# ---- design 1 ----
$ cat config.mk
export PLATFORM = sky130hd
export DESIGN_NAME = vga_sincronismo
export DESIGN_NICKNAME = d
export VERILOG_FILES = /design/src/rtl/vga_sincronismo.sv
export SDC_FILE = /design/constraint.sdc
export NUM_CORES = 1
export LEC_CHECK = 0
export CAP_MARGIN = 15
export CORE_MARGIN = 2
export CORE_UTILIZATION = 50
export DETAILED_ROUTE_END_ITERATION = 10
export PLACE_DENSITY = 0.72
export SETUP_SLACK_MARGIN = 0.02
export SYNTH_ARGS = -nofsm -noshare
export SYNTH_HDL_FRONTEND = slang
export SYNTH_SLANG_ARGS = --single-unit
$ cat constraint.sdc
create_clock -name clk -period 6.6 [get_ports clk]
set_input_delay 0.66 -clock clk [delete_from_list [all_inputs] [get_ports clk]]
set_output_delay 0.66 -clock clk [all_outputs]
set_load 0.005 [all_outputs]
$ cat src/rtl/vga_sincronismo.sv
// Raster timing generator for 640x480@60 Hz VGA.
// Divides the system clock to a pixel tick, runs the column/line counters and
// produces registered sync, active-area and end-of-frame flags that are always
// aligned with the counter values visible in the same clock.
module vga_sincronismo #(
  parameter int   DIVISOR   = 2,
  parameter int   H_VISIVEL = 640,
  parameter int   H_FRENTE  = 16,
  parameter int   H_SINC    = 96,
  parameter int   H_TRAS    = 48,
  parameter int   V_VISIVEL = 480,
  parameter int   V_FRENTE  = 10,
  parameter int   V_SINC    = 2,
  parameter int   V_TRAS    = 33,
  parameter logic SINC_POL  = 1'b0
) (
  input  logic       clk,
  input  logic       rst,
  output logic       pixelTick,
  output logic [9:0] coluna,
  output logic [9:0] linha,
  output logic       areaAtiva,
  output logic       hsync,
  output logic       vsync,
  output logic       fimQuadro
);

  localparam int H_TOTAL = H_VISIVEL + H_FRENTE + H_SINC + H_TRAS;
  localparam int V_TOTAL = V_VISIVEL + V_FRENTE + V_SINC + V_TRAS;

  localparam logic [3:0] DIV_MAX = 4'(DIVISOR - 1);
  localparam logic [9:0] H_MAX   = 10'(H_TOTAL - 1);
  localparam logic [9:0] V_MAX   = 10'(V_TOTAL - 1);
  localparam logic [9:0] H_VIS   = 10'(H_VISIVEL);
  localparam logic [9:0] V_VIS   = 10'(V_VISIVEL);
  localparam logic [9:0] HS_INI  = 10'(H_VISIVEL + H_FRENTE);
  localparam logic [9:0] HS_FIM  = 10'(H_VISIVEL + H_FRENTE + H_SINC);
  localparam logic [9:0] VS_INI  = 10'(V_VISIVEL + V_FRENTE);
  localparam logic [9:0] VS_FIM  = 10'(V_VISIVEL + V_FRENTE + V_SINC);

  // Configuration errors are reported while the design is elaborated for simulation.
  if (H_TOTAL > 1024 || V_TOTAL > 1024) begin : g_cfg_total
    $error("vga_sincronismo: H_TOTAL or V_TOTAL exceeds 1024");
  end
  if (DIVISOR < 1 || DIVISOR > 16) begin : g_cfg_div
    $error("vga_sincronismo: DIVISOR must be 1..16");
  end

  logic [3:0] div_cnt;
  logic [9:0] coluna_n;
  logic [9:0] linha_n;
  logic       col_fim;
  logic       lin_fim;

  // Pixel tick is decoded straight from the divider register; with DIVISOR=1
  // the register never leaves 0, so the tick is permanently high.
  assign pixelTick = (div_cnt == DIV_MAX);

  // Next counter values; flags below are computed from these so they line up
  // with the counters in the same clock.
  always_comb begin
    coluna_n = coluna;
    linha_n  = linha;
    col_fim  = (coluna == H_MAX);
    lin_fim  = (linha == V_MAX);
    if (pixelTick) begin
      if (col_fim) begin
        coluna_n = 10'd0;
        linha_n  = lin_fim ? 10'd0 : linha + 10'd1;
      end else begin
        coluna_n = coluna + 10'd1;
      end
    end
  end

  // Divider, counters and registered timing flags.
  always_ff @(posedge clk) begin
    if (rst) begin
      div_cnt   <= 4'd0;
      coluna    <= 10'd0;
      linha     <= 10'd0;
      areaAtiva <= 1'b1;
      hsync     <= ~SINC_POL;
      vsync     <= ~SINC_POL;
      fimQuadro <= 1'b0;
    end else begin
      div_cnt   <= pixelTick ? 4'd0 : div_cnt + 4'd1;
      coluna    <= coluna_n;
      linha     <= linha_n;
      areaAtiva <= (coluna_n < H_VIS) && (linha_n < V_VIS);
      hsync     <= ((coluna_n >= HS_INI) && (coluna_n < HS_FIM)) ? SINC_POL : ~SINC_POL;
      vsync     <= ((linha_n >= VS_INI) && (linha_n < VS_FIM)) ? SINC_POL : ~SINC_POL;
      fimQuadro <= pixelTick && col_fim && lin_fim;
    end
  end

endmodule

==> design_1/wires.png <==
Two of the layers only.
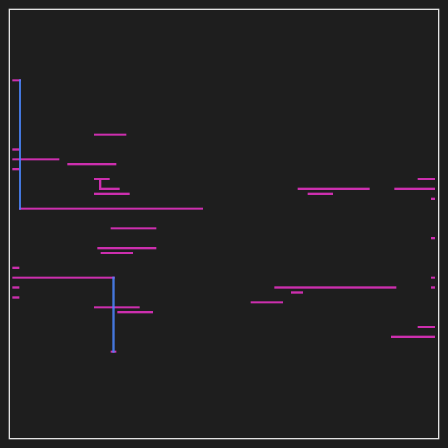
colour	layer	wire length
blue	metal 4	27.9 µm
magenta	metal 3	150 µm

==> design_1/layer_met1.png <==
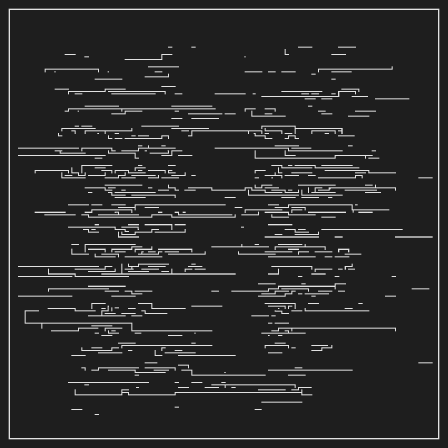
share of all routed wire	45%
longest straight run	20.2 µm
main direction	horizontal
wire length on this layer	1390 µm
nets with wire on the layer	186

==> notes.org <==
#+TITLE: Implementation results

** Synth
- Average size of a mapped cell :: 8.595 µm²
- According to the Yosys statistics, the synthesized design has a chip area of 1513 µm².
- Summing the areas of all xor and xnor instances in the mapped netlist gives 11.00% of the synthesized area.
- MUX share of area :: 0.6617%
- Sorting the synthesized cells by area gives the leading types as dfxtp_1 37%, nor2_1 6.5%, xor2_1 6.4%.
- Summing the areas of all compound-gate instances in the mapped netlist gives 10.75% of the synthesized area.
- The netlist uses 44 different library cells.

** Clock tree
- Counting every sink on the clock net gives 28.
- TritonCTS clock tree :: done
- Looking at the clock tree report, the H-tree level count equals 1.

** Cells and area
- Antenna cells :: 0
- Comb area :: 879.6 µm²
- Of the total standard cell area in the layout, the sequential portion is 31.18%.
- Register Area :: 560.5 µm²
- The layout has 249 filler cells.
- Area added between synthesis and finish :: 18.86%

** Min path
- According to the hold report, the worst path is of the flop to flop type.

** Worst setup path
- Stages on the worst setup path :: 4

** Power and ir drop
- IR analysis of the VDD net gives a maximum drop of 0.1334 mV.
- The clock network consumes a total of 0.0000830 W.
- Combinational share of power :: 8.5%

** STA
- The max-slew check reports its worst relative slack as 45.24%.
- Number of max-slew violations in the final report :: 0
- The flow reports an fmax of 348.9 MHz.

** Floorplan
- TAP cells :: 31

** Run status
- Result of the run :: complete, no violations

** Global route
- For this run the aggregate overflow at the end of global routing stands at 0.
- met3 track demand over resource after global routing is 3.275%.
- Layer carrying the most global-route usage :: met2

** Routing
- In the final routing, the length of wire on met1 measures 1385 µm.
- Top Layer Used :: met4

** Place
- Gp weighted congestion :: 0.8807
synth_stat cells, types with 2 or more instances:
cell,n
ha_1,5
nand3_1,5
o21ai_1,2
inv_1,6
o211ai_1,2
buf_6,3
a21oi_1,9
o21ai_0,2
nand2_1,14
nand2b_1,2
nand4_1,11
nor2_1,26
and3_1,3
xnor2_1,8
clkbuf_1,3
o21bai_1,2
dfxtp_1,28
xor2_1,11
nor3_1,8
nor4_4,2
registers in the layout (all words and copies together) (netlist names):
register   cells
div_cnt        4
fimQuadro      1
vsync          1
areaAtiva      1
linha         10
hsync          1
coluna        10

# ---- design 2 ----
--- config.mk ---
export PLATFORM = sky130hd
export DESIGN_NAME = sprite_drawer
export DESIGN_NICKNAME = d
export VERILOG_FILES = /design/src/rtl/chip8_pkg.sv /design/src/rtl/sprite_drawer.sv
export SDC_FILE = /design/constraint.sdc
export NUM_CORES = 1
export LEC_CHECK = 0
export CAP_MARGIN = 40
export CORE_MARGIN = 2
export CORE_UTILIZATION = 50
export DETAILED_ROUTE_END_ITERATION = 16
export GPL_TIMING_DRIVEN = 0
export PLACE_DENSITY = 0.77
export SYNTH_ARGS = -nofsm -noshare
export SYNTH_HDL_FRONTEND = slang
export SYNTH_SLANG_ARGS = --single-unit
export TNS_END_PERCENT = 10
--- constraint.sdc ---
create_clock -name clk -period 4.9 [get_ports clk]
set_clock_uncertainty 0.2 [all_clocks]
set_input_delay 0.49 -clock clk [delete_from_list [all_inputs] [get_ports clk]]
set_output_delay 0.49 -clock clk [all_outputs]
set_load 0.05 [all_outputs]
--- src/rtl/chip8_pkg.sv ---
// -----------------------------------------------------------------------------
// chip8_pkg
// Shared constants and types for the CHIP-8 GPU draw path.
//   FB_W / FB_H       : framebuffer size in pixels (64 x 32, monochrome)
//   FB_ROW_BYTES      : bytes per framebuffer row (MSB = leftmost pixel)
//   FB_BASE_DEFAULT   : default byte address of framebuffer row 0, byte 0
//   draw_state_t      : sprite draw FSM states
// -----------------------------------------------------------------------------
package chip8_pkg;

    localparam int FB_W         = 64;
    localparam int FB_H         = 32;
    localparam int FB_ROW_BYTES = 8;

    localparam logic [11:0] FB_BASE_DEFAULT = 12'hF00;

    typedef enum logic [3:0] {
        IDLE,
        SPR_REQ,
        SPR_WAIT,
        FB0_REQ,
        FB0_WAIT,
        FB0_WR,
        FB1_REQ,
        FB1_WAIT,
        FB1_WR,
        DONE
    } draw_state_t;

endpackage

--- src/rtl/sprite_drawer.sv ---
// -----------------------------------------------------------------------------
// sprite_drawer
// Draw engine for the CHIP-8 DXYN instruction. Fetches N sprite bytes starting
// at I and XORs them into the framebuffer held in main memory, reporting
// whether any lit pixel was cleared.
//
// Ports
//   clk, rst            : clock, synchronous active-high reset
//   start               : one-cycle draw request (accepted only when idle)
//   x, y, n, i_addr     : Vx, Vy, sprite height, sprite base address
//   busy                : draw in progress
//   done                : one-cycle completion pulse
//   collision           : VF result, valid from done until the next start
//   mem_read / _addr    : one-cycle read request and address
//   mem_read_data / _ack: read data, valid while ack is high
//   mem_write / _addr / _data : one-cycle write strobe, address, data
// -----------------------------------------------------------------------------
module sprite_drawer
    import chip8_pkg::*;
#(
    parameter logic [11:0] FB_BASE = FB_BASE_DEFAULT
) (
    input  logic        clk,
    input  logic        rst,
    input  logic        start,
    input  logic [7:0]  x,
    input  logic [7:0]  y,
    input  logic [3:0]  n,
    input  logic [11:0] i_addr,
    output logic        busy,
    output logic        done,
    output logic        collision,
    output logic        mem_read,
    output logic [11:0] mem_read_addr,
    input  logic [7:0]  mem_read_data,
    input  logic        mem_read_ack,
    output logic        mem_write,
    output logic [11:0] mem_write_addr,
    output logic [7:0]  mem_write_data
);

    draw_state_t r_state;
    draw_state_t w_next;

    logic [5:0]  r_x0;
    logic [4:0]  r_y0;
    logic [3:0]  r_n;
    logic [11:0] r_iaddr;
    logic [3:0]  r_row;
    logic [7:0]  r_spr;
    logic [7:0]  r_old;
    logic        r_collision;

    logic [2:0]  w_xb;
    logic [2:0]  w_xs;
    logic [7:0]  w_hi;
    logic [7:0]  w_lo;
    logic [4:0]  w_fb_row;
    logic [11:0] w_fb_addr0;
    logic [11:0] w_fb_addr1;
    logic [11:0] w_spr_addr;
    logic        w_has_lo;
    logic [4:0]  w_row_next;
    logic        w_rows_done;
    logic        w_row_end;
    logic        w_unused;

    // Vx/Vy wrap modulo 64/32, so their upper bits never matter.
    assign w_unused = &{1'b0, x[7:6], y[7:5]};

    assign w_xb = r_x0[5:3];
    assign w_xs = r_x0[2:0];

    // The sprite byte straddles two framebuffer bytes when xs != 0:
    // hi lands in column byte xb, lo spills into xb+1.
    assign w_hi = r_spr >> w_xs;
    assign w_lo = r_spr << (4'd8 - {1'b0, w_xs});

    // Only evaluated while drawing, when y0 + row is known to be < 32.
    assign w_fb_row   = r_y0 + {1'b0, r_row};
    assign w_fb_addr0 = FB_BASE + {4'b0000, w_fb_row, w_xb};
    assign w_fb_addr1 = w_fb_addr0 + 12'd1;
    assign w_spr_addr = r_iaddr + {8'b0000_0000, r_row};

    // Second byte is skipped when aligned or when it would fall off the right edge.
    assign w_has_lo = (w_xs != 3'd0) && (w_xb != 3'd7);

    // Row loop ends after n rows or at the bottom edge (clipped, not wrapped).
    assign w_row_next  = {1'b0, r_row} + 5'd1;
    assign w_rows_done = (w_row_next >= {1'b0, r_n}) ||
                         (({1'b0, r_y0} + {1'b0, w_row_next}) >= 6'(FB_H));

    assign w_row_end = ((r_state == FB0_WR) && !w_has_lo) || (r_state == FB1_WR);

    assign collision = r_collision;

    // Control state
    always_ff @(posedge clk) begin
        if (rst) begin
            r_state     <= IDLE;
            r_collision <= 1'b0;
        end else begin
            r_state <= w_next;
            if ((r_state == IDLE) && start) begin
                r_collision <= 1'b0;
            end else if ((r_state == FB0_WAIT) && mem_read_ack) begin
                r_collision <= r_collision | (|(mem_read_data & w_hi));
            end else if ((r_state == FB1_WAIT) && mem_read_ack) begin
                r_collision <= r_collision | (|(mem_read_data & w_lo));
            end
        end
    end

    // Datapath registers: operands latched at start, bytes captured on ack
    always_ff @(posedge clk) begin
        if ((r_state == IDLE) && start) begin
            r_x0    <= x[5:0];
            r_y0    <= y[4:0];
            r_n     <= n;
            r_iaddr <= i_addr;
            r_row   <= 4'd0;
        end
        if ((r_state == SPR_WAIT) && mem_read_ack) begin
            r_spr <= mem_read_data;
        end
        if (((r_state == FB0_WAIT) || (r_state == FB1_WAIT)) && mem_read_ack) begin
            r_old <= mem_read_data;
        end
        if (w_row_end) begin
            r_row <= w_row_next[3:0];
        end
    end

    // Next state and Moore outputs
    always_comb begin
        w_next         = r_state;
        busy           = 1'b0;
        done           = 1'b0;
        mem_read       = 1'b0;
        mem_read_addr  = 12'h000;
        mem_write      = 1'b0;
        mem_write_addr = 12'h000;
        mem_write_data = 8'h00;
        unique case (r_state)
            IDLE: begin
                if (start) begin
                    w_next = (n == 4'd0) ? DONE : SPR_REQ;
                end
            end
            SPR_REQ: begin
                busy          = 1'b1;
                mem_read      = 1'b1;
                mem_read_addr = w_spr_addr;
                w_next        = SPR_WAIT;
            end
            SPR_WAIT: begin
                busy = 1'b1;
                if (mem_read_ack) begin
                    w_next = FB0_REQ;
                end
            end
            FB0_REQ: begin
                busy          = 1'b1;
                mem_read      = 1'b1;
                mem_read_addr = w_fb_addr0;
                w_next        = FB0_WAIT;
            end
            FB0_WAIT: begin
                busy = 1'b1;
                if (mem_read_ack) begin
                    w_next = FB0_WR;
                end
            end
            FB0_WR: begin
                busy           = 1'b1;
                mem_write      = 1'b1;
                mem_write_addr = w_fb_addr0;
                mem_write_data = r_old ^ w_hi;
                if (w_has_lo) begin
                    w_next = FB1_REQ;
                end else begin
                    w_next = w_rows_done ? DONE : SPR_REQ;
                end
            end
            FB1_REQ: begin
                busy          = 1'b1;
                mem_read      = 1'b1;
                mem_read_addr = w_fb_addr1;
                w_next        = FB1_WAIT;
            end
            FB1_WAIT: begin
                busy = 1'b1;
                if (mem_read_ack) begin
                    w_next = FB1_WR;
                end
            end
            FB1_WR: begin
                busy           = 1'b1;
                mem_write      = 1'b1;
                mem_write_addr = w_fb_addr1;
                mem_write_data = r_old ^ w_lo;
                w_next         = w_rows_done ? DONE : SPR_REQ;
            end
            DONE: begin
                done   = 1'b1;
                w_next = IDLE;
            end
            default: begin
                w_next = IDLE;
            end
        endcase
    end

endmodule

==> design_2/layer_met2.png <==
Cells faint in the background.
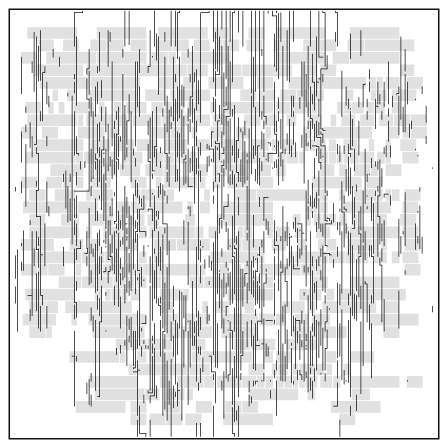
wire length on this layer	5040 µm
longest straight run	36.0 µm

-- power breakdown --
group	total, W	switching (W)	internal [W]	leakage [nW]
combinational	0.000800	0.000487	0.000313	1.36
sequential	0.000584	0.0000419	0.000542	0.481
clock	0.000358	0.000153	0.000206	0.0687
-- layout make-up --
class | instances | area (µm²)
Fill cell | 629 | 2686
Multi-Input combinational cell | 325 | 2283
Sequential cell | 52 | 1511
Timing Repair Buffer | 76 | 778.2
Tap cell | 102 | 127.6
Buffer | 21 | 112.6
Inverter | 24 | 90.09
Clock buffer | 5 | 68.82
Clock inverter | 3 | 68.82
==> notes.org <==
#+TITLE: Implementation results

** Synth
- By count the netlist is led by 47 x edfxtp_1, 36 x a21oi_1, 33 x nand2_1, 33 x nor2_1, 24 x inv_1.
- After synthesis, the chip area reported by Yosys is 3998 µm².
- Average size of a mapped cell :: 9.473 µm²

** Worst setup path
- Maximum cell stage delay along the critical path :: 0.83 ns
- STA puts the critical path data required time at 4.21 ns.
- Launching element type of the critical path :: flop
- Critical path's top delay family :: buffers and inverters
- The script reports the combined buffer and inverter count of the critical path as 6.
- Logic depth along the worst register-to-register path is recorded as 12.

** Cells and area
- Leaving out fill and tap cells, the most frequent cell in the layout is clkdlybuf4s50_1.
- For the completed layout, the total cell area is recorded as 5041 µm².

** Place
- The count of buffers added on input and output ports is 75.

** Clock tree
- The clock tree synthesis step divided the H-tree into 2 levels.

** Run status
- The flow ran to the end, and the final reports show no timing, DRC or antenna violations.

** Job
- Tool warnings :: 33

** Routing
- Summed over all layers, the routed wires come to 10680 µm.
- For this run, the detailed router's first-pass iteration total came to 9.

# ---- design 3 ----
==> config.mk <==
export PLATFORM = sky130hd
export DESIGN_NAME = gcd_ops_queue
export DESIGN_NICKNAME = d
export VERILOG_FILES = /design/src/rtl/gcd_pkg.sv /design/src/rtl/gcd_ops_mem.sv /design/src/rtl/gcd_ops_queue.sv
export SDC_FILE = /design/constraint.sdc
export NUM_CORES = 1
export LEC_CHECK = 0
export ABC_AREA = 1
export CORE_ASPECT_RATIO = 1.2
export CORE_MARGIN = 4
export CORE_UTILIZATION = 40
export DETAILED_ROUTE_END_ITERATION = 10
export GPL_ROUTABILITY_DRIVEN = 0
export GPL_TIMING_DRIVEN = 1
export HOLD_SLACK_MARGIN = 0.12
export SYNTH_ARGS = -nofsm -noshare
export SYNTH_HDL_FRONTEND = slang
export SYNTH_SLANG_ARGS = --single-unit
==> constraint.sdc <==
create_clock -name clk -period 5.4 [get_ports clk]
set_input_delay 0.54 -clock clk [delete_from_list [all_inputs] [get_ports clk]]
set_output_delay 0.54 -clock clk [all_outputs]
set_load 0.005 [all_outputs]
==> src/rtl/gcd_pkg.sv <==
// Shared constants and helpers for the GCD unit and its operand-pair queue.
package gcd_pkg;

    localparam int GCD_WL_DEFAULT     = 8;
    localparam int GCD_QDEPTH_DEFAULT = 4;

    // One extra bit above the storage index serves as the wrap flag.
    function automatic int gcd_ptr_w(input int depth);
        return $clog2(depth) + 1;
    endfunction

endpackage

==> src/rtl/gcd_ops_mem.sv <==
// Operand-pair storage: DEPTH entries of {A, B}, synchronous write, asynchronous read.
module gcd_ops_mem
    import gcd_pkg::*;
#(
    parameter int WL    = GCD_WL_DEFAULT,
    parameter int DEPTH = GCD_QDEPTH_DEFAULT
) (
    input  logic                       clk,
    input  logic                       we,
    input  logic [$clog2(DEPTH)-1:0]   waddr,
    input  logic [2*WL-1:0]            wdata,
    input  logic [$clog2(DEPTH)-1:0]   raddr,
    output logic [2*WL-1:0]            rdata
);

    logic [2*WL-1:0] mem [DEPTH];

    // Contents are never reset; the queue pointers alone define validity.
    always_ff @(posedge clk) begin
        if (we) begin
            mem[waddr] <= wdata;
        end
    end

    assign rdata = mem[raddr];

endmodule

==> src/rtl/gcd_ops_queue.sv <==
// In-order (A, B) operand-pair queue feeding the GCD unit's ops_val/ops_rdy handshake.
module gcd_ops_queue
    import gcd_pkg::*;
#(
    parameter int WL    = GCD_WL_DEFAULT,
    parameter int DEPTH = GCD_QDEPTH_DEFAULT
) (
    input  logic                       clk,
    input  logic                       rst_b,
    input  logic                       flush,
    input  logic                       in_val,
    output logic                       in_rdy,
    input  logic [WL-1:0]              in_A,
    input  logic [WL-1:0]              in_B,
    output logic                       ops_val,
    input  logic                       ops_rdy,
    output logic [WL-1:0]              ops_A,
    output logic [WL-1:0]              ops_B,
    output logic [$clog2(DEPTH):0]     count
);

    localparam int PW = gcd_ptr_w(DEPTH);
    localparam int AW = PW - 1;

    logic [PW-1:0]   wr_ptr;
    logic [PW-1:0]   rd_ptr;
    logic            empty;
    logic            full;
    logic            push;
    logic            pop;
    logic [2*WL-1:0] rd_data;

    assign empty = (wr_ptr == rd_ptr);
    assign full  = (wr_ptr[AW-1:0] == rd_ptr[AW-1:0]) && (wr_ptr[PW-1] != rd_ptr[PW-1]);

    assign in_rdy  = !full;
    assign ops_val = !empty;
    assign count   = wr_ptr - rd_ptr;

    // A flush in the same cycle discards the push and cancels the pop.
    assign push = in_val && in_rdy && !flush;
    assign pop  = ops_val && ops_rdy && !flush;

    always_ff @(posedge clk or negedge rst_b) begin
        if (!rst_b) begin
            wr_ptr <= '0;
            rd_ptr <= '0;
        end else if (flush) begin
            wr_ptr <= '0;
            rd_ptr <= '0;
        end else begin
            if (push) begin
                wr_ptr <= wr_ptr + PW'(1);
            end
            if (pop) begin
                rd_ptr <= rd_ptr + PW'(1);
            end
        end
    end

    gcd_ops_mem #(
        .WL    (WL),
        .DEPTH (DEPTH)
    ) u_mem (
        .clk   (clk),
        .we    (push),
        .waddr (wr_ptr[AW-1:0]),
        .wdata ({in_A, in_B}),
        .raddr (rd_ptr[AW-1:0]),
        .rdata (rd_data)
    );

    assign ops_A = rd_data[2*WL-1:WL];
    assign ops_B = rd_data[WL-1:0];

endmodule

==> design_3/layer_met1.png <==
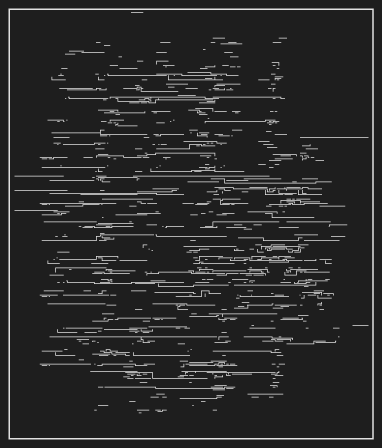
wire length on this layer	2380 µm
main direction	horizontal
nets with wire on the layer	271

==> design_3/wires.png <==
Two of the layers only.
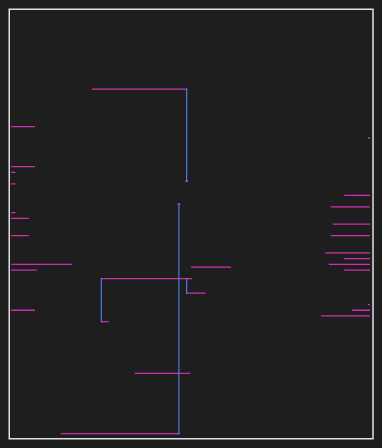
colour	layer	wire length
blue	metal 4	89.8 µm
magenta	metal 3	225 µm

==> notes.org <==
#+TITLE: Implementation results

** Cells and area
- Most used cells in the layout excluding fill and tap cells :: 64 x edfxtp_1, 41 x clkdlybuf4s50_1, 38 x nor2_1
- In the final layout, flip-flops and latches take up 57.10% of the cell area.
- Layout cells sized above 1 :: 13.09%
- Logic gate fraction of the total cell area :: 20.14%
- The non-clock inverters instantiated in the layout total 15.
- Comb area :: 730.7 µm²

** Worst setup path
- Worst Setup SP :: rd_ptr[1]
- Required time of the critical path :: 4.86 ns
- Maximum cell stage delay along the critical path :: 0.76 ns
- Measured in cells, the most critical reg-to-reg path has a length of 8.
- Among all stages on the critical path, the largest delay is contributed by dfrtp_1.
- STA classifies the critical path endpoint as a primary output.

** Global route
- Initial antenna violation count :: 0
- Global-route wire length before repair :: 8990 µm
- Fraction of met1 tracks used by global routing :: 15.97%

** Synth
- Yosys mapped the design onto 20 distinct sky130hd cell types.
- For reference, compound AND-OR and OR-AND cells occupy 10.12% of the area reported after synthesis.
- Netlist area before placement :: 2907 µm²
- The most common cell in the synthesized netlist is edfxtp_1.

** Min path
- Min-delay worst type :: input pin to asynchronous set/reset pin

** Power and ir drop
- Total power :: 0.001301 W
- The leakage component of the power was reported as 1.336 nW.
- The power report puts the net switching power at 0.0003188 W.

** Job
- Number of violations of the max-capacitance limit :: 0

** Clock tree
- TritonCTS clock tree :: done
- The clock tree synthesis step divided the H-tree into 3 levels.
- The skew report gives the latency at the later pin of the worst-skew pair as 0.33 ns.

** Floorplan
- Placeable core area :: 6937 µm²

** STA
- Final cycle utilization of the critical path :: 58.61%

** Run status
- Result of the run :: complete, no violations

** Routing
- Remaining number of nets flagged by the antenna check after routing :: 0

** Place
- Input and output buffers added on the ports amount to 41.
==> design_3/clocks.png <==
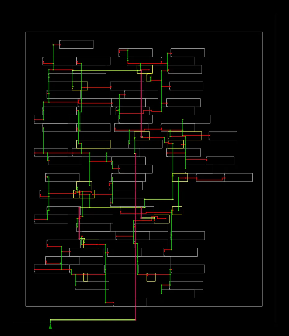
# clock sinks: 70
Post-Route Skew: 0.005611 ns
power attributed to the clock group: 0.000452 W
number of flip-flops and latches: 70

==> state kept, by name, summed over array words and instances, names as in the netlist <==
name / cells
rd_ptr: 3
u_mem.mem: 64
wr_ptr: 3
==> per-stage QoR <==
stage	cell area, µm²	setup WS [ns]	hold slack, ns
6_report	3628	2.235	0.4413
5_1_grt	3628	2.015	0.4507
4_1_cts	3628	2.158	0.4367
3_5_place_dp	3416	2.555	0.5829
3_3_place_gp	3416	2.600	0.5714
2_1_floorplan	2907	2.912	0.2444

# ---- design 4 ----
==> design_4/layer_met1.png <==
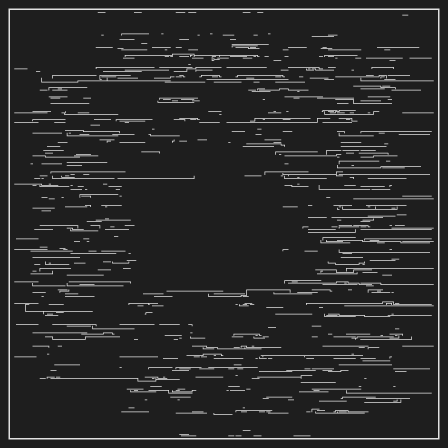
==> design_4/clocks.png <==
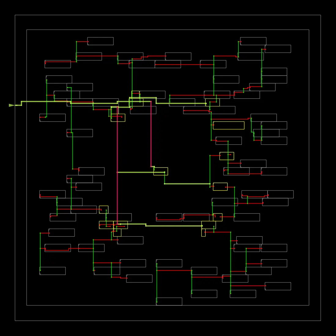
**src/rtl/obi_pkg.sv**
```systemverilog
// OBI configuration type, default configuration and default request/response
// structs for a 32-bit address/data manager port.
package obi_pkg;

    typedef struct packed {
        logic UseAtop;
        logic UseProt;
    } obi_optional_cfg_t;

    typedef struct packed {
        logic              UseRReady;
        logic              CombGnt;
        int unsigned       AddrWidth;
        int unsigned       DataWidth;
        int unsigned       IdWidth;
        logic              Integrity;
        obi_optional_cfg_t OptionalCfg;
    } obi_cfg_t;

    localparam obi_cfg_t ObiDefaultConfig = '{
        UseRReady:   1'b0,
        CombGnt:     1'b0,
        AddrWidth:   32,
        DataWidth:   32,
        IdWidth:     1,
        Integrity:   1'b0,
        OptionalCfg: '{UseAtop: 1'b0, UseProt: 1'b0}
    };

    typedef struct packed {
        logic [31:0] addr;
        logic        we;
        logic [3:0]  be;
        logic [31:0] wdata;
        logic [0:0]  aid;
        logic [5:0]  atop;
        logic        a_optional;
    } obi_default_a_chan_t;

    typedef struct packed {
        logic                req;
        logic                rready;
        obi_default_a_chan_t a;
    } obi_default_req_t;

    typedef struct packed {
        logic [31:0] rdata;
        logic [0:0]  rid;
        logic        err;
        logic        r_optional;
    } obi_default_r_chan_t;

    typedef struct packed {
        logic                gnt;
        logic                rvalid;
        obi_default_r_chan_t r;
    } obi_default_rsp_t;

endpackage

```
**src/rtl/sram_obi_bridge.sv**
```systemverilog
// SRAM-style req/gnt requester to OBI manager bridge: registered address phase,
// combinationally forwarded responses, credit-limited outstanding transactions.
module sram_obi_bridge
    import obi_pkg::*;
#(
    parameter obi_cfg_t    ObiCfg    = ObiDefaultConfig,
    parameter type         obi_req_t = obi_default_req_t,
    parameter type         obi_rsp_t = obi_default_rsp_t,
    parameter int unsigned MaxTrans  = 2,
    parameter logic [ObiCfg.IdWidth-1:0] Id = '0
) (
    input  logic                          clk_i,
    input  logic                          rst_ni,
    input  logic                          req_i,
    input  logic                          we_i,
    input  logic [ObiCfg.AddrWidth-1:0]   addr_i,
    input  logic [ObiCfg.DataWidth-1:0]   wdata_i,
    input  logic [ObiCfg.DataWidth/8-1:0] be_i,
    output logic                          gnt_o,
    output logic                          rvalid_o,
    output logic [ObiCfg.DataWidth-1:0]   rdata_o,
    output logic                          err_o,
    output obi_req_t                      obi_req_o,
    input  obi_rsp_t                      obi_rsp_i
);

    localparam int unsigned CntW = $clog2(MaxTrans + 1);
    localparam logic [CntW-1:0] MaxCnt = CntW'(MaxTrans);

    if (ObiCfg.OptionalCfg.UseAtop || ObiCfg.Integrity) begin : gen_cfg_check
        $fatal(1, "sram_obi_bridge: atomics and integrity are not supported");
    end
    if (MaxTrans < 1 || MaxTrans > 16) begin : gen_max_trans_check
        $fatal(1, "sram_obi_bridge: MaxTrans must be within 1..16");
    end

    typedef struct packed {
        logic                          we;
        logic [ObiCfg.AddrWidth-1:0]   addr;
        logic [ObiCfg.DataWidth-1:0]   wdata;
        logic [ObiCfg.DataWidth/8-1:0] be;
    } hold_t;

    hold_t           hold_q, hold_d;
    logic            hold_valid_q, hold_valid_d;
    logic [CntW-1:0] cnt_q, cnt_d;
    logic            obi_hs, rsp_hs, accept;
    logic            unused_rsp;

    always_comb begin
        obi_hs = hold_valid_q & obi_rsp_i.gnt;
        rsp_hs = obi_rsp_i.rvalid & (cnt_q != '0);
        // A slot frees up either when the held entry is granted this cycle or
        // when a response retires a credit this very cycle.
        gnt_o  = (!hold_valid_q | obi_hs) & ((cnt_q < MaxCnt) | rsp_hs);
        accept = req_i & gnt_o;

        hold_d       = hold_q;
        hold_valid_d = hold_valid_q;
        if (accept) begin
            hold_valid_d = 1'b1;
            hold_d       = '{we: we_i, addr: addr_i, wdata: wdata_i, be: be_i};
        end else if (obi_hs) begin
            hold_valid_d = 1'b0;
        end

        cnt_d = cnt_q + CntW'(accept) - CntW'(rsp_hs);
    end

    always_ff @(posedge clk_i or negedge rst_ni) begin
        if (!rst_ni) begin
            hold_valid_q <= 1'b0;
            hold_q       <= '0;
            cnt_q        <= '0;
        end else begin
            hold_valid_q <= hold_valid_d;
            hold_q       <= hold_d;
            cnt_q        <= cnt_d;
        end
    end

    always_comb begin
        obi_req_o              = '0;
        obi_req_o.req          = hold_valid_q;
        obi_req_o.rready       = ObiCfg.UseRReady;
        obi_req_o.a.addr       = hold_q.addr;
        obi_req_o.a.we         = hold_q.we;
        obi_req_o.a.be         = hold_q.be;
        obi_req_o.a.wdata      = hold_q.wdata;
        obi_req_o.a.aid        = Id;
        obi_req_o.a.atop       = '0;
        obi_req_o.a.a_optional = '0;
    end

    always_comb begin
        rvalid_o = rsp_hs;
        rdata_o  = obi_rsp_i.r.rdata;
        err_o    = rsp_hs & (obi_rsp_i.r.err | (obi_rsp_i.r.rid != Id));
    end

    assign unused_rsp = ^obi_rsp_i;

`ifndef SYNTHESIS
    a_addr_stable: assert property (@(posedge clk_i) disable iff (!rst_ni)
        (obi_req_o.req && !obi_rsp_i.gnt) |=> (obi_req_o.req && $stable(obi_req_o.a)))
        else $error("sram_obi_bridge: OBI address phase changed before gnt");
    a_cnt_bound: assert property (@(posedge clk_i) disable iff (!rst_ni) cnt_q <= MaxCnt)
        else $error("sram_obi_bridge: credit counter above MaxTrans");
    // Responses without an outstanding transaction are dropped, only reported.
    a_spurious_rsp: assert property (@(posedge clk_i) disable iff (!rst_ni)
        !(obi_rsp_i.rvalid && cnt_q == '0))
        else $warning("sram_obi_bridge: spurious OBI response dropped");
`endif

endmodule

```
**config.mk**
```make
export PLATFORM = sky130hd
export DESIGN_NAME = sram_obi_bridge
export DESIGN_NICKNAME = d
export VERILOG_FILES = /design/src/rtl/obi_pkg.sv /design/src/rtl/sram_obi_bridge.sv
export SDC_FILE = /design/constraint.sdc
export NUM_CORES = 1
export LEC_CHECK = 0
export CORE_MARGIN = 4
export CORE_UTILIZATION = 33
export DETAILED_ROUTE_END_ITERATION = 8
export HOLD_SLACK_MARGIN = 0.15
export PLACE_DENSITY = 0.82
export SYNTH_ARGS = -nofsm -noshare
export SYNTH_HDL_FRONTEND = slang
export SYNTH_SLANG_ARGS = --single-unit
```
**constraint.sdc**
```tcl
create_clock -name clk_i -period 1.92 [get_ports clk_i]
set_clock_uncertainty 0.2 [all_clocks]
set_input_delay 0.576 -clock clk_i [delete_from_list [all_inputs] [get_ports clk_i]]
set_output_delay 0.576 -clock clk_i [all_outputs]
set_load 0.05 [all_outputs]
```
==> notes.org <==
#+TITLE: Implementation results

** STA
- Per the finish-stage timing summary, setup violations number 4.
- The final hold violation count recorded for this run is 0.
- The final timing report derives a shortest allowable period of 2.020 ns.
- Across all setup checks in the final design, the least slack found is -0.1005 ns.
- Per the final report, max-transition violations number 0.

** Cells and area
- 0 antenna diodes ended up in the layout.
- Fill count :: 765
- Per the layout area report, the combinational gate area comes to 1222 µm².
- Layout Nets :: 444
- Final Non-Filler Cells :: 471
- Utilization of the core after routing :: 58.37%

** Place
- Gp weighted congestion :: 0.6991
- Cell area after placement :: 5477 µm²
- For this run the detailed placement stage logged an HPWL of 6020 µm.

** Synth
- Largest area contributor in the netlist :: dfrtp_1
- Among the non-sequential cells, multiplexers take the most area.
- Flip-flop and latch count after synthesis :: 72
- Adder and majority gate portion of the synthesized area :: 0.7496%
- The main area contributors are dfrtp_1 54%, mux2_4 31%, buf_4 9.4%.
- Yosys mapped the design onto 14 distinct sky130hd cell types.
- Sequential cell area fraction in the yosys report :: 53.97%
- Netlist area before placement :: 3338 µm²

** Run status
- Violations in the final reports :: setup timing
- The run finished, with violations left.

** Routing
- Per the detail_route report, routed wire per instance is 16.70 µm.
- Top Layer Used :: met4
- Remaining number of nets flagged by the antenna check after routing :: 0
- Via-to-Cell Ratio :: 4.304

** Worst setup path
- Maximum cell stage delay along the critical path :: 0.40 ns
- Worst setup path category :: flop to primary output

** Global route
- The first global-routing pass estimated 11930 µm of wire.
- Layer carrying the most global-route usage :: met2
- Met2 usage in global routing :: 21.89%

** Power and ir drop
- Per report_power, the Sequential row totals 0.00274 W.
- Cell internal power was estimated by the tool at 0.005950 W.
- Clock network fraction of design power :: 11.8%
- The dominant power group in this design is combinational cells.

** Clock tree
- Post-CTS Setup Inserts :: 6
- TritonCTS clock tree :: done
- CTS Root Buffer Type :: clkbuf_8
About design_4/layer_met1.png:
wire length on this layer	3070 µm
main direction	horizontal
longest straight run	25.8 µm
nets with wire on the layer	336

About design_4/clocks.png:
power attributed to the clock group: 0.00118 W
Latency at later pin: 0.33 ns
# clock sinks: 72

state kept, by name, indices dropped and copies added (netlist names):
name and cells:
obi_req_o 69, hold_valid_q 1, cnt_q 2
layout make-up:
class | instances | area share [%]
timing repair buffer | 160 | 40.82
sequential | 72 | 31.43
multi-input combinational | 89 | 21.33
tap | 133 | 2.903
clock buffer | 10 | 2.227
clock inverter | 6 | 1.222
inverter | 1 | 0.06549
Yosys cell counts (all sizes together):
library cell,number
mux2,69
nand2b,2
dfrtp,72
nand3,1
conb,1
inv,1
xnor2,2
ha,2
nand2,1
o21a,2
and2,1
buf,49

# ---- design 5 ----
`config.mk`:
```
export PLATFORM = sky130hd
export DESIGN_NAME = hpm_overflow_ctrl
export DESIGN_NICKNAME = d
export VERILOG_FILES = /design/src/rtl/hpm_overflow_ctrl_pkg.sv /design/src/rtl/hpm_overflow_ctrl_lzc.sv /design/src/rtl/hpm_overflow_ctrl.sv
export SDC_FILE = /design/constraint.sdc
export NUM_CORES = 1
export LEC_CHECK = 0
export CORE_MARGIN = 2
export CORE_UTILIZATION = 45
export DETAILED_ROUTE_END_ITERATION = 7
export PLACE_DENSITY = 0.7
export REMOVE_ABC_BUFFERS = 1
export SLEW_MARGIN = 20
export SYNTH_ARGS = -nofsm -noshare
export SYNTH_HDL_FRONTEND = slang
export SYNTH_HIERARCHICAL = 1
export SYNTH_SLANG_ARGS = --single-unit
```
`constraint.sdc`:
```
create_clock -name clk_i -period 1.9 [get_ports clk_i]
set_input_delay 0.285 -clock clk_i [delete_from_list [all_inputs] [get_ports clk_i]]
set_output_delay 0.285 -clock clk_i [all_outputs]
set_load 0.01 [all_outputs]
```
`src/rtl/hpm_overflow_ctrl_pkg.sv`:
```
// Shared types for the HPM overflow/mode-filter control block: mhpmevent control
// byte layout, counter index offset and the privilege-mode inhibit selection.
package hpm_overflow_ctrl_pkg;

    localparam int unsigned HPM_CNT_OFFSET = 3;

    localparam int unsigned HPM_EVT_OF_BIT    = 7;
    localparam int unsigned HPM_EVT_MINH_BIT  = 6;
    localparam int unsigned HPM_EVT_SINH_BIT  = 5;
    localparam int unsigned HPM_EVT_UINH_BIT  = 4;
    localparam int unsigned HPM_EVT_VSINH_BIT = 3;
    localparam int unsigned HPM_EVT_VUINH_BIT = 2;

    typedef struct packed {
        logic       of;
        logic       minh;
        logic       sinh;
        logic       uinh;
        logic       vsinh;
        logic       vuinh;
        logic [1:0] rsvd;
    } hpm_evt_ctrl_t;

    typedef enum logic [1:0] {
        PRIV_LVL_U = 2'b00,
        PRIV_LVL_S = 2'b01,
        PRIV_LVL_M = 2'b11
    } priv_lvl_t;

    // The reserved encoding 2'b10 selects no inhibit bit.
    function automatic logic hpm_inhibit(input hpm_evt_ctrl_t ctrl,
                                         input logic [1:0]    priv,
                                         input logic          virt);
        logic inh;
        inh = 1'b0;
        case (priv)
            PRIV_LVL_M: inh = ctrl.minh;
            PRIV_LVL_S: inh = virt ? ctrl.vsinh : ctrl.sinh;
            PRIV_LVL_U: inh = virt ? ctrl.vuinh : ctrl.uinh;
            default:    inh = 1'b0;
        endcase
        return inh;
    endfunction

endpackage

```
`src/rtl/hpm_overflow_ctrl_lzc.sv`:
```
// Lowest-set-bit index finder used to pick the first overflowing counter
// when the overflow snapshot feature is built in.
module hpm_overflow_ctrl_lzc #(
    parameter int unsigned WIDTH = 29
) (
    input  logic [WIDTH-1:0] in_i,
    output logic [4:0]       idx_o,
    output logic             empty_o
);

    logic w_found;

    always_comb begin
        idx_o   = '0;
        w_found = 1'b0;
        for (int unsigned i = 0; i < WIDTH; i++) begin
            if (in_i[i] && !w_found) begin
                idx_o   = 5'(i);
                w_found = 1'b1;
            end
        end
        empty_o = !w_found;
    end

endmodule

```
`src/rtl/hpm_overflow_ctrl.sv`:
```
// Sscofpmf overflow tracking, mode filtering and LCOFI generation for mhpmcounter3..31.
// Optional first-overflow snapshot ports under `HPM_OVF_SNAPSHOT_EN.
module hpm_overflow_ctrl
    import hpm_overflow_ctrl_pkg::*;
#(
    parameter int unsigned NumCounters = 29
) (
    input  logic                   clk_i,
    input  logic                   rst_ni,
    input  logic [1:0]             priv_lvl_i,
    input  logic                   v_i,
    input  logic                   debug_mode_i,
    input  logic [NumCounters-1:0] inc_i,
    input  logic [NumCounters-1:0] cnt_allones_i,
    output logic [NumCounters-1:0] count_en_o,
    input  logic                   evt_we_i,
    input  logic [4:0]             evt_idx_i,
    input  logic [7:0]             evt_wdata_i,
    output logic [7:0]             evt_rdata_o,
    output logic [31:0]            scountovf_o,
    output logic                   lcof_irq_o,
`ifdef HPM_OVF_SNAPSHOT_EN
    output logic [4:0]             ovf_first_idx_o,
    output logic                   ovf_first_vld_o,
`endif
    input  logic                   lcof_clr_i
);

    typedef enum logic {IDLE, PEND} state_e;

    state_e        r_state, w_state_d;
    hpm_evt_ctrl_t r_ctrl [NumCounters];
    hpm_evt_ctrl_t w_wr;
    logic [NumCounters-1:0] w_ovf, w_of_q, w_new;

    always_comb begin
        w_wr      = hpm_evt_ctrl_t'(evt_wdata_i);
        w_wr.rsvd = '0;
        w_ovf     = inc_i & cnt_allones_i;
        for (int unsigned i = 0; i < NumCounters; i++) begin
            w_of_q[i]     = r_ctrl[i].of;
            count_en_o[i] = !debug_mode_i && !hpm_inhibit(r_ctrl[i], priv_lvl_i, v_i);
        end
        w_new = w_ovf & ~w_of_q;
    end

    // Hardware overflow set takes priority over a same-cycle software write of OF.
    always_ff @(posedge clk_i or negedge rst_ni) begin
        if (!rst_ni) begin
            for (int unsigned i = 0; i < NumCounters; i++) r_ctrl[i] <= '0;
        end else begin
            for (int unsigned i = 0; i < NumCounters; i++) begin
                if (evt_we_i && evt_idx_i == 5'(i)) begin
                    r_ctrl[i]    <= w_wr;
                    r_ctrl[i].of <= w_wr.of | w_ovf[i];
                end else if (w_ovf[i]) begin
                    r_ctrl[i].of <= 1'b1;
                end
            end
        end
    end

    always_comb begin
        evt_rdata_o = '0;
        scountovf_o = '0;
        for (int unsigned i = 0; i < NumCounters; i++) begin
            if (evt_idx_i == 5'(i)) evt_rdata_o = r_ctrl[i];
            scountovf_o[i + HPM_CNT_OFFSET] = r_ctrl[i].of;
        end
    end

    always_ff @(posedge clk_i or negedge rst_ni) begin
        if (!rst_ni) r_state <= IDLE;
        else         r_state <= w_state_d;
    end

    always_comb begin
        w_state_d  = r_state;
        lcof_irq_o = 1'b0;
        case (r_state)
            IDLE: if (|w_new) w_state_d = PEND;
            PEND: begin
                lcof_irq_o = 1'b1;
                if (lcof_clr_i && !(|w_new)) w_state_d = IDLE;
            end
            default: w_state_d = IDLE;
        endcase
    end

`ifdef HPM_OVF_SNAPSHOT_EN
    logic [4:0] w_first_idx;
    logic       w_first_empty;
    logic [4:0] r_first_idx;
    logic       r_first_vld;

    hpm_overflow_ctrl_lzc #(
        .WIDTH (NumCounters)
    ) u_lzc (
        .in_i    (w_new),
        .idx_o   (w_first_idx),
        .empty_o (w_first_empty)
    );

    always_ff @(posedge clk_i or negedge rst_ni) begin
        if (!rst_ni) begin
            r_first_idx <= '0;
            r_first_vld <= 1'b0;
        end else if (r_state == IDLE && w_state_d == PEND && !w_first_empty) begin
            r_first_idx <= w_first_idx;
            r_first_vld <= 1'b1;
        end else if (r_state == PEND && w_state_d == IDLE) begin
            r_first_vld <= 1'b0;
        end
    end

    assign ovf_first_idx_o = r_first_idx;
    assign ovf_first_vld_o = r_first_vld;
`endif

endmodule

```
==> design_5/wires.png <==
Two of the layers only.
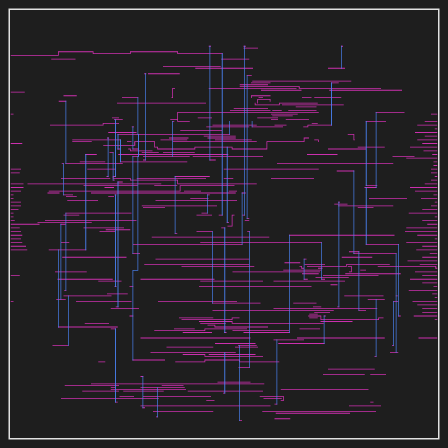
colour	layer	wire length
blue	metal 4	1390 µm
magenta	metal 3	4360 µm

==> design_5/sizes.png <==
Bar = 50 µm.
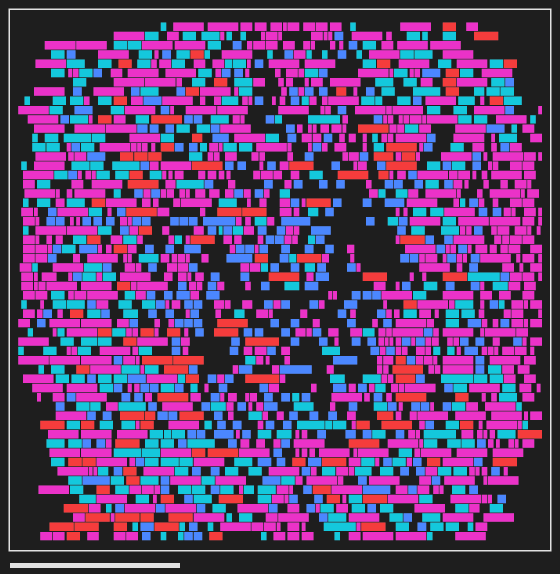
colour	size	cells	most used
blue	_3 and _4 cells	322	buf_4
cyan	_2 cells	301	mux2_2
red	_6 and larger	110	buf_6
magenta	_0 and _1 cells	765	dfrtp_1

==> notes.org <==
#+TITLE: Implementation results

** Clock tree
- Clock transition at the register clock pins on the worst setup and hold paths after CTS :: 0.08 ns
- The tree is rooted in a clkbuf_16.

** Place
- Per the placement log, port buffering inserted 141 buffers.
- HPWL after DPL :: 32880 µm
- Detailed placement reports a standard cell area of 14710 µm².

** Synth
- Sequential cell area fraction in the yosys report :: 40.71%
- The synthesis report names the predominant flop master as dfrtp_1.

** Floorplan
- Ports placed on the boundary :: 149
- Die X :: 158.6 µm
- In this run the standard cell core region covers 23470 µm².

** Run status
- The flow ran to the end, but the final reports show violations.
- Violations in the final reports :: setup timing

** STA
- The final timing report counts setup violations totalling 31.
- Final Hold Violating Endpoints :: 0
- Setup slack on the critical path of the routed design comes to -0.8713 ns.

** Routing
- Total wire length after detailed routing :: 45800 µm
- Once detail routing completed, the nets flagged for antenna violations numbered 0.
- The violation tally recorded at the end of detailed-routing iteration 0 is 1021.

** Cells and area
- Comb area :: 6217 µm²
- Logic gate fraction of the total cell area :: 38.46%
- MI comb cells :: 779
- Ranked by total area, the top cell class in this layout is logic gates.
- The register with the most flip-flops in the final layout is r_ctrl.

** Global route
- Met3 Usage GRT :: 8.274%

** Worst setup path
- Worst-path cell with the longest stage delay :: a222oi_1
power by group:
part / internal (W) / leakage, nW / switching (W)
sequential: 0.00436 / 2.12 / 0.000611
clock: 0.00179 / 0.288 / 0.00181
combinational: 0.00224 / 4.77 / 0.00174
metrics by stage:
step                      cells  hold WS, ns
after CTS                  1799       0.2810
after global placement     1752       0.1804
final                      1817       0.2915
after floorplan             963     -0.01059
after detailed placement   1752       0.1809
after global routing       1817       0.3044

# ---- design 6 ----
==> design_6/layer_met2.png <==
Cells faint in the background.
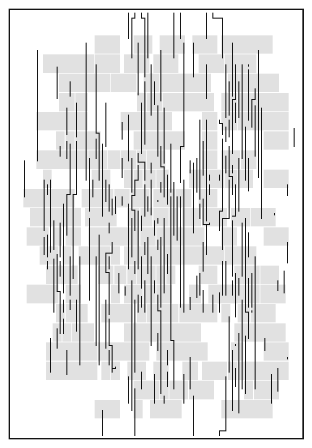
==> design_6/wires.png <==
Two of the layers only.
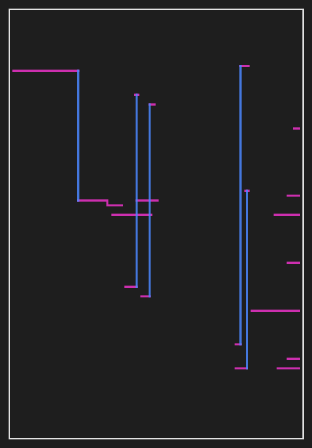
==> design_6/layer_met1.png <==
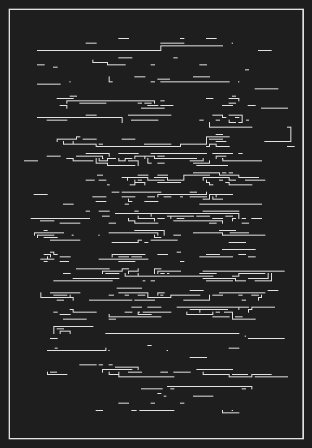
File: src/rtl/or4_sweep_ctrl.sv
// Clocked self-checking sweep of a 4-input OR unit: drives all 16 vectors, samples i_f after a settle time, counts mismatches.
// Optional OR4_SWEEP_STOP_ON_ERR_EN: halt the sweep on the first mismatch.
module or4_sweep_ctrl #(
  parameter int unsigned SETTLE_CYCLES = 2
) (
  input  logic       i_clk,
  input  logic       i_rst,
  input  logic       i_start,
  input  logic       i_f,
  output logic       o_a,
  output logic       o_b,
  output logic       o_c,
  output logic       o_d,
  output logic [3:0] o_vec,
  output logic       o_busy,
  output logic       o_done,
  output logic       o_pass,
  output logic [4:0] o_err_cnt
);

  typedef enum logic [1:0] {IDLE, SETTLE, CHECK, DONE} state_t;

  localparam logic [3:0] LAST_CNT = 4'(SETTLE_CYCLES - 1);

  state_t     state, state_n;
  logic [3:0] vec, vec_n;
  logic [3:0] cnt, cnt_n;
  logic [4:0] err, err_n;
  logic       busy_n, done_n, pass_n;
  logic [3:0] drive_n;
  logic       mismatch;
  logic       halt;

  assign mismatch = (i_f != (|vec));

`ifdef OR4_SWEEP_STOP_ON_ERR_EN
  assign halt = mismatch;
`else
  assign halt = 1'b0;
`endif

  always_ff @(posedge i_clk) begin
    if (i_rst) begin
      state   <= IDLE;
      vec     <= '0;
      cnt     <= '0;
      err     <= '0;
      o_busy  <= 1'b0;
      o_done  <= 1'b0;
      o_pass  <= 1'b0;
      {o_a, o_b, o_c, o_d} <= '0;
    end else begin
      state   <= state_n;
      vec     <= vec_n;
      cnt     <= cnt_n;
      err     <= err_n;
      o_busy  <= busy_n;
      o_done  <= done_n;
      o_pass  <= pass_n;
      {o_a, o_b, o_c, o_d} <= drive_n;
    end
  end

  always_comb begin
    state_n = state;
    vec_n   = vec;
    cnt_n   = cnt;
    err_n   = err;
    case (state)
      IDLE, DONE: begin
        if (i_start) begin
          vec_n   = '0;
          cnt_n   = '0;
          err_n   = '0;
          state_n = SETTLE;
        end
      end
      SETTLE: begin
        cnt_n = cnt + 4'd1;
        if (cnt == LAST_CNT) state_n = CHECK;
      end
      CHECK: begin
        if (mismatch) err_n = err + 5'd1;
        // Vector 15 never wraps: its check always ends the sweep.
        if (halt || vec == '1) begin
          state_n = DONE;
        end else begin
          vec_n   = vec + 4'd1;
          cnt_n   = '0;
          state_n = SETTLE;
        end
      end
      default: state_n = IDLE;
    endcase
  end

  // Outputs are registered, so they are computed from the next-state values.
  always_comb begin
    busy_n  = (state_n == SETTLE) || (state_n == CHECK);
    done_n  = (state_n == DONE);
    pass_n  = done_n && (err_n == '0);
    drive_n = (state_n == IDLE) ? '0 : vec_n;
  end

  assign o_vec     = vec;
  assign o_err_cnt = err;

endmodule
File: config.mk
export PLATFORM = sky130hd
export DESIGN_NAME = or4_sweep_ctrl
export DESIGN_NICKNAME = d
export VERILOG_FILES = /design/src/rtl/or4_sweep_ctrl.sv
export SDC_FILE = /design/constraint.sdc
export NUM_CORES = 1
export LEC_CHECK = 0
export CAP_MARGIN = 20
export CORE_ASPECT_RATIO = 1.5
export CORE_MARGIN = 1.5
export CORE_UTILIZATION = 51
export DETAILED_ROUTE_END_ITERATION = 16
export PLACE_DENSITY = 0.78
export SYNTH_ARGS = -nofsm -noshare
export SYNTH_HDL_FRONTEND = slang
export SYNTH_SLANG_ARGS = --single-unit
File: constraint.sdc
create_clock -name i_clk -period 2.1 [get_ports i_clk]
set_input_delay 0.42 -clock i_clk [delete_from_list [all_inputs] [get_ports i_clk]]
set_output_delay 0.42 -clock i_clk [all_outputs]
set_load 0.01 [all_outputs]
==> notes.org <==
#+TITLE: Implementation results

** Power and ir drop
- Static leakage power :: 0.5700 nW

** Job
- The stage logs contain a warning count of 30.

** Place
- Cells after DPL :: 164
- Minimum setup slack after placement :: 0.01911 ns
- Once detailed placement completed, the half-perimeter wirelength came to 1808 µm.

** Global route
- Maximum number of pins on one net before global-route repair :: 14

** Run status
- The run finished with clean final reports.

** STA
- Of the available clock period, the critical path in the final layout requires 91.40%.
- Post-Route Skew :: 0.006363 ns

** Cells and area
- Flop share of the area :: 31.23%
- Total of clock buffers placed in the layout :: 3
- Top cell excl fill/tap :: dfxtp_1
- With fillers left out, the area of the finished cells amounts to 1410 µm².

** Min path
- The worst hold path passes through 2 cells.

** Clock tree
- The later pin in the worst-skew pair is clocked with a latency of 0.31 ns.

** Synth
- Yosys shows that the main logic family after synthesis is simple AND/OR/NAND/NOR gates.
- In the synthesized netlist the dominant register cell turns out to be dfxtp_1.
- Counting every net in the synthesized netlist gives 137.

** Worst setup path
- The launch point of the worst register-to-register path is recorded as state[0].
- The worst setup path is captured at a flop.

** Floorplan
- Die outline height :: 60.65 µm

** Routing
- Per the detailed-route log, wirelength across all metal layers totals 2266 µm.
About design_6/layer_met2.png:
nets with wire on the layer	140
share of all routed wire	53%
longest straight run	20.4 µm
wire length on this layer	1200 µm

About design_6/wires.png:
colour	layer	wire length
magenta	metal 3	50.6 µm
blue	metal 4	137 µm

About design_6/layer_met1.png:
longest straight run	18.9 µm
nets with wire on the layer	141

synthesized netlist by cell type (2+ instances only):
cell,number
dfxtp_1,22
nor2_1,14
inv_1,10
ha_1,9
nor2b_1,9
nand3_1,6
a31oi_1,5
nand2_1,4
mux2i_1,3
nand2b_1,3
o21ai_0,3
o31ai_1,3
a211oi_1,2
a21o_1,2
a21oi_1,2
a311oi_2,2
and2_1,2
clkbuf_1,2
nand3b_1,2
nand4_1,2
xor2_1,2
metal layers:
layer	wire length (µm)	track usage, %
met5	0	0
met4	137	17.51
met3	50	2.083
met2	1201	38.62
met1	876	20.18

# ---- design 7 ----
==> config.mk <==
export PLATFORM = sky130hd
export DESIGN_NAME = hold_pulse_tx
export DESIGN_NICKNAME = d
export VERILOG_FILES = /design/src/rtl/hold_pulse_tx.sv
export SDC_FILE = /design/constraint.sdc
export NUM_CORES = 1
export LEC_CHECK = 0
export ABC_AREA = 1
export CAP_MARGIN = 10
export CORE_MARGIN = 5
export CORE_UTILIZATION = 30
export CTS_CLUSTER_DIAMETER = 100
export DETAILED_ROUTE_END_ITERATION = 8
export PLACE_DENSITY = 0.44
export SETUP_SLACK_MARGIN = 0.3
export SKIP_LAST_GASP = 1
export SLEW_MARGIN = 30
export SYNTH_ARGS = -nofsm -noshare
export SYNTH_HDL_FRONTEND = slang
export SYNTH_SLANG_ARGS = --single-unit
==> constraint.sdc <==
create_clock -name clk -period 1.5 [get_ports clk]
set_clock_uncertainty 0.05 [all_clocks]
set_input_delay 0.15 -clock clk [delete_from_list [all_inputs] [get_ports clk]]
set_output_delay 0.15 -clock clk [all_outputs]
set_load 0.01 [all_outputs]
==> src/rtl/hold_pulse_tx.sv <==
// Purpose : turns a requested count into that many long high pulses on a level-qualified line.
// Latency : first pulse edge 1 cycle after accept; done 1 cycle after the final HOLD (or TAIL).
// Backpr. : one frame at a time; req is taken only while ready=1, otherwise ignored (not queued).
//
// Ports:
//   clk, rst      - clock, asynchronous active-high reset
//   start         - global enable; low aborts to IDLE on the next edge without done
//   req, code     - frame request and pulse count, captured when req && ready
//   ready         - combinational, IDLE and enabled
//   busy          - registered, high while pulses/gaps are being emitted
//   tx_line       - registered line output
//   done          - registered, one-cycle completion strobe
// Optional macro HOLD_PULSE_TX_GUARD_EN adds a low TAIL of GAP_CYCLES after the final pulse.
module hold_pulse_tx #(
  parameter int HOLD_CYCLES = 60,
  parameter int GAP_CYCLES  = 60,
  parameter int CNT_W       = 11,
  parameter int CODE_W      = 4
) (
  input  logic              clk,
  input  logic              rst,
  input  logic              start,
  input  logic              req,
  input  logic [CODE_W-1:0] code,
  output logic              ready,
  output logic              busy,
  output logic              tx_line,
  output logic              done
);

  localparam logic [2:0] S_IDLE = 3'd0;
  localparam logic [2:0] S_HOLD = 3'd1;
  localparam logic [2:0] S_GAP  = 3'd2;
`ifdef HOLD_PULSE_TX_GUARD_EN
  localparam logic [2:0] S_TAIL = 3'd3;
`endif
  localparam logic [2:0] S_DONE = 3'd4;

  localparam logic [CNT_W-1:0]  HOLD_LAST = CNT_W'(HOLD_CYCLES - 1);
  localparam logic [CNT_W-1:0]  GAP_LAST  = CNT_W'(GAP_CYCLES - 1);
  localparam logic [CNT_W-1:0]  CNT_ONE   = CNT_W'(1);
  localparam logic [CODE_W-1:0] REM_ONE   = CODE_W'(1);

  logic [2:0]        state_q, state_d;
  logic [CNT_W-1:0]  cnt_q, cnt_d;
  logic [CODE_W-1:0] rem_q, rem_d;
  logic              tx_line_q, busy_q, done_q;
  logic              tx_line_d, busy_d, done_d;

  assign ready   = (state_q == S_IDLE) && start;
  assign busy    = busy_q;
  assign tx_line = tx_line_q;
  assign done    = done_q;

  always_comb begin
    state_d = state_q;
    cnt_d   = cnt_q;
    rem_d   = rem_q;
    if (!start) begin
      // Abort: drop straight to IDLE, no done strobe.
      state_d = S_IDLE;
      cnt_d   = '0;
      rem_d   = '0;
    end else begin
      case (state_q)
        S_IDLE: begin
          cnt_d = '0;
          if (req && ready) begin
            if (code != '0) begin
              rem_d   = code;
              state_d = S_HOLD;
            end else begin
              state_d = S_DONE;
            end
          end
        end
        S_HOLD: begin
          if (cnt_q == HOLD_LAST) begin
            cnt_d = '0;
            if (rem_q == REM_ONE) begin
              rem_d = '0;
`ifdef HOLD_PULSE_TX_GUARD_EN
              state_d = S_TAIL;
`else
              state_d = S_DONE;
`endif
            end else begin
              rem_d   = rem_q - REM_ONE;
              state_d = S_GAP;
            end
          end else begin
            cnt_d = cnt_q + CNT_ONE;
          end
        end
        S_GAP: begin
          if (cnt_q == GAP_LAST) begin
            cnt_d   = '0;
            state_d = S_HOLD;
          end else begin
            cnt_d = cnt_q + CNT_ONE;
          end
        end
`ifdef HOLD_PULSE_TX_GUARD_EN
        S_TAIL: begin
          // Trailing low so the receiver's qualifier clears before the next frame.
          if (cnt_q == GAP_LAST) begin
            cnt_d   = '0;
            state_d = S_DONE;
          end else begin
            cnt_d = cnt_q + CNT_ONE;
          end
        end
`endif
        S_DONE: begin
          cnt_d   = '0;
          state_d = S_IDLE;
        end
        default: begin
          cnt_d   = '0;
          rem_d   = '0;
          state_d = S_IDLE;
        end
      endcase
    end
  end

  // Outputs are registered from the next state so they line up with it.
  always_comb begin
    tx_line_d = (state_d == S_HOLD);
    done_d    = (state_d == S_DONE);
    busy_d    = (state_d == S_HOLD) || (state_d == S_GAP);
`ifdef HOLD_PULSE_TX_GUARD_EN
    busy_d    = busy_d || (state_d == S_TAIL);
`endif
  end

  always_ff @(posedge clk or posedge rst) begin
    if (rst) begin
      state_q   <= S_IDLE;
      cnt_q     <= '0;
      rem_q     <= '0;
      tx_line_q <= 1'b0;
      busy_q    <= 1'b0;
      done_q    <= 1'b0;
    end else begin
      state_q   <= state_d;
      cnt_q     <= cnt_d;
      rem_q     <= rem_d;
      tx_line_q <= tx_line_d;
      busy_q    <= busy_d;
      done_q    <= done_d;
    end
  end

endmodule
==> design_7/layer_met1.png <==
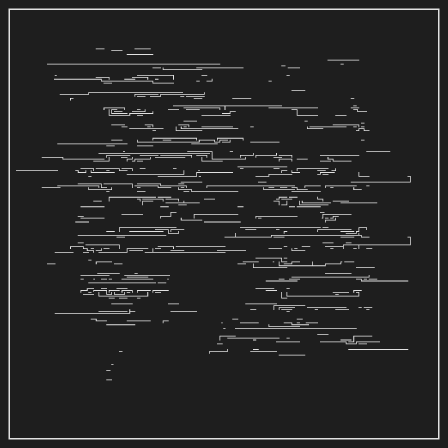
wire length on this layer	1390 µm
share of all routed wire	43%
main direction	horizontal

==> design_7/sizes.png <==
Bar = 20 µm.
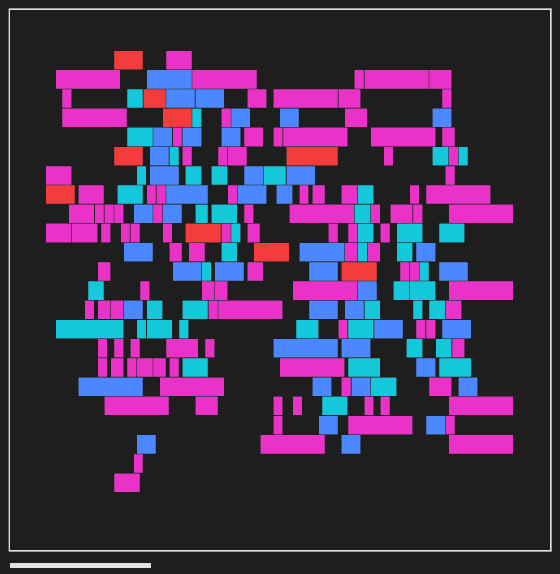
colour	size	cells	most used
magenta	_0 and _1 cells	110	nand2_1
red	_6 and larger	9	buf_6
cyan	_2 cells	45	inv_2
blue	_3 and _4 cells	42	buf_4

==> design_7/layer_met2.png <==
Cells faint in the background.
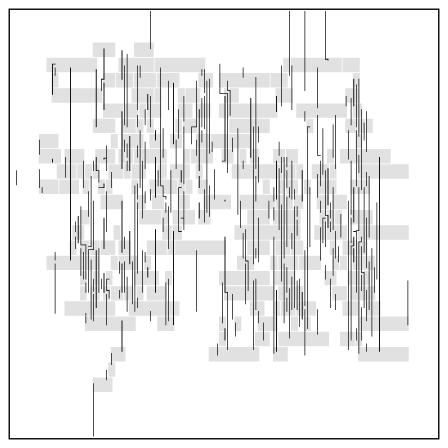
longest straight run	36.0 µm
wire length on this layer	1730 µm
main direction	vertical
nets with wire on the layer	191

==> notes.org <==
#+TITLE: Implementation results

** STA
- Unrepaired setup endpoints after global routing :: yes
- Of the available clock period, the critical path in the final layout requires 91.26%.

** Power and ir drop
- Largest Pwr Group :: sequential cells
- The internal power of the cells totals 0.0008831 W.
- Sequential cells account for 48.4% of the total power.
- The power report attributes to the combinational group a share of 20.3%.

** Global route
- Met2 usage in global routing :: 20.12%
- Global routing used 3.073% of the available met3 tracks.
- The first global-routing pass estimated 5540 µm of wire.
- For this run, global-route usage on met1 was measured as 13.99%.

** Synth
- Area share of xor/xnor cells in the synthesized design :: 1.983%
- In this run, synthesis inferred 0 flip-flops with an integrated enable.
- Async set or reset register ratio after synthesis :: 100.0%
- Of the post-synthesis cell area, the part taken by muxes is 0%.
- Summing the sequential cell areas from Yosys gives 39.66% of the chip area.
- Largest area contributor in the netlist :: dfrtp_1
- The synthesized netlist was found by Yosys to have 166 cells.

** Floorplan
- Overall die area :: 5846 µm²
- In the floorplan report the effective utilization is 30.64%.
- Num rows :: 24

** Clock tree
- After clock tree synthesis, the repair step resized 22 gates.
- Post-CTS Setup Inserts :: 10

** Routing
- In the log, the iteration count for the first detailed-route pass is 3.

** Cells and area
- The layout report lists the multi-input gate area as 847.1 µm².
- Most used cells in the layout excluding fill and tap cells :: 27 x nand2_1, 22 x buf_4, 20 x dfrtp_1
- Register Area :: 526.8 µm²
- Final standard cell area without fillers :: 1908 µm²
- Biggest regs :: cnt_q x11, rem_q x4, state_q x3
- Antenna cells :: 0
- Counting flops per register, the top entry is cnt_q.

** Place
- Gp weighted congestion :: 0.7914

** Worst setup path
- Data arrival time at the worst-slack endpoint :: 1.51 ns
- The critical path goes through buf_6 -> nor2_4 -> nand2_4 -> nand2_4 -> inv_4 -> nor2_4 -> nand2_8 -> nor3b_2.

** Run status
- Result of the run :: complete, no violations

** Min path
- Min-delay worst type :: input pin to asynchronous set/reset pin
## path summary, 6_finish.rpt
kind                            end        from  cells after the start  slack (ns)
hold / removal             rem_q[3]         rst                      3        0.17
hold reg to reg            rem_q[1]    rem_q[1]                      2        0.50
min in group clk           rem_q[1]    rem_q[1]                      2        0.50
setup / recovery           cnt_q[3]  state_q[0]                      8        0.13
max in group asynchronous  rem_q[0]         rst                      3        1.00
setup reg to reg           cnt_q[3]  state_q[0]                      8        0.13

# ---- design 8 ----
==> design_8/clocks.png <==
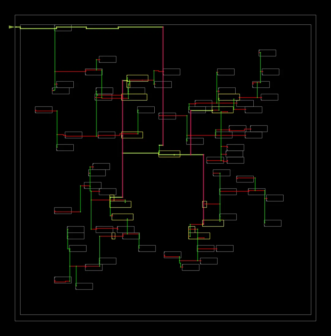
==> design_8/sizes.png <==
Bar = 50 µm.
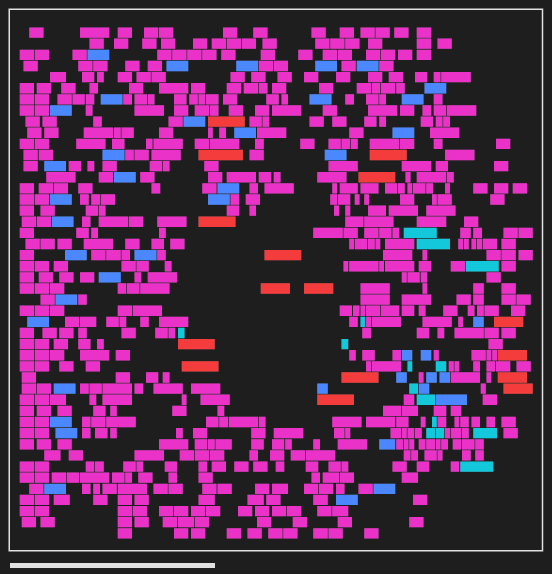
## config.mk

```make
export PLATFORM = sky130hd
export DESIGN_NAME = dp_issue_arbiter
export DESIGN_NICKNAME = d
export VERILOG_FILES = /design/src/rtl/dp_issue_arbiter.sv
export SDC_FILE = /design/constraint.sdc
export NUM_CORES = 1
export LEC_CHECK = 0
export CORE_AREA = 2 2 128 130
export CTS_CLUSTER_DIAMETER = 200
export CTS_CLUSTER_SIZE = 24
export DETAILED_ROUTE_END_ITERATION = 7
export DIE_AREA = 0 0 130 132
export PLACE_DENSITY_LB_ADDON = 0.15
export SLEW_MARGIN = 20
export SYNTH_ARGS = -nofsm -noshare
export SYNTH_HDL_FRONTEND = slang
export SYNTH_SLANG_ARGS = --single-unit
export TNS_END_PERCENT = 30
```

## constraint.sdc

```tcl
create_clock -name clk -period 3.85 [get_ports clk]
set_clock_uncertainty 0.15 [all_clocks]
set_input_delay 0.385 -clock clk [delete_from_list [all_inputs] [get_ports clk]]
set_output_delay 0.385 -clock clk [all_outputs]
set_load 0.05 [all_outputs]
```

## src/rtl/dp_issue_arbiter.sv

```systemverilog
`default_nettype none
// ============================================================================
//  Module   : dp_issue_arbiter
//  Purpose  : Round-robin issue arbiter with credit-limited in-flight tracking
//             and requester-tag steering of in-order datapath results.
//  Revision : 1.0  initial release
// ============================================================================
module dp_issue_arbiter #(
    parameter int NREQ         = 4,
    parameter int MAX_INFLIGHT = 4,
    parameter int IDW          = 2
) (
    input  logic                          clk,
    input  logic                          rst,
    input  logic [NREQ-1:0]               req_valid,
    output logic [NREQ-1:0]               req_ready,
    input  logic [NREQ*8-1:0]             req_warp,
    input  logic [NREQ*4-1:0]             req_op,
    input  logic [NREQ*32-1:0]            req_imm,
    output logic                          dp_in_valid,
    input  logic                          dp_in_ready,
    output logic [7:0]                    dp_warp,
    output logic [3:0]                    dp_op,
    output logic [31:0]                   dp_imm,
    input  logic                          dp_out_valid,
    output logic                          dp_out_ready,
    input  logic [7:0]                    dp_out_warp,
    input  logic [31:0]                   dp_out_data,
    output logic [NREQ-1:0]               rsp_valid,
    input  logic [NREQ-1:0]               rsp_ready,
    output logic [7:0]                    rsp_warp,
    output logic [31:0]                   rsp_data,
    output logic [$clog2(MAX_INFLIGHT):0] inflight,
    output logic                          tag_err
);

    localparam int              c_cw   = $clog2(MAX_INFLIGHT) + 1;
    localparam int              c_pw   = $clog2(MAX_INFLIGHT);
    localparam logic [c_cw-1:0] c_max  = c_cw'(MAX_INFLIGHT);
    localparam logic [IDW-1:0]  c_last = IDW'(NREQ - 1);

    logic [7:0]  warp_arr [NREQ];
    logic [3:0]  op_arr   [NREQ];
    logic [31:0] imm_arr  [NREQ];

    for (genvar gi = 0; gi < NREQ; gi++) begin : g_unpack
        assign warp_arr[gi] = req_warp[gi*8 +: 8];
        assign op_arr[gi]   = req_op[gi*4 +: 4];
        assign imm_arr[gi]  = req_imm[gi*32 +: 32];
    end

    logic            iss_valid_q, iss_valid_d;
    logic [7:0]      iss_warp_q,  iss_warp_d;
    logic [3:0]      iss_op_q,    iss_op_d;
    logic [31:0]     iss_imm_q,   iss_imm_d;
    logic [IDW-1:0]  rr_ptr_q,    rr_ptr_d;
    logic [c_cw-1:0] inflight_q,  inflight_d;
    logic [c_pw-1:0] wr_ptr_q,    wr_ptr_d;
    logic [c_pw-1:0] rd_ptr_q,    rd_ptr_d;
    logic [IDW-1:0]  tag_mem_q [MAX_INFLIGHT];
    logic [IDW-1:0]  tag_mem_d [MAX_INFLIGHT];
    logic            tag_err_q,   tag_err_d;

    logic            any_valid;
    logic [IDW-1:0]  grant_idx;
    logic            can_issue;
    logic            grant;
    logic            fifo_nonempty;
    logic [IDW-1:0]  head;
    logic            retire;

    // Rotating search: the first index examined is the one after the last winner.
    always_comb begin
        logic [IDW-1:0] scan_idx;
        any_valid = 1'b0;
        grant_idx = '0;
        scan_idx  = rr_ptr_q;
        for (int k = 0; k < NREQ; k++) begin
            scan_idx = (scan_idx == c_last) ? '0 : scan_idx + 1'b1;
            if (!any_valid && req_valid[scan_idx]) begin
                any_valid = 1'b1;
                grant_idx = scan_idx;
            end
        end
    end

    always_comb begin
        can_issue     = (!iss_valid_q || dp_in_ready) && (inflight_q < c_max);
        grant         = any_valid && can_issue && !rst;
        req_ready     = '0;
        if (grant) begin
            req_ready[grant_idx] = 1'b1;
        end

        // FIFO occupancy tracks the credit count exactly, so it doubles as the empty flag.
        fifo_nonempty = (inflight_q != '0);
        head          = tag_mem_q[rd_ptr_q];
        rsp_valid     = '0;
        if (!rst && dp_out_valid && fifo_nonempty) begin
            rsp_valid[head] = 1'b1;
        end
        dp_out_ready  = !rst && fifo_nonempty && rsp_ready[head];
        retire        = dp_out_valid && dp_out_ready;
    end

    always_comb begin
        iss_valid_d = iss_valid_q;
        iss_warp_d  = iss_warp_q;
        iss_op_d    = iss_op_q;
        iss_imm_d   = iss_imm_q;
        rr_ptr_d    = rr_ptr_q;
        tag_mem_d   = tag_mem_q;
        wr_ptr_d    = wr_ptr_q;
        rd_ptr_d    = rd_ptr_q;
        inflight_d  = inflight_q;
        tag_err_d   = tag_err_q || (dp_out_valid && !fifo_nonempty);

        if (grant) begin
            iss_valid_d          = 1'b1;
            iss_warp_d           = warp_arr[grant_idx];
            iss_op_d             = op_arr[grant_idx];
            iss_imm_d            = imm_arr[grant_idx];
            rr_ptr_d             = grant_idx;
            tag_mem_d[wr_ptr_q]  = grant_idx;
            wr_ptr_d             = wr_ptr_q + 1'b1;
        end else if (iss_valid_q && dp_in_ready) begin
            iss_valid_d = 1'b0;
        end

        if (retire) begin
            rd_ptr_d = rd_ptr_q + 1'b1;
        end

        if (grant && !retire) begin
            inflight_d = inflight_q + 1'b1;
        end else if (retire && !grant) begin
            inflight_d = inflight_q - 1'b1;
        end
    end

    always_ff @(posedge clk) begin
        if (rst) begin
            iss_valid_q <= 1'b0;
            iss_warp_q  <= '0;
            iss_op_q    <= '0;
            iss_imm_q   <= '0;
            rr_ptr_q    <= c_last;
            inflight_q  <= '0;
            wr_ptr_q    <= '0;
            rd_ptr_q    <= '0;
            tag_err_q   <= 1'b0;
            for (int i = 0; i < MAX_INFLIGHT; i++) begin
                tag_mem_q[i] <= '0;
            end
        end else begin
            iss_valid_q <= iss_valid_d;
            iss_warp_q  <= iss_warp_d;
            iss_op_q    <= iss_op_d;
            iss_imm_q   <= iss_imm_d;
            rr_ptr_q    <= rr_ptr_d;
            inflight_q  <= inflight_d;
            wr_ptr_q    <= wr_ptr_d;
            rd_ptr_q    <= rd_ptr_d;
            tag_err_q   <= tag_err_d;
            tag_mem_q   <= tag_mem_d;
        end
    end

    assign dp_in_valid = iss_valid_q;
    assign dp_warp     = iss_warp_q;
    assign dp_op       = iss_op_q;
    assign dp_imm      = iss_imm_q;
    assign rsp_warp    = dp_out_warp;
    assign rsp_data    = dp_out_data;
    assign inflight    = inflight_q;
    assign tag_err     = tag_err_q;

endmodule
`default_nettype wire

```

==> notes.org <==
#+TITLE: Implementation results

** Synth
- The synthesized netlist was found by Yosys to have 500 cells.
- The synthesis stat section lists a flop and latch total of 63.
- The mapped netlist covers 4641 µm².
- Yosys top cell by instances :: dfxtp_1
- In this run, the synthesized area fraction spent on xor and xnor cells is recorded as 1.132%.

** Power and ir drop
- Registers are responsible for 20.3% of the overall power.

** Run status
- Result of the run :: complete, no violations

** Worst setup path
- The capture point of the worst register-to-register path is recorded as dp_imm[11].
- Data arrival time at the worst-slack endpoint :: 2.99 ns

** STA
- Total setup violations reported at the end of the flow :: 0
- Final cycle utilization of the critical path :: 91.47%

** Routing
- After detailed routing, the number of vias per cell comes to 5.140.

** Place
- OpenSTA, run right after detailed placement, puts the worst setup slack at 0.6454 ns.

** Clock tree
- The number of setup buffers added after CTS is 0.
- Per the CTS log, the maximum H-tree level is 3.
- The clock reaches the later pin of the worst-skew pair after 0.32 ns.
- The tree is rooted in a clkbuf_16.

** Cells and area
- Non-clock inverter total of the final layout :: 6
- By area, logic gates come first.
- Top cell excl fill/tap :: clkdlybuf4s50_1
- Number of non-clock buffers :: 254
- In the final layout, the share of cells above drive strength 1 is 10.78%.

** Global route
- Global-route wire length before repair :: 24630 µm

** Floorplan
- According to the floorplan log, the row count is 46.
## Picture notes: design_8/clocks.png
number of flip-flops and latches: 63
total of clock buffers placed in the layout: 11

## Picture notes: design_8/sizes.png
colour	size	cells	most used
blue	_3 and _4 cells	42	mux2_4
cyan	_2 cells	15	mux4_2
red	_6 and larger	16	clkbuf_16
magenta	_0 and _1 cells	604	clkdlybuf4s50_1

-- power groups by stage --
stage / Sequential, W / Clock [W] / Combinational [W]
CTS: 0.00104 / 0.000808 / 0.00337
finish: 0.00104 / 0.000780 / 0.00332
floorplan: 0.00171 / 0 / 0.00181
global route: 0.00107 / 0.000830 / 0.00356
detailed placement: 0.00105 / 0 / 0.00336
global placement: 0.00104 / 0 / 0.00332
-- routing by layer --
layer	up-vias	GRT usage [%]	share of wire, %
met3	32	5.235	8.3
met4	0	6.930	2.6
met1	2135	21.69	40
met2	220	30.37	49
li1	2203	-	-
met5	-	0	0

# ---- design 9 ----
==> design_9/wires.png <==
Two of the layers only.
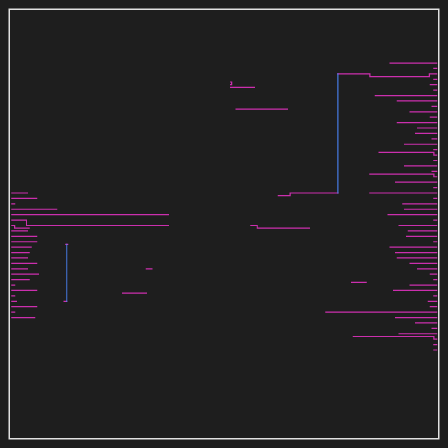
==> src/rtl/riscv_pkg.sv <==
// Shared RV32I front-end definitions: redirect encodings, the EBREAK
// encoding and the fetch state constants.
package riscv_pkg;

    // Redirect kinds presented by execute; encoding 3 is reserved and fetched as JAL
    localparam logic [1:0] REDIR_BRANCH = 2'd0;
    localparam logic [1:0] REDIR_JAL    = 2'd1;
    localparam logic [1:0] REDIR_JALR   = 2'd2;

    // The only instruction the front end decodes itself
    localparam logic [31:0] EBREAK_INSTR = 32'h0010_0073;

    // Fetch state machine
    localparam logic [0:0] ST_RUN  = 1'b0;
    localparam logic [0:0] ST_HALT = 1'b1;

    // True when a fetched word is the EBREAK instruction
    function automatic logic is_ebreak(input logic [31:0] instr);
        return instr == EBREAK_INSTR;
    endfunction

endpackage

==> src/rtl/next_pc_calc.sv <==
// Redirect target calculation: forms the byte target for BRANCH/JAL/JALR,
// returns the truncated word PC and flags a half-word-aligned target.
module next_pc_calc
    import riscv_pkg::*;
#(
    parameter int ADDR_W = 8,
    parameter int XLEN   = 32
) (
    input  logic [1:0]        redir_kind,
    input  logic [ADDR_W-1:0] redir_base_pc,
    input  logic [XLEN-1:0]   redir_rs1,
    input  logic [XLEN-1:0]   redir_imm,
    output logic [ADDR_W-1:0] new_pc,
    output logic              misalign
);

    logic [XLEN-1:0] base_byte;
    logic [XLEN-1:0] jalr_sum;
    logic [XLEN-1:0] target;
    logic            unused_target_bits;

    // Byte target; PC-relative kinds add to the redirecting instruction's byte address,
    // JALR adds to rs1 and clears bit 0. Reserved kind falls through as JAL.
    always_comb begin
        base_byte                = '0;
        base_byte[ADDR_W+1:0]    = {redir_base_pc, 2'b00};
        jalr_sum                 = redir_rs1 + redir_imm;
        target                   = base_byte + redir_imm;
        case (redir_kind)
            REDIR_JALR:             target = {jalr_sum[XLEN-1:1], 1'b0};
            REDIR_BRANCH, REDIR_JAL: target = base_byte + redir_imm;
            default:                target = base_byte + redir_imm;
        endcase
    end

    // Bits above the instruction-memory range are dropped without complaint;
    // bit 1 is reported but fetch still proceeds from the truncated word address.
    assign new_pc             = target[ADDR_W+1:2];
    assign misalign           = target[1];
    assign unused_target_bits = ^{target[XLEN-1:ADDR_W+2], target[0]};

endmodule

==> src/rtl/fetch_pc_unit.sv <==
// Instruction-fetch front end: owns the PC, addresses the instruction
// memory, captures the returned word into a valid/ready register for
// decode, applies execute redirects and stops after an EBREAK.
module fetch_pc_unit
    import riscv_pkg::*;
#(
    parameter int ADDR_W = 8,
    parameter int XLEN   = 32
) (
    input  logic              clk,
    input  logic              rst,
    output logic [ADDR_W-1:0] pc_current_address,
    input  logic [XLEN-1:0]   Instruction,
    output logic              if_valid,
    input  logic              if_ready,
    output logic [XLEN-1:0]   if_instr,
    output logic [ADDR_W-1:0] if_pc,
    input  logic              redir_valid,
    input  logic [1:0]        redir_kind,
    input  logic [ADDR_W-1:0] redir_base_pc,
    input  logic [XLEN-1:0]   redir_rs1,
    input  logic [XLEN-1:0]   redir_imm,
    output logic              redir_misalign,
    output logic              halted
);

    localparam logic [ADDR_W-1:0] PC_STEP = ADDR_W'(1);

    logic [ADDR_W-1:0] pc;
    logic [0:0]        state;
    logic [ADDR_W-1:0] target_pc;
    logic              target_misalign;
    logic              reg_free;
    logic              capture;
    logic              fetch_ebreak;

    next_pc_calc #(
        .ADDR_W (ADDR_W),
        .XLEN   (XLEN)
    ) u_next_pc_calc (
        .redir_kind    (redir_kind),
        .redir_base_pc (redir_base_pc),
        .redir_rs1     (redir_rs1),
        .redir_imm     (redir_imm),
        .new_pc        (target_pc),
        .misalign      (target_misalign)
    );

    assign reg_free     = !if_valid || if_ready;
    assign capture      = !redir_valid && (state == ST_RUN) && reg_free;
    assign fetch_ebreak = is_ebreak(Instruction);

    // PC: redirect target first, otherwise advance after each non-EBREAK capture
    always_ff @(posedge clk) begin
        if (rst) begin
            pc <= '0;
        end else if (redir_valid) begin
            pc <= target_pc;
        end else if (capture && !fetch_ebreak) begin
            pc <= pc + PC_STEP;
        end
    end

    // Fetch state: a redirect always resumes RUN since the EBREAK may have been on a wrong path
    always_ff @(posedge clk) begin
        if (rst) begin
            state <= ST_RUN;
        end else if (redir_valid) begin
            state <= ST_RUN;
        end else if (capture && fetch_ebreak) begin
            state <= ST_HALT;
        end
    end

    // Valid flag: flushed by redirects, set on capture, dropped in HALT once decode takes the EBREAK
    always_ff @(posedge clk) begin
        if (rst) begin
            if_valid <= 1'b0;
        end else if (redir_valid) begin
            if_valid <= 1'b0;
        end else if (capture) begin
            if_valid <= 1'b1;
        end else if ((state == ST_HALT) && if_ready) begin
            if_valid <= 1'b0;
        end
    end

    // Fetch register payload: loaded only on capture, otherwise held for decode
    always_ff @(posedge clk) begin
        if (rst) begin
            if_instr <= '0;
            if_pc    <= '0;
        end else if (capture) begin
            if_instr <= Instruction;
            if_pc    <= pc;
        end
    end

    // Misalign flag is a single-cycle pulse following each accepted redirect
    always_ff @(posedge clk) begin
        if (rst) begin
            redir_misalign <= 1'b0;
        end else begin
            redir_misalign <= redir_valid && target_misalign;
        end
    end

    assign pc_current_address = pc;
    assign halted             = (state == ST_HALT);

endmodule

==> config.mk <==
export PLATFORM = sky130hd
export DESIGN_NAME = fetch_pc_unit
export DESIGN_NICKNAME = d
export VERILOG_FILES = /design/src/rtl/riscv_pkg.sv /design/src/rtl/next_pc_calc.sv /design/src/rtl/fetch_pc_unit.sv
export SDC_FILE = /design/constraint.sdc
export NUM_CORES = 1
export LEC_CHECK = 0
export ABC_AREA = 1
export CAP_MARGIN = 30
export CORE_MARGIN = 4
export CORE_UTILIZATION = 29
export DETAILED_ROUTE_END_ITERATION = 7
export SLEW_MARGIN = 40
export SYNTH_ARGS = -nofsm -noshare
export SYNTH_HDL_FRONTEND = slang
export SYNTH_SLANG_ARGS = --single-unit
==> constraint.sdc <==
create_clock -name clk -period 2.3 [get_ports clk]
set_clock_uncertainty 0.05 [all_clocks]
set_input_delay 0.345 -clock clk [delete_from_list [all_inputs] [get_ports clk]]
set_output_delay 0.345 -clock clk [all_outputs]
set_load 0.1 [all_outputs]
==> notes.org <==
#+TITLE: Implementation results

** Run status
- Result of the run :: complete, no violations

** Cells and area
- Clock cells make up 3.225% of the layout cell area.
- Per the area breakdown, the dominant cell category is logic gates.
- Number of flip-flops and latches :: 51
- The top cell type in the final layout, fill and taps aside, is nor2_1.
- Layout cells sized above 1 :: 14.68%
- For this run, the share of the core covered by cells in the final layout is 43.47%.
- Of the total standard cell area in the layout, the sequential portion is 24.14%.
- After routing the design area is 4229 µm².

** Clock tree
- Number of hold buffers added after CTS :: 0
- CTS H-tree lvls :: 2
- TritonCTS clock tree :: done
- After clock tree synthesis, the setup repair step added 0 buffers.
- According to the CTS report, the clock sink count is 51.

** Power and ir drop
- Sequential cell fraction of total power :: 34.8%
- Largest Pwr Group :: combinational cells
- Dividing total power by cell area gives a power density of 679.1 nW/µm².
- Worst IR drop on VDD :: 0.3382 mV

** Global route
- For this run, the total global-route usage over all layers was measured as 13.99%.
- Layer carrying the most global-route usage :: met2
- Routing resource usage on met3 recorded by global route was 3.059%.
- Via count of the first global-routing pass :: 2811
- Global-route wire length before repair :: 13340 µm

** Floorplan
- The region available for standard cell placement spans 9729 µm².
- Num rows :: 36
- Overall die area :: 11560 µm²
- Initial core utilization :: 29.51%

** STA
- Setup Total Neg Slack :: 0 ns
- Post-route minimum period :: 2.066 ns

** Worst setup path
- RR Endpoint :: pc_current_address[6]
- Worst-path cell with the longest stage delay :: clkdlybuf4s50_1
- Looking at the reg2reg group, the worst path starts from pc_current_address[0].
- The critical path is of the input pin to flop type.
- The worst setup path is captured at a flop.
- Data arrival time at the worst-slack endpoint :: 2.26 ns

** Routing
- According to the report, the first pass of detailed routing completed in 4 iterations.
- Iter 0 DRT Violations :: 119
- Wirelength per Cell :: 12.76 µm
- Total DRC errors in the routed layout :: 0
- Remaining number of nets flagged by the antenna check after routing :: 0

** Synth
- Mapped Cells :: 418
- By instance count, the leading cell after synthesis is nor2_1.
- Post-synthesis, Yosys gives the total cell area as 2872 µm².

** Min path
- Hold Path Cell Cnt :: 2
## Picture notes: design_9/wires.png
colour	layer	wire length
blue	metal 4	44.2 µm
magenta	metal 3	618 µm

sequential cells by signal, summed over array words and instances (netlist names):
register / count
if_instr: 32
pc_current_address: 8
redir_misalign: 1
if_valid: 1
if_pc: 8
halted: 1
cells by family (layout without fill, tap and decap cells):
logic type | Yosys count | count (layout) | synth area share, %
compound gates | 91 | 91 | 16.73
xor+xnor | 11 | 11 | 3.355
fa+ha+maj | 18 | 18 | 8.366
buf+inv | 46 | 166 | 6.362
flops | 51 | 51 | 35.56
simple gates | 201 | 201 | 29.63

# ---- design 10 ----
==> design_10/sizes.png <==
Bar = 20 µm.
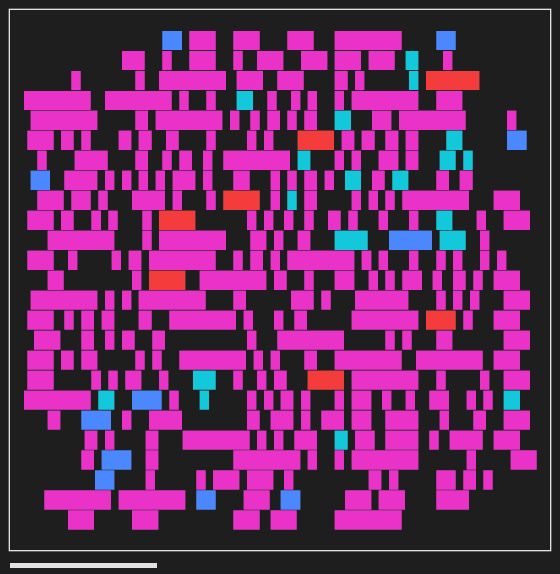
==> design_10/layer_met2.png <==
Cells faint in the background.
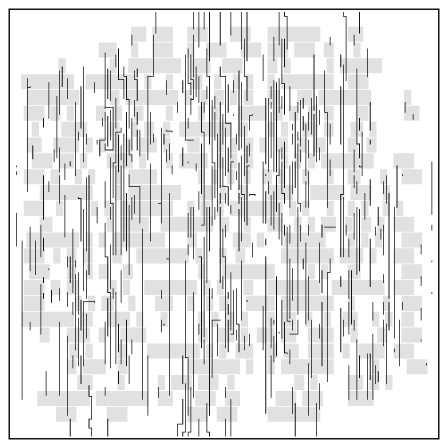
==> design_10/clocks.png <==
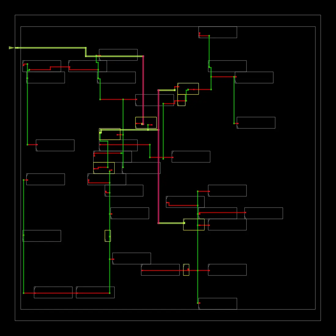
$ cat src/rtl/maze_game_ctrl_if.sv
// maze_game_ctrl_if: map-ROM read port shared by the game controller and the maze ROM
interface maze_game_ctrl_if;
   logic       rd_map;
   logic [2:0] rd_row;
   logic [2:0] rd_col;
   logic       wall_bit;
   modport master (output rd_map, rd_row, rd_col, input wall_bit);
   modport slave (input rd_map, rd_row, rd_col, output wall_bit);
endinterface

$ cat src/rtl/maze_game_ctrl.sv
// maze_game_ctrl: 8x8 maze game flow controller; define MAZE_BEST_SCORE_EN for per-map best step count
module maze_game_ctrl #(
   parameter int         TIME_LIMIT = 30,
   parameter int         STEP_MAX   = 99,
   parameter logic [5:0] START1     = 6'b110_111,
   parameter logic [5:0] GOAL1      = 6'b000_000,
   parameter logic [5:0] START2     = 6'b111_110,
   parameter logic [5:0] GOAL2      = 6'b001_111
) (
   input  logic             clk,
   input  logic             rst,
   input  logic             start,
   input  logic             self_exa,
   input  logic             change_map,
   input  logic             restart,
   input  logic [3:0]       move,
   input  logic             tick_1hz,
   maze_game_ctrl_if.master rom,
   output logic [2:0]       pos_row,
   output logic [2:0]       pos_col,
   output logic [4:0]       time_left,
   output logic [6:0]       steps,
   output logic [2:0]       disp_mode,
   output logic [6:0]       best_steps
);
   localparam logic [4:0] TL   = 5'(TIME_LIMIT);
   localparam logic [6:0] SMAX = 7'(STEP_MAX);
   typedef enum logic [2:0] {IDLE, TEST, LOAD, PLAY, CHK1, CHK2, WIN, LOSE} state_t;
   state_t     state, state_nx;
   logic [2:0] tgt_row, tgt_col, disp_nx;
   logic [6:0] steps_inc;
   logic       off_grid, try_move, expire, at_goal, load, run, issue, commit;

   assign tgt_row   = move[0] ? pos_row + 3'd1 : move[1] ? pos_row - 3'd1 : pos_row;
   assign tgt_col   = (move[0] | move[1]) ? pos_col : move[2] ? pos_col - 3'd1 : pos_col + 3'd1;
   assign off_grid  = move[0] ? pos_row == 3'd7 : move[1] ? pos_row == 3'd0 :
                      move[2] ? pos_col == 3'd0 : pos_col == 3'd7;
   assign try_move  = |move && !off_grid;
   assign expire    = tick_1hz && time_left <= 5'd1;
   assign at_goal   = {rom.rd_row, rom.rd_col} == (rom.rd_map ? GOAL2 : GOAL1);
   assign steps_inc = steps >= SMAX ? steps : steps + 7'd1;
   assign disp_nx   = state_nx == IDLE ? 3'd0 :
                      state_nx == TEST ? (state != TEST ? 3'd1 : tick_1hz ? 3'd3 - disp_mode : disp_mode) :
                      state_nx == WIN  ? 3'd5 : state_nx == LOSE ? 3'd4 : 3'd3;

   // state register
   always_ff @(posedge clk or negedge rst)
      if (!rst) state <= IDLE;
      else state <= state_nx;

   // next state and datapath strobes; start=0 overrides everything, restart abandons any check
   always_comb begin
      state_nx = state;
      load     = 1'b0;
      run      = 1'b0;
      issue    = 1'b0;
      commit   = 1'b0;
      if (!start)
         state_nx = self_exa ? TEST : IDLE;
      else
         case (state)
            IDLE, TEST: state_nx = LOAD;
            LOAD: begin
               state_nx = PLAY;
               load     = 1'b1;
            end
            WIN, LOSE: state_nx = restart ? LOAD : state;
            default:
               if (restart)
                  state_nx = LOAD;
               else begin
                  run      = 1'b1;
                  commit   = state == CHK2 && !rom.wall_bit;
                  issue    = state == PLAY && try_move && !expire;
                  state_nx = commit && at_goal ? WIN : expire ? LOSE : issue ? CHK1 :
                             state == CHK1 ? CHK2 : PLAY;
               end
         endcase
   end

   // game registers: reload in LOAD, latch target on accepted move, commit on a clear wall check
   always_ff @(posedge clk or negedge rst)
      if (!rst) begin
         rom.rd_map <= 1'b0;
         rom.rd_row <= 3'd0;
         rom.rd_col <= 3'd0;
         pos_row    <= 3'd0;
         pos_col    <= 3'd0;
         time_left  <= 5'd0;
         steps      <= 7'd0;
         disp_mode  <= 3'd0;
      end else begin
         disp_mode <= disp_nx;
         if (load) begin
            rom.rd_map           <= change_map;
            {pos_row, pos_col}   <= change_map ? START2 : START1;
            time_left            <= TL;
            steps                <= 7'd0;
         end
         if (issue) {rom.rd_row, rom.rd_col} <= {tgt_row, tgt_col};
         if (commit) begin
            {pos_row, pos_col} <= {rom.rd_row, rom.rd_col};
            steps              <= steps_inc;
         end
         if (run && tick_1hz && time_left != 5'd0) time_left <= time_left - 5'd1;
      end

`ifdef MAZE_BEST_SCORE_EN
   logic [6:0] best [2];
   // lowest winning step count per map, updated on the commit that enters WIN; only rst clears it
   always_ff @(posedge clk or negedge rst)
      if (!rst) begin
         best[0] <= 7'd127;
         best[1] <= 7'd127;
      end else if (commit && at_goal && steps_inc < best[rom.rd_map])
         best[rom.rd_map] <= steps_inc;
   assign best_steps = best[rom.rd_map];
`else
   assign best_steps = 7'd127;
`endif
endmodule

$ cat src/flat_wrapper.sv
// flat-port wrapper written by rule: the top's interface ports become plain ports
module maze_game_ctrl_flat 
#(
   parameter int         TIME_LIMIT = 30,
   parameter int         STEP_MAX   = 99,
   parameter logic [5:0] START1     = 6'b110_111,
   parameter logic [5:0] GOAL1      = 6'b000_000,
   parameter logic [5:0] START2     = 6'b111_110,
   parameter logic [5:0] GOAL2      = 6'b001_111
)
  (clk, rst, start, self_exa, change_map, restart, move, tick_1hz, pos_row, pos_col, time_left, steps, disp_mode, best_steps, rom_rd_map, rom_rd_row, rom_rd_col, rom_wall_bit);
  maze_game_ctrl_if rom_i ();
  input  logic clk;
  input  logic rst;
  input  logic start;
  input  logic self_exa;
  input  logic change_map;
  input  logic restart;
  input  logic [3:0] move;
  input  logic tick_1hz;
  output logic [2:0] pos_row;
  output logic [2:0] pos_col;
  output logic [4:0] time_left;
  output logic [6:0] steps;
  output logic [2:0] disp_mode;
  output logic [6:0] best_steps;
  output wire logic [$bits(rom_i.rd_map)-1:0] rom_rd_map;
  output wire logic [$bits(rom_i.rd_row)-1:0] rom_rd_row;
  output wire logic [$bits(rom_i.rd_col)-1:0] rom_rd_col;
  input wire logic [$bits(rom_i.wall_bit)-1:0] rom_wall_bit;
  assign rom_rd_map = rom_i.rd_map;
  assign rom_rd_row = rom_i.rd_row;
  assign rom_rd_col = rom_i.rd_col;
  assign rom_i.wall_bit = rom_wall_bit;
  maze_game_ctrl #(.TIME_LIMIT(TIME_LIMIT), .STEP_MAX(STEP_MAX), .START1(START1), .GOAL1(GOAL1), .START2(START2), .GOAL2(GOAL2)) u_core (.clk(clk), .rst(rst), .start(start), .self_exa(self_exa), .change_map(change_map), .restart(restart), .move(move), .tick_1hz(tick_1hz), .rom(rom_i), .pos_row(pos_row), .pos_col(pos_col), .time_left(time_left), .steps(steps), .disp_mode(disp_mode), .best_steps(best_steps));
endmodule
$ cat config.mk
export PLATFORM = sky130hd
export DESIGN_NAME = maze_game_ctrl_flat
export DESIGN_NICKNAME = d
export VERILOG_FILES = /design/src/rtl/maze_game_ctrl_if.sv /design/src/rtl/maze_game_ctrl.sv /design/src/flat_wrapper.sv
export SDC_FILE = /design/constraint.sdc
export NUM_CORES = 1
export LEC_CHECK = 0
export ABC_AREA = 1
export CAP_MARGIN = 20
export CELL_PAD_IN_SITES_DETAIL_PLACEMENT = 1
export CELL_PAD_IN_SITES_GLOBAL_PLACEMENT = 1
export CORE_UTILIZATION = 38
export CTS_CLUSTER_SIZE = 24
export DETAILED_ROUTE_END_ITERATION = 12
export GPL_TIMING_DRIVEN = 0
export PLACE_DENSITY = 0.84
export SLEW_MARGIN = 20
export SYNTH_ARGS = -nofsm -noshare
export SYNTH_HDL_FRONTEND = slang
export SYNTH_SLANG_ARGS = --single-unit
$ cat constraint.sdc
create_clock -name clk -period 4.6 [get_ports clk]
set_clock_uncertainty 0.1 [all_clocks]
set_input_delay 0.46 -clock clk [delete_from_list [all_inputs] [get_ports clk]]
set_output_delay 0.46 -clock clk [all_outputs]
set_load 0.01 [all_outputs]
==> notes.org <==
#+TITLE: Implementation results

** Run status
- Result of the run :: complete, no violations

** Synth
- Yosys mapped the design onto 34 distinct sky130hd cell types.

** Cells and area
- Measured on the final layout, buffering overhead outside the clock network stands at 18.82%.
- The layout report gives the register share of total cell area as 30.47%.
- Total of clock buffers placed in the layout :: 7
- The register with the most flip-flops in the layout has 7 of them.
- Area added between synthesis and finish :: 31.04%
- Non-clock inverter total of the final layout :: 36

** Clock tree
- CTS added clock buffers totalling 5.
- Per the CTS log, the root buffer master is clkbuf_8.

** Worst setup path
- The script reports the combined buffer and inverter count of the critical path as 3.
- Data arrival time at the worst-slack endpoint :: 2.35 ns
- Cell Chain, Critical Path :: clkdlybuf4s50_1 -> inv_2 -> nor2_2 -> inv_2 -> nand2_4 -> nand2_2 -> nor2_4 -> nand3_1 -> nand2_1 -> a21oi_1

** Power and ir drop
- Combinational share of power :: 31.7%
- IR analysis of the VDD net gives a maximum drop of 0.1515 mV.

** STA
- Final cycle utilization of the critical path :: 49.55%
- Unrepaired setup endpoints after global routing :: no

** Routing
- Summing over every cut layer, the via total after detailed routing is 1841.
- In the detailed route, the total length drawn on met3 is 163 µm.

** Floorplan
- Initial core utilization :: 40.34%
About design_10/sizes.png:
colour	size	cells	most used
red	_6 and larger	7	clkbuf_8
magenta	_0 and _1 cells	269	nand2_1
blue	_3 and _4 cells	11	buf_4
cyan	_2 cells	19	nor2_2

About design_10/layer_met2.png:
main direction	vertical
nets with wire on the layer	286
share of all routed wire	49%
longest straight run	34.7 µm
wire length on this layer	2540 µm

About design_10/clocks.png:
power attributed to the clock group: 0.000205 W
number of flip-flops and latches: 31

Yosys cell counts (2+ instances only):
cell type   n  area share, %
nand4_1     5            1.6
nor2_1     26            5.0
o21ai_1     4            1.0
nor3_1      3           0.77
inv_2       4           0.77
o21ai_0    12            3.1
nand2_4     2            1.2
o211ai_1    3            1.2
ha_1        8            5.2
dfrtp_1    31             40
nand2_1    54             10
xor2_1      5            2.3
inv_1      31            6.0
nand3_1    16            4.1
nor2_2      5            1.6
a22oi_1     4            1.5
nand2_2     3           0.97
buf_4       7            2.7
a21oi_1    13            3.3

# ---- design 11 ----
==> design_11/layer_met4.png <==
Bar = 20 µm. Cells faint in the background.
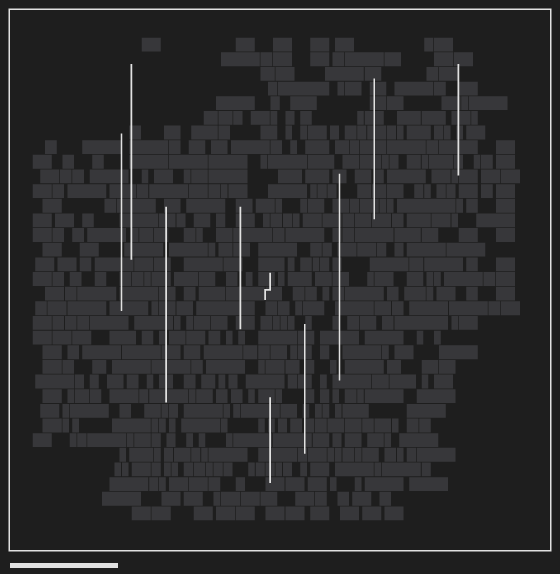
==> design_11/sizes.png <==
Bar = 20 µm.
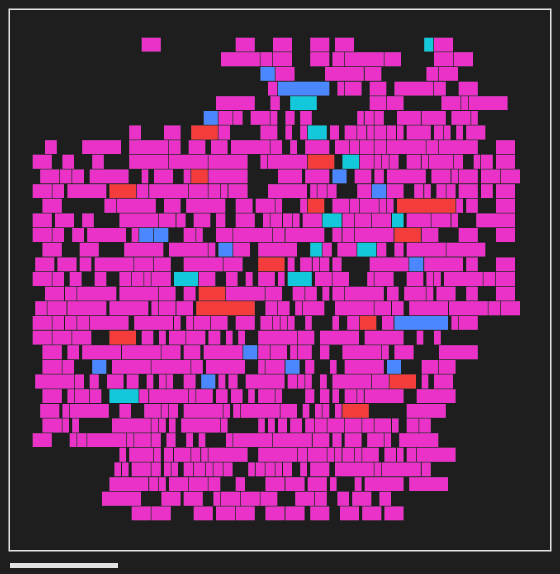
--- config.mk ---
export PLATFORM = sky130hd
export DESIGN_NAME = occupancy_update
export DESIGN_NICKNAME = d
export VERILOG_FILES = /design/src/rtl/occupancy_update.sv
export SDC_FILE = /design/constraint.sdc
export NUM_CORES = 1
export LEC_CHECK = 0
export ABC_AREA = 0
export ABC_CLOCK_PERIOD_IN_PS = 4400
export CORE_MARGIN = 4
export CORE_UTILIZATION = 50
export DETAILED_ROUTE_END_ITERATION = 6
export PLACE_DENSITY = 0.87
export REMOVE_ABC_BUFFERS = 1
export SLEW_MARGIN = 5
export SYNTH_ARGS = -nofsm -noshare
export SYNTH_HDL_FRONTEND = slang
export SYNTH_SLANG_ARGS = --single-unit
--- constraint.sdc ---
create_clock -name clock -period 4.4 [get_ports clock]
set_input_delay 0.66 -clock clock [delete_from_list [all_inputs] [get_ports clock]]
set_output_delay 0.66 -clock clock [all_outputs]
set_load 0.05 [all_outputs]
--- src/rtl/occupancy_update.sv ---
// occupancy_update: pipelined log-odds read-modify-write of the occupancy map with a map-clear sweep.
// Define OCC_UPDATE_STATS_EN to add the free_count/occ_count request counters.
module occupancy_update #(
    parameter int INDEX_W = 8,
    parameter int CELL_W  = 8,
    parameter int L_FREE  = 3,
    parameter int L_OCC   = 9,
    parameter int L_MIN   = -127,
    parameter int L_MAX   = 127
) (
    input  logic                     clock,
    input  logic                     reset,
    input  logic [INDEX_W-1:0]       x_index,
    input  logic [INDEX_W-1:0]       y_index,
    input  logic                     cell_is_free,
    input  logic                     write_enable,
    input  logic                     clear_start,
    output logic                     map_rd_en,
    output logic [2*INDEX_W-1:0]     map_rd_addr,
    input  logic signed [CELL_W-1:0] map_rd_data,
    output logic                     map_wr_en,
    output logic [2*INDEX_W-1:0]     map_wr_addr,
    output logic signed [CELL_W-1:0] map_wr_data,
    output logic                     busy,
    output logic                     overrun
`ifdef OCC_UPDATE_STATS_EN
    ,
    output logic [31:0]              free_count,
    output logic [31:0]              occ_count
`endif
);
    localparam int AW = 2 * INDEX_W;
    localparam int SW = CELL_W + 2;
    localparam logic signed [SW-1:0] C_MIN   = SW'(L_MIN);
    localparam logic signed [SW-1:0] C_MAX   = SW'(L_MAX);
    localparam logic signed [SW-1:0] C_DFREE = SW'(-L_FREE);
    localparam logic signed [SW-1:0] C_DOCC  = SW'(L_OCC);

    typedef enum logic [1:0] {IDLE, DRAIN, CLEAR} state_t;

    state_t                   r_state, w_state_nxt;
    logic                     r_s1_valid, r_s1_free, r_s2_valid, r_w_valid, r_overrun;
    logic [AW-1:0]            r_s1_addr, r_s2_addr, r_w_addr, r_clr_addr;
    logic signed [CELL_W-1:0] r_s2_data, r_w_data;
    logic                     w_accept, w_drop, w_clear_go, w_clear_done;
    logic signed [CELL_W-1:0] w_old, w_new;
    logic signed [SW-1:0]     w_sum;

    always_comb begin
        w_accept     = write_enable && r_state == IDLE;
        w_drop       = write_enable && r_state != IDLE;
        w_clear_go   = clear_start && r_state == IDLE;
        w_clear_done = r_state == CLEAR && r_clr_addr == '1;
        w_state_nxt  = r_state == IDLE  ? (clear_start ? DRAIN : IDLE) :
                       r_state == DRAIN ? ((!r_s1_valid && !r_s2_valid) ? CLEAR : DRAIN) :
                       (w_clear_done ? IDLE : CLEAR);
        // The write in S2 lands this cycle and W landed last cycle; neither is visible in map_rd_data yet.
        w_old = (r_s2_valid && r_s2_addr == r_s1_addr) ? r_s2_data :
                (r_w_valid && r_w_addr == r_s1_addr) ? r_w_data : map_rd_data;
        w_sum = SW'(w_old) + (r_s1_free ? C_DFREE : C_DOCC);
        w_new = w_sum > C_MAX ? CELL_W'(C_MAX) :
                w_sum < C_MIN ? CELL_W'(C_MIN) : w_sum[CELL_W-1:0];
        map_rd_en   = w_accept && !reset;
        map_rd_addr = map_rd_en ? {y_index, x_index} : '0;
        map_wr_en   = !reset && (r_state == CLEAR || r_s2_valid);
        map_wr_addr = !map_wr_en ? '0 : r_state == CLEAR ? r_clr_addr : r_s2_addr;
        map_wr_data = (!map_wr_en || r_state == CLEAR) ? '0 : r_s2_data;
        busy        = r_state != IDLE || r_s1_valid || r_s2_valid;
        overrun     = r_overrun;
    end

    always_ff @(posedge clock) begin
        if (reset) begin
            r_state    <= IDLE;
            r_s1_valid <= 1'b0;
            r_s1_free  <= 1'b0;
            r_s1_addr  <= '0;
            r_s2_valid <= 1'b0;
            r_s2_addr  <= '0;
            r_s2_data  <= '0;
            r_w_valid  <= 1'b0;
            r_w_addr   <= '0;
            r_w_data   <= '0;
            r_clr_addr <= '0;
            r_overrun  <= 1'b0;
        end else begin
            r_state    <= w_state_nxt;
            r_s1_valid <= w_accept;
            r_s1_free  <= cell_is_free;
            r_s1_addr  <= {y_index, x_index};
            r_s2_valid <= r_s1_valid;
            r_s2_addr  <= r_s1_addr;
            r_s2_data  <= w_new;
            if (r_s2_valid) begin
                r_w_valid <= 1'b1;
                r_w_addr  <= r_s2_addr;
                r_w_data  <= r_s2_data;
            end else if (w_clear_done) begin
                r_w_valid <= 1'b0;
            end
            r_clr_addr <= r_state == CLEAR ? r_clr_addr + 1'b1 : '0;
            if (w_drop)
                r_overrun <= 1'b1;
            else if (w_clear_go)
                r_overrun <= 1'b0;
        end
    end

`ifdef OCC_UPDATE_STATS_EN
    logic [31:0] r_free_count, r_occ_count;

    always_ff @(posedge clock) begin
        if (reset || (r_state == DRAIN && w_state_nxt == CLEAR)) begin
            r_free_count <= '0;
            r_occ_count  <= '0;
        end else if (w_accept) begin
            if (cell_is_free)
                r_free_count <= r_free_count + 1'b1;
            else
                r_occ_count <= r_occ_count + 1'b1;
        end
    end

    assign free_count = r_free_count;
    assign occ_count  = r_occ_count;
`endif
endmodule
==> notes.org <==
#+TITLE: Implementation results

** Run status
- The run finished with clean final reports.

** STA
- Worst setup slack after layout :: 0.4948 ns

** Routing
- Total DRC errors in the routed layout :: 0
- The count of nets left with antenna violations once routing finished came out at 0.

** Synth
- The chip area line in the Yosys stat output reads 4257 µm².

** Global route
- Global-route wire length before repair :: 17350 µm
- In the global route stage, overall resource usage came out at 21.88%.
- The number of global-route vias before repair was 3656.

** Floorplan
- Placeable core area :: 8258 µm²

** Cells and area
- The fraction of final cell area spent on clock buffers and inverters in this run is 4.213%.
- Register Area :: 1742 µm²
- Non-Clock Buffer Area Fraction :: 14.93%
- In the final layout, the fill cell count is 661.

** Power and ir drop
- Switching power :: 0.0005162 W
- Largest Pwr Group :: sequential cells

** Clock tree
- Clock transition at the register clock pins on the worst setup and hold paths after CTS :: 0.09 ns
Notes on design_11/layer_met4.png above:
nets with wire on the layer	8
share of all routed wire	2.5%
longest straight run	38.1 µm
wire length on this layer	257 µm

Notes on design_11/sizes.png above:
colour	size	cells
red	_6 and larger	14
cyan	_2 cells	11
blue	_3 and _4 cells	15
magenta	_0 and _1 cells	530

## how the worst min path moves through the flow
stage,startpoint,end,slack [ns],cells after the start
finish,overrun,overrun,0.48,2
global route,r_s1_valid,r_s2_valid,0.49,1
detailed placement,r_w_valid,r_w_valid,0.46,2
floorplan,r_w_valid,r_w_valid,0.43,2
CTS,r_w_valid,r_w_valid,0.48,2
global placement,r_w_valid,r_w_valid,0.44,2
## what timing repair did
action / CTS / global route
endpoints found under the setup margin: 0 / 7
hold endpoints to repair: 0 / 0
resized: 0 / 3
buffers inserted: 0 / 3

# ---- design 12 ----
==> design_12/layer_met4.png <==
Bar = 20 µm. Cells faint in the background.
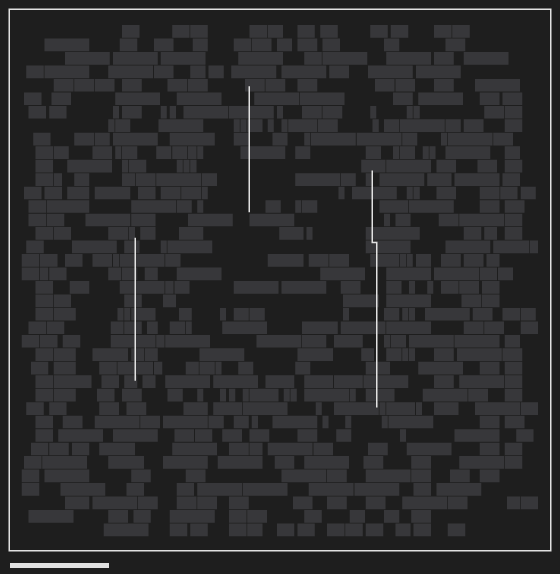
==> design_12/layer_met2.png <==
Cells faint in the background.
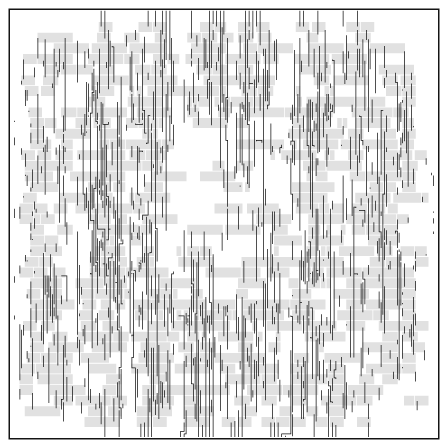
File: config.mk
export PLATFORM = sky130hd
export DESIGN_NAME = parallel_in_flat
export DESIGN_NICKNAME = d
export VERILOG_FILES = /design/src/rtl/parallel_in_pkg.sv /design/src/rtl/parallel_in_if.sv /design/src/rtl/pin_channel.sv /design/src/rtl/parallel_in.sv /design/src/flat_wrapper.sv
export SDC_FILE = /design/constraint.sdc
export NUM_CORES = 1
export LEC_CHECK = 0
export CAP_MARGIN = 20
export CORE_MARGIN = 2
export CORE_UTILIZATION = 43
export CTS_CLUSTER_DIAMETER = 100
export DETAILED_ROUTE_END_ITERATION = 12
export PLACE_DENSITY_LB_ADDON = 0.12
export SLEW_MARGIN = 30
export SYNTH_ARGS = -nofsm -noshare
export SYNTH_HDL_FRONTEND = slang
export SYNTH_SLANG_ARGS = --single-unit
File: constraint.sdc
create_clock -name clk -period 1.4 [get_ports clk]
set_input_delay 0.14 -clock clk [delete_from_list [all_inputs] [get_ports clk]]
set_output_delay 0.14 -clock clk [all_outputs]
set_load 0.02 [all_outputs]
File: src/rtl/parallel_in_pkg.sv
// Shared constants for the parallel input port: default bus addresses,
// status word bit positions and a helper that packs the status word.
package parallel_in_pkg;

    localparam logic [31:0] DEF_ADDR_CH0  = 32'h0000_00FF;
    localparam logic [31:0] DEF_ADDR_CH1  = 32'h0000_00FE;
    localparam logic [31:0] DEF_ADDR_STAT = 32'h0000_00FD;

    localparam int READY0 = 0;
    localparam int READY1 = 1;
    localparam int OVR0   = 2;
    localparam int OVR1   = 3;

    // Builds the status word from the per-channel flags.
    function automatic logic [31:0] status_word(input logic ready0, input logic ready1,
                                                input logic ovr0,   input logic ovr1);
        logic [31:0] w;
        w         = '0;
        w[READY0] = ready0;
        w[READY1] = ready1;
        w[OVR0]   = ovr0;
        w[OVR1]   = ovr1;
        return w;
    endfunction

endpackage

File: src/rtl/parallel_in_if.sv
// CPU read bus of the parallel input port: enable and address from the CPU,
// registered read data and valid flag back to it.
interface parallel_in_if;

    logic        EN;
    logic [31:0] Address;
    logic [31:0] ReadData;
    logic        Valid;

    modport master (output EN, output Address, input  ReadData, input  Valid);
    modport slave  (input  EN, input  Address, output ReadData, output Valid);

endinterface

File: src/rtl/pin_channel.sv
// One input channel: strobe synchroniser and rising-edge detector, holding
// register for the captured word, and ready/overrun flags cleared by a read.
module pin_channel (
    input  logic        clk,
    input  logic        rst,
    input  logic        strobe,
    input  logic [31:0] data_in,
    input  logic        rd_clr,
    output logic [31:0] data,
    output logic        ready,
    output logic        overrun
);

    logic s1, s2, s3;
    logic rise;

    assign rise = s2 & ~s3;

    // Two-flop synchroniser for the asynchronous strobe plus a history flop.
    // NOTE: sequential state uses non-blocking (<=) so every flop samples
    // pre-edge values; blocking here would collapse the synchroniser chain.
    always_ff @(posedge clk or negedge rst) begin
        if (!rst) begin
            s1 <= 1'b0;
            s2 <= 1'b0;
            s3 <= 1'b0;
        end else begin
            s1 <= strobe;
            s2 <= s1;
            s3 <= s2;
        end
    end

    // Holding register loads the external word on a detected strobe rise.
    // NOTE: this storage is reset because software may read it before any
    // capture and must see zero, not X.
    always_ff @(posedge clk or negedge rst) begin
        if (!rst) begin
            data <= '0;
        end else if (rise) begin
            data <= data_in;
        end
    end

    // Ready/overrun flags: a capture beats a same-edge read clear, and a
    // capture over unread data is an overrun unless that data is read now.
    always_ff @(posedge clk or negedge rst) begin
        if (!rst) begin
            ready   <= 1'b0;
            overrun <= 1'b0;
        end else begin
            if (rise) begin
                ready <= 1'b1;
            end else if (rd_clr) begin
                ready <= 1'b0;
            end

            if (rise && ready && !rd_clr) begin
                overrun <= 1'b1;
            end else if (rd_clr) begin
                overrun <= 1'b0;
            end
        end
    end

endmodule

File: src/rtl/parallel_in.sv
// Memory-mapped parallel input port: two strobed 32-bit channels, address
// decoded reads with one cycle of latency, and an interrupt on pending data.
module parallel_in
    import parallel_in_pkg::*;
#(
    parameter logic [31:0] ADDR_CH0  = DEF_ADDR_CH0,
    parameter logic [31:0] ADDR_CH1  = DEF_ADDR_CH1,
    parameter logic [31:0] ADDR_STAT = DEF_ADDR_STAT
) (
    input  logic                clk,
    input  logic                rst,
    parallel_in_if.slave        bus,
    input  logic [31:0]         DataIn1,
    input  logic [31:0]         DataIn2,
    input  logic                Strobe1,
    input  logic                Strobe2,
    output logic                IRQ
);

    logic [31:0] data0, data1;
    logic        ready0, ready1;
    logic        ovr0, ovr1;
    logic        hit0, hit1, hit_stat;
    logic [31:0] rd_mux;

    pin_channel u_ch0 (
        .clk     (clk),
        .rst     (rst),
        .strobe  (Strobe1),
        .data_in (DataIn1),
        .rd_clr  (hit0),
        .data    (data0),
        .ready   (ready0),
        .overrun (ovr0)
    );

    pin_channel u_ch1 (
        .clk     (clk),
        .rst     (rst),
        .strobe  (Strobe2),
        .data_in (DataIn2),
        .rd_clr  (hit1),
        .data    (data1),
        .ready   (ready1),
        .overrun (ovr1)
    );

    // Address decode and read-data selection; unmapped addresses return zero.
    // NOTE: every output of this block gets a default first so no latch forms.
    always_comb begin
        hit0     = 1'b0;
        hit1     = 1'b0;
        hit_stat = 1'b0;
        rd_mux   = '0;
        if (bus.EN) begin
            if (bus.Address == ADDR_CH0) begin
                hit0   = 1'b1;
                rd_mux = data0;
            end else if (bus.Address == ADDR_CH1) begin
                hit1   = 1'b1;
                rd_mux = data1;
            end else if (bus.Address == ADDR_STAT) begin
                hit_stat = 1'b1;
                rd_mux   = status_word(ready0, ready1, ovr0, ovr1);
            end
        end
    end

    // Registered read port: updates only on enabled cycles, Valid pulses once.
    always_ff @(posedge clk or negedge rst) begin
        if (!rst) begin
            bus.ReadData <= '0;
            bus.Valid    <= 1'b0;
        end else if (bus.EN) begin
            bus.ReadData <= rd_mux;
            bus.Valid    <= hit0 | hit1 | hit_stat;
        end else begin
            bus.Valid    <= 1'b0;
        end
    end

    assign IRQ = ready0 | ready1;

endmodule

File: src/flat_wrapper.sv
// flat-port wrapper written by rule: the top's interface ports become plain ports
module parallel_in_flat import parallel_in_pkg::*;
#(
    parameter logic [31:0] ADDR_CH0  = DEF_ADDR_CH0,
    parameter logic [31:0] ADDR_CH1  = DEF_ADDR_CH1,
    parameter logic [31:0] ADDR_STAT = DEF_ADDR_STAT
)
  (clk, rst, DataIn1, DataIn2, Strobe1, Strobe2, IRQ, bus_EN, bus_Address, bus_ReadData, bus_Valid);
  parallel_in_if bus_i ();
  input  logic clk;
  input  logic rst;
  input  logic [31:0] DataIn1;
  input  logic [31:0] DataIn2;
  input  logic Strobe1;
  input  logic Strobe2;
  output logic IRQ;
  input wire logic [$bits(bus_i.EN)-1:0] bus_EN;
  input wire logic [$bits(bus_i.Address)-1:0] bus_Address;
  output wire logic [$bits(bus_i.ReadData)-1:0] bus_ReadData;
  output wire logic [$bits(bus_i.Valid)-1:0] bus_Valid;
  assign bus_i.EN = bus_EN;
  assign bus_i.Address = bus_Address;
  assign bus_ReadData = bus_i.ReadData;
  assign bus_Valid = bus_i.Valid;
  parallel_in #(.ADDR_CH0(ADDR_CH0), .ADDR_CH1(ADDR_CH1), .ADDR_STAT(ADDR_STAT)) u_core (.clk(clk), .rst(rst), .bus(bus_i), .DataIn1(DataIn1), .DataIn2(DataIn2), .Strobe1(Strobe1), .Strobe2(Strobe2), .IRQ(IRQ));
endmodule
==> notes.org <==
#+TITLE: Implementation results

** STA
- Setup repair after global routing left no endpoint under its margin.
- In the finished design, the share of the clock period the worst path needs comes to 96.02%.

** Cells and area
- The final layout contains a sequential cell count of 107.
- Layout Nets :: 592
- Clock cells make up 2.812% of the layout cell area.
- The post-route netlist has 30.51% of its cells at a drive strength greater than 1.
- Flop share of the area :: 40.93%
- Biggest regs :: u_core.bus.ReadData x32, u_core.u_ch0.data x32, u_core.u_ch1.data x32
- The final report lists a non-filler cell total of 635.

** Run status
- Result of the run :: complete, no violations

** Synth
- For reference, the top logic cell family by area is multiplexers.
- Synth warnings :: 0
- Dividing the synthesized area by the synthesized cell count gives 13.36 µm².
- Ranked by instance count, the synthesized netlist is headed by 107 x dfrtp_1, 96 x mux2_2, 33 x inv_1.
- Number of library cell types mapped by synthesis :: 28

** Routing
- Before antenna repair, the detailed router went through 4 iterations.
- Once detail routing completed, the nets flagged for antenna violations numbered 0.

** Worst setup path
- Worst-path cell with the longest stage delay :: clkdlybuf4s50_1
- Stages on the worst setup path :: 5
- Number of cell instances on the worst register-to-register path :: 3

** Floorplan
- For reference, the placement row count at floorplan is 38.
- The floorplan step defined a die boundary enclosing 11890 µm².
- Across the placement rows, the number of tap cells is 140.
- Ports placed on the boundary :: 135

** Global route
- The first global-routing pass estimated 16840 µm of wire.

** Place
- At the end of routability-driven placement, the weighted congestion stood at 0.7587.
- The HPWL after detailed placement is 7504 µm.
- Cells after DPL :: 619
- Buffers added on ports :: 134

** Job
- Number of violations of the max-capacitance limit :: 0

** Min path
- End point of the most critical hold path :: u_core.u_ch1.s1

** Power and ir drop
- The flow reports that sequential cells draw 54.7% of the design power.
- In the power breakdown, the internal column shows 0.004878 W.
- The switching component of the power was reported as 0.001511 W.
- Power attributed to the clock group is 0.00182 W.

** Clock tree
- Latency at later pin :: 0.36 ns
- Number of hold buffers added after CTS :: 1
- The cell sitting at the root of the clock tree is a clkbuf_8.
About design_12/layer_met4.png:
wire length on this layer	102 µm
nets with wire on the layer	2
share of all routed wire	0.97%

About design_12/layer_met2.png:
longest straight run	53.7 µm
main direction	vertical
nets with wire on the layer	529
share of all routed wire	49%

-- cell usage in the layout (no fill, tap or decap), types with 4 or more instances in the layout --
cell type,n
a22oi_1,4
buf_12,10
buf_4,7
clkbuf_8,9
clkdlybuf4s50_1,97
dfrtp_1,107
dlygate4sd2_1,33
inv_1,33
mux2_2,96
nand2_1,29
nor2_1,4
o32ai_1,21
o32ai_2,11
-- routing by layer --
layer	global-route usage (%)	routed length (µm)	vias to the layer above	share of wire (%)
met3	5.499	766	9	7.2
li1	-	-	1536	-
met5	0	0	-	0
met2	31.32	5182	106	49
met1	23.06	4516	1633	43
met4	4.579	102	0	0.97

# ---- design 13 ----
`src/rtl/pc_sequencer.sv`:
```
// Fetch/decode/execute controller for the 16-bit microprocessor.
// Sequences the PC strobes and memory handshakes, and holds the fetched instruction.
module pc_sequencer #(
  parameter int unsigned IW  = 16,
  parameter int unsigned OPW = 12
) (
  input  logic            clk,
  input  logic            reset,
  input  logic            start,
  input  logic            imem_ack,
  input  logic [IW-1:0]   imem_data,
  input  logic            dmem_ack,
  input  logic            zero_flag,
  output logic            imem_req,
  output logic            dmem_req,
  output logic            dmem_we,
  output logic [OPW-1:0]  dmem_addr,
  output logic            count_enable,
  output logic            load_address,
  output logic            jump_enable,
  output logic [IW-1:0]   jump_address,
  output logic            exec_valid,
  output logic [3:0]      alu_op,
  output logic [IW-1:0]   ir,
  output logic            busy,
  output logic            halted
);

  localparam logic [3:0] OpAlu  = 4'h1;
  localparam logic [3:0] OpLd   = 4'h2;
  localparam logic [3:0] OpSt   = 4'h3;
  localparam logic [3:0] OpJmp  = 4'h8;
  localparam logic [3:0] OpJz   = 4'h9;
  localparam logic [3:0] OpHalt = 4'hF;

  typedef enum logic [2:0] {
    StIdle,
    StFetch,
    StDecode,
    StExec,
    StMem,
    StHalt
  } state_e;

  state_e          state_q, state_d;
  logic [IW-1:0]   ir_q, ir_d;
  logic [3:0]      opcode;

  assign opcode       = ir_q[IW-1:IW-4];
  assign ir           = ir_q;
  assign alu_op       = ir_q[11:8];
  assign dmem_addr    = ir_q[OPW-1:0];
  // Jump targets stay inside the low 4K window.
  assign jump_address = {{(IW-OPW){1'b0}}, ir_q[OPW-1:0]};

  always_comb begin
    state_d      = state_q;
    ir_d         = ir_q;
    imem_req     = 1'b0;
    dmem_req     = 1'b0;
    dmem_we      = 1'b0;
    count_enable = 1'b0;
    load_address = 1'b0;
    jump_enable  = 1'b0;
    exec_valid   = 1'b0;
    busy         = 1'b0;
    halted       = 1'b0;

    unique case (state_q)
      StIdle: begin
        if (start) state_d = StFetch;
      end
      StFetch: begin
        imem_req     = 1'b1;
        load_address = 1'b1;
        busy         = 1'b1;
        if (imem_ack) begin
          ir_d    = imem_data;
          state_d = StDecode;
        end
      end
      StDecode: begin
        load_address = 1'b1;
        busy         = 1'b1;
        if (opcode == OpHalt) begin
          state_d = StHalt;
        end else if (opcode == OpLd || opcode == OpSt) begin
          state_d = StMem;
        end else begin
          state_d = StExec;
        end
      end
      StExec: begin
        load_address = 1'b1;
        busy         = 1'b1;
        state_d      = StFetch;
        if (opcode == OpJmp) begin
          jump_enable = 1'b1;
        end else if (opcode == OpJz) begin
          jump_enable  = zero_flag;
          count_enable = ~zero_flag;
        end else begin
          // NOP, ALU and undefined opcodes all just step the PC.
          count_enable = 1'b1;
          exec_valid   = (opcode == OpAlu);
        end
      end
      StMem: begin
        dmem_req     = 1'b1;
        dmem_we      = (opcode == OpSt);
        load_address = 1'b1;
        busy         = 1'b1;
        if (dmem_ack) begin
          count_enable = 1'b1;
          exec_valid   = (opcode == OpLd);
          state_d      = StFetch;
        end
      end
      StHalt: begin
        halted = 1'b1;
      end
      default: begin
        state_d = StIdle;
      end
    endcase
  end

  always_ff @(posedge clk) begin
    if (reset) begin
      state_q <= StIdle;
      ir_q    <= '0;
    end else begin
      state_q <= state_d;
      ir_q    <= ir_d;
    end
  end

endmodule

```
`config.mk`:
```
export PLATFORM = sky130hd
export DESIGN_NAME = pc_sequencer
export DESIGN_NICKNAME = d
export VERILOG_FILES = /design/src/rtl/pc_sequencer.sv
export SDC_FILE = /design/constraint.sdc
export NUM_CORES = 1
export LEC_CHECK = 0
export CAP_MARGIN = 20
export CORE_ASPECT_RATIO = 0.5
export CORE_MARGIN = 2
export CORE_UTILIZATION = 35
export DETAILED_ROUTE_END_ITERATION = 7
export PLACE_DENSITY = 0.8
export SYNTH_ARGS = -nofsm -noshare
export SYNTH_HDL_FRONTEND = slang
export SYNTH_SLANG_ARGS = --single-unit
```
`constraint.sdc`:
```
create_clock -name clk -period 1.6 [get_ports clk]
set_input_delay 0.32 -clock clk [delete_from_list [all_inputs] [get_ports clk]]
set_output_delay 0.32 -clock clk [all_outputs]
set_load 0.005 [all_outputs]
```
==> design_13/wires.png <==
Two of the layers only.
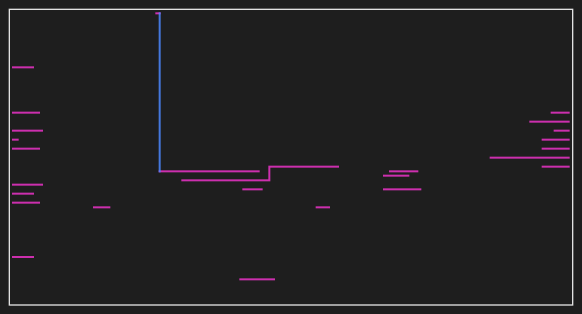
colour	layer	wire length
blue	metal 4	23.8 µm
magenta	metal 3	130 µm

==> design_13/sizes.png <==
Bar = 20 µm.
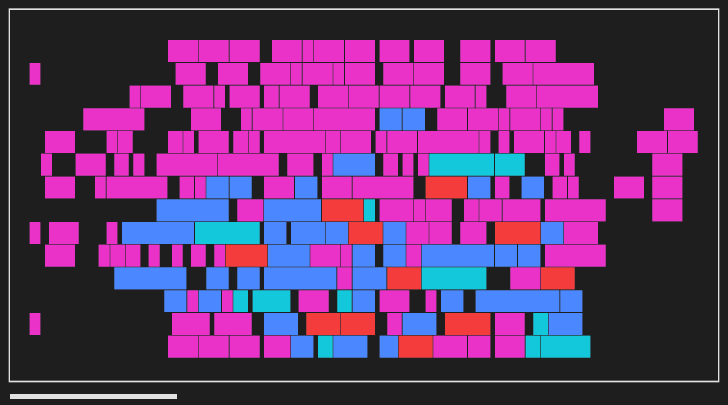
colour	size	cells
magenta	_0 and _1 cells	149
blue	_3 and _4 cells	39
cyan	_2 cells	12
red	_6 and larger	11

==> notes.org <==
#+TITLE: Implementation results

** Run status
- The run finished, with violations left.
- Violations in the final reports :: setup timing

** Clock tree
- The tree is rooted in a clkbuf_8.
- No sink is reached through more buffers than the 2 on the longest clock path.
- Clock transition at the register clock pins on the worst setup and hold paths after CTS :: 0.07 ns

** Place
- Cells after DPL :: 239

** Routing
- Count of TritonRoute iterations in the first routing pass :: 4
- Detailed-route iteration 0 reported a violation count of 71.
- Remaining number of nets flagged by the antenna check after routing :: 0

** STA
- Final cycle utilization of the critical path :: 113.4%
- The final timing report gives a worst setup slack of -0.2149 ns.
- Total setup violations reported at the end of the flow :: 4

** Cells and area
- 84 cells are multi-input combinational gates.

** Power and ir drop
- The largest share of the power goes to combinational cells.

** Global route
- The first global-routing pass estimated 4602 µm of wire.

** Synth
- Counting flops and latches in the post-synthesis netlist gives 19.

** Worst setup path
- Critical path peak fanout :: 2

** Min path
- End point of the most critical hold path :: ir[0]
==> design_13/clocks.png <==
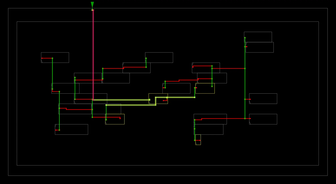
Latency at later pin: 0.26 ns
# clock sinks: 19

[timing repair]
action / in CTS / in global routing
pin swaps: 5 / 2
setup endpoints to repair: 11 / 11
setup buffers: 4 / 4
endpoints found under the hold margin: 0 / 0
resized: 31 / 43
[routing by layer]
layer	routed length (µm)	track usage, %	part of all wire, %	vias up
li1	-	-	-	578
met2	1778	28.35	53	35
met1	1436	18.85	43	570
met3	129	3.545	3.8	2
met4	23	3.810	0.68	0
met5	0	0	0	-
[tightest hold or removal path, cell delays in order, from the launching register on]
cell and delay [ns]:
dfxtp_1 0.33, nand2_1 0.06, a21oi_1 0.05

# ---- design 14 ----
**src/rtl/clock_divider_seq.sv**
```systemverilog
// clock_divider_seq
// Steps an external clock divider through a small table of scale values.
// Each table entry is held for a programmable number of divided-clock
// periods. A new scale is applied only in the cycle after a div_tick, so the
// divider always sees the change on an output-period boundary.
// The sequence can run once or loop, and can be stopped at the next period
// boundary.

module clock_divider_seq (
    input  logic       clk,
    input  logic       rst_n,
    input  logic       cfg_we,
    input  logic [1:0] cfg_addr,
    input  logic [7:0] cfg_data,
    input  logic [1:0] last_idx,
    input  logic [7:0] dwell,
    input  logic       loop_en,
    input  logic       start,
    input  logic       stop,
    input  logic       div_tick,
    output logic [7:0] scale,
    output logic       scale_upd,
    output logic [1:0] step_idx,
    output logic       busy,
    output logic       done,
    output logic       cfg_err
);

    typedef enum logic [1:0] {
        ST_IDLE     = 2'd0,
        ST_RUN      = 2'd1,
        ST_STOPPING = 2'd2
    } state_t;

    state_t     state_q, state_d;
    logic [7:0] tbl_q [0:3];
    logic [7:0] tbl_d [0:3];
    logic [7:0] cnt_q, cnt_d;
    logic [7:0] scale_q, scale_d;
    logic [1:0] step_q, step_d;
    logic       upd_q, upd_d;
    logic       busy_q, busy_d;
    logic       done_q, done_d;
    logic       err_q, err_d;

    logic [7:0] dwell_eff_s;
    logic [7:0] term_s;
    logic       at_term_s;
    logic [1:0] next_idx_s;
    logic       advance_s;

    // Terminal count for the current step; a dwell of 0 behaves as 1. The
    // compare uses >= so a dwell lowered mid-step still ends that step
    // instead of letting the counter run on to 255 and wrap.
    always_comb begin
        dwell_eff_s = (dwell == 8'd0) ? 8'd1 : dwell;
        term_s      = dwell_eff_s - 8'd1;
        at_term_s   = (cnt_q >= term_s);
    end

    // Next-state, table-write and output logic for the sequencer.
    always_comb begin
        state_d    = state_q;
        tbl_d      = tbl_q;
        cnt_d      = cnt_q;
        scale_d    = scale_q;
        step_d     = step_q;
        upd_d      = 1'b0;
        done_d     = 1'b0;
        err_d      = 1'b0;
        next_idx_s = 2'd0;
        advance_s  = 1'b0;

        // The table may only be written while idle; a write while busy is
        // rejected and flagged.
        if (cfg_we) begin
            if (state_q != ST_IDLE) begin
                err_d = 1'b1;
            end else begin
                tbl_d[cfg_addr] = cfg_data;
            end
        end else begin
            err_d = 1'b0;
        end

        case (state_q)
            ST_IDLE: begin
                // Stop wins over start; neither does anything on its own here.
                if (start && !stop) begin
                    advance_s  = 1'b1;
                    next_idx_s = 2'd0;
                    state_d    = ST_RUN;
                end else begin
                    state_d = ST_IDLE;
                end
            end
            ST_RUN: begin
                if (div_tick) begin
                    if (at_term_s) begin
                        if (step_q < last_idx) begin
                            advance_s  = 1'b1;
                            next_idx_s = step_q + 2'd1;
                        end else if (loop_en) begin
                            advance_s  = 1'b1;
                            next_idx_s = 2'd0;
                        end else begin
                            // One-shot sequence finished; keep the last scale.
                            done_d  = 1'b1;
                            cnt_d   = 8'd0;
                            state_d = ST_IDLE;
                        end
                    end else begin
                        cnt_d = cnt_q + 8'd1;
                    end
                end else begin
                    cnt_d = cnt_q;
                end
                // A stop request still lets a coinciding step update happen
                // before the sequencer waits for the next period boundary.
                if (stop && (state_d == ST_RUN)) begin
                    state_d = ST_STOPPING;
                end else begin
                    state_d = state_d;
                end
            end
            ST_STOPPING: begin
                if (div_tick) begin
                    done_d  = 1'b1;
                    cnt_d   = 8'd0;
                    state_d = ST_IDLE;
                end else begin
                    state_d = ST_STOPPING;
                end
            end
            default: begin
                state_d = ST_IDLE;
                cnt_d   = 8'd0;
            end
        endcase

        // Apply a table entry; the update pulse is only raised when the value
        // actually changes.
        if (advance_s) begin
            step_d  = next_idx_s;
            scale_d = tbl_q[next_idx_s];
            upd_d   = (tbl_q[next_idx_s] != scale_q);
            cnt_d   = 8'd0;
        end else begin
            step_d = step_d;
        end

        busy_d = (state_d != ST_IDLE);
    end

    // Sequencer state, table and registered outputs.
    always_ff @(posedge clk or negedge rst_n) begin
        if (!rst_n) begin
            state_q <= ST_IDLE;
            for (int i = 0; i < 4; i++) begin
                tbl_q[i] <= 8'd0;
            end
            cnt_q   <= 8'd0;
            scale_q <= 8'd0;
            step_q  <= 2'd0;
            upd_q   <= 1'b0;
            busy_q  <= 1'b0;
            done_q  <= 1'b0;
            err_q   <= 1'b0;
        end else begin
            state_q <= state_d;
            for (int i = 0; i < 4; i++) begin
                tbl_q[i] <= tbl_d[i];
            end
            cnt_q   <= cnt_d;
            scale_q <= scale_d;
            step_q  <= step_d;
            upd_q   <= upd_d;
            busy_q  <= busy_d;
            done_q  <= done_d;
            err_q   <= err_d;
        end
    end

    assign scale     = scale_q;
    assign scale_upd = upd_q;
    assign step_idx  = step_q;
    assign busy      = busy_q;
    assign done      = done_q;
    assign cfg_err   = err_q;

endmodule

```
**config.mk**
```make
export PLATFORM = sky130hd
export DESIGN_NAME = clock_divider_seq
export DESIGN_NICKNAME = d
export VERILOG_FILES = /design/src/rtl/clock_divider_seq.sv
export SDC_FILE = /design/constraint.sdc
export NUM_CORES = 1
export LEC_CHECK = 0
export ABC_AREA = 1
export CORE_MARGIN = 2
export CORE_UTILIZATION = 56
export DETAILED_ROUTE_END_ITERATION = 8
export GPL_TIMING_DRIVEN = 0
export PLACE_DENSITY = 0.8
export SYNTH_ARGS = -nofsm -noshare
export SYNTH_HDL_FRONTEND = slang
export SYNTH_SLANG_ARGS = --single-unit
```
**constraint.sdc**
```tcl
create_clock -name clk -period 2.75 [get_ports clk]
set_clock_uncertainty 0.15 [all_clocks]
set_input_delay 0.4125 -clock clk [delete_from_list [all_inputs] [get_ports clk]]
set_output_delay 0.4125 -clock clk [all_outputs]
set_load 0.05 [all_outputs]
```
==> design_14/sizes.png <==
Bar = 20 µm.
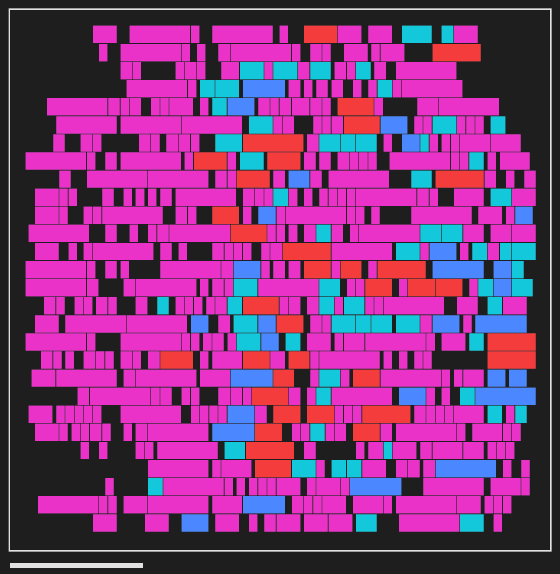
colour	size	cells	most used
red	_6 and larger	35	buf_6
cyan	_2 cells	62	nand2_2
magenta	_0 and _1 cells	401	nand2_1
blue	_3 and _4 cells	28	buf_4

==> notes.org <==
#+TITLE: Implementation results

** Worst setup path
- Stages on the worst setup path :: 26
- Worst-path cell with the longest stage delay :: nor4_4
- Most frequent cell on the critical path :: nand2_1

** Job
- Tool warnings :: 32

** Place
- The number of placed instances, taps included, is 574.
- Timing analysis after detailed placement gives a worst setup slack of -1.170 ns.

** STA
- From the final report, the count of setup violators was given as 20.
- Worst setup slack after layout :: -0.4098 ns
- The pin closest to its max-slew limit shows a slew of 0.5430 ns.

** Clock tree
- In this run the deepest clock path goes through 2 buffers.
- Post-CTS Setup Inserts :: 11

** Cells and area
- Biggest area consumer among cell classes :: logic gates
- The layout summary lists the proportion of cells stronger than drive strength 1 as 23.76%.
- Across the whole layout, storage elements make up 30.41% of the cell area.
- Number of non-clock buffers :: 72
- The finished cells cover 4608 µm².
- Total of clock buffers placed in the layout :: 5
- Non-Clock Buffer Area Fraction :: 16.24%
- The final design was reported to hold multi-input combinational gates totalling 305.

** Routing
- Met3 layer wire length in the routed design :: 364 µm
- Total wire length after detailed routing :: 9166 µm
- Via-to-Cell Ratio :: 5.384

** Synth
- Among all cell types in the netlist, the one instantiated most often is nand2_1.
- Simple logic cell fraction of the synthesized area :: 29.40%
- Summed over all instances, the cell type with the most area after synthesis is dfrtp_1.
- Of all flip-flops after synthesis, the portion carrying an async set or reset was 100.0%.
- Per the synthesis report, the AND-OR/OR-AND share of the synthesized area is 9.374%.

** Run status
- Violations in the final reports :: setup timing
- The run finished, with violations left.

** Power and ir drop
- Static leakage power :: 2.265 nW
- The flow reports power dissipated in combinational cells as 0.000931 W.

** Floorplan
- Die X :: 81.20 µm

** Global route
- Via count of the first global-routing pass :: 3106
- Global routing used 3.000% of the available met3 tracks.
==> design_14/wires.png <==
Two of the layers only.
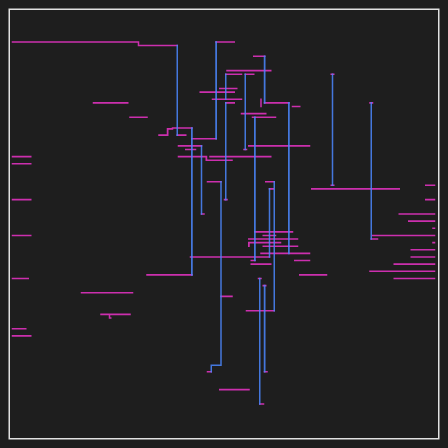
colour	layer	wire length
magenta	metal 3	364 µm
blue	metal 4	341 µm

worst min-delay path by stage:
stage                      to  depth (start not counted)  slack (ns)
floorplan                busy                          0       -0.03
global placement    tbl_q[24]                          2        0.32
detailed placement   cnt_q[7]                          1        0.23
CTS                 tbl_q[19]                          2        0.35
global route        tbl_q[22]                          2        0.36
finish              tbl_q[22]                          2        0.35
cell usage in the layout, fill, tap and decap left out, drive strengths merged, types with 10 or more instances in the layout:
cell	count
nor2	27
inv	86
o21ai	46
ha	15
nand2	127
nand3	59
clkdlybuf4s50	31
buf	34
a21oi	10
dfrtp	56
clkbuf	10

# ---- design 15 ----
$ cat config.mk
export PLATFORM = sky130hd
export DESIGN_NAME = dmem_ctrl
export DESIGN_NICKNAME = d
export VERILOG_FILES = /design/src/rtl/dmem_ctrl.sv
export SDC_FILE = /design/constraint.sdc
export NUM_CORES = 2
export LEC_CHECK = 0
export ABC_CLOCK_PERIOD_IN_PS = 11080
export CAP_MARGIN = 5
export CORE_ASPECT_RATIO = 1.25
export CORE_UTILIZATION = 39
export DETAILED_ROUTE_END_ITERATION = 16
export PLACE_DENSITY = 0.64
export SYNTH_ARGS = -nofsm -noshare
export SYNTH_HDL_FRONTEND = slang
export SYNTH_SLANG_ARGS = --single-unit
export TNS_END_PERCENT = 5
$ cat constraint.sdc
create_clock -name clk -period 11.08 [get_ports clk]
set_clock_uncertainty 0.1 [all_clocks]
set_input_delay 2.216 -clock clk [delete_from_list [all_inputs] [get_ports clk]]
set_output_delay 2.216 -clock clk [all_outputs]
set_load 0.01 [all_outputs]
$ cat src/rtl/dmem_ctrl.sv
// Data memory controller with a req/ready handshake, WAIT_STATES wait cycles and RV32 sized loads/stores.
// The optional MMIO output register is compiled in when DMEM_MMIO_EN is defined.

module dmem_ctrl #(
    parameter int              XLEN        = 32,
    parameter int              DEPTH_WORDS = 64,
    parameter int              WAIT_STATES = 1,
    parameter logic [XLEN-1:0] MMIO_ADDR   = 32'hFFFF_FFF0
) (
    input  logic            clk,
    input  logic            reset,
    input  logic            req,
    input  logic            we,
    input  logic [2:0]      funct3,
    input  logic [XLEN-1:0] addr,
    input  logic [XLEN-1:0] wdata,
    output logic [XLEN-1:0] rdata,
    output logic            ready,
    output logic            err,
    output logic [XLEN-1:0] mmio_out,
    output logic            mmio_valid
);

    localparam int AW = $clog2(DEPTH_WORDS);
    localparam int NB = XLEN / 8;

`ifdef DMEM_MMIO_EN
    localparam bit MMIO_EN = 1'b1;
`else
    localparam bit MMIO_EN = 1'b0;
`endif

    typedef enum logic [1:0] {IDLE, WAIT, RESP} state_t;

    state_t          state_q, state_d;
    logic [3:0]      cnt_q, cnt_d;
    logic            we_q, we_d;
    logic [2:0]      f3_q, f3_d;
    logic [XLEN-1:0] addr_q, addr_d;
    logic [XLEN-1:0] wdata_q, wdata_d;
    logic [XLEN-1:0] mmio_q, mmio_d;

    logic [XLEN-1:0] mem [DEPTH_WORDS];

    logic [1:0]      lane;
    logic [AW-1:0]   widx;
    logic [XLEN-1:0] mem_word, src_word, load_val, wr_data, merged;
    logic [NB-1:0]   be;
    logic [7:0]      byte_sel;
    logic [15:0]     half_sel;
    logic            illegal, misalign, mmio_hit, acc_err, resp, commit;

    // Handshake: the request is captured only in IDLE; ready is a single-cycle pulse
    // in RESP, and req is not re-sampled until the FSM is back in IDLE.
    always_comb begin
        state_d = state_q;
        cnt_d   = cnt_q;
        we_d    = we_q;
        f3_d    = f3_q;
        addr_d  = addr_q;
        wdata_d = wdata_q;
        case (state_q)
            IDLE: begin
                if (req) begin
                    we_d    = we;
                    f3_d    = funct3;
                    addr_d  = addr;
                    wdata_d = wdata;
                    if (WAIT_STATES == 0) begin
                        state_d = RESP;
                    end else begin
                        cnt_d   = 4'(WAIT_STATES - 1);
                        state_d = WAIT;
                    end
                end
            end
            WAIT: begin
                if (cnt_q == 4'd0) state_d = RESP;
                else               cnt_d   = cnt_q - 4'd1;
            end
            RESP:    state_d = IDLE;
            default: state_d = IDLE;
        endcase
    end

    always_comb begin
        lane     = addr_q[1:0];
        widx     = addr_q[AW+1:2];
        mem_word = mem[widx];
        resp     = (state_q == RESP);
        mmio_hit = MMIO_EN && (addr_q[XLEN-1:2] == MMIO_ADDR[XLEN-1:2]);

        if (we_q) illegal = (f3_q > 3'b010);
        else      illegal = (f3_q == 3'b011) || (f3_q == 3'b110) || (f3_q == 3'b111);
        misalign = ((f3_q[1:0] == 2'b01) && lane[0]) ||
                   ((f3_q[1:0] == 2'b10) && (lane != 2'b00));
        acc_err  = illegal || misalign || (mmio_hit && (f3_q != 3'b010));

        src_word = mmio_hit ? mmio_q : mem_word;
        byte_sel = src_word[8*lane +: 8];
        half_sel = src_word[16*lane[1] +: 16];
        case (f3_q)
            3'b000:  load_val = {{(XLEN-8){byte_sel[7]}}, byte_sel};
            3'b001:  load_val = {{(XLEN-16){half_sel[15]}}, half_sel};
            3'b010:  load_val = src_word;
            3'b100:  load_val = {{(XLEN-8){1'b0}}, byte_sel};
            3'b101:  load_val = {{(XLEN-16){1'b0}}, half_sel};
            default: load_val = '0;
        endcase

        // Store data is replicated across lanes so the byte enables alone pick the target bytes.
        case (f3_q[1:0])
            2'b00: begin
                wr_data = {NB{wdata_q[7:0]}};
                be      = NB'(1) << lane;
            end
            2'b01: begin
                wr_data = {(NB/2){wdata_q[15:0]}};
                be      = NB'(3) << {lane[1], 1'b0};
            end
            default: begin
                wr_data = wdata_q;
                be      = '1;
            end
        endcase
        merged = mem_word;
        for (int b = 0; b < NB; b++) begin
            if (be[b]) merged[8*b +: 8] = wr_data[8*b +: 8];
        end

        commit = resp && we_q && !acc_err && reset;
        mmio_d = (commit && mmio_hit) ? wdata_q : mmio_q;
    end

    assign ready      = resp;
    assign err        = resp && acc_err;
    assign rdata      = (resp && !we_q && !acc_err) ? load_val : '0;
    assign mmio_valid = resp && we_q && !acc_err && mmio_hit;
    assign mmio_out   = mmio_q;

    always_ff @(posedge clk) begin
        if (!reset) begin
            state_q <= IDLE;
            cnt_q   <= 4'd0;
            we_q    <= 1'b0;
            f3_q    <= 3'b000;
            addr_q  <= '0;
            wdata_q <= '0;
            mmio_q  <= '0;
        end else begin
            state_q <= state_d;
            cnt_q   <= cnt_d;
            we_q    <= we_d;
            f3_q    <= f3_d;
            addr_q  <= addr_d;
            wdata_q <= wdata_d;
            mmio_q  <= mmio_d;
        end
    end

    // RAM contents survive reset; an aborted store never reaches here because commit needs reset high.
    always_ff @(posedge clk) begin
        if (commit && !mmio_hit) mem[widx] <= merged;
    end

endmodule
==> design_15/layer_met2.png <==
Cells faint in the background.
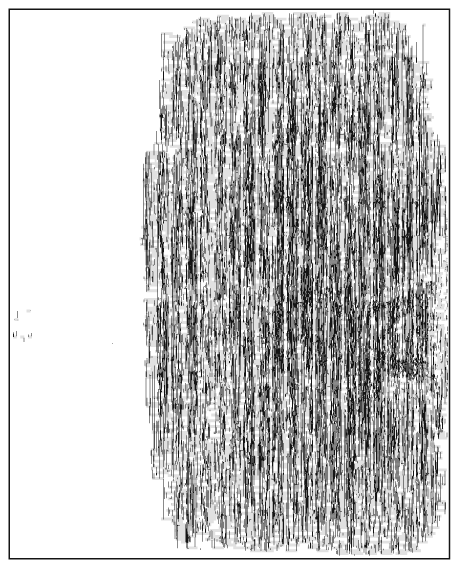
main direction	vertical
longest straight run	176 µm
nets with wire on the layer	3659
wire length on this layer	102 mm

==> design_15/layer_met4.png <==
Bar = 100 µm. Cells faint in the background.
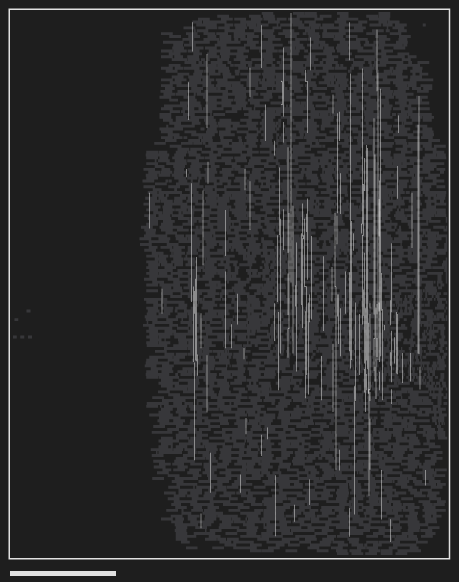
share of all routed wire	4.3%
nets with wire on the layer	92
wire length on this layer	8940 µm
longest straight run	277 µm
main direction	vertical

==> notes.org <==
#+TITLE: Implementation results

** Run status
- Result of the run :: complete, no violations

** Place
- The wire-length estimate of the detail-placed layout is 114400 µm.

** Global route
- Initial antenna violation count :: 3
- Entering global routing, the biggest net connects 107 pins.

** STA
- Headroom to the max-slew limit came out at 17.89%.
- OpenROAD reports that the post-layout worst path occupies 76.47% of the period.

** Synth
- In this run, the synthesized area fraction spent on and/or/nand/nor cells is recorded as 2.249%.
- Top area cells in the synthesized netlist :: edfxtp_1 75%, mux4_2 14%, mux2i_1 1.8%
- Flip-flop and latch count after synthesis :: 2104
- Yosys top cell area share :: 74.63%
- Mapped Cells :: 3835

** Clock tree
- Clock latency on the worst-skew pair, taken at its later pin, is 0.82 ns.
- # clock sinks :: 2104
- No sink is reached through more buffers than the 3 on the longest clock path.

** Power and ir drop
- The leakage component of the power was reported as 28.02 nW.
- Sw frac :: 23.40%
- Comb group :: 0.00150 W

** Job
- Tool warnings :: 55

** Worst setup path
- Launching element type of the critical path :: flop
- Required time of the critical path :: 8.76 ns
- Logic depth along the worst register-to-register path is recorded as 8.

** Cells and area
- The finished cells cover 93240 µm².
- Flop share of the area :: 67.18%

** Min path
- Min-delay worst type :: flop to flop
==> layer usage <==
layer  wire length [µm]  vias up  part of all wire, %
li1                   -    16430                    -
met1              80780    21660                   39
met2             102200     1693                   49
met3              15280      327                  7.4
met4               8944        0                  4.3
met5                  0        -                    0
==> registers in the layout, summed over array words and instances, names as in the netlist, named ones only <==
| register | count |
|---|---|
| we_q | 1 |
| f3_q | 3 |
| cnt_q | 4 |
| addr_q | 8 |
| state_q | 2 |
| wdata_q | 32 |
| mem | 2048 |

# ---- design 16 ----
==> design_16/wires.png <==
Two of the layers only.
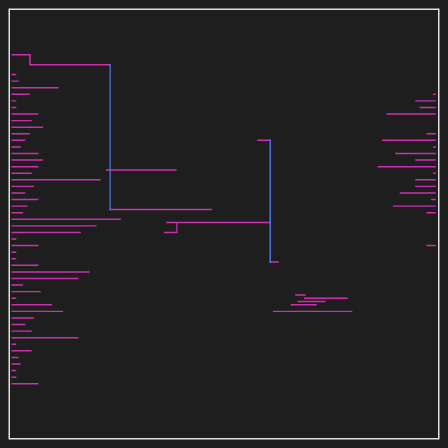
==> design_16/clocks.png <==
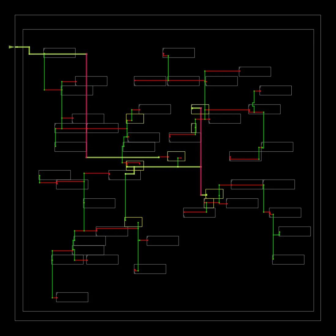
==> design_16/layer_met2.png <==
Cells faint in the background.
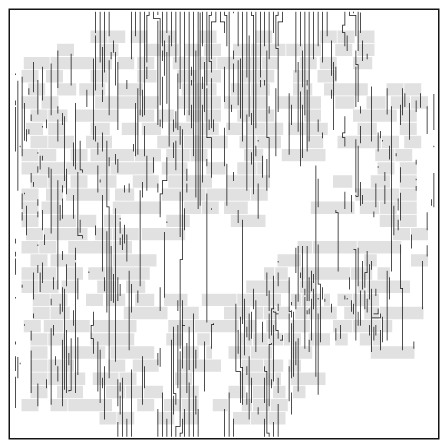
[src/rtl/mdr_mem_if.sv]
// Memory data register with a handshaked memory read/write port and an optional timeout.
// Optional feature: define MDR_SIGN_EXT_EN to sign-extend byte/halfword read data according to size.
module mdr_mem_if #(
  parameter int WIDTH   = 32,
  parameter int TIMEOUT = 15
) (
  input  logic             clock,
  input  logic             clear,
  input  logic             MDRin,
  input  logic             read,
  input  logic             write,
  input  logic [1:0]       size,
  input  logic [WIDTH-1:0] BusMuxOut,
  input  logic [WIDTH-1:0] mem_rdata,
  input  logic             mem_ready,
  output logic             mem_rd_req,
  output logic             mem_wr_req,
  output logic [WIDTH-1:0] mem_wdata,
  output logic [WIDTH-1:0] BusMuxIn,
  output logic             busy,
  output logic             done,
  output logic             timeout_err
);

  localparam int CNT_W = (TIMEOUT > 0) ? $clog2(TIMEOUT + 1) : 1;
  localparam logic [CNT_W-1:0] LAST = (TIMEOUT > 0) ? CNT_W'(TIMEOUT - 1) : '0;

  typedef enum logic [1:0] {IDLE, RD_WAIT, WR_WAIT} state_t;

  state_t           state_q, state_d;
  logic [WIDTH-1:0] q_q, q_d;
  logic [CNT_W-1:0] cnt_q, cnt_d;
  logic             done_q, done_d;
  logic             terr_q, terr_d;
  logic             expire;
  logic [WIDTH-1:0] rd_value;

`ifdef MDR_SIGN_EXT_EN
  logic [1:0] size_q, size_d;

  function automatic logic [WIDTH-1:0] ext_rdata(input logic [WIDTH-1:0] d, input logic [1:0] sz);
    logic signed [7:0]  b;
    logic signed [15:0] h;
    b = d[7:0];
    h = d[15:0];
    case (sz)
      2'b00:   return WIDTH'(b);
      2'b01:   return WIDTH'(h);
      default: return d;
    endcase
  endfunction

  assign rd_value = ext_rdata(mem_rdata, size_q);
`else
  logic unused_size;
  assign unused_size = ^size;
  assign rd_value    = mem_rdata;
`endif

  // The final permitted wait cycle: completing here still wins over the timeout.
  assign expire = (TIMEOUT > 0) && (cnt_q == LAST);

  always_comb begin
    state_d = state_q;
    q_d     = q_q;
    cnt_d   = cnt_q;
    done_d  = 1'b0;
    terr_d  = terr_q;
`ifdef MDR_SIGN_EXT_EN
    size_d  = size_q;
`endif
    case (state_q)
      IDLE: begin
        if (read) begin
          state_d = RD_WAIT;
          cnt_d   = '0;
          terr_d  = 1'b0;
`ifdef MDR_SIGN_EXT_EN
          size_d  = size;
`endif
        end else if (write) begin
          state_d = WR_WAIT;
          cnt_d   = '0;
          terr_d  = 1'b0;
        end else if (MDRin) begin
          q_d = BusMuxOut;
        end
      end
      RD_WAIT, WR_WAIT: begin
        if (mem_ready) begin
          if (state_q == RD_WAIT) q_d = rd_value;
          state_d = IDLE;
          done_d  = 1'b1;
        end else begin
          cnt_d = cnt_q + CNT_W'(1);
          if (expire) begin
            state_d = IDLE;
            terr_d  = 1'b1;
          end
        end
      end
      default: state_d = IDLE;
    endcase
  end

  always_ff @(posedge clock or posedge clear) begin
    if (clear) begin
      state_q <= IDLE;
      q_q     <= '0;
      cnt_q   <= '0;
      done_q  <= 1'b0;
      terr_q  <= 1'b0;
`ifdef MDR_SIGN_EXT_EN
      size_q  <= 2'b10;
`endif
    end else begin
      state_q <= state_d;
      q_q     <= q_d;
      cnt_q   <= cnt_d;
      done_q  <= done_d;
      terr_q  <= terr_d;
`ifdef MDR_SIGN_EXT_EN
      size_q  <= size_d;
`endif
    end
  end

  assign mem_rd_req  = (state_q == RD_WAIT);
  assign mem_wr_req  = (state_q == WR_WAIT);
  assign busy        = (state_q != IDLE);
  assign mem_wdata   = q_q;
  assign BusMuxIn    = q_q;
  assign done        = done_q;
  assign timeout_err = terr_q;

endmodule

[config.mk]
export PLATFORM = sky130hd
export DESIGN_NAME = mdr_mem_if
export DESIGN_NICKNAME = d
export VERILOG_FILES = /design/src/rtl/mdr_mem_if.sv
export SDC_FILE = /design/constraint.sdc
export NUM_CORES = 1
export LEC_CHECK = 0
export CAP_MARGIN = 25
export CORE_MARGIN = 2
export CORE_UTILIZATION = 35
export CTS_CLUSTER_DIAMETER = 150
export CTS_CLUSTER_SIZE = 10
export DETAILED_ROUTE_END_ITERATION = 10
export PLACE_DENSITY_LB_ADDON = 0.3
export SLEW_MARGIN = 5
export SYNTH_ARGS = -nofsm -noshare
export SYNTH_HDL_FRONTEND = slang
export SYNTH_SLANG_ARGS = --single-unit
export TNS_END_PERCENT = 20
[constraint.sdc]
create_clock -name clock -period 2.1 [get_ports clock]
set_clock_uncertainty 0.15 [all_clocks]
set_input_delay 0.42 -clock clock [delete_from_list [all_inputs] [get_ports clock]]
set_output_delay 0.42 -clock clock [all_outputs]
set_load 0.005 [all_outputs]
==> notes.org <==
#+TITLE: Implementation results

** Routing
- Count of TritonRoute iterations in the first routing pass :: 4
- Top Layer Used :: met4
- Remaining number of nets flagged by the antenna check after routing :: 0
- Via count :: 1857
- In the per-layer breakdown of the detailed-route log, met1 shows 2281 µm.
- In the detailed route, the total length drawn on met3 is 462 µm.

** Worst setup path
- For reference, the critical path cell chain is inv_2 -> buf_4 -> ha_2 -> nand2_2 -> a211oi_4 -> buf_6 -> clkbuf_16 -> mux2_2.
- On the critical path the largest part of the delay comes from buffers and inverters.
- Launching element type of the critical path :: flop
- Startpoint of the worst-slack reg-to-reg timing path :: state_q[1]
- For the worst setup path, the data required time is 2.13 ns.
- The worst register-to-register path depth is 8.
- The STA report counts the stages on the worst setup path as 8.
- Across all register-to-register paths, the minimum setup slack is 0.08 ns.
- The worst setup path is of the flop to flop kind.

** Floorplan
- The report lists the number of standard-cell rows as 30.
- Initial core utilization :: 36.38%
- The design received a total of 96 well taps at floorplan.

** Synth
- The synthesized netlist was found by Yosys to have 193 cells.
- Simple logic cell fraction of the synthesized area :: 5.108%
- Chip area estimate from yosys synthesis :: 2499 µm²
- Dividing the synthesized area by the synthesized cell count gives 12.95 µm².
- Top area cells in the synthesized netlist :: dfrtp_1 40%, mux2_2 19%, mux2_4 12%
- Per the synthesis report, the AND-OR/OR-AND share of the synthesized area is 5.709%.

** Power and ir drop
- The share of total power dissipated in combinational logic is 67.0%.
- Power consumed by sequential cells :: 0.00147 W
- Worst IR drop on VDD :: 0.7234 mV
- Per report_power, the top consumer among the power groups is combinational cells.
- The analysis attributes to cell leakage a power of 1.652 nW.

** Place
- The detailed placer reported the number of placed instances as 395.

** Run status
- The run finished with clean final reports.

** Global route
- Global routing used 15.11% of the available tracks.
- The initial antenna violation count is 0.

** STA
- Highest achievable clock rate :: 495.9 MHz
- Across all checked pins, the minimum headroom to the slew limit is 73.51%.

** Cells and area
- Clock cells make up 2.351% of the layout cell area.
- Register Area :: 1001 µm²
- Non-clock inverters in the final layout number 6.
- Flop share of the area :: 25.08%
- MI comb cells :: 106
- The register with the most flip-flops in the layout has 32 of them.

** Clock tree
- TritonCTS clock tree :: done
- TritonCTS created 5 clock buffers.
About design_16/wires.png:
colour	layer	wire length
blue	metal 4	55.1 µm
magenta	metal 3	462 µm

About design_16/clocks.png:
# clock sinks: 40
total of clock buffers placed in the layout: 7

About design_16/layer_met2.png:
longest straight run	43.5 µm
main direction	vertical
nets with wire on the layer	348
wire length on this layer	3310 µm

-- Yosys cell counts (2+ instances only) --
| cell type | count |
|---|---|
| nand3b_1 | 2 |
| or2_2 | 2 |
| inv_1 | 6 |
| o211ai_1 | 2 |
| dfrtp_1 | 40 |
| ha_1 | 6 |
| mux2_2 | 43 |
| buf_6 | 6 |
| nand2b_1 | 3 |
| nand3_1 | 2 |
| nand2_1 | 2 |
| o31ai_1 | 3 |
| o21a_1 | 2 |
| a22o_1 | 2 |
| mux2_4 | 20 |
| buf_4 | 33 |
| o21ai_0 | 2 |

# ---- design 17 ----
==> design_17/layer_met2.png <==
Cells faint in the background.
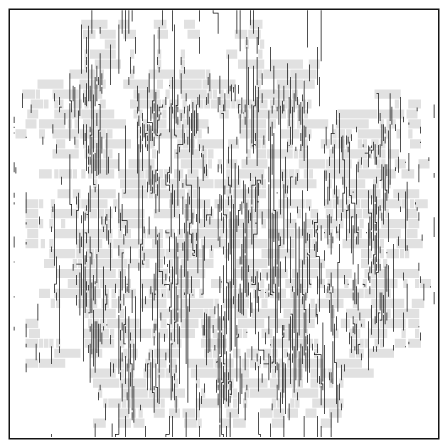
==> design_17/layer_met4.png <==
Bar = 20 µm. Cells faint in the background.
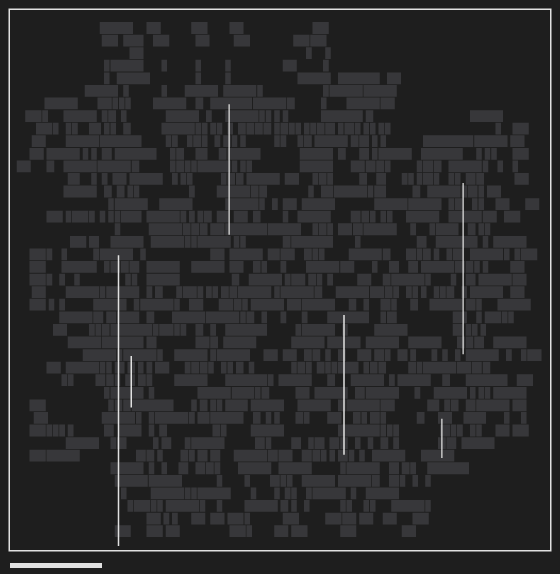
==> design_17/wires.png <==
Two of the layers only.
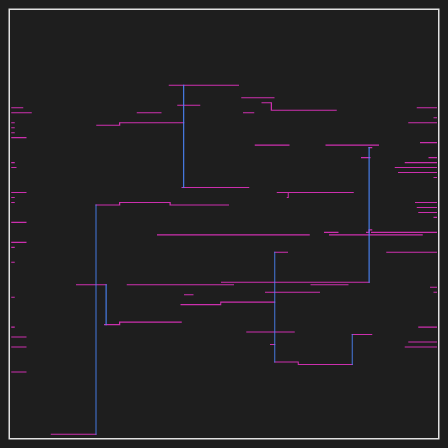
[src/rtl/descramble_32_pkg.sv]
// Shared 64b/66b PCS constants, types and helpers for the 32-bit RX descrambler.
// Tap positions follow G(x) = 1 + x^39 + x^58.
package descramble_32_pkg;
    localparam int WORD_W    = 32;
    localparam int SCR_TAP_A = 39;
    localparam int SCR_TAP_B = 58;
    localparam int HIST_W    = SCR_TAP_B;

    localparam logic [1:0] SYNC_DATA = 2'b01;
    localparam logic [1:0] SYNC_CTRL = 2'b10;

    typedef logic [WORD_W-1:0] word_t;
    typedef logic [HIST_W-1:0] hist_t;

    // Only 01 and 10 are legal 64b/66b sync headers.
    function automatic logic sync_illegal(input logic [1:0] head);
        return (head != SYNC_DATA) && (head != SYNC_CTRL);
    endfunction

    function automatic word_t bit_reverse(input word_t w);
        word_t r;
        for (int i = 0; i < WORD_W; i++) begin
            r[i] = w[WORD_W-1-i];
        end
        return r;
    endfunction
endpackage

[src/rtl/descramble_32_if.sv]
// One 32-bit half-block beat of a 66b stream: word, sync header and qualifiers.
// The gearbox drives it as master; the descrambler re-drives the same shape downstream.
interface descramble_32_if;
    import descramble_32_pkg::*;

    word_t      data;
    logic [1:0] head;
    logic       head_vld;
    logic       data_vld;

    modport master (output data, head, head_vld, data_vld);
    modport slave  (input  data, head, head_vld, data_vld);
endinterface

[src/rtl/descramble_32_core.sv]
// Combinational self-synchronizing descrambler for one 32-bit word.
// Both taps always reach back into history because the word is shorter than 39 bits.
module descramble_core
    import descramble_32_pkg::*;
(
    input  word_t d,
    input  hist_t hist,
    output word_t out
);
    // The newest seven history bits never land on a tap for a 32-bit word.
    logic unused_hist;
    assign unused_hist = ^hist[SCR_TAP_A-WORD_W-1:0];

    generate
        for (genvar gi = 0; gi < WORD_W; gi++) begin : g_bit
            assign out[gi] = d[gi] ^ hist[SCR_TAP_A-1-gi] ^ hist[SCR_TAP_B-1-gi];
        end
    endgenerate
endmodule

[src/rtl/descramble_32.sv]
// RX 64b/66b descrambler, 32-bit datapath, fixed 2-clock latency from gearbox to decoder.
// History is fed with received line bits, so the block self-synchronizes after priming.
module descramble_32
    import descramble_32_pkg::*;
#(
    parameter bit BYPASS      = 1'b0,
    parameter int PRIME_WORDS = 2
) (
    input  logic            clk_i,
    input  logic            rst_i,
    descramble_32_if.slave  rx,
    descramble_32_if.master dec,
    output logic            head_err_o,
    output logic            primed_o
);
    localparam int               CNT_W   = (PRIME_WORDS > 0) ? $clog2(PRIME_WORDS + 1) : 1;
    localparam logic [CNT_W-1:0] CNT_MAX = CNT_W'(PRIME_WORDS);

    word_t            s1_data_reg;
    logic [1:0]       s1_head_reg;
    logic             s1_head_vld_reg;
    logic             s1_vld_reg;

    hist_t            hist_reg;
    logic [CNT_W-1:0] cnt_reg;
    logic [CNT_W-1:0] cnt_next;
    logic             primed_reg;

    word_t            data_reg;
    logic [1:0]       head_reg;
    logic             head_vld_reg;
    logic             data_vld_reg;
    logic             head_err_reg;

    word_t            core_word;
    word_t            out_word_next;

    descramble_core u_core (
        .d    (s1_data_reg),
        .hist (hist_reg),
        .out  (core_word)
    );

    always_comb begin
        cnt_next      = cnt_reg;
        out_word_next = BYPASS ? s1_data_reg : core_word;
        if (s1_vld_reg && (cnt_reg != CNT_MAX)) begin
            cnt_next = cnt_reg + CNT_W'(1);
        end
    end

    always_ff @(posedge clk_i) begin
        if (rst_i) begin
            s1_data_reg     <= '0;
            s1_head_reg     <= '0;
            s1_head_vld_reg <= 1'b0;
            s1_vld_reg      <= 1'b0;
            hist_reg        <= '0;
            cnt_reg         <= '0;
            primed_reg      <= 1'b0;
            data_reg        <= '0;
            head_reg        <= '0;
            head_vld_reg    <= 1'b0;
            data_vld_reg    <= 1'b0;
            head_err_reg    <= 1'b0;
        end else begin
            s1_data_reg     <= rx.data;
            s1_head_reg     <= rx.head;
            s1_head_vld_reg <= rx.head_vld;
            s1_vld_reg      <= rx.data_vld;

            // Gate with the pre-update primed flag so exactly PRIME_WORDS words are dropped.
            head_vld_reg <= s1_head_vld_reg;
            data_vld_reg <= s1_vld_reg & primed_reg;
            head_err_reg <= s1_vld_reg & s1_head_vld_reg & primed_reg & sync_illegal(s1_head_reg);

            cnt_reg    <= cnt_next;
            primed_reg <= (cnt_next == CNT_MAX);

            if (s1_vld_reg) begin
                data_reg <= out_word_next;
                // Shift in the scrambled word, newest bit (d[31]) ending at hist[0].
                hist_reg <= {hist_reg[HIST_W-WORD_W-1:0], bit_reverse(s1_data_reg)};
                if (s1_head_vld_reg) begin
                    head_reg <= s1_head_reg;
                end
            end
        end
    end

    assign dec.data     = data_reg;
    assign dec.head     = head_reg;
    assign dec.head_vld = head_vld_reg;
    assign dec.data_vld = data_vld_reg;
    assign head_err_o   = head_err_reg;
    assign primed_o     = primed_reg;
endmodule

[src/flat_wrapper.sv]
// flat-port wrapper written by rule: the top's interface ports become plain ports
module descramble_32_flat import descramble_32_pkg::*;
#(
    parameter bit BYPASS      = 1'b0,
    parameter int PRIME_WORDS = 2
)
  (clk_i, rst_i, head_err_o, primed_o, rx_data, rx_head, rx_head_vld, rx_data_vld, dec_data, dec_head, dec_head_vld, dec_data_vld);
  descramble_32_if rx_i ();
  descramble_32_if dec_i ();
  input  logic clk_i;
  input  logic rst_i;
  output logic head_err_o;
  output logic primed_o;
  input wire logic [$bits(rx_i.data)-1:0] rx_data;
  input wire logic [$bits(rx_i.head)-1:0] rx_head;
  input wire logic [$bits(rx_i.head_vld)-1:0] rx_head_vld;
  input wire logic [$bits(rx_i.data_vld)-1:0] rx_data_vld;
  output wire logic [$bits(dec_i.data)-1:0] dec_data;
  output wire logic [$bits(dec_i.head)-1:0] dec_head;
  output wire logic [$bits(dec_i.head_vld)-1:0] dec_head_vld;
  output wire logic [$bits(dec_i.data_vld)-1:0] dec_data_vld;
  assign rx_i.data = rx_data;
  assign rx_i.head = rx_head;
  assign rx_i.head_vld = rx_head_vld;
  assign rx_i.data_vld = rx_data_vld;
  assign dec_data = dec_i.data;
  assign dec_head = dec_i.head;
  assign dec_head_vld = dec_i.head_vld;
  assign dec_data_vld = dec_i.data_vld;
  descramble_32 #(.BYPASS(BYPASS), .PRIME_WORDS(PRIME_WORDS)) u_core (.clk_i(clk_i), .rst_i(rst_i), .rx(rx_i), .dec(dec_i), .head_err_o(head_err_o), .primed_o(primed_o));
endmodule
[config.mk]
export PLATFORM = sky130hd
export DESIGN_NAME = descramble_32_flat
export DESIGN_NICKNAME = d
export VERILOG_FILES = /design/src/rtl/descramble_32_pkg.sv /design/src/rtl/descramble_32_if.sv /design/src/rtl/descramble_32_core.sv /design/src/rtl/descramble_32.sv /design/src/flat_wrapper.sv
export SDC_FILE = /design/constraint.sdc
export NUM_CORES = 1
export LEC_CHECK = 0
export ABC_AREA = 1
export CORE_UTILIZATION = 40
export DETAILED_ROUTE_END_ITERATION = 8
export PLACE_DENSITY = 0.65
export SYNTH_ARGS = -nofsm -noshare
export SYNTH_HDL_FRONTEND = slang
export SYNTH_SLANG_ARGS = --single-unit
[constraint.sdc]
create_clock -name clk_i -period 1.6 [get_ports clk_i]
set_input_delay 0.32 -clock clk_i [delete_from_list [all_inputs] [get_ports clk_i]]
set_output_delay 0.32 -clock clk_i [all_outputs]
set_load 0.01 [all_outputs]
==> notes.org <==
#+TITLE: Implementation results

** STA
- The tightest hold path in the finished design has a slack of 0.3480 ns.
- Number of max-slew violations in the final report :: 0
- At the pin with the least slew margin, the transition time is 0.4313 ns.
- Setup Total Neg Slack :: 0 ns

** Routing
- Via-to-Cell Ratio :: 4.618
- Total wire length after detailed routing :: 11700 µm
- In the detailed route, the total length drawn on met2 is 5582 µm.

** Power and ir drop
- Static leakage power :: 3.136 nW
- Summing internal, switching and leakage power gives 0.008093 W.

** Synth
- Per the synth stats, the proportion of register bits with asynchronous set or reset is 0%.
- The synthesis log from Yosys contains 0 warnings.
- Yosys top cell by instances :: nor2_1
- Counting every instance in the synthesized netlist gives 679.
- By area, the combinational part of the netlist is dominated by simple AND/OR/NAND/NOR gates.

** Floorplan
- For reference, the placement row count at floorplan is 41.

** Clock tree
- CTS H-tree lvls :: 4
- On the reported timing paths, the clock transition at the registers reads 0.06 ns.

** Min path
- End point of the most critical hold path :: u_core.dec.data[31]
- Hold Path Cell Cnt :: 4

** Global route
- For met2 alone, demand over resource in global routing was 31.12%.

** Cells and area
- Fill count :: 1264
- Final standard cell area without fillers :: 6671 µm²

** Run status
- The flow ran to the end, and the final reports show no timing, DRC or antenna violations.
## Picture notes: design_17/layer_met2.png
nets with wire on the layer	624
share of all routed wire	48%

## Picture notes: design_17/layer_met4.png
main direction	vertical
longest straight run	62.6 µm
nets with wire on the layer	3
wire length on this layer	176 µm
share of all routed wire	1.5%

## Picture notes: design_17/wires.png
colour	layer	wire length
blue	metal 4	176 µm
magenta	metal 3	640 µm

-- area by class of cell --
class / instances / area, µm² / area share (%)
clock inverters: 8 / 70.07 / 1.050
flip-flops and latches: 134 / 2684 / 40.23
well taps: 172 / 215.2 / 3.226
multi-input cells: 457 / 2157 / 32.33
clock buffers: 24 / 511.7 / 7.671
inverters: 54 / 206.4 / 3.095
repair buffers: 85 / 827.0 / 12.40
-- where the power goes --
part	total, W	internal, W	switching, W
Combinational	0.000721	0.000334	0.000388
Sequential	0.00363	0.00352	0.000116
Clock	0.00374	0.00237	0.00137

# ---- design 18 ----
==> design_18/layer_met2.png <==
Cells faint in the background.
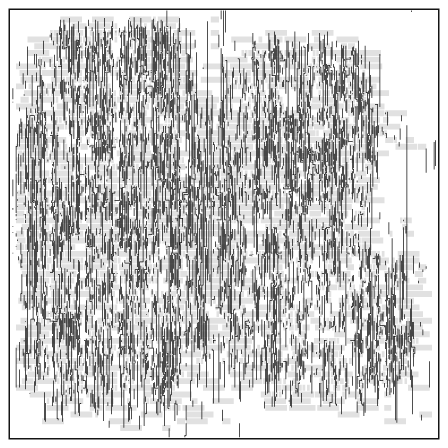
==> design_18/wires.png <==
Two of the layers only.
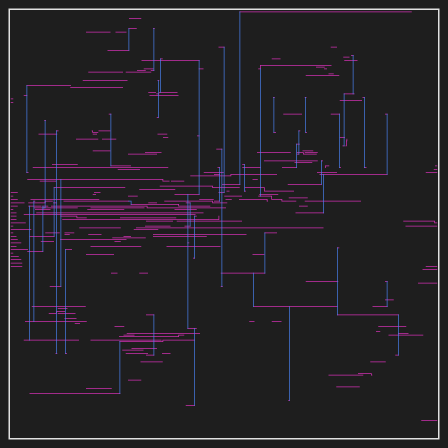
## config.mk

```make
export PLATFORM = sky130hd
export DESIGN_NAME = multi_clock_divider
export DESIGN_NICKNAME = d
export VERILOG_FILES = /design/src/rtl/clkdiv_pkg.sv /design/src/rtl/clkdiv_channel.sv /design/src/rtl/multi_clock_divider.sv
export SDC_FILE = /design/constraint.sdc
export NUM_CORES = 1
export LEC_CHECK = 0
export ABC_AREA = 1
export CORE_MARGIN = 2
export CORE_UTILIZATION = 60
export CTS_CLUSTER_SIZE = 40
export DETAILED_ROUTE_END_ITERATION = 8
export GPL_ROUTABILITY_DRIVEN = 1
export PLACE_DENSITY = 0.88
export SLEW_MARGIN = 20
export SYNTH_ARGS = -nofsm -noshare
export SYNTH_HDL_FRONTEND = slang
export SYNTH_SLANG_ARGS = --single-unit
```

## constraint.sdc

```tcl
create_clock -name inclk -period 3.9 [get_ports inclk]
set_input_delay 0.585 -clock inclk [delete_from_list [all_inputs] [get_ports inclk]]
set_output_delay 0.585 -clock inclk [all_outputs]
set_load 0.03 [all_outputs]
```

## src/rtl/clkdiv_pkg.sv

```systemverilog
// ---------------------------------------------------------------------------
// clkdiv_pkg
// Shared helpers for multi_clock_divider and clkdiv_channel.
//   default_half(in_f, out_f) : reset half-period in input clock cycles,
//                               never smaller than 1.
//   chan_w(n)                 : width of a channel index, at least 1 bit.
//   CH_W                      : channel index width for the default
//                               channel count.
// The half-period type depends on the DIV_WIDTH module parameter, so it is
// declared inside the modules rather than here.
// ---------------------------------------------------------------------------
package clkdiv_pkg;

  localparam int DEF_CHANNELS = 4;

  function automatic int default_half(input int in_f, input int out_f);
    int h;
    if (out_f > 0) begin
      h = in_f / out_f / 2;
    end else begin
      h = 1;
    end
    if (h < 1) begin
      h = 1;
    end
    return h;
  endfunction

  function automatic int chan_w(input int n);
    return (n > 1) ? $clog2(n) : 1;
  endfunction

  localparam int CH_W = chan_w(DEF_CHANNELS);

endpackage

```

## src/rtl/clkdiv_channel.sv

```systemverilog
// ---------------------------------------------------------------------------
// clkdiv_channel
// One divider channel: a counter running 0..half-1, a 50% square wave that
// toggles at each terminal count, and a one-cycle tick on each rising edge.
// A new half-period is written into a shadow register and only becomes
// active at a half-period boundary (or immediately next cycle when the
// channel is disabled), so the output never glitches.
//
// Ports
//   inclk     in   1          clock
//   rst_n     in   1          asynchronous reset, active-low
//   en        in   1          run enable; low holds counter/outclk/tick at 0
//   load      in   1          write load_val into the shadow register
//   load_val  in   DIV_WIDTH  new half-period (0 is stored as 1)
//   sync      in   1          phase realign (tied low when not built in)
//   pending   out  1          shadow value waiting to become active
//   outclk    out  1          divided square wave
//   tick      out  1          high for the cycle in which outclk went 0->1
// ---------------------------------------------------------------------------
module clkdiv_channel #(
  parameter int                   DIV_WIDTH  = 24,
  parameter logic [DIV_WIDTH-1:0] RESET_HALF = DIV_WIDTH'(1)
) (
  input  logic                 inclk,
  input  logic                 rst_n,
  input  logic                 en,
  input  logic                 load,
  input  logic [DIV_WIDTH-1:0] load_val,
  input  logic                 sync,
  output logic                 pending,
  output logic                 outclk,
  output logic                 tick
);

  localparam logic [DIV_WIDTH-1:0] ONE = DIV_WIDTH'(1);

  logic [DIV_WIDTH-1:0] r_cnt;
  logic [DIV_WIDTH-1:0] r_half;
  logic [DIV_WIDTH-1:0] r_shadow;
  logic                 r_pending;
  logic                 r_outclk;
  logic                 r_tick;

  logic                 w_terminal;
  logic [DIV_WIDTH-1:0] w_load_half;

  // Greater-or-equal rather than equal: if the active half ever shrinks
  // below the current count, the next edge still terminates the half-period.
  assign w_terminal  = (r_cnt >= (r_half - ONE));
  assign w_load_half = (load_val == '0) ? ONE : load_val;

  always_ff @(posedge inclk or negedge rst_n) begin
    if (!rst_n) begin
      r_cnt     <= '0;
      r_half    <= RESET_HALF;
      r_shadow  <= RESET_HALF;
      r_pending <= 1'b0;
      r_outclk  <= 1'b0;
      r_tick    <= 1'b0;
    end else begin
      if (!en) begin
        // Disabled: nothing is running, so a pending value can go live now.
        r_cnt    <= '0;
        r_outclk <= 1'b0;
        r_tick   <= 1'b0;
        if (r_pending) begin
          r_half    <= r_shadow;
          r_pending <= 1'b0;
        end
      end else if (sync) begin
        // Realign beats a coinciding terminal count, but that boundary is
        // still a legal point to activate a pending value.
        r_cnt    <= '0;
        r_outclk <= 1'b0;
        r_tick   <= 1'b0;
        if (w_terminal && r_pending) begin
          r_half    <= r_shadow;
          r_pending <= 1'b0;
        end
      end else if (w_terminal) begin
        r_cnt    <= '0;
        r_outclk <= ~r_outclk;
        // Tick marks the 0->1 transition of the registered square wave.
        r_tick   <= ~r_outclk;
        if (r_pending) begin
          r_half    <= r_shadow;
          r_pending <= 1'b0;
        end
      end else begin
        r_cnt  <= r_cnt + ONE;
        r_tick <= 1'b0;
      end

      // Load never coincides with an apply: the top only loads a channel
      // whose pending flag is clear.
      if (load) begin
        r_shadow  <= w_load_half;
        r_pending <= 1'b1;
      end
    end
  end

  assign pending = r_pending;
  assign outclk  = r_outclk;
  assign tick    = r_tick;

endmodule

```

## src/rtl/multi_clock_divider.sv

```systemverilog
// ---------------------------------------------------------------------------
// multi_clock_divider
// CHANNELS independent clock dividers driven from one input clock. Each
// channel produces a 50% square wave with a runtime-programmable
// half-period and a one-cycle tick on every rising edge of that wave.
//
// Optional feature macro: CLKDIV_SYNC_EN
//   defined   : adds the sync input; a high sync realigns every enabled
//               channel (counter, outclk and tick to 0).
//   undefined : no sync port; channels free-run from their own enable.
//
// Ports
//   inclk        in   1          sole clock
//   rst_n        in   1          asynchronous reset, active-low
//   chan_en      in   CHANNELS   per-channel run enable
//   cfg_valid    in   1          configuration request
//   cfg_ready    out  1          configuration accept
//   cfg_channel  in   CH_W       target channel
//   cfg_half     in   DIV_WIDTH  half-period in inclk cycles (0 means 1)
//   outclk       out  CHANNELS   divided square waves
//   tick         out  CHANNELS   one-cycle pulse on each outclk 0->1
//   sync         in   1          phase realign (CLKDIV_SYNC_EN only)
//
// Handshake: a configuration transfer happens in a cycle where cfg_valid
// and cfg_ready are both high at the rising edge of inclk. cfg_ready depends
// only on registered state and cfg_channel, never on cfg_valid. A channel
// index outside the implemented range is always ready and its data dropped.
// ---------------------------------------------------------------------------
module multi_clock_divider
  import clkdiv_pkg::*;
#(
  parameter int IN_FREQUENCY  = 10**7,
  parameter int OUT_FREQUENCY = 100,
  parameter int CHANNELS      = 4,
  parameter int DIV_WIDTH     = 24
) (
  input  logic                         inclk,
  input  logic                         rst_n,
  input  logic [CHANNELS-1:0]          chan_en,
  input  logic                         cfg_valid,
  output logic                         cfg_ready,
  input  logic [chan_w(CHANNELS)-1:0]  cfg_channel,
  input  logic [DIV_WIDTH-1:0]         cfg_half,
  output logic [CHANNELS-1:0]          outclk,
  output logic [CHANNELS-1:0]          tick
`ifdef CLKDIV_SYNC_EN
  ,
  input  logic                         sync
`endif
);

  localparam int CW      = chan_w(CHANNELS);
  localparam int PAD_CHS = 1 << CW;
  localparam logic [DIV_WIDTH-1:0] DEFAULT_HALF =
    DIV_WIDTH'(default_half(IN_FREQUENCY, OUT_FREQUENCY));

  logic [CHANNELS-1:0] w_pending;
  logic [CHANNELS-1:0] w_load;
  logic [PAD_CHS-1:0]  w_pend_pad;
  logic                w_xfer;
  logic                w_sync;

`ifdef CLKDIV_SYNC_EN
  assign w_sync = sync;
`else
  assign w_sync = 1'b0;
`endif

  // Pending flags padded out to every encodable channel index. The padding
  // reads as "not pending", which makes out-of-range indices always ready.
  always_comb begin
    w_pend_pad                 = '0;
    w_pend_pad[CHANNELS-1:0]   = w_pending;
  end

  assign cfg_ready = ~w_pend_pad[cfg_channel];
  assign w_xfer    = cfg_valid & cfg_ready;

  for (genvar gi = 0; gi < CHANNELS; gi++) begin : g_chan
    assign w_load[gi] = w_xfer && (cfg_channel == CW'(gi));

    clkdiv_channel #(
      .DIV_WIDTH  (DIV_WIDTH),
      .RESET_HALF (DEFAULT_HALF)
    ) u_chan (
      .inclk    (inclk),
      .rst_n    (rst_n),
      .en       (chan_en[gi]),
      .load     (w_load[gi]),
      .load_val (cfg_half),
      .sync     (w_sync),
      .pending  (w_pending[gi]),
      .outclk   (outclk[gi]),
      .tick     (tick[gi])
    );
  end

endmodule

```

==> notes.org <==
#+TITLE: Implementation results

** Power and ir drop
- Clock network fraction of design power :: 31.7%
- The worst VDD IR drop from the latest analysis is 0.4673 mV.
- Static leakage power :: 9.531 nW

** Cells and area
- Per the layout report, the design carries 61 non-clock buffers.
- The finished cells cover 19220 µm².
- Layout cells sized above 1 :: 7.709%
- After layout, the clock buffer instance count stands at 37.
- Share of final layout cell area taken by clock buffers and inverters :: 6.413%

** Synth
- Top cells by instance count after synthesis :: 613 x nand2_1, 286 x nor2_1, 252 x dfrtp_1
- Synth warnings :: 0
- For this design, Yosys synthesis ends with a cell count of 2193.
- Synth Net Count :: 2330
- Flip-flop and latch count after synthesis :: 300

** Routing
- For this block, the via count after detailed routing is 14430.
- The wire length recorded after detailed routing is 39710 µm.
- Remaining number of nets flagged by the antenna check after routing :: 0

** Place
- In this run, placement finished with an instance count of 2570.
- Buffers added on ports :: 41

** STA
- In the finished design, the share of the clock period the worst path needs comes to 86.58%.
- On the final layout, the worst clock skew is 0.009060 ns.

** Global route
- Layer carrying the most global-route usage :: met2

** Run status
- The run finished with clean final reports.

** Min path
- The min-delay analysis places its worst path in the category input pin to asynchronous set/reset pin.
## Picture notes: design_18/layer_met2.png
longest straight run	75.5 µm
share of all routed wire	48%
main direction	vertical
nets with wire on the layer	1896

## Picture notes: design_18/wires.png
colour	layer	wire length
blue	metal 4	1240 µm
magenta	metal 3	2450 µm

-- critical path: cells and delay by family, from the launching register on --
kind / cells / cell delay, ns
simple gates: 14 / 1.99
buf+inv: 3 / 0.26
xor+xnor: 1 / 0.16
flops: 1 / 0.38
fa+ha+maj: 2 / 0.47
-- logic make-up after synthesis --
logic type	count (synthesis)	synth area share, %
AOI/OAI and AO/OA	170	5.603
adders and majority gates	104	7.518
buffers and inverters	290	7.157
and+or+nand+nor	1187	28.82
xor gates and xnor gates	142	7.186
DFF	300	43.72

# ---- design 19 ----
`src/rtl/stopwatch_counter.sv`:
```
// -----------------------------------------------------------------------------
// stopwatch_counter
//   Timebase and control stage for an MM:SS:cc stopwatch. The module divides
//   the board clock down to TICKS_PER_SEC ticks per second. A start/pause/clear
//   FSM, driven by raw key inputs, gates that timebase. It produces an
//   elapsed-tick count that wraps at 60 minutes, so the downstream decoder
//   digits stay in 0-9.
//
//   Optional feature (compile-time macro LAP_HOLD_EN):
//     A lap key freezes the displayed count on a hold register. The internal
//     counter keeps running while the display is frozen. Without the macro,
//     key_lap is ignored and no hold register is built.
//
// Ports
//   clk        in   1        system clock
//   rst        in   1        synchronous, active-high reset
//   key_start  in   1        raw start/pause key (async level)
//   key_clear  in   1        raw clear key (async level)
//   key_lap    in   1        raw lap key (async level, LAP_HOLD_EN only)
//   count      out  COUNT_W  ticks to display
//   hex_num    out  7        constant TICKS_PER_SEC for the decoder
//   running    out  1        registered, high while the FSM is in RUN
//   wrap       out  1        one-cycle pulse when count wraps MAX->0
// -----------------------------------------------------------------------------
module stopwatch_counter #(
  parameter int unsigned CLK_HZ        = 50_000_000,
  parameter int unsigned TICKS_PER_SEC = 100,
  parameter int unsigned COUNT_W       = 20
) (
  input  logic               clk,
  input  logic               rst,
  input  logic               key_start,
  input  logic               key_clear,
  input  logic               key_lap,
  output logic [COUNT_W-1:0] count,
  output logic [6:0]         hex_num,
  output logic               running,
  output logic               wrap
);

  localparam logic [31:0]        DIV_M1  = 32'(CLK_HZ / TICKS_PER_SEC - 1);
  localparam logic [COUNT_W-1:0] MAX_CNT = COUNT_W'(3600 * TICKS_PER_SEC - 1);

  typedef enum logic [1:0] {
    IDLE  = 2'd0,
    RUN   = 2'd1,
    PAUSE = 2'd2
  } state_t;

  state_t             state;
  logic [31:0]        pre;
  logic [COUNT_W-1:0] live;

  // Key conditioning. Bit 0 is start and bit 1 is clear.
  logic [1:0] key_s1, key_s2, key_dly, key_edge;
  logic       start_edge, clear_edge, tick;

  assign hex_num = 7'(TICKS_PER_SEC);

  // Two flops resynchronise the async keys. A third flop remembers the
  // previous level, so a held key yields a single registered pulse.
  always_ff @(posedge clk) begin
    // NOTE: state registers use non-blocking assignment, so every flop samples
    // pre-edge values no matter what order the statements appear in.
    if (rst) begin
      // NOTE: the synchronizer and edge flops are cleared as well. If they were
      // not, a key held through reset would emit a spurious edge afterwards.
      key_s1   <= '0;
      key_s2   <= '0;
      key_dly  <= '0;
      key_edge <= '0;
    end else begin
      key_s1   <= {key_clear, key_start};
      key_s2   <= key_s1;
      key_dly  <= key_s2;
      key_edge <= key_s2 & ~key_dly;
    end
  end

  assign start_edge = key_edge[0];
  assign clear_edge = key_edge[1];
  assign tick       = (state == RUN) && (pre == DIV_M1);

  // Control FSM, prescaler and live counter share one sequential block.
  // Clear outranks everything else in the same cycle, including a start edge
  // and a tick.
  always_ff @(posedge clk) begin
    if (rst) begin
      state   <= IDLE;
      pre     <= '0;
      live    <= '0;
      running <= 1'b0;
      wrap    <= 1'b0;
    end else begin
      wrap <= 1'b0;
      if (clear_edge) begin
        state   <= IDLE;
        pre     <= '0;
        live    <= '0;
        running <= 1'b0;
      end else begin
        // The prescaler advances only in RUN. PAUSE keeps the partial tick,
        // so resuming loses no time.
        if (state == RUN) begin
          if (tick) begin
            pre <= '0;
            if (live == MAX_CNT) begin
              live <= '0;
              wrap <= 1'b1;
            end else begin
              live <= live + COUNT_W'(1);
            end
          end else begin
            pre <= pre + 32'd1;
          end
        end

        if (start_edge) begin
          unique case (state)
            IDLE:    begin state <= RUN;   running <= 1'b1; end
            RUN:     begin state <= PAUSE; running <= 1'b0; end
            PAUSE:   begin state <= RUN;   running <= 1'b1; end
            default: begin state <= IDLE;  running <= 1'b0; end
          endcase
        end
      end
    end
  end

`ifdef LAP_HOLD_EN
  logic               lap_s1, lap_s2, lap_dly, lap_edge;
  logic               lap_mode;
  logic [COUNT_W-1:0] hold;

  // The first lap edge in RUN freezes the display. The next lap edge (in any
  // state) releases it. A clear edge always releases it.
  always_ff @(posedge clk) begin
    if (rst) begin
      lap_s1   <= 1'b0;
      lap_s2   <= 1'b0;
      lap_dly  <= 1'b0;
      lap_edge <= 1'b0;
      lap_mode <= 1'b0;
      hold     <= '0;
    end else begin
      lap_s1   <= key_lap;
      lap_s2   <= lap_s1;
      lap_dly  <= lap_s2;
      lap_edge <= lap_s2 & ~lap_dly;
      if (clear_edge) begin
        lap_mode <= 1'b0;
      end else if (lap_edge) begin
        if (lap_mode) begin
          lap_mode <= 1'b0;
        end else if (state == RUN) begin
          lap_mode <= 1'b1;
          hold     <= live;
        end
      end
    end
  end

  assign count = lap_mode ? hold : live;
`else
  logic unused_key_lap;
  assign unused_key_lap = key_lap;
  assign count          = live;
`endif

endmodule

```
`config.mk`:
```
export PLATFORM = sky130hd
export DESIGN_NAME = stopwatch_counter
export DESIGN_NICKNAME = d
export VERILOG_FILES = /design/src/rtl/stopwatch_counter.sv
export SDC_FILE = /design/constraint.sdc
export NUM_CORES = 1
export LEC_CHECK = 0
export CORE_MARGIN = 2
export CORE_UTILIZATION = 40
export CTS_BUF_LIST = sky130_fd_sc_hd__clkbuf_2 sky130_fd_sc_hd__clkbuf_4 sky130_fd_sc_hd__clkbuf_8
export DETAILED_ROUTE_END_ITERATION = 10
export MAX_ROUTING_LAYER = met4
export PLACE_DENSITY = 0.67
export SETUP_SLACK_MARGIN = 0.4
export SYNTH_ARGS = -nofsm -noshare
export SYNTH_HDL_FRONTEND = slang
export SYNTH_SLANG_ARGS = --single-unit
```
`constraint.sdc`:
```
create_clock -name clk -period 4.2 [get_ports clk]
set_input_delay 0.42 -clock clk [delete_from_list [all_inputs] [get_ports clk]]
set_output_delay 0.42 -clock clk [all_outputs]
set_load 0.005 [all_outputs]
```
==> design_19/sizes.png <==
Bar = 20 µm.
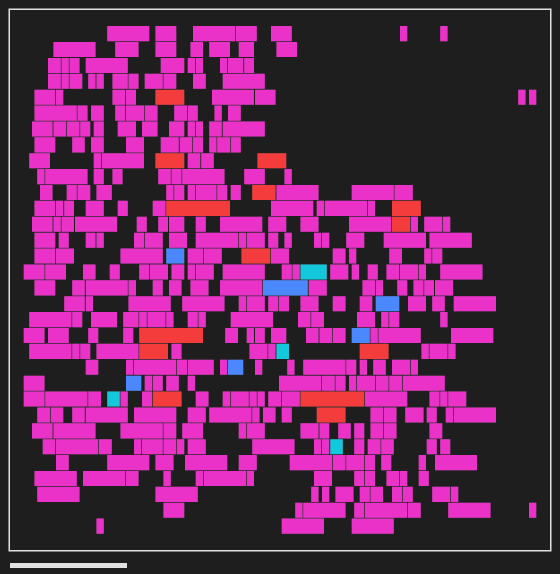
colour	size	cells
red	_6 and larger	14
magenta	_0 and _1 cells	379
blue	_3 and _4 cells	6
cyan	_2 cells	4

[registers in the layout, indices dropped and copies added (netlist names)]
register  count
count        20
key_s1        2
state         2
key_dly       2
wrap          1
pre          32
key_s2        2
key_edge      2
[worst min path at each step]
stage	endpoint	cells past startpoint
6_report	key_edge[0]	1
5_1_grt	key_edge[1]	1
4_1_cts	key_edge[0]	1
3_5_place_dp	key_edge[0]	1
3_3_place_gp	key_edge[0]	1
2_1_floorplan	key_edge[0]	1
[worst max-delay path: stages, from the launching register on]
cell and delay [ns]:
dfxtp_1 0.39, nor4_1 0.32, nand4_1 0.30, or3_1 0.68, or4b_1 0.58, a21oi_1 0.17
==> notes.org <==
#+TITLE: Implementation results

** Min path
- The path class of the tightest hold or removal check is flop to flop.

** Synth
- The area fraction of the largest cell type after synthesis is 40.30%.
- Number of synthesized flops with an enable pin :: 0

** Worst setup path
- Required time of the critical path :: 4.47 ns

** STA
- Transition time at the pin with the least slew margin :: 0.7948 ns
- Unrepaired setup endpoints after global routing :: no

** Run status
- Result of the run :: complete, no violations

** Place
- Cell area after placement :: 3408 µm²

** Global route
- Layer carrying the most global-route usage :: met2
- Via count of the first global-routing pass :: 2556
- Global-route usage over all layers :: 17.46%

** Cells and area
- The area taken by sequential standard cells is reported as 1261 µm².

** Power and ir drop
- The flow reports power dissipated in the clock network as 0.000664 W.

** Clock tree
- Number of hold buffers added after CTS :: 0

** Floorplan
- In the floorplan report the effective utilization is 40.92%.

# ---- design 20 ----
==> design_20/wires.png <==
Two of the layers only.
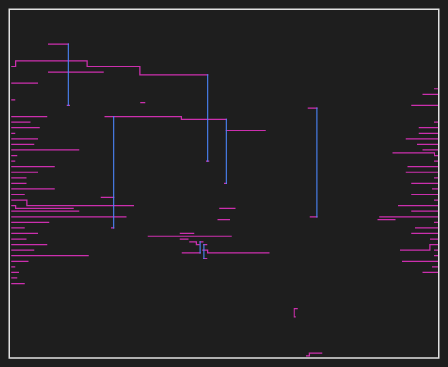
==> design_20/layer_met4.png <==
Bar = 20 µm. Cells faint in the background.
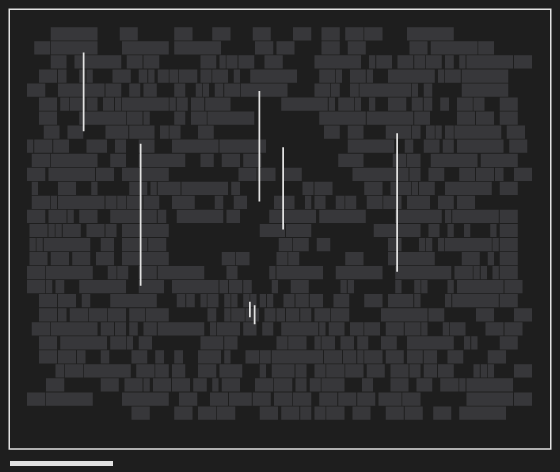
$ cat src/rtl/instr_imm_pkg.sv
// -----------------------------------------------------------------------------
// instr_imm_pkg
// Shared types and constants for the immediate encoder:
//   imm_src_e    - immediate format selector (same encoding as decode ImmSrc)
//   out_state_e  - output register occupancy
//   *_MIN/*_MAX  - legal signed immediate range per format
//   *_MASK       - instruction bit positions owned by the immediate per format
// -----------------------------------------------------------------------------
package instr_imm_pkg;

    typedef enum logic [1:0] {
        IMM_I = 2'b00,
        IMM_S = 2'b01,
        IMM_B = 2'b10,
        IMM_J = 2'b11
    } imm_src_e;

    typedef enum logic {
        ST_EMPTY = 1'b0,
        ST_FULL  = 1'b1
    } out_state_e;

    localparam logic signed [31:0] I_MIN = -32'sd2048;
    localparam logic signed [31:0] I_MAX =  32'sd2047;
    localparam logic signed [31:0] S_MIN = -32'sd2048;
    localparam logic signed [31:0] S_MAX =  32'sd2047;
    localparam logic signed [31:0] B_MIN = -32'sd4096;
    localparam logic signed [31:0] B_MAX =  32'sd4094;
    localparam logic signed [31:0] J_MIN = -32'sd1048576;
    localparam logic signed [31:0] J_MAX =  32'sd1048574;

    localparam logic [31:0] I_MASK = 32'hFFF0_0000;
    localparam logic [31:0] S_MASK = 32'hFE00_0F80;
    localparam logic [31:0] B_MASK = 32'hFE00_0F80;
    localparam logic [31:0] J_MASK = 32'hFFFF_F000;

    function automatic logic [31:0] imm_mask(input imm_src_e src);
        logic [31:0] m;
        m = I_MASK;
        case (src)
            IMM_I: m = I_MASK;
            IMM_S: m = S_MASK;
            IMM_B: m = B_MASK;
            IMM_J: m = J_MASK;
            default: m = I_MASK;
        endcase
        return m;
    endfunction

endpackage

$ cat src/rtl/imm_scatter.sv
// -----------------------------------------------------------------------------
// imm_scatter
// Combinational core of the encoder: range/alignment check of a signed
// immediate for the selected format and placement of its bits into the
// RISC-V immediate fields of an instruction template.
// Ports:
//   ImmSrc     in  2   format select (I/S/B/J)
//   instr_base in  32  template; bits under the format's immediate mask ignored
//   imm        in  32  signed immediate (byte offset for B/J)
//   instr      out 32  template with immediate fields filled (zero if err)
//   err        out 1   immediate out of range or misaligned
// -----------------------------------------------------------------------------
module imm_scatter
    import instr_imm_pkg::*;
(
    input  logic [1:0]  ImmSrc,
    input  logic [31:0] instr_base,
    input  logic [31:0] imm,
    output logic [31:0] instr,
    output logic        err
);

    imm_src_e           w_src;
    logic signed [31:0] w_simm;
    logic [31:0]        w_field;
    logic [31:0]        w_mask;
    logic               w_in_range;
    logic               w_aligned;

    assign w_src  = imm_src_e'(ImmSrc);
    assign w_simm = imm;
    assign w_mask = imm_mask(w_src);

    always_comb begin
        w_field    = '0;
        w_in_range = 1'b0;
        w_aligned  = 1'b1;
        case (w_src)
            IMM_I: begin
                w_field    = {imm[11:0], 20'b0};
                w_in_range = (w_simm >= I_MIN) && (w_simm <= I_MAX);
            end
            IMM_S: begin
                w_field    = {imm[11:5], 13'b0, imm[4:0], 7'b0};
                w_in_range = (w_simm >= S_MIN) && (w_simm <= S_MAX);
            end
            IMM_B: begin
                w_field    = {imm[12], imm[10:5], 13'b0, imm[4:1], imm[11], 7'b0};
                w_in_range = (w_simm >= B_MIN) && (w_simm <= B_MAX);
                w_aligned  = ~imm[0];
            end
            IMM_J: begin
                w_field    = {imm[20], imm[10:1], imm[11], imm[19:12], 12'b0};
                w_in_range = (w_simm >= J_MIN) && (w_simm <= J_MAX);
                w_aligned  = ~imm[0];
            end
            default: begin
                w_field    = '0;
                w_in_range = 1'b0;
            end
        endcase
    end

    // Illegal immediates leave the field zeroed but keep the template bits.
    assign err   = ~(w_in_range & w_aligned);
    assign instr = (instr_base & ~w_mask) | (err ? '0 : w_field);

endmodule

$ cat src/rtl/instr_imm_encoder.sv
// -----------------------------------------------------------------------------
// instr_imm_encoder
// Encodes a signed immediate into an instruction template and emits the word
// through a single registered valid/ready stage, with saturating counters of
// good and erroneous words delivered downstream.
// Ports:
//   clk, rst_n            clock, asynchronous active-low reset
//   in_valid / in_ready   request handshake (in_ready = ~out_valid | out_ready)
//   ImmSrc, instr_base,   request payload, sampled only on accept
//   imm
//   out_valid / out_ready output handshake
//   instr, err            registered encoded word and its error flag
//   enc_count, err_count  saturating counts of delivered good / bad words
// -----------------------------------------------------------------------------
module instr_imm_encoder
    import instr_imm_pkg::*;
#(
    parameter int unsigned CNT_W = 16
) (
    input  logic             clk,
    input  logic             rst_n,
    input  logic             in_valid,
    output logic             in_ready,
    input  logic [1:0]       ImmSrc,
    input  logic [31:0]      instr_base,
    input  logic [31:0]      imm,
    output logic             out_valid,
    input  logic             out_ready,
    output logic [31:0]      instr,
    output logic             err,
    output logic [CNT_W-1:0] enc_count,
    output logic [CNT_W-1:0] err_count
);

    localparam logic [CNT_W-1:0] CNT_MAX = '1;

    out_state_e       r_state;
    out_state_e       w_state_nxt;
    logic [31:0]      r_instr;
    logic             r_err;
    logic [CNT_W-1:0] r_enc_count;
    logic [CNT_W-1:0] r_err_count;
    logic [31:0]      w_instr;
    logic             w_err;
    logic             w_accept;
    logic             w_handshake;

    imm_scatter u_scatter (
        .ImmSrc     (ImmSrc),
        .instr_base (instr_base),
        .imm        (imm),
        .instr      (w_instr),
        .err        (w_err)
    );

    assign out_valid   = (r_state == ST_FULL);
    assign in_ready    = ~out_valid | out_ready;
    assign w_accept    = in_valid & in_ready;
    assign w_handshake = out_valid & out_ready;

    always_ff @(posedge clk or negedge rst_n) begin
        if (!rst_n) begin
            r_state <= ST_EMPTY;
        end else begin
            r_state <= w_state_nxt;
        end
    end

    always_comb begin
        w_state_nxt = r_state;
        case (r_state)
            ST_EMPTY: if (w_accept) w_state_nxt = ST_FULL;
            ST_FULL:  if (out_ready && !w_accept) w_state_nxt = ST_EMPTY;
            default:  w_state_nxt = ST_EMPTY;
        endcase
    end

    // Accept is only possible when the register is empty or draining this
    // cycle, so loading on accept never overwrites an undelivered word.
    always_ff @(posedge clk or negedge rst_n) begin
        if (!rst_n) begin
            r_instr <= '0;
            r_err   <= 1'b0;
        end else if (w_accept) begin
            r_instr <= w_instr;
            r_err   <= w_err;
        end
    end

    always_ff @(posedge clk or negedge rst_n) begin
        if (!rst_n) begin
            r_enc_count <= '0;
            r_err_count <= '0;
        end else if (w_handshake) begin
            if (!r_err && r_enc_count != CNT_MAX) r_enc_count <= r_enc_count + CNT_W'(1);
            if (r_err && r_err_count != CNT_MAX)  r_err_count <= r_err_count + CNT_W'(1);
        end
    end

    assign instr     = r_instr;
    assign err       = r_err;
    assign enc_count = r_enc_count;
    assign err_count = r_err_count;

endmodule

$ cat config.mk
export PLATFORM = sky130hd
export DESIGN_NAME = instr_imm_encoder
export DESIGN_NICKNAME = d
export VERILOG_FILES = /design/src/rtl/instr_imm_pkg.sv /design/src/rtl/imm_scatter.sv /design/src/rtl/instr_imm_encoder.sv
export SDC_FILE = /design/constraint.sdc
export NUM_CORES = 1
export LEC_CHECK = 0
export CORE_ASPECT_RATIO = 0.8
export CORE_MARGIN = 3
export CORE_UTILIZATION = 43
export CTS_CLUSTER_SIZE = 25
export DETAILED_ROUTE_END_ITERATION = 10
export PLACE_DENSITY = 0.8
export SLEW_MARGIN = 20
export SYNTH_ARGS = -nofsm -noshare
export SYNTH_HDL_FRONTEND = slang
export SYNTH_SLANG_ARGS = --single-unit
$ cat constraint.sdc
create_clock -name clk -period 2.64 [get_ports clk]
set_clock_uncertainty 0.05 [all_clocks]
set_input_delay 0.528 -clock clk [delete_from_list [all_inputs] [get_ports clk]]
set_output_delay 0.528 -clock clk [all_outputs]
set_load 0.005 [all_outputs]
==> notes.org <==
#+TITLE: Implementation results

** Cells and area
- Per the layout area report, the combinational fraction of cell area is 31.19%.
- The final design was reported to hold multi-input combinational gates totalling 238.
- Layout Nets :: 554
- Across the whole layout, storage elements make up 32.34% of the cell area.
- Area added between synthesis and finish :: 52.73%
- Biggest area consumer among cell classes :: sequential cells
- After layout the signal buffers, clock cells excluded, come to 28.67% of cell area.

** STA
- Hold-check failures listed in the final report amount to 0.
- Setup repair after global routing left no endpoint under its margin.
- Transition time at the pin with the least slew margin :: 0.6264 ns
- Post-route minimum period :: 2.412 ns

** Worst setup path
- Data arrival time at the worst-slack endpoint :: 2.57 ns
- Launching element type of the critical path :: input pin
- Per the OpenROAD timing report, the critical path contains 7 cells.
- STA lists the startpoint of the worst register-to-register path as enc_count[0].
- The timing report notes that buffer and inverter cells on the critical path total 2.

** Clock tree
- # clock sinks :: 66
- On the reported timing paths, the clock transition at the registers reads 0.08 ns.

** Synth
- Number of synthesized flops with an enable pin :: 0
- Yosys top cell by instances :: dfrtp_1
- In the synthesized netlist the dominant register cell turns out to be dfrtp_1.
- The main area contributors are dfrtp_1 49%, xnor2_1 4.2%, nand2_1 4.2%.
- Of the total synthesized cell area, the portion taken by XOR and XNOR cells is 7.859%.
- Yosys reports that the leading cell type by area covers 49.40% of the netlist area.
- Largest area contributor in the netlist :: dfrtp_1
- Flip-flop and latch count after synthesis :: 66
- Averaged over all synthesized cells, the footprint is 10.16 µm².

** Global route
- Met2 usage in global routing :: 34.35%
- The initial antenna violation count was 0.
- Via count of the first global-routing pass :: 3009

** Routing
- Total wire length after detailed routing :: 8951 µm
- TritonRoute reported its final design rule violation total as 0.
- Remaining number of nets flagged by the antenna check after routing :: 0
- Count of TritonRoute iterations in the first routing pass :: 4

** Place
- Gp weighted congestion :: 0.8447
- Detailed placement ended at an HPWL of 6900 µm.

** Power and ir drop
- Static leakage power :: 2.208 nW
- For this design the ratio of total power to cell area is 549.7 nW/µm².

** Run status
- The flow ran to the end, and the final reports show no timing, DRC or antenna violations.

** Min path
- Min-delay worst type :: input pin to asynchronous set/reset pin
Notes on design_20/wires.png above:
colour	layer	wire length
magenta	metal 3	583 µm
blue	metal 4	112 µm

Notes on design_20/layer_met4.png above:
main direction	vertical
wire length on this layer	112 µm
longest straight run	27.2 µm
share of all routed wire	1.3%
nets with wire on the layer	5

-- through the flow --
stage / area (µm²) / util, % / setup TNS (ns) / hold slack (ns)
6_report: 5106 / 68.43 / 0 / 0.1531
5_1_grt: 5106 / 68.43 / 0 / 0.2011
4_1_cts: 5099 / 68.33 / 0 / 0.1622
3_5_place_dp: 4873 / 65.31 / -2.172 / 0.4108
3_3_place_gp: 4873 / 65.31 / -1.078 / 0.4066
2_1_floorplan: 3343 / - / 0 / 0.1824
-- power by group --
group	leakage, nW	internal, W	switching, W
clock network	0.106	0.000540	0.000416
registers	0.848	0.00112	0.000110
logic	1.25	0.000386	0.000236

# ---- design 21 ----
==> design_21/sizes.png <==
Bar = 100 µm.
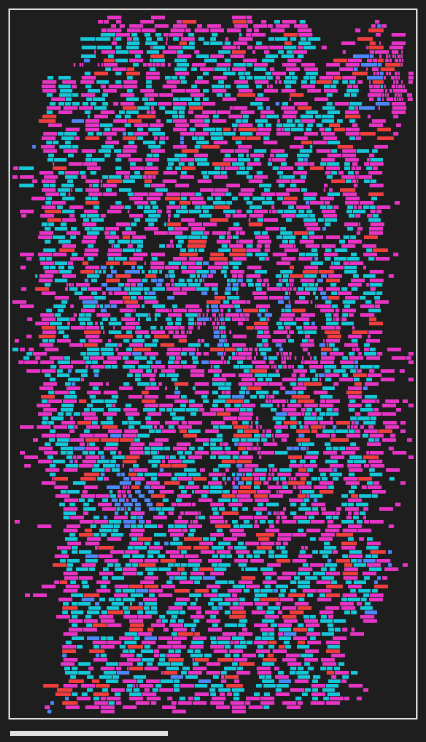
## src/rtl/pattern_seq_pkg.sv

```systemverilog
// pattern_seq_pkg: shared types and helpers for the pattern sequencer buffer.
// Field offsets are functions of the tweak count, so any NUM_TWEAKS gets a consistent map.
package pattern_seq_pkg;

  typedef enum logic [1:0] {
    IDLE  = 2'd0,
    SWEEP = 2'd1,
    HOLD  = 2'd2
  } state_e;

  function automatic int clog2(input int n);
    int r;
    r = 0;
    for (int i = 0; i < 31; i++) begin
      if ((1 << i) < n) r = i + 1;
    end
    return r;
  endfunction

  function automatic int num_fields(input int nt);
    return 2 + 2 * (2 + nt);
  endfunction

  // N-side block (sense, delay, tweaks) starts right after the P-side block
  function automatic int F_NSENSE(input int nt);
    return 4 + nt;
  endfunction

  function automatic int F_NDELAY(input int nt);
    return F_NSENSE(nt) + 1;
  endfunction

  function automatic int F_NTWEAK0(input int nt);
    return F_NSENSE(nt) + 2;
  endfunction

  // P-side block sits exactly one phase block (2+nt fields) below the N-side block
  function automatic int F_PSENSE(input int nt);
    return F_NSENSE(nt) - (2 + nt);
  endfunction

  function automatic int F_PDELAY(input int nt);
    return F_PSENSE(nt) + 1;
  endfunction

  function automatic int F_PTWEAK0(input int nt);
    return F_PSENSE(nt) + 2;
  endfunction

  // The two main drive words precede both phase blocks
  function automatic int F_PDRIVE(input int nt);
    return F_PSENSE(nt) - 2;
  endfunction

  function automatic int F_NDRIVE(input int nt);
    return F_PSENSE(nt) - 1;
  endfunction

endpackage

```

## src/rtl/pattern_seq_store.sv

```systemverilog
// pattern_seq_store: pattern storage with range-checked write port, registered read
// port and a combinational whole-buffer fetch used to drive the outputs.
module pattern_seq_store
  import pattern_seq_pkg::*;
#(
  parameter int WIDTH      = 8,
  parameter int NUM_BUFS   = 8,
  parameter int NUM_TWEAKS = 4,
  parameter int NUM_FIELDS = num_fields(NUM_TWEAKS),
  parameter int BUF_W      = clog2(NUM_BUFS),
  parameter int FIELD_W    = clog2(NUM_FIELDS)
) (
  input  logic                        clk,
  input  logic                        rst_n,
  input  logic                        i_wr_en,
  input  logic [BUF_W-1:0]            i_wr_buf,
  input  logic [FIELD_W-1:0]          i_wr_field,
  input  logic [WIDTH-1:0]            i_wr_data,
  output logic                        o_wr_err,
  input  logic [BUF_W-1:0]            i_rd_buf,
  input  logic [FIELD_W-1:0]          i_rd_field,
  output logic [WIDTH-1:0]            o_rd_data,
  input  logic [BUF_W-1:0]            i_fetch_buf,
  output logic [NUM_FIELDS*WIDTH-1:0] o_fetch
);

  logic [WIDTH-1:0] r_mem [NUM_BUFS][NUM_FIELDS];
  logic [WIDTH-1:0] r_rd_data;
  logic             r_wr_err;
  logic             w_wr_ok;
  logic             w_rd_ok;

  assign w_wr_ok   = (int'(i_wr_buf) < NUM_BUFS) && (int'(i_wr_field) < NUM_FIELDS);
  assign w_rd_ok   = (int'(i_rd_buf) < NUM_BUFS) && (int'(i_rd_field) < NUM_FIELDS);
  assign o_rd_data = r_rd_data;
  assign o_wr_err  = r_wr_err;

  // Storage array: cleared on reset, in-range writes land at the clock edge
  always_ff @(posedge clk or negedge rst_n) begin
    if (!rst_n) begin
      for (int b = 0; b < NUM_BUFS; b++) begin
        for (int f = 0; f < NUM_FIELDS; f++) begin
          r_mem[b][f] <= '0;
        end
      end
    end else if (i_wr_en && w_wr_ok) begin
      r_mem[i_wr_buf][i_wr_field] <= i_wr_data;
    end
  end

  // Registered read (pre-write data on a same-cycle collision) and write-error pulse
  always_ff @(posedge clk or negedge rst_n) begin
    if (!rst_n) begin
      r_rd_data <= '0;
      r_wr_err  <= 1'b0;
    end else begin
      r_rd_data <= w_rd_ok ? r_mem[i_rd_buf][i_rd_field] : '0;
      r_wr_err  <= i_wr_en && !w_wr_ok;
    end
  end

  // Flatten every field of the selected buffer; field f lives at [f*WIDTH +: WIDTH]
  always_comb begin
    o_fetch = '0;
    for (int f = 0; f < NUM_FIELDS; f++) begin
      o_fetch[f*WIDTH +: WIDTH] = r_mem[i_fetch_buf][f];
    end
  end

endmodule

```

## src/rtl/pattern_sequencer_buf.sv

```systemverilog
// pattern_sequencer_buf: steps through NUM_BUFS pattern sets after every pwm edge,
// holding each for dwell+1 cycles, and drives registered P- or N-phase words.
// Optional macro PATSEQ_WRAP_EN: wrap back to buffer 0 after the last buffer
// instead of holding it (HOLD is then never entered).
module pattern_sequencer_buf
  import pattern_seq_pkg::*;
#(
  parameter int WIDTH      = 8,
  parameter int NUM_BUFS   = 8,
  parameter int NUM_TWEAKS = 4,
  parameter int DWELL_W    = 4
) (
  input  logic                                     clk,
  input  logic                                     rst_n,
  input  logic                                     i_pwm,
  input  logic [DWELL_W-1:0]                       i_dwell,
  input  logic                                     i_wr_en,
  input  logic [clog2(NUM_BUFS)-1:0]               i_wr_buf,
  input  logic [clog2(num_fields(NUM_TWEAKS))-1:0] i_wr_field,
  input  logic [WIDTH-1:0]                         i_wr_data,
  output logic                                     o_wr_err,
  input  logic [clog2(NUM_BUFS)-1:0]               i_rd_buf,
  input  logic [clog2(num_fields(NUM_TWEAKS))-1:0] i_rd_field,
  output logic [WIDTH-1:0]                         o_rd_data,
  output logic [WIDTH-1:0]                         o_p_drive,
  output logic [WIDTH-1:0]                         o_n_drive,
  output logic [WIDTH-1:0]                         o_tweak_sense,
  output logic [WIDTH-1:0]                         o_tweak_delay,
  output logic [NUM_TWEAKS*WIDTH-1:0]              o_tweak_drive,
  output logic [clog2(NUM_BUFS)-1:0]               o_buf_sel,
  output logic                                     o_sweep_done
);

  localparam int NUM_FIELDS = num_fields(NUM_TWEAKS);
  localparam int BUF_W      = clog2(NUM_BUFS);
  localparam int FIELD_W    = clog2(NUM_FIELDS);
  localparam int TW_W       = NUM_TWEAKS * WIDTH;
  localparam logic [BUF_W-1:0] LAST_BUF = BUF_W'(NUM_BUFS - 1);

  localparam int O_PDRIVE  = F_PDRIVE(NUM_TWEAKS)  * WIDTH;
  localparam int O_NDRIVE  = F_NDRIVE(NUM_TWEAKS)  * WIDTH;
  localparam int O_PSENSE  = F_PSENSE(NUM_TWEAKS)  * WIDTH;
  localparam int O_PDELAY  = F_PDELAY(NUM_TWEAKS)  * WIDTH;
  localparam int O_PTWEAK0 = F_PTWEAK0(NUM_TWEAKS) * WIDTH;
  localparam int O_NSENSE  = F_NSENSE(NUM_TWEAKS)  * WIDTH;
  localparam int O_NDELAY  = F_NDELAY(NUM_TWEAKS)  * WIDTH;
  localparam int O_NTWEAK0 = F_NTWEAK0(NUM_TWEAKS) * WIDTH;

  state_e                      r_state;
  state_e                      w_state_nxt;
  logic [BUF_W-1:0]            r_buf_sel;
  logic [BUF_W-1:0]            w_buf_sel_nxt;
  logic [DWELL_W-1:0]          r_dwell_cnt;
  logic [DWELL_W-1:0]          w_dwell_cnt_nxt;
  logic [DWELL_W-1:0]          r_dwell;
  logic                        r_pwm_prev;
  logic                        w_edge;
  logic                        w_active;
  logic [NUM_FIELDS*WIDTH-1:0] w_fetch;

  logic [WIDTH-1:0]            r_p_drive;
  logic [WIDTH-1:0]            r_n_drive;
  logic [WIDTH-1:0]            r_tweak_sense;
  logic [WIDTH-1:0]            r_tweak_delay;
  logic [TW_W-1:0]             r_tweak_drive;

  assign w_edge   = (i_pwm != r_pwm_prev);
  assign w_active = (r_state == SWEEP) || (r_state == HOLD);

  assign o_p_drive     = r_p_drive;
  assign o_n_drive     = r_n_drive;
  assign o_tweak_sense = r_tweak_sense;
  assign o_tweak_delay = r_tweak_delay;
  assign o_tweak_drive = r_tweak_drive;
  assign o_buf_sel     = r_buf_sel;
  assign o_sweep_done  = (r_state == HOLD);

  pattern_seq_store #(
    .WIDTH      (WIDTH),
    .NUM_BUFS   (NUM_BUFS),
    .NUM_TWEAKS (NUM_TWEAKS),
    .NUM_FIELDS (NUM_FIELDS),
    .BUF_W      (BUF_W),
    .FIELD_W    (FIELD_W)
  ) u_store (
    .clk         (clk),
    .rst_n       (rst_n),
    .i_wr_en     (i_wr_en),
    .i_wr_buf    (i_wr_buf),
    .i_wr_field  (i_wr_field),
    .i_wr_data   (i_wr_data),
    .o_wr_err    (o_wr_err),
    .i_rd_buf    (i_rd_buf),
    .i_rd_field  (i_rd_field),
    .o_rd_data   (o_rd_data),
    .i_fetch_buf (r_buf_sel),
    .o_fetch     (w_fetch)
  );

  // Sequencer state, pwm history and the dwell value captured at each edge
  always_ff @(posedge clk or negedge rst_n) begin
    if (!rst_n) begin
      r_state     <= IDLE;
      r_buf_sel   <= '0;
      r_dwell_cnt <= '0;
      r_dwell     <= '0;
      r_pwm_prev  <= 1'b0;
    end else begin
      r_state     <= w_state_nxt;
      r_buf_sel   <= w_buf_sel_nxt;
      r_dwell_cnt <= w_dwell_cnt_nxt;
      r_pwm_prev  <= i_pwm;
      if (w_edge) r_dwell <= i_dwell;
    end
  end

  // Next-state: a pwm edge always restarts the sweep, otherwise count down and advance
  always_comb begin
    w_state_nxt     = r_state;
    w_buf_sel_nxt   = r_buf_sel;
    w_dwell_cnt_nxt = r_dwell_cnt;
    if (w_edge) begin
      w_state_nxt     = SWEEP;
      w_buf_sel_nxt   = '0;
      w_dwell_cnt_nxt = i_dwell;
    end else begin
      case (r_state)
        SWEEP: begin
          if (r_dwell_cnt != '0) begin
            w_dwell_cnt_nxt = r_dwell_cnt - DWELL_W'(1);
          end else if (r_buf_sel < LAST_BUF) begin
            w_buf_sel_nxt   = r_buf_sel + BUF_W'(1);
            w_dwell_cnt_nxt = r_dwell;
          end else begin
`ifdef PATSEQ_WRAP_EN
            w_buf_sel_nxt   = '0;
            w_dwell_cnt_nxt = r_dwell;
`else
            w_state_nxt     = HOLD;
`endif
          end
        end
        IDLE, HOLD: begin
        end
        default: begin
          w_state_nxt = IDLE;
        end
      endcase
    end
  end

  // Driver words: registered from the buffer being driven this cycle and the current phase
  always_ff @(posedge clk or negedge rst_n) begin
    if (!rst_n) begin
      r_p_drive     <= '1;
      r_n_drive     <= '0;
      r_tweak_sense <= '0;
      r_tweak_delay <= '0;
      r_tweak_drive <= '0;
    end else if (!w_active) begin
      r_p_drive     <= '1;
      r_n_drive     <= '0;
      r_tweak_sense <= '0;
      r_tweak_delay <= '0;
      r_tweak_drive <= '0;
    end else if (r_pwm_prev) begin
      r_p_drive     <= w_fetch[O_PDRIVE +: WIDTH];
      r_n_drive     <= '0;
      r_tweak_sense <= w_fetch[O_PSENSE +: WIDTH];
      r_tweak_delay <= w_fetch[O_PDELAY +: WIDTH];
      r_tweak_drive <= w_fetch[O_PTWEAK0 +: TW_W];
    end else begin
      r_p_drive     <= '1;
      r_n_drive     <= w_fetch[O_NDRIVE +: WIDTH];
      r_tweak_sense <= w_fetch[O_NSENSE +: WIDTH];
      r_tweak_delay <= w_fetch[O_NDELAY +: WIDTH];
      r_tweak_drive <= w_fetch[O_NTWEAK0 +: TW_W];
    end
  end

endmodule

```

## config.mk

```make
export PLATFORM = sky130hd
export DESIGN_NAME = pattern_sequencer_buf
export DESIGN_NICKNAME = d
export VERILOG_FILES = /design/src/rtl/pattern_seq_pkg.sv /design/src/rtl/pattern_seq_store.sv /design/src/rtl/pattern_sequencer_buf.sv
export SDC_FILE = /design/constraint.sdc
export NUM_CORES = 2
export LEC_CHECK = 0
export ABC_CLOCK_PERIOD_IN_PS = 2400
export CAP_MARGIN = 20
export CORE_ASPECT_RATIO = 1.75
export CORE_UTILIZATION = 45
export CTS_CLUSTER_DIAMETER = 150
export DETAILED_ROUTE_END_ITERATION = 10
export GPL_TIMING_DRIVEN = 0
export REMOVE_ABC_BUFFERS = 1
export SYNTH_ARGS = -nofsm -noshare
export SYNTH_HDL_FRONTEND = slang
export SYNTH_SLANG_ARGS = --single-unit
```

## constraint.sdc

```tcl
create_clock -name clk -period 2.4 [get_ports clk]
set_input_delay 0.48 -clock clk [delete_from_list [all_inputs] [get_ports clk]]
set_output_delay 0.48 -clock clk [all_outputs]
set_load 0.02 [all_outputs]
```

==> notes.org <==
#+TITLE: Implementation results

** Run status
- Violations in the final reports :: setup timing
- Result of the run :: complete, but fails checks

** Cells and area
- Final standard cell area without fillers :: 60370 µm²
- The register with the most flip-flops in the final layout is u_store.r_mem.
- Non-clock inverter total of the final layout :: 12
- Of the total standard cell area in the layout, the sequential portion is 40.79%.
- Per the run report, area growth between synthesis and finish was 18.72%.

** Power and ir drop
- The power report lists the combinational group at 0.0104 W.

** Floorplan
- The flow inserted 1476 tap cells.

** STA
- Worst setup slack after layout :: -0.1356 ns
- In the final report, the number of endpoints failing setup comes to 48.
- Setup Total Neg Slack :: -2.383 ns
- The most critical hold endpoint after final layout shows a slack of 0.2756 ns.

** Global route
- Initial antenna violation count :: 5

** Min path
- Note that the worst hold path type here is input pin to flop.

** Clock tree
- On the reported timing paths, the clock transition at the registers reads 0.06 ns.

** Routing
- After detailed routing, the number of remaining DRC violations is 0.

** Job
- The tool warning count for the run is 34.

** Synth
- The cell-mix breakdown from Yosys lists the adder-cell area share as 0.1230%.
Notes on design_21/sizes.png above:
colour	size	cells	most used
cyan	_2 cells	1450	mux2_2
magenta	_0 and _1 cells	1605	dfrtp_1
red	_6 and larger	261	clkbuf_16
blue	_3 and _4 cells	176	nor2_4

-- routing by layer --
layer / global-route usage (%) / vias to the layer above
met5: 0 / -
met4: 18.30 / 0
met3: 4.666 / 394
met2: 50.66 / 1217
met1: 35.20 / 17620
li1: - / 12970
-- metrics by stage --
stage	std cells	util (%)	total power (W)	setup slack, ns
4_1_cts	4935	53.40	0.04678	-0.2260
2_1_floorplan	3036	-	0.02316	-7.928
3_3_place_gp	4618	46.87	0.02596	-41.33
3_5_place_dp	4679	48.08	0.02797	-2.616
6_report	4970	54.05	0.04685	-0.1356
5_1_grt	4969	54.05	0.04842	-0.1457

# ---- design 22 ----
===== config.mk =====
export PLATFORM = sky130hd
export DESIGN_NAME = branch_target_buffer
export DESIGN_NICKNAME = d
export VERILOG_FILES = /design/src/rtl/cpu_types_pkg.sv /design/src/rtl/branch_target_buffer_sat_counter.sv /design/src/rtl/branch_target_buffer.sv
export SDC_FILE = /design/constraint.sdc
export NUM_CORES = 2
export LEC_CHECK = 0
export CORE_ASPECT_RATIO = 0.6
export CORE_MARGIN = 2
export CORE_UTILIZATION = 40
export CTS_CLUSTER_DIAMETER = 200
export DETAILED_ROUTE_END_ITERATION = 12
export GPL_TIMING_DRIVEN = 0
export PLACE_DENSITY = 0.66
export SYNTH_ARGS = -nofsm -noshare
export SYNTH_HDL_FRONTEND = slang
export SYNTH_SLANG_ARGS = --single-unit

===== constraint.sdc =====
create_clock -name CLK -period 5.8 [get_ports CLK]
set_input_delay 0.58 -clock CLK [delete_from_list [all_inputs] [get_ports CLK]]
set_output_delay 0.58 -clock CLK [all_outputs]
set_load 0.02 [all_outputs]

===== src/rtl/cpu_types_pkg.sv =====
// Shared datapath types: machine word and the branch target buffer entry layout.
package cpu_types_pkg;

  typedef logic [31:0] word_t;

  // Entry fields are sized for the widest legal configuration (ENTRIES=2, CTR_BITS=4).
  // Narrower configurations keep the unused upper bits at zero.
  localparam int BTB_TAG_MAX = 29;
  localparam int BTB_CTR_MAX = 4;

  typedef struct packed {
    logic                   valid;
    logic [BTB_TAG_MAX-1:0] tag;
    word_t                  target;
    logic [BTB_CTR_MAX-1:0] ctr;
  } btb_entry_t;

  function automatic word_t sat_incr(input word_t v);
    return (v == 32'hFFFF_FFFF) ? v : v + 32'd1;
  endfunction

endpackage


===== src/rtl/branch_target_buffer_sat_counter.sv =====
// Saturating up/down counter next-value logic; holds when both or neither of inc/dec are set.
module sat_counter #(
  parameter int W = 2
) (
  input  logic [W-1:0] cur,
  input  logic         inc,
  input  logic         dec,
  output logic [W-1:0] nxt
);

  always_comb begin
    nxt = cur;
    if (inc && !dec && (cur != {W{1'b1}})) begin
      nxt = cur + W'(1);
    end else if (dec && !inc && (cur != '0)) begin
      nxt = cur - W'(1);
    end
  end

endmodule


===== src/rtl/branch_target_buffer.sv =====
// Direct-mapped BTB with per-entry saturating direction counters and
// branch/mispredict statistics. Lookup is combinational from the registered table.
module branch_target_buffer
  import cpu_types_pkg::*;
#(
  parameter int ENTRIES  = 16,
  parameter int CTR_BITS = 2
) (
  input  logic  CLK,
  input  logic  nRST,
  input  word_t lk_pc,
  output logic  lk_hit,
  output logic  lk_taken,
  output word_t lk_next_pc,
  input  logic  upd_en,
  input  word_t upd_pc,
  input  logic  upd_taken,
  input  word_t upd_target,
  input  logic  upd_mispredict,
  input  logic  inv,
  output word_t stat_branches,
  output word_t stat_mispredicts
);

  localparam int IDX   = $clog2(ENTRIES);
  localparam int TAG_W = 30 - IDX;
  localparam logic [BTB_CTR_MAX-1:0] CTR_WEAK_TAKEN = BTB_CTR_MAX'(1 << (CTR_BITS - 1));

  btb_entry_t table_q [ENTRIES];

  // Lookup path
  logic [IDX-1:0]   lk_idx;
  logic [TAG_W-1:0] lk_tag;
  btb_entry_t       lk_entry;

  assign lk_idx     = lk_pc[IDX+1:2];
  assign lk_tag     = lk_pc[31:IDX+2];
  assign lk_entry   = table_q[lk_idx];
  assign lk_hit     = lk_entry.valid && (lk_entry.tag == BTB_TAG_MAX'(lk_tag));
  assign lk_taken   = lk_hit && lk_entry.ctr[CTR_BITS-1];
  assign lk_next_pc = lk_taken ? lk_entry.target : lk_pc + 32'd4;

  // Update path: upd_en is a single-cycle pulse per resolved instruction, no handshake.
  logic [IDX-1:0]      upd_idx;
  logic [TAG_W-1:0]    upd_tag;
  btb_entry_t          upd_old;
  btb_entry_t          upd_new;
  logic                upd_hit;
  logic                upd_write;
  logic [CTR_BITS-1:0] ctr_nxt;

  assign upd_idx = upd_pc[IDX+1:2];
  assign upd_tag = upd_pc[31:IDX+2];
  assign upd_old = table_q[upd_idx];
  assign upd_hit = upd_old.valid && (upd_old.tag == BTB_TAG_MAX'(upd_tag));

  sat_counter #(.W(CTR_BITS)) u_ctr (
    .cur (upd_old.ctr[CTR_BITS-1:0]),
    .inc (upd_hit && upd_taken),
    .dec (upd_hit && !upd_taken),
    .nxt (ctr_nxt)
  );

  always_comb begin
    upd_new   = upd_old;
    upd_write = 1'b0;
    if (upd_en) begin
      if (upd_hit) begin
        upd_write   = 1'b1;
        upd_new.ctr = BTB_CTR_MAX'(ctr_nxt);
        if (upd_taken) begin
          upd_new.target = upd_target;
        end
      end else if (upd_taken) begin
        // Allocation replaces whatever occupies the slot, aliasing entries included.
        upd_write      = 1'b1;
        upd_new.valid  = 1'b1;
        upd_new.tag    = BTB_TAG_MAX'(upd_tag);
        upd_new.target = upd_target;
        upd_new.ctr    = CTR_WEAK_TAKEN;
      end
    end
  end

  always_ff @(posedge CLK or negedge nRST) begin
    if (!nRST) begin
      for (int i = 0; i < ENTRIES; i++) begin
        table_q[i] <= '0;
      end
      stat_branches    <= '0;
      stat_mispredicts <= '0;
    end else begin
      // Invalidate takes priority and discards a same-cycle allocation.
      if (inv) begin
        for (int i = 0; i < ENTRIES; i++) begin
          table_q[i].valid <= 1'b0;
        end
      end else if (upd_write) begin
        table_q[upd_idx] <= upd_new;
      end
      if (upd_en) begin
        stat_branches <= sat_incr(stat_branches);
        if (upd_mispredict) begin
          stat_mispredicts <= sat_incr(stat_mispredicts);
        end
      end
    end
  end

  logic unused_bits;
  assign unused_bits = ^{lk_pc[1:0], upd_pc[1:0], lk_entry.ctr, upd_old.ctr};

endmodule

==> design_22/wires.png <==
Two of the layers only.
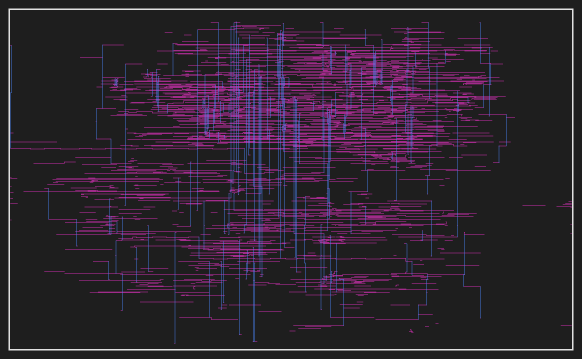
colour	layer	wire length
blue	metal 4	7640 µm
magenta	metal 3	29.5 mm

==> design_22/clocks.png <==
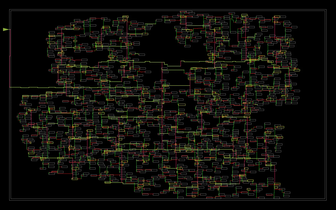
TritonCTS Buffers: 109
total of clock buffers placed in the layout: 163
Post-Route Skew: 0.04455 ns

[sequential cells by signal, summed over array words and instances, names as in the netlist]
signal,count
stat_branches,32
table_q,1024
stat_mispredicts,32
[metal layers]
layer  routed length [µm]  track usage, %  share of wire, %  vias to the layer above
met2                85930           37.41                40                     2562
met3                29460           12.18                14                      411
met5                   34               0             0.016                        -
met1                93930           42.37                43                    21960
met4                 7635           9.286               3.5                        4
li1                     -               -                 -                    15820
==> notes.org <==
#+TITLE: Implementation results

** Run status
- The flow ran to the end, but the final reports show violations.
- The checks that failed: capacitance limit, slew limit, setup timing.

** STA
- Total setup violations reported at the end of the flow :: 622
- Dividing the final minimum period by the clock period gives 103.0%.
- Once routing completed, OpenROAD measured the worst setup slack at -0.1729 ns.
- After routing, the total negative slack on setup checks comes to -45.19 ns.
- Transition time at the pin with the least slew margin :: 1.574 ns
- Number of max-slew violations in the final report :: 18
- In the final report, the number of hold violations comes to 0.

** Min path
- Min-delay worst type :: input pin to asynchronous set/reset pin

** Floorplan
- For this design the top-level I/O count stands at 200.
- The horizontal die dimension reported for this design is 499.6 µm.
- The die covers 150500 µm².

** Power and ir drop
- Sw frac :: 28.20%
- Clock network fraction of design power :: 39.0%

** Cells and area
- Flop share of the area :: 40.05%
- In the final layout, flip-flops and latches occupy 27230 µm².
- Leaving out the clock tree, the finished layout contains a buffer count of 544.
- Fill count :: 12780

** Job
- Tool warnings :: 53
- Number of violations of the max-capacitance limit :: 3

** Synth
- After technology mapping, the gate count stands at 3959.
- Yosys mapped the design onto 66 distinct sky130hd cell types.
- In the synthesized netlist, the dominant kind of combinational cell is multiplexers.
- In this run the mean area of a mapped cell was 14.89 µm².
- Synth Net Count :: 4066

** Routing
- Total wire length after detailed routing :: 217000 µm

** Global route
- Total congestion overflow :: 0
- Via count of the first global-routing pass :: 39970
- The initial antenna violation count was 14.

** Worst setup path
- Stages on the worst setup path :: 15
- The startpoint identified for the worst register-to-register timing path is table_q[184].
- The critical path contains buffers and inverters numbering 6 combined.
- Data arrival time at the worst-slack endpoint :: 6.62 ns
- Critical path peak fanout :: 10
- According to the timing report, the data required time at the worst endpoint equals 6.45 ns.
- Worst-path cell with the longest stage delay :: nor2b_1
- The timing report gives the biggest stage delay along the critical path as 1.22 ns.

** Clock tree
- According to the CTS report, the clock sink count is 1088.
- The later pin in the worst-skew pair is clocked with a latency of 0.78 ns.
- Per the CTS log, the maximum H-tree level is 3.

** Place
- Gp weighted congestion :: 1.020
- Cells after DPL :: 6098

# ---- design 23 ----
==> design_23/layer_met2.png <==
Cells faint in the background.
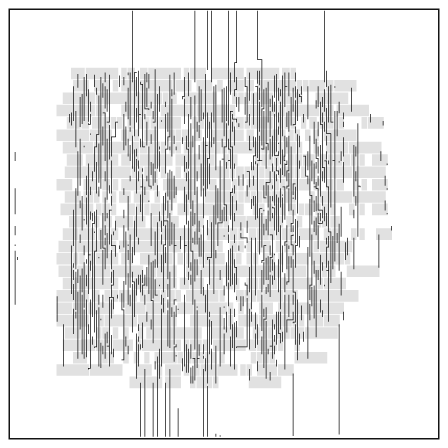
==> design_23/clocks.png <==
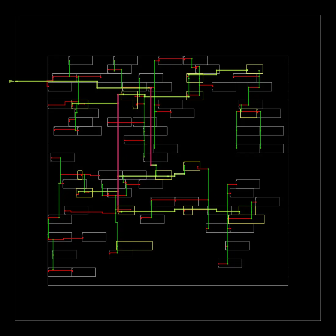
==> src/rtl/mul4_dot_acc_if.sv <==
// Operand-in / result-out handshake bundle for the dot-product accumulator.
// master drives operands and consumes results; slave is the accumulator side.
interface mul4_dot_acc_if #(
  parameter int ACC_W = 16,
  parameter int CNT_W = 8
);
  logic             in_valid;
  logic             in_ready;
  logic [3:0]       in_a;
  logic [3:0]       in_b;
  logic             in_last;
  logic             out_valid;
  logic             out_ready;
  logic [ACC_W-1:0] out_data;
  logic [CNT_W-1:0] out_count;
  logic             out_ovf;

  modport master (
    output in_valid, in_a, in_b, in_last, out_ready,
    input  in_ready, out_valid, out_data, out_count, out_ovf
  );

  modport slave (
    input  in_valid, in_a, in_b, in_last, out_ready,
    output in_ready, out_valid, out_data, out_count, out_ovf
  );
endinterface

==> src/rtl/mul4_dot_acc.sv <==
// 4-bit dot-product accumulator: carry-save 4x4 multiplier, registered product
// stage, registered accumulate stage, one result per in_last-terminated packet.
module csa_mul_4b (
  input  logic [3:0] a,
  input  logic [3:0] b,
  output logic [7:0] p
);
  // s/c hold the redundant partial sum; one full-adder row per multiplier bit
  logic [3:0] s, c, ns, nc, hi;
  logic [4:0] s_ext;

  always_comb begin
    s     = a & {4{b[0]}};
    c     = '0;
    ns    = '0;
    nc    = '0;
    s_ext = '0;
    hi    = '0;
    p     = '0;
    p[0]  = s[0];
    for (int i = 1; i < 4; i++) begin
      s_ext = {1'b0, s};
      for (int j = 0; j < 4; j++) begin
        ns[j] = (a[j] & b[i]) ^ s_ext[j+1] ^ c[j];
        nc[j] = ((a[j] & b[i]) & s_ext[j+1]) | ((a[j] & b[i]) & c[j]) | (s_ext[j+1] & c[j]);
      end
      s    = ns;
      c    = nc;
      p[i] = s[0];
    end
    // final carry-propagate resolves the upper nibble; the product fits in 8 bits
    hi     = {1'b0, s[3:1]} + c;
    p[7:4] = hi;
  end
endmodule

module mul4_dot_acc #(
  parameter int ACC_W = 16,
  parameter int CNT_W = 8
) (
  input logic          clk,
  input logic          rst,
  mul4_dot_acc_if.slave bus
);
  logic [7:0]       prod;
  logic             p_vld, p_last;
  logic [7:0]       p_reg;
  logic [ACC_W-1:0] acc;
  logic [CNT_W-1:0] cnt;
  logic             ovf_st;
  logic             o_vld, o_ovf;
  logic [ACC_W-1:0] o_data;
  logic [CNT_W-1:0] o_cnt;
  logic [ACC_W:0]   sum;
  logic             p_adv, accept;

  csa_mul_4b u_mul (.a(bus.in_a), .b(bus.in_b), .p(prod));

  // only a last product waiting on an unconsumed result can stall the pipe
  assign p_adv  = p_vld & ~(p_last & o_vld & ~bus.out_ready);
  assign accept = bus.in_valid & bus.in_ready;
  assign sum    = {1'b0, acc} + (ACC_W+1)'(p_reg);

  assign bus.in_ready  = ~rst & (~p_vld | p_adv);
  assign bus.out_valid = o_vld;
  assign bus.out_data  = o_data;
  assign bus.out_count = o_cnt;
  assign bus.out_ovf   = o_ovf;

  always_ff @(posedge clk) begin
    if (rst) begin
      p_vld  <= 1'b0;
      p_last <= 1'b0;
      p_reg  <= '0;
      acc    <= '0;
      cnt    <= '0;
      ovf_st <= 1'b0;
      o_vld  <= 1'b0;
      o_data <= '0;
      o_cnt  <= '0;
      o_ovf  <= 1'b0;
    end else begin
      if (accept) begin
        p_reg  <= prod;
        p_last <= bus.in_last;
        p_vld  <= 1'b1;
      end else if (p_adv) begin
        p_vld  <= 1'b0;
      end

      if (o_vld & bus.out_ready) o_vld <= 1'b0;

      if (p_adv) begin
        if (!p_last) begin
          acc    <= sum[ACC_W-1:0];
          cnt    <= cnt + CNT_W'(1);
          ovf_st <= ovf_st | sum[ACC_W];
        end else begin
          // a fresh result overrides the consume-clear above
          o_data <= sum[ACC_W-1:0];
          o_cnt  <= cnt + CNT_W'(1);
          o_ovf  <= ovf_st | sum[ACC_W];
          o_vld  <= 1'b1;
          acc    <= '0;
          cnt    <= '0;
          ovf_st <= 1'b0;
        end
      end
    end
  end
endmodule

==> src/flat_wrapper.sv <==
// flat-port wrapper written by rule: the top's interface ports become plain ports
module mul4_dot_acc_flat 
#(
  parameter int ACC_W = 16,
  parameter int CNT_W = 8
)
  (clk, rst, bus_in_valid, bus_in_a, bus_in_b, bus_in_last, bus_out_ready, bus_in_ready, bus_out_valid, bus_out_data, bus_out_count, bus_out_ovf);
  mul4_dot_acc_if #(.ACC_W(ACC_W), .CNT_W(CNT_W)) bus_i ();
  input logic clk;
  input logic rst;
  input wire logic [$bits(bus_i.in_valid)-1:0] bus_in_valid;
  input wire logic [$bits(bus_i.in_a)-1:0] bus_in_a;
  input wire logic [$bits(bus_i.in_b)-1:0] bus_in_b;
  input wire logic [$bits(bus_i.in_last)-1:0] bus_in_last;
  input wire logic [$bits(bus_i.out_ready)-1:0] bus_out_ready;
  output wire logic [$bits(bus_i.in_ready)-1:0] bus_in_ready;
  output wire logic [$bits(bus_i.out_valid)-1:0] bus_out_valid;
  output wire logic [$bits(bus_i.out_data)-1:0] bus_out_data;
  output wire logic [$bits(bus_i.out_count)-1:0] bus_out_count;
  output wire logic [$bits(bus_i.out_ovf)-1:0] bus_out_ovf;
  assign bus_i.in_valid = bus_in_valid;
  assign bus_i.in_a = bus_in_a;
  assign bus_i.in_b = bus_in_b;
  assign bus_i.in_last = bus_in_last;
  assign bus_i.out_ready = bus_out_ready;
  assign bus_in_ready = bus_i.in_ready;
  assign bus_out_valid = bus_i.out_valid;
  assign bus_out_data = bus_i.out_data;
  assign bus_out_count = bus_i.out_count;
  assign bus_out_ovf = bus_i.out_ovf;
  mul4_dot_acc #(.ACC_W(ACC_W), .CNT_W(CNT_W)) u_core (.clk(clk), .rst(rst), .bus(bus_i));
endmodule
==> config.mk <==
export PLATFORM = sky130hd
export DESIGN_NAME = mul4_dot_acc_flat
export DESIGN_NICKNAME = d
export VERILOG_FILES = /design/src/rtl/mul4_dot_acc_if.sv /design/src/rtl/mul4_dot_acc.sv /design/src/flat_wrapper.sv
export SDC_FILE = /design/constraint.sdc
export NUM_CORES = 1
export LEC_CHECK = 0
export ABC_AREA = 1
export CAP_MARGIN = 20
export CORE_MARGIN = 10
export CORE_UTILIZATION = 60
export DETAILED_ROUTE_END_ITERATION = 12
export HOLD_SLACK_MARGIN = 0.02
export PLACE_DENSITY = 0.95
export SYNTH_ARGS = -nofsm -noshare
export SYNTH_HDL_FRONTEND = slang
export SYNTH_HIERARCHICAL = 1
export SYNTH_SLANG_ARGS = --single-unit
==> constraint.sdc <==
create_clock -name clk -period 4.1 [get_ports clk]
set_input_delay 0.41 -clock clk [delete_from_list [all_inputs] [get_ports clk]]
set_output_delay 0.41 -clock clk [all_outputs]
set_load 0.01 [all_outputs]
==> notes.org <==
#+TITLE: Implementation results

** Cells and area
- Layout cells sized above 1 :: 5.917%
- After routing the design area is 3948 µm².
- The layout report gives the multi-input gate share of total cell area as 44.12%.
- Comb area :: 1742 µm²
- Relative to the synthesized area, the layout overhead comes to 19.46%.
- Sequential cells placed in the final layout were counted as 61.
- Most used cells in the layout excluding fill and tap cells :: 154 x nand2_1, 65 x inv_1, 61 x dfxtp_1
- Top cell excl fill/tap :: nand2_1
- After filler insertion, the fill cell instance count of the layout stands at 374.

** Job
- The run reported a max-capacitance violation count of 0.

** Power and ir drop
- In the power breakdown, the biggest contributor is sequential cells.
- Total power per unit cell area :: 348.9 nW/µm²
- The combinational power reported by the tool is 0.000151 W.
- Sw frac :: 24.21%
- P_int :: 0.001044 W

** STA
- Highest achievable clock rate :: 343.8 MHz

** Worst setup path
- Of all nets on the critical path, the largest fanout is 4.

** Synth
- The synthesized netlist handed to floorplanning was reported with a cell count of 462.
- Top area cells in the synthesized netlist :: dfxtp_1 37%, nand2_1 17%, inv_1 7.4%
- Counting flops and latches in the post-synthesis netlist gives 61.
- In the synthesized netlist, the cells that appear most often are 154 x nand2_1, 65 x inv_1, 61 x dfxtp_1.
- The synthesis report names the predominant flop master as dfxtp_1.
- After synthesis, the largest area contributor takes up 36.96% of total cell area.

** Routing
- Remaining number of nets flagged by the antenna check after routing :: 0
- The routed wirelength on the met1 layer is recorded as 3399 µm.

** Clock tree
- Clock transition at the register clock pins on the worst setup and hold paths after CTS :: 0.06 ns
- The clock tree synthesis step divided the H-tree into 3 levels.
- Clock tree synthesis inserted a total of 9 buffers.

** Min path
- Startpoint of the lowest-slack hold path :: u_core/bus.out_data[9]

** Place
- Cell area after placement :: 3721 µm²
- Buffers added on ports :: 39
- Including well taps, the total number of placed cells is 561.

** Floorplan
- Die X :: 94.21 µm

** Run status
- Result of the run :: complete, no violations

** Global route
- The initial antenna violation count was 0.
- Global routing consumed, on the met1 layer, 21.46% of the routing resources.
About design_23/layer_met2.png:
main direction	vertical
wire length on this layer	3850 µm
share of all routed wire	49%
longest straight run	33.0 µm

About design_23/clocks.png:
Latency at later pin: 0.35 ns
# clock sinks: 61
power attributed to the clock group: 0.000607 W
Post-Route Skew: 0.008674 ns

cell families after synthesis:
kind of cell,synth area share [%]
simple gates,29.50
buf+inv,10.34
flops,36.96
compound gates,10.30
fa+ha+maj,10.53
xor+xnor,2.386
worst max-delay path, stage by stage:
cell             delay (ns)
clkdlybuf4s50_1        0.53
nand2_1                0.07
inv_1                  0.06
ha_1                   0.24
fa_1                   0.40
inv_1                  0.09
fa_1                   0.42
inv_1                  0.07
ha_1                   0.15
inv_1                  0.05
fa_1                   0.37
xnor2_1                0.14
nand2_1                0.06
o21ai_0                0.07

# ---- design 24 ----
==> design_24/clocks.png <==
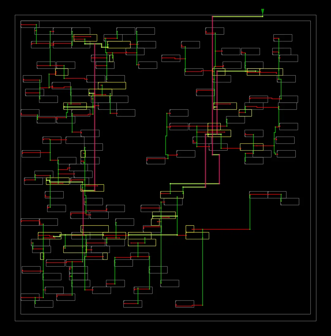
==> design_24/layer_met2.png <==
Cells faint in the background.
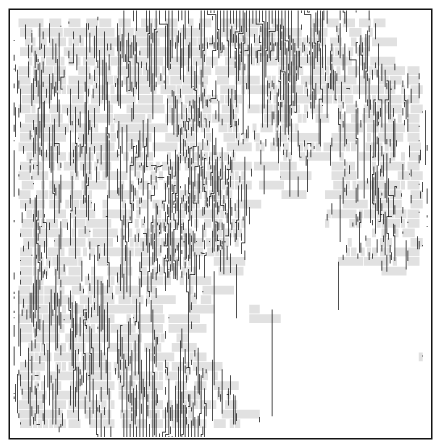
==> design_24/layer_met4.png <==
Bar = 20 µm. Cells faint in the background.
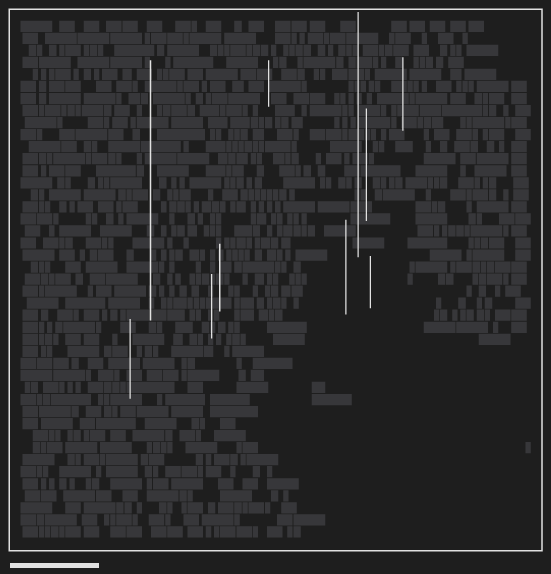
==> src/rtl/bus_cmd_master_pkg.sv <==
// Shared types and constants for the single-beat bus command master.
// Trans encodings, FSM states and the command/response bundles.
package bus_cmd_master_pkg;

  localparam int addr_w_c = 32;
  localparam int data_w_c = 32;

  localparam logic [1:0] trans_idle_c   = 2'b00;
  localparam logic [1:0] trans_nonseq_c = 2'b10;

  typedef enum logic [1:0] {
    st_idle,
    st_addr,
    st_data,
    st_rsp
  } state_e;

  typedef struct packed {
    logic [addr_w_c-1:0] addr;
    logic                write;
    logic [data_w_c-1:0] wdata;
  } cmd_t;

  typedef struct packed {
    logic                err;
    logic                timeout;
    logic [data_w_c-1:0] rdata;
  } rsp_t;

endpackage

==> src/rtl/bus_cmd_master.sv <==
// Single-outstanding bus master: accepts one command, runs an
// address/data transfer with wait-state timeout, holds the response.
module bus_cmd_master
  import bus_cmd_master_pkg::*;
#(
  parameter int unsigned timeout_p = 255
) (
  input  logic                main_clk_i,
  input  logic                main_rst_i,
  input  logic                cmd_valid_i,
  output logic                cmd_accept_o,
  input  logic [addr_w_c-1:0] cmd_addr_i,
  input  logic                cmd_write_i,
  input  logic [data_w_c-1:0] cmd_wdata_i,
  output logic                rsp_valid_o,
  input  logic                rsp_accept_i,
  output logic                rsp_err_o,
  output logic                rsp_timeout_o,
  output logic [data_w_c-1:0] rsp_rdata_o,
  output logic [1:0]          bus_trans_o,
  output logic [addr_w_c-1:0] bus_addr_o,
  output logic                bus_write_o,
  output logic [data_w_c-1:0] bus_wdata_o,
  input  logic                bus_ready_i,
  input  logic                bus_resp_i,
  input  logic [data_w_c-1:0] bus_rdata_i,
  output logic                busy_o
);

  localparam logic [15:0] tmo_c    = 16'(timeout_p);
  localparam logic        tmo_en_c = (timeout_p != 0);

  state_e      state_q, state_d;
  cmd_t        cmd_q;
  rsp_t        rsp_q, rsp_d;
  logic [15:0] wait_q, wait_d, wait_inc;
  logic        rst_q;
  logic        cmd_fire;

  // rst_q keeps accept low in the cycle right after a reset edge
  assign cmd_accept_o = (state_q == st_idle) && !rst_q;
  assign cmd_fire     = cmd_valid_i && cmd_accept_o;
  assign wait_inc     = (wait_q == 16'hFFFF) ? wait_q
                                             : wait_q + 16'd1;

  always_comb begin
    state_d = state_q;
    wait_d  = wait_q;
    rsp_d   = rsp_q;
    unique case (state_q)
      st_idle: begin
        if (cmd_fire) begin
          state_d = st_addr;
          wait_d  = '0;
        end
      end
      st_addr: begin
        state_d = st_data;
      end
      st_data: begin
        if (bus_ready_i) begin
          rsp_d.err     = bus_resp_i;
          rsp_d.timeout = 1'b0;
          rsp_d.rdata   = (cmd_q.write || bus_resp_i) ? '0
                                                      : bus_rdata_i;
          state_d       = st_rsp;
        end else begin
          wait_d = wait_inc;
          if (tmo_en_c && (wait_inc >= tmo_c)) begin
            rsp_d.err     = 1'b1;
            rsp_d.timeout = 1'b1;
            rsp_d.rdata   = '0;
            state_d       = st_rsp;
          end
        end
      end
      st_rsp: begin
        if (rsp_accept_i) begin
          state_d = st_idle;
          rsp_d   = '0;
        end
      end
      default: begin
        state_d = st_idle;
      end
    endcase
  end

  always_ff @(posedge main_clk_i) begin
    if (main_rst_i) begin
      state_q <= st_idle;
      cmd_q   <= '0;
      rsp_q   <= '0;
      wait_q  <= '0;
      rst_q   <= 1'b1;
    end else begin
      state_q <= state_d;
      rsp_q   <= rsp_d;
      wait_q  <= wait_d;
      rst_q   <= 1'b0;
      if (cmd_fire) begin
        cmd_q.addr  <= cmd_addr_i;
        cmd_q.write <= cmd_write_i;
        cmd_q.wdata <= cmd_wdata_i;
      end
    end
  end

  assign bus_trans_o   = (state_q == st_addr) ? trans_nonseq_c
                                              : trans_idle_c;
  assign bus_addr_o    = cmd_q.addr;
  assign bus_write_o   = cmd_q.write;
  assign bus_wdata_o   = cmd_q.wdata;
  assign rsp_valid_o   = (state_q == st_rsp);
  assign rsp_err_o     = rsp_q.err;
  assign rsp_timeout_o = rsp_q.timeout;
  assign rsp_rdata_o   = rsp_q.rdata;
  assign busy_o        = (state_q != st_idle);

endmodule

==> config.mk <==
export PLATFORM = sky130hd
export DESIGN_NAME = bus_cmd_master
export DESIGN_NICKNAME = d
export VERILOG_FILES = /design/src/rtl/bus_cmd_master_pkg.sv /design/src/rtl/bus_cmd_master.sv
export SDC_FILE = /design/constraint.sdc
export NUM_CORES = 1
export LEC_CHECK = 0
export ABC_AREA = 1
export CORE_AREA = 2 2 118 120
export DETAILED_ROUTE_END_ITERATION = 12
export DIE_AREA = 0 0 120 122
export MAX_ROUTING_LAYER = met4
export PLACE_DENSITY = 0.82
export SYNTH_ARGS = -nofsm -noshare
export SYNTH_HDL_FRONTEND = slang
export SYNTH_SLANG_ARGS = --single-unit
==> constraint.sdc <==
create_clock -name main_clk_i -period 4.9 [get_ports main_clk_i]
set_input_delay 0.735 -clock main_clk_i [delete_from_list [all_inputs] [get_ports main_clk_i]]
set_output_delay 0.735 -clock main_clk_i [all_outputs]
set_load 0.03 [all_outputs]
==> notes.org <==
#+TITLE: Implementation results

** Run status
- The flow ran to the end, and the final reports show no timing, DRC or antenna violations.

** Global route
- Via count of the first global-routing pass :: 4908

** Synth
- Per the post-synthesis stats, the area per cell is 6.943 µm².
- Top area cells in the synthesized netlist :: dfxtp_1 45%, nand2_1 20%, a21oi_1 11%
- Synth Net Count :: 859
- In the synthesized netlist, mux cells make up 0% of the area.
- The synthesized design spends more area on one cell type than any other, namely dfxtp_1.

** Routing
- Per the detail_route log, met3 wirelength is 1237 µm.
- Via-to-Cell Ratio :: 4.793
- The first routing iteration left 319 violations.

** Clock tree
- The number of setup buffers added after CTS is 0.
- Per the CTS log, the buffer count on the longest clock path is 2.
- Buffers inserted during clock tree synthesis total 17.

** Power and ir drop
- The clock network is responsible for 31.3% of the overall power.
- Worst IR drop on VDD :: 0.3385 mV
- The power report lists the combinational group at 0.00159 W.

** Min path
- The worst hold path belongs to the class flop to flop.

** Job
- Number of violations of the max-capacitance limit :: 0

** Cells and area
- In the final layout, the fill cell count is 1204.

** Place
- Gp weighted congestion :: 0.9805
- Minimum setup slack after placement :: 1.839 ns

** Floorplan
- Placeable core area :: 13500 µm²
About design_24/clocks.png:
total of clock buffers placed in the layout: 24
Post-Route Skew: 0.01078 ns

About design_24/layer_met2.png:
main direction	vertical
share of all routed wire	47%
nets with wire on the layer	814
wire length on this layer	6660 µm

About design_24/layer_met4.png:
longest straight run	58.5 µm
share of all routed wire	1.7%

[worst max path at each step]
| stage | to | cells after the start |
|---|---|---|
| floorplan | wait_q[5] | 12 |
| global placement | rsp_rdata_o[20] | 10 |
| detailed placement | rsp_rdata_o[15] | 10 |
| CTS | rsp_rdata_o[19] | 15 |
| global route | rsp_rdata_o[19] | 15 |
| finish | rsp_rdata_o[19] | 15 |
[state kept, by name (all words and copies together), names as in the netlist]
name / cells
rsp_rdata_o: 32
bus_write_o: 1
rsp_err_o: 1
wait_q: 16
bus_wdata_o: 32
rsp_timeout_o: 1
state_q: 2
rst_q: 1
bus_addr_o: 32

# ---- design 25 ----
==> design_25/layer_met2.png <==
Cells faint in the background.
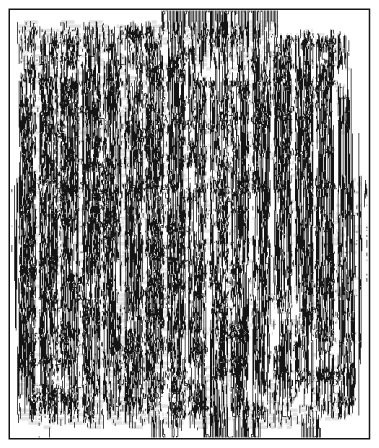
<file path="config.mk">
export PLATFORM = sky130hd
export DESIGN_NAME = pipe_exe_mdu
export DESIGN_NICKNAME = d
export VERILOG_FILES = /design/src/rtl/pipe_pkg.sv /design/src/rtl/pipe_mdu.sv /design/src/rtl/pipe_exe_mdu.sv
export SDC_FILE = /design/constraint.sdc
export NUM_CORES = 1
export LEC_CHECK = 0
export ABC_AREA = 0
export CORE_ASPECT_RATIO = 1.2
export CORE_MARGIN = 4
export CORE_UTILIZATION = 45
export DETAILED_ROUTE_END_ITERATION = 10
export HOLD_SLACK_MARGIN = 0.08
export REMOVE_ABC_BUFFERS = 1
export SYNTH_ARGS = -nofsm -noshare
export SYNTH_HDL_FRONTEND = slang
export SYNTH_SLANG_ARGS = --single-unit
</file>
<file path="constraint.sdc">
create_clock -name clock -period 6.52 [get_ports clock]
set_input_delay 0.652 -clock clock [delete_from_list [all_inputs] [get_ports clock]]
set_output_delay 0.652 -clock clock [all_outputs]
set_load 0.01 [all_outputs]
</file>
<file path="src/rtl/pipe_pkg.sv">
// Shared definitions for the pipelined CPU execute stage: ALU and MDU
// operation codes, the multiply/divide unit state type and a small decode helper.
package pipe_pkg;

  // ALU operation codes carried on ealuc
  localparam logic [3:0] ALU_ADD  = 4'd0;
  localparam logic [3:0] ALU_SUB  = 4'd1;
  localparam logic [3:0] ALU_AND  = 4'd2;
  localparam logic [3:0] ALU_OR   = 4'd3;
  localparam logic [3:0] ALU_XOR  = 4'd4;
  localparam logic [3:0] ALU_LUI  = 4'd5;
  localparam logic [3:0] ALU_SLL  = 4'd6;
  localparam logic [3:0] ALU_SRL  = 4'd7;
  localparam logic [3:0] ALU_SRA  = 4'd8;
  localparam logic [3:0] ALU_SLT  = 4'd9;
  localparam logic [3:0] ALU_SLTU = 4'd10;

  // Multiply/divide operation codes carried on emdop
  localparam logic [2:0] MD_NONE  = 3'd0;
  localparam logic [2:0] MD_MULT  = 3'd1;
  localparam logic [2:0] MD_MULTU = 3'd2;
  localparam logic [2:0] MD_DIV   = 3'd3;
  localparam logic [2:0] MD_DIVU  = 3'd4;
  localparam logic [2:0] MD_MFHI  = 3'd5;
  localparam logic [2:0] MD_MFLO  = 3'd6;

  typedef enum logic {
    MDU_IDLE = 1'b0,
    MDU_BUSY = 1'b1
  } mdu_state_t;

  // True for the four ops that launch an iterative multiply or divide
  function automatic logic is_mdu_start(input logic [2:0] op);
    return (op == MD_MULT) || (op == MD_MULTU) || (op == MD_DIV) || (op == MD_DIVU);
  endfunction

endpackage

</file>
<file path="src/rtl/pipe_mdu.sv">
// Iterative multiply/divide unit with HI/LO result registers.
// Multiplies by shift-add and divides by restoring subtraction on operand
// magnitudes, one step per cycle for XLEN cycles, then applies sign fix-up.
module pipe_mdu
  import pipe_pkg::*;
#(
  parameter int XLEN = 32
) (
  input  logic            clock,
  input  logic            resetn,
  input  logic            start,
  input  logic [2:0]      op,
  input  logic [XLEN-1:0] a,
  input  logic [XLEN-1:0] b,
  output logic            busy,
  output logic [XLEN-1:0] hi,
  output logic [XLEN-1:0] lo
);

  localparam int CW = $clog2(XLEN);

  mdu_state_t      state;
  logic [CW-1:0]   count;
  logic [2:0]      op_q;
  logic            sign_a;
  logic            sign_b;
  logic [XLEN-1:0] acc;
  logic [XLEN-1:0] work;
  logic [XLEN-1:0] mcand;

  logic            start_signed;
  logic            start_mul;
  logic            start_sa;
  logic            start_sb;
  logic [XLEN-1:0] mag_a;
  logic [XLEN-1:0] mag_b;

  logic            is_mul;
  logic [XLEN:0]   mul_sum;
  logic [XLEN:0]   div_shift;
  logic [XLEN:0]   div_diff;
  logic [XLEN-1:0] step_acc;
  logic [XLEN-1:0] step_work;

  logic [2*XLEN-1:0] prod;
  logic [XLEN-1:0]   quo;
  logic [XLEN-1:0]   rem;
  logic [XLEN-1:0]   fin_hi;
  logic [XLEN-1:0]   fin_lo;

  assign busy = (state == MDU_BUSY);

  // Operand magnitudes and signs captured when an operation is launched
  always_comb begin
    start_signed = (op == MD_MULT) || (op == MD_DIV);
    start_mul    = (op == MD_MULT) || (op == MD_MULTU);
    start_sa     = start_signed & a[XLEN-1];
    start_sb     = start_signed & b[XLEN-1];
    mag_a        = start_sa ? (-a) : a;
    mag_b        = start_sb ? (-b) : b;
  end

  // One shift-add (multiply) or restoring-subtract (divide) iteration
  always_comb begin
    is_mul    = (op_q == MD_MULT) || (op_q == MD_MULTU);
    mul_sum   = {1'b0, acc} + {1'b0, (work[0] ? mcand : {XLEN{1'b0}})};
    div_shift = {acc, work[XLEN-1]};
    div_diff  = div_shift - {1'b0, mcand};
    if (is_mul) begin
      step_acc  = mul_sum[XLEN:1];
      step_work = {mul_sum[0], work[XLEN-1:1]};
    end else if (!div_diff[XLEN]) begin
      step_acc  = div_diff[XLEN-1:0];
      step_work = {work[XLEN-2:0], 1'b1};
    end else begin
      step_acc  = div_shift[XLEN-1:0];
      step_work = {work[XLEN-2:0], 1'b0};
    end
  end

  // Sign fix-up of the final iteration; a zero divisor leaves the dividend
  // magnitude in the remainder, so only the quotient needs overriding
  always_comb begin
    prod   = {step_acc, step_work};
    quo    = (sign_a ^ sign_b) ? (-step_work) : step_work;
    rem    = sign_a ? (-step_acc) : step_acc;
    fin_hi = rem;
    fin_lo = quo;
    if (is_mul) begin
      {fin_hi, fin_lo} = (sign_a ^ sign_b) ? (-prod) : prod;
    end else if (mcand == {XLEN{1'b0}}) begin
      fin_lo = {XLEN{1'b1}};
    end
  end

  // IDLE/BUSY sequencer: launch, iterate XLEN times, then commit HI/LO
  always_ff @(posedge clock or negedge resetn) begin
    if (!resetn) begin
      state  <= MDU_IDLE;
      count  <= '0;
      op_q   <= MD_NONE;
      sign_a <= 1'b0;
      sign_b <= 1'b0;
      acc    <= '0;
      work   <= '0;
      mcand  <= '0;
      hi     <= '0;
      lo     <= '0;
    end else begin
      case (state)
        MDU_IDLE: begin
          if (start) begin
            op_q   <= op;
            sign_a <= start_sa;
            sign_b <= start_sb;
            acc    <= '0;
            work   <= start_mul ? mag_b : mag_a;
            mcand  <= start_mul ? mag_a : mag_b;
            count  <= CW'(XLEN - 1);
            state  <= MDU_BUSY;
          end
        end
        MDU_BUSY: begin
          acc  <= step_acc;
          work <= step_work;
          if (count == '0) begin
            hi    <= fin_hi;
            lo    <= fin_lo;
            state <= MDU_IDLE;
          end else begin
            count <= count - 1'b1;
          end
        end
        default: state <= MDU_IDLE;
      endcase
    end
  end

endmodule

</file>
<file path="src/rtl/pipe_exe_mdu.sv">
// Execute stage: ALU, link handling, MDU front end, stall generation and
// the EX/MEM pipeline register.
// Optional macro PIPE_EXE_OVF_TRAP_EN adds the moverf output, flagging signed
// overflow on ADD/SUB and suppressing that instruction's register write.
module pipe_exe_mdu
  import pipe_pkg::*;
#(
  parameter int XLEN = 32,
  parameter int RW   = 5,
  parameter int SW   = $clog2(XLEN)
) (
  input  logic            clock,
  input  logic            resetn,
  input  logic            ein_valid,
  input  logic [XLEN-1:0] ea,
  input  logic [XLEN-1:0] eb,
  input  logic [XLEN-1:0] eimm,
  input  logic [XLEN-1:0] epc4,
  input  logic [RW-1:0]   ern0,
  input  logic [3:0]      ealuc,
  input  logic            ealuimm,
  input  logic            eshift,
  input  logic            ejal,
  input  logic [2:0]      emdop,
  output logic            estall,
  output logic            mvalid,
  output logic [XLEN-1:0] malu,
  output logic [RW-1:0]   mrn
`ifdef PIPE_EXE_OVF_TRAP_EN
  ,
  output logic            moverf
`endif
);

  logic [XLEN-1:0] alu_a;
  logic [XLEN-1:0] alu_b;
  logic [SW-1:0]   shamt;
  logic [XLEN-1:0] alu_res;
  logic            mdu_busy;
  logic            mdu_start;
  logic [XLEN-1:0] hi;
  logic [XLEN-1:0] lo;
  logic            nx_valid;
  logic [XLEN-1:0] nx_alu;
  logic [RW-1:0]   nx_rn;
`ifdef PIPE_EXE_OVF_TRAP_EN
  logic            ovf;
  logic            nx_ovf;
`endif

  assign alu_a     = eshift ? {{(XLEN-SW){1'b0}}, eimm[6+SW-1:6]} : ea;
  assign alu_b     = ealuimm ? eimm : eb;
  assign shamt     = alu_a[SW-1:0];
  assign estall    = ein_valid & mdu_busy & (emdop != MD_NONE);
  assign mdu_start = ein_valid & ~mdu_busy & is_mdu_start(emdop);

  pipe_mdu #(
    .XLEN(XLEN)
  ) u_mdu (
    .clock (clock),
    .resetn(resetn),
    .start (mdu_start),
    .op    (emdop),
    .a     (ea),
    .b     (eb),
    .busy  (mdu_busy),
    .hi    (hi),
    .lo    (lo)
  );

  // ALU result selection; undefined op codes produce zero
  always_comb begin
    alu_res = '0;
    case (ealuc)
      ALU_ADD:  alu_res = alu_a + alu_b;
      ALU_SUB:  alu_res = alu_a - alu_b;
      ALU_AND:  alu_res = alu_a & alu_b;
      ALU_OR:   alu_res = alu_a | alu_b;
      ALU_XOR:  alu_res = alu_a ^ alu_b;
      ALU_LUI:  alu_res = alu_b << (XLEN / 2);
      ALU_SLL:  alu_res = alu_b << shamt;
      ALU_SRL:  alu_res = alu_b >> shamt;
      ALU_SRA:  alu_res = $signed(alu_b) >>> shamt;
      ALU_SLT:  alu_res = {{(XLEN-1){1'b0}}, ($signed(alu_a) < $signed(alu_b))};
      ALU_SLTU: alu_res = {{(XLEN-1){1'b0}}, (alu_a < alu_b)};
      default:  alu_res = '0;
    endcase
  end

`ifdef PIPE_EXE_OVF_TRAP_EN
  // Signed overflow detection for ADD and SUB
  always_comb begin
    ovf = 1'b0;
    if (ealuc == ALU_ADD) begin
      ovf = (alu_a[XLEN-1] == alu_b[XLEN-1]) && (alu_res[XLEN-1] != alu_a[XLEN-1]);
    end else if (ealuc == ALU_SUB) begin
      ovf = (alu_a[XLEN-1] != alu_b[XLEN-1]) && (alu_res[XLEN-1] != alu_a[XLEN-1]);
    end
  end
`endif

  // Next EX/MEM contents: bubble when invalid or stalled, otherwise the
  // MDU read, link address or ALU result; MDU launches retire with no write
  always_comb begin
    nx_valid = 1'b0;
    nx_alu   = '0;
    nx_rn    = '0;
`ifdef PIPE_EXE_OVF_TRAP_EN
    nx_ovf   = 1'b0;
`endif
    if (ein_valid && !estall) begin
      nx_valid = 1'b1;
      if (is_mdu_start(emdop)) begin
        nx_rn = '0;
      end else if (emdop == MD_MFHI) begin
        nx_alu = hi;
        nx_rn  = ern0;
      end else if (emdop == MD_MFLO) begin
        nx_alu = lo;
        nx_rn  = ern0;
      end else if (ejal) begin
        nx_alu = epc4 + XLEN'(4);
        nx_rn  = {RW{1'b1}};
      end else begin
        nx_alu = alu_res;
        nx_rn  = ern0;
`ifdef PIPE_EXE_OVF_TRAP_EN
        if (ovf) begin
          nx_ovf = 1'b1;
          nx_rn  = '0;
        end
`endif
      end
    end
  end

  // EX/MEM pipeline register
  always_ff @(posedge clock or negedge resetn) begin
    if (!resetn) begin
      mvalid <= 1'b0;
      malu   <= '0;
      mrn    <= '0;
`ifdef PIPE_EXE_OVF_TRAP_EN
      moverf <= 1'b0;
`endif
    end else begin
      mvalid <= nx_valid;
      malu   <= nx_alu;
      mrn    <= nx_rn;
`ifdef PIPE_EXE_OVF_TRAP_EN
      moverf <= nx_ovf;
`endif
    end
  end

endmodule

</file>
==> notes.org <==
#+TITLE: Implementation results

** Floorplan
- During I/O placement, the number of pins put on the boundary was 185.
- Placeable core area :: 57540 µm²

** Place
- Buffers placed on the I/O ports in this run total 184.
- Cells after DPL :: 4443
- At the placement stage, the worst setup path has a slack of 0.2980 ns.

** STA
- Worst relative slew slack :: 24.82%
- Total setup violations reported at the end of the flow :: 0
- Post-route minimum period :: 6.164 ns
- Number of max-slew violations in the final report :: 0
- Final cycle utilization of the critical path :: 94.55%

** Worst setup path
- The worst setup path is launched from a flop.
- Cell Chain, Critical Path :: ha_1 -> a21oi_1 -> o21ai_0 -> or3b_1 -> o211a_4 -> o21a_4 -> o21ai_1 -> nand2_1 -> inv_1 -> ha_1 -> nor2b_1 -> o21ai_0 -> nor2_1 -> and3_1 -> and3_1 -> nor2b_1 -> a21oi_1 -> nand2_1 -> o21ai_0 -> xnor2_1 -> o21ai_0
- The launch point of the critical path was reported as u_mdu.acc[9].
- At the worst endpoint, the required time is 6.96 ns.

** Job
- Across the run, the number of max-cap violations was 0.

** Synth
- Number of synthesized flops with an enable pin :: 0
- Among all cell types in the netlist, the one instantiated most often is nand2_1.

** Run status
- Result of the run :: complete, no violations

** Power and ir drop
- Power consumed by sequential cells :: 0.00258 W
- The power report shows net switching accounting for 54.13% of the total.
- Sequential cell fraction of total power :: 17.6%

** Clock tree
- In this run, post-CTS hold repair placed 0 buffers.
- The clock passes through at most 3 buffers.
- Clock transition at the register clock pins on the worst setup and hold paths after CTS :: 0.07 ns

** Cells and area
- Share of final layout cell area taken by clock buffers and inverters :: 2.959%
- Biggest area consumer among cell classes :: logic gates
- Layout Nets :: 4057
- The finished cells cover 30060 µm².

** Routing
- Detailed-routed wire length on met2 :: 64240 µm

** Global route
- Via count of the first global-routing pass :: 30370
- Global routing put the most usage on met2.
Notes on design_25/layer_met2.png above:
share of all routed wire	48%
main direction	vertical
nets with wire on the layer	3423

## kinds of logic (layout without fill, tap and decap cells)
kind of cell / after synthesis / after routing / share of synthesized area [%]
DFF: 209 / 209 / 19.89
buffers and inverters: 393 / 498 / 5.772
adders and majority gates: 178 / 178 / 8.584
AOI/OAI and AO/OA: 1281 / 1281 / 31.43
xor gates and xnor gates: 204 / 204 / 6.795
other: 0 / 2 / 0
muxes: 136 / 136 / 5.234
and+or+nand+nor: 1244 / 1244 / 22.30


==> layout pictures side by side <==
Cells by drive strength.
Plate I
Bar = 100 µm.
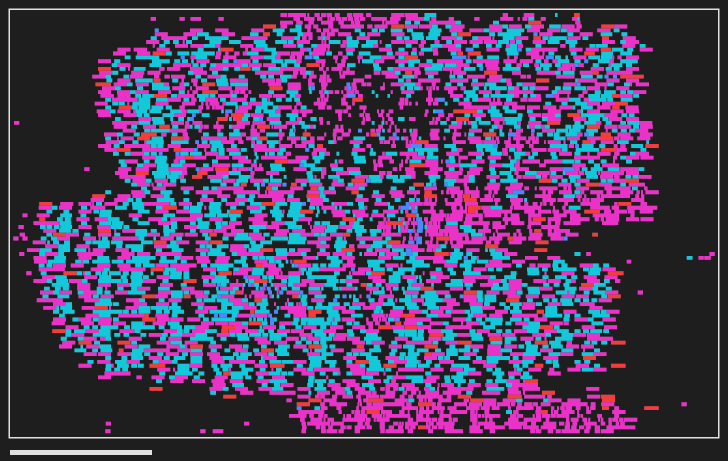
Plate II
Bar = 20 µm.
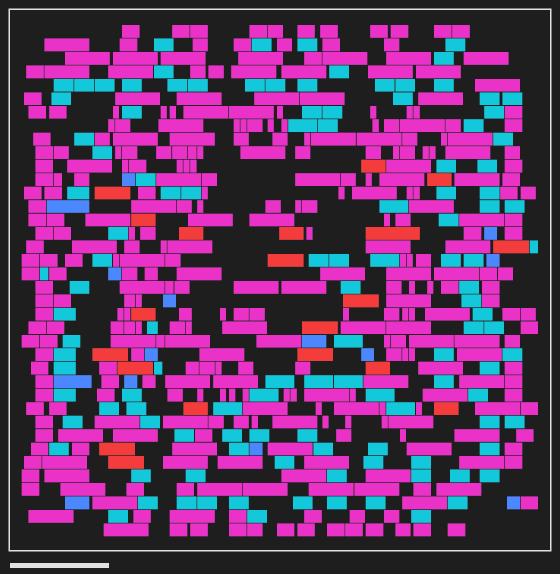
Plate III
Bar = 20 µm.
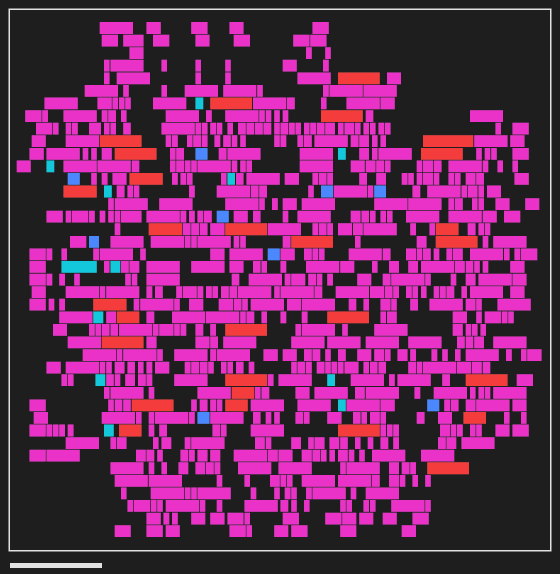
Plate IV
Bar = 20 µm.
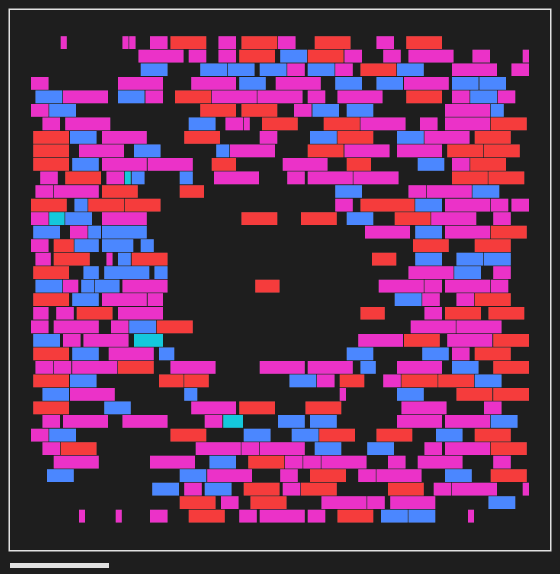
Plate V
Bar = 20 µm.
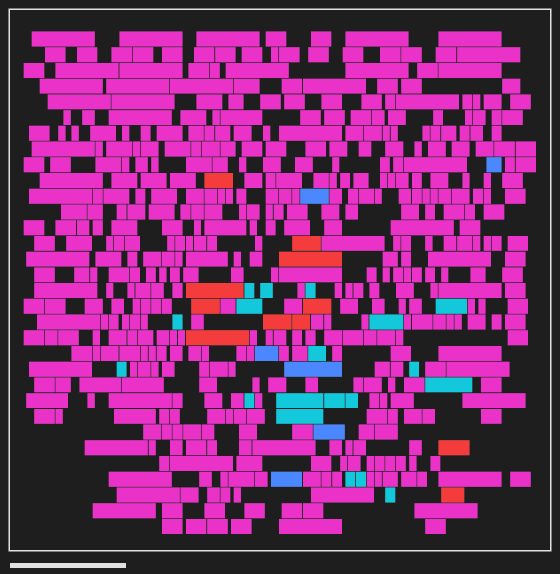
Plate VI
Bar = 20 µm.
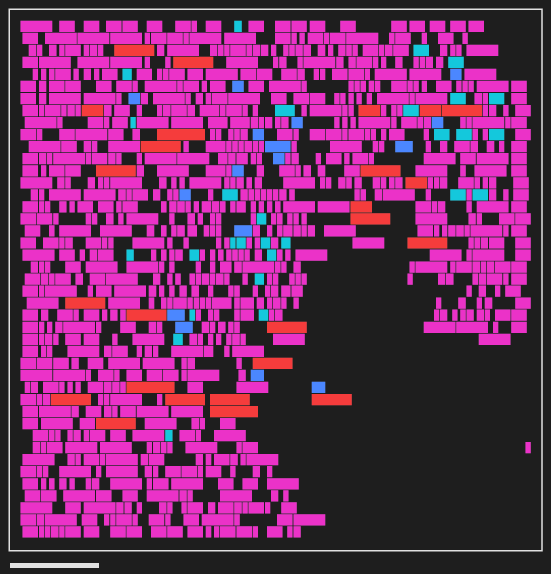
- largest die: Plate I
- most cells: Plate I
- design 17 = Plate III
- design 4 = Plate IV
- design 22 = Plate I
- design 24 = Plate VI
- design 2 = Plate V
- design 12 = Plate II


==> gallery <==
Cells by drive strength.
shot_01.png
Bar = 20 µm.
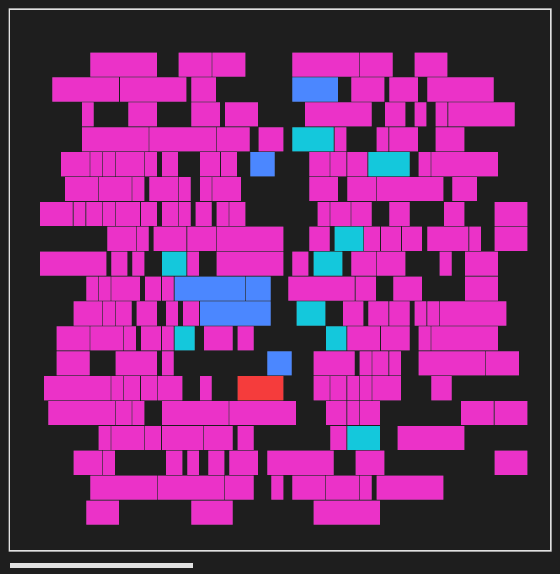
shot_02.png
Bar = 10 µm.
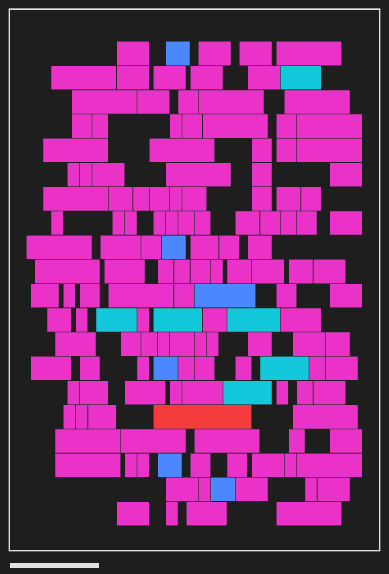
shot_03.png
Bar = 20 µm.
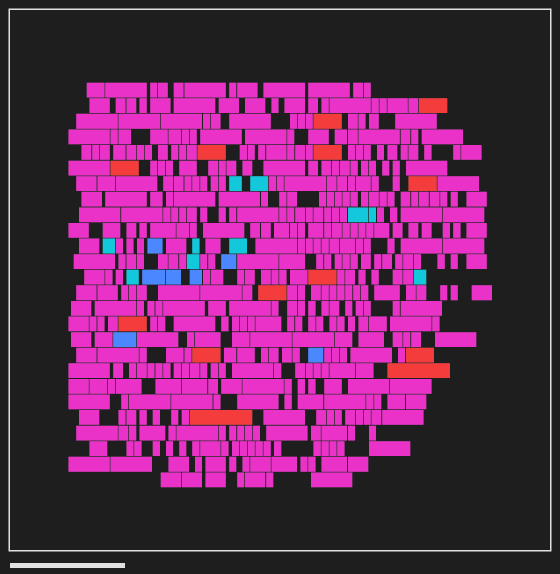
shot_04.png
Bar = 20 µm.
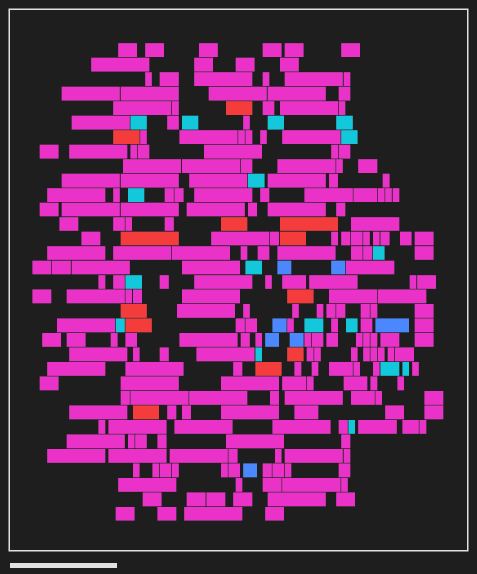
shot_01.png is design 1.
shot_03.png is design 23.
shot_02.png is design 6.
shot_04.png is design 3.
- smallest die: shot_02.png
- fewest cells: shot_02.png

Power and IR drop assume default switching activity.
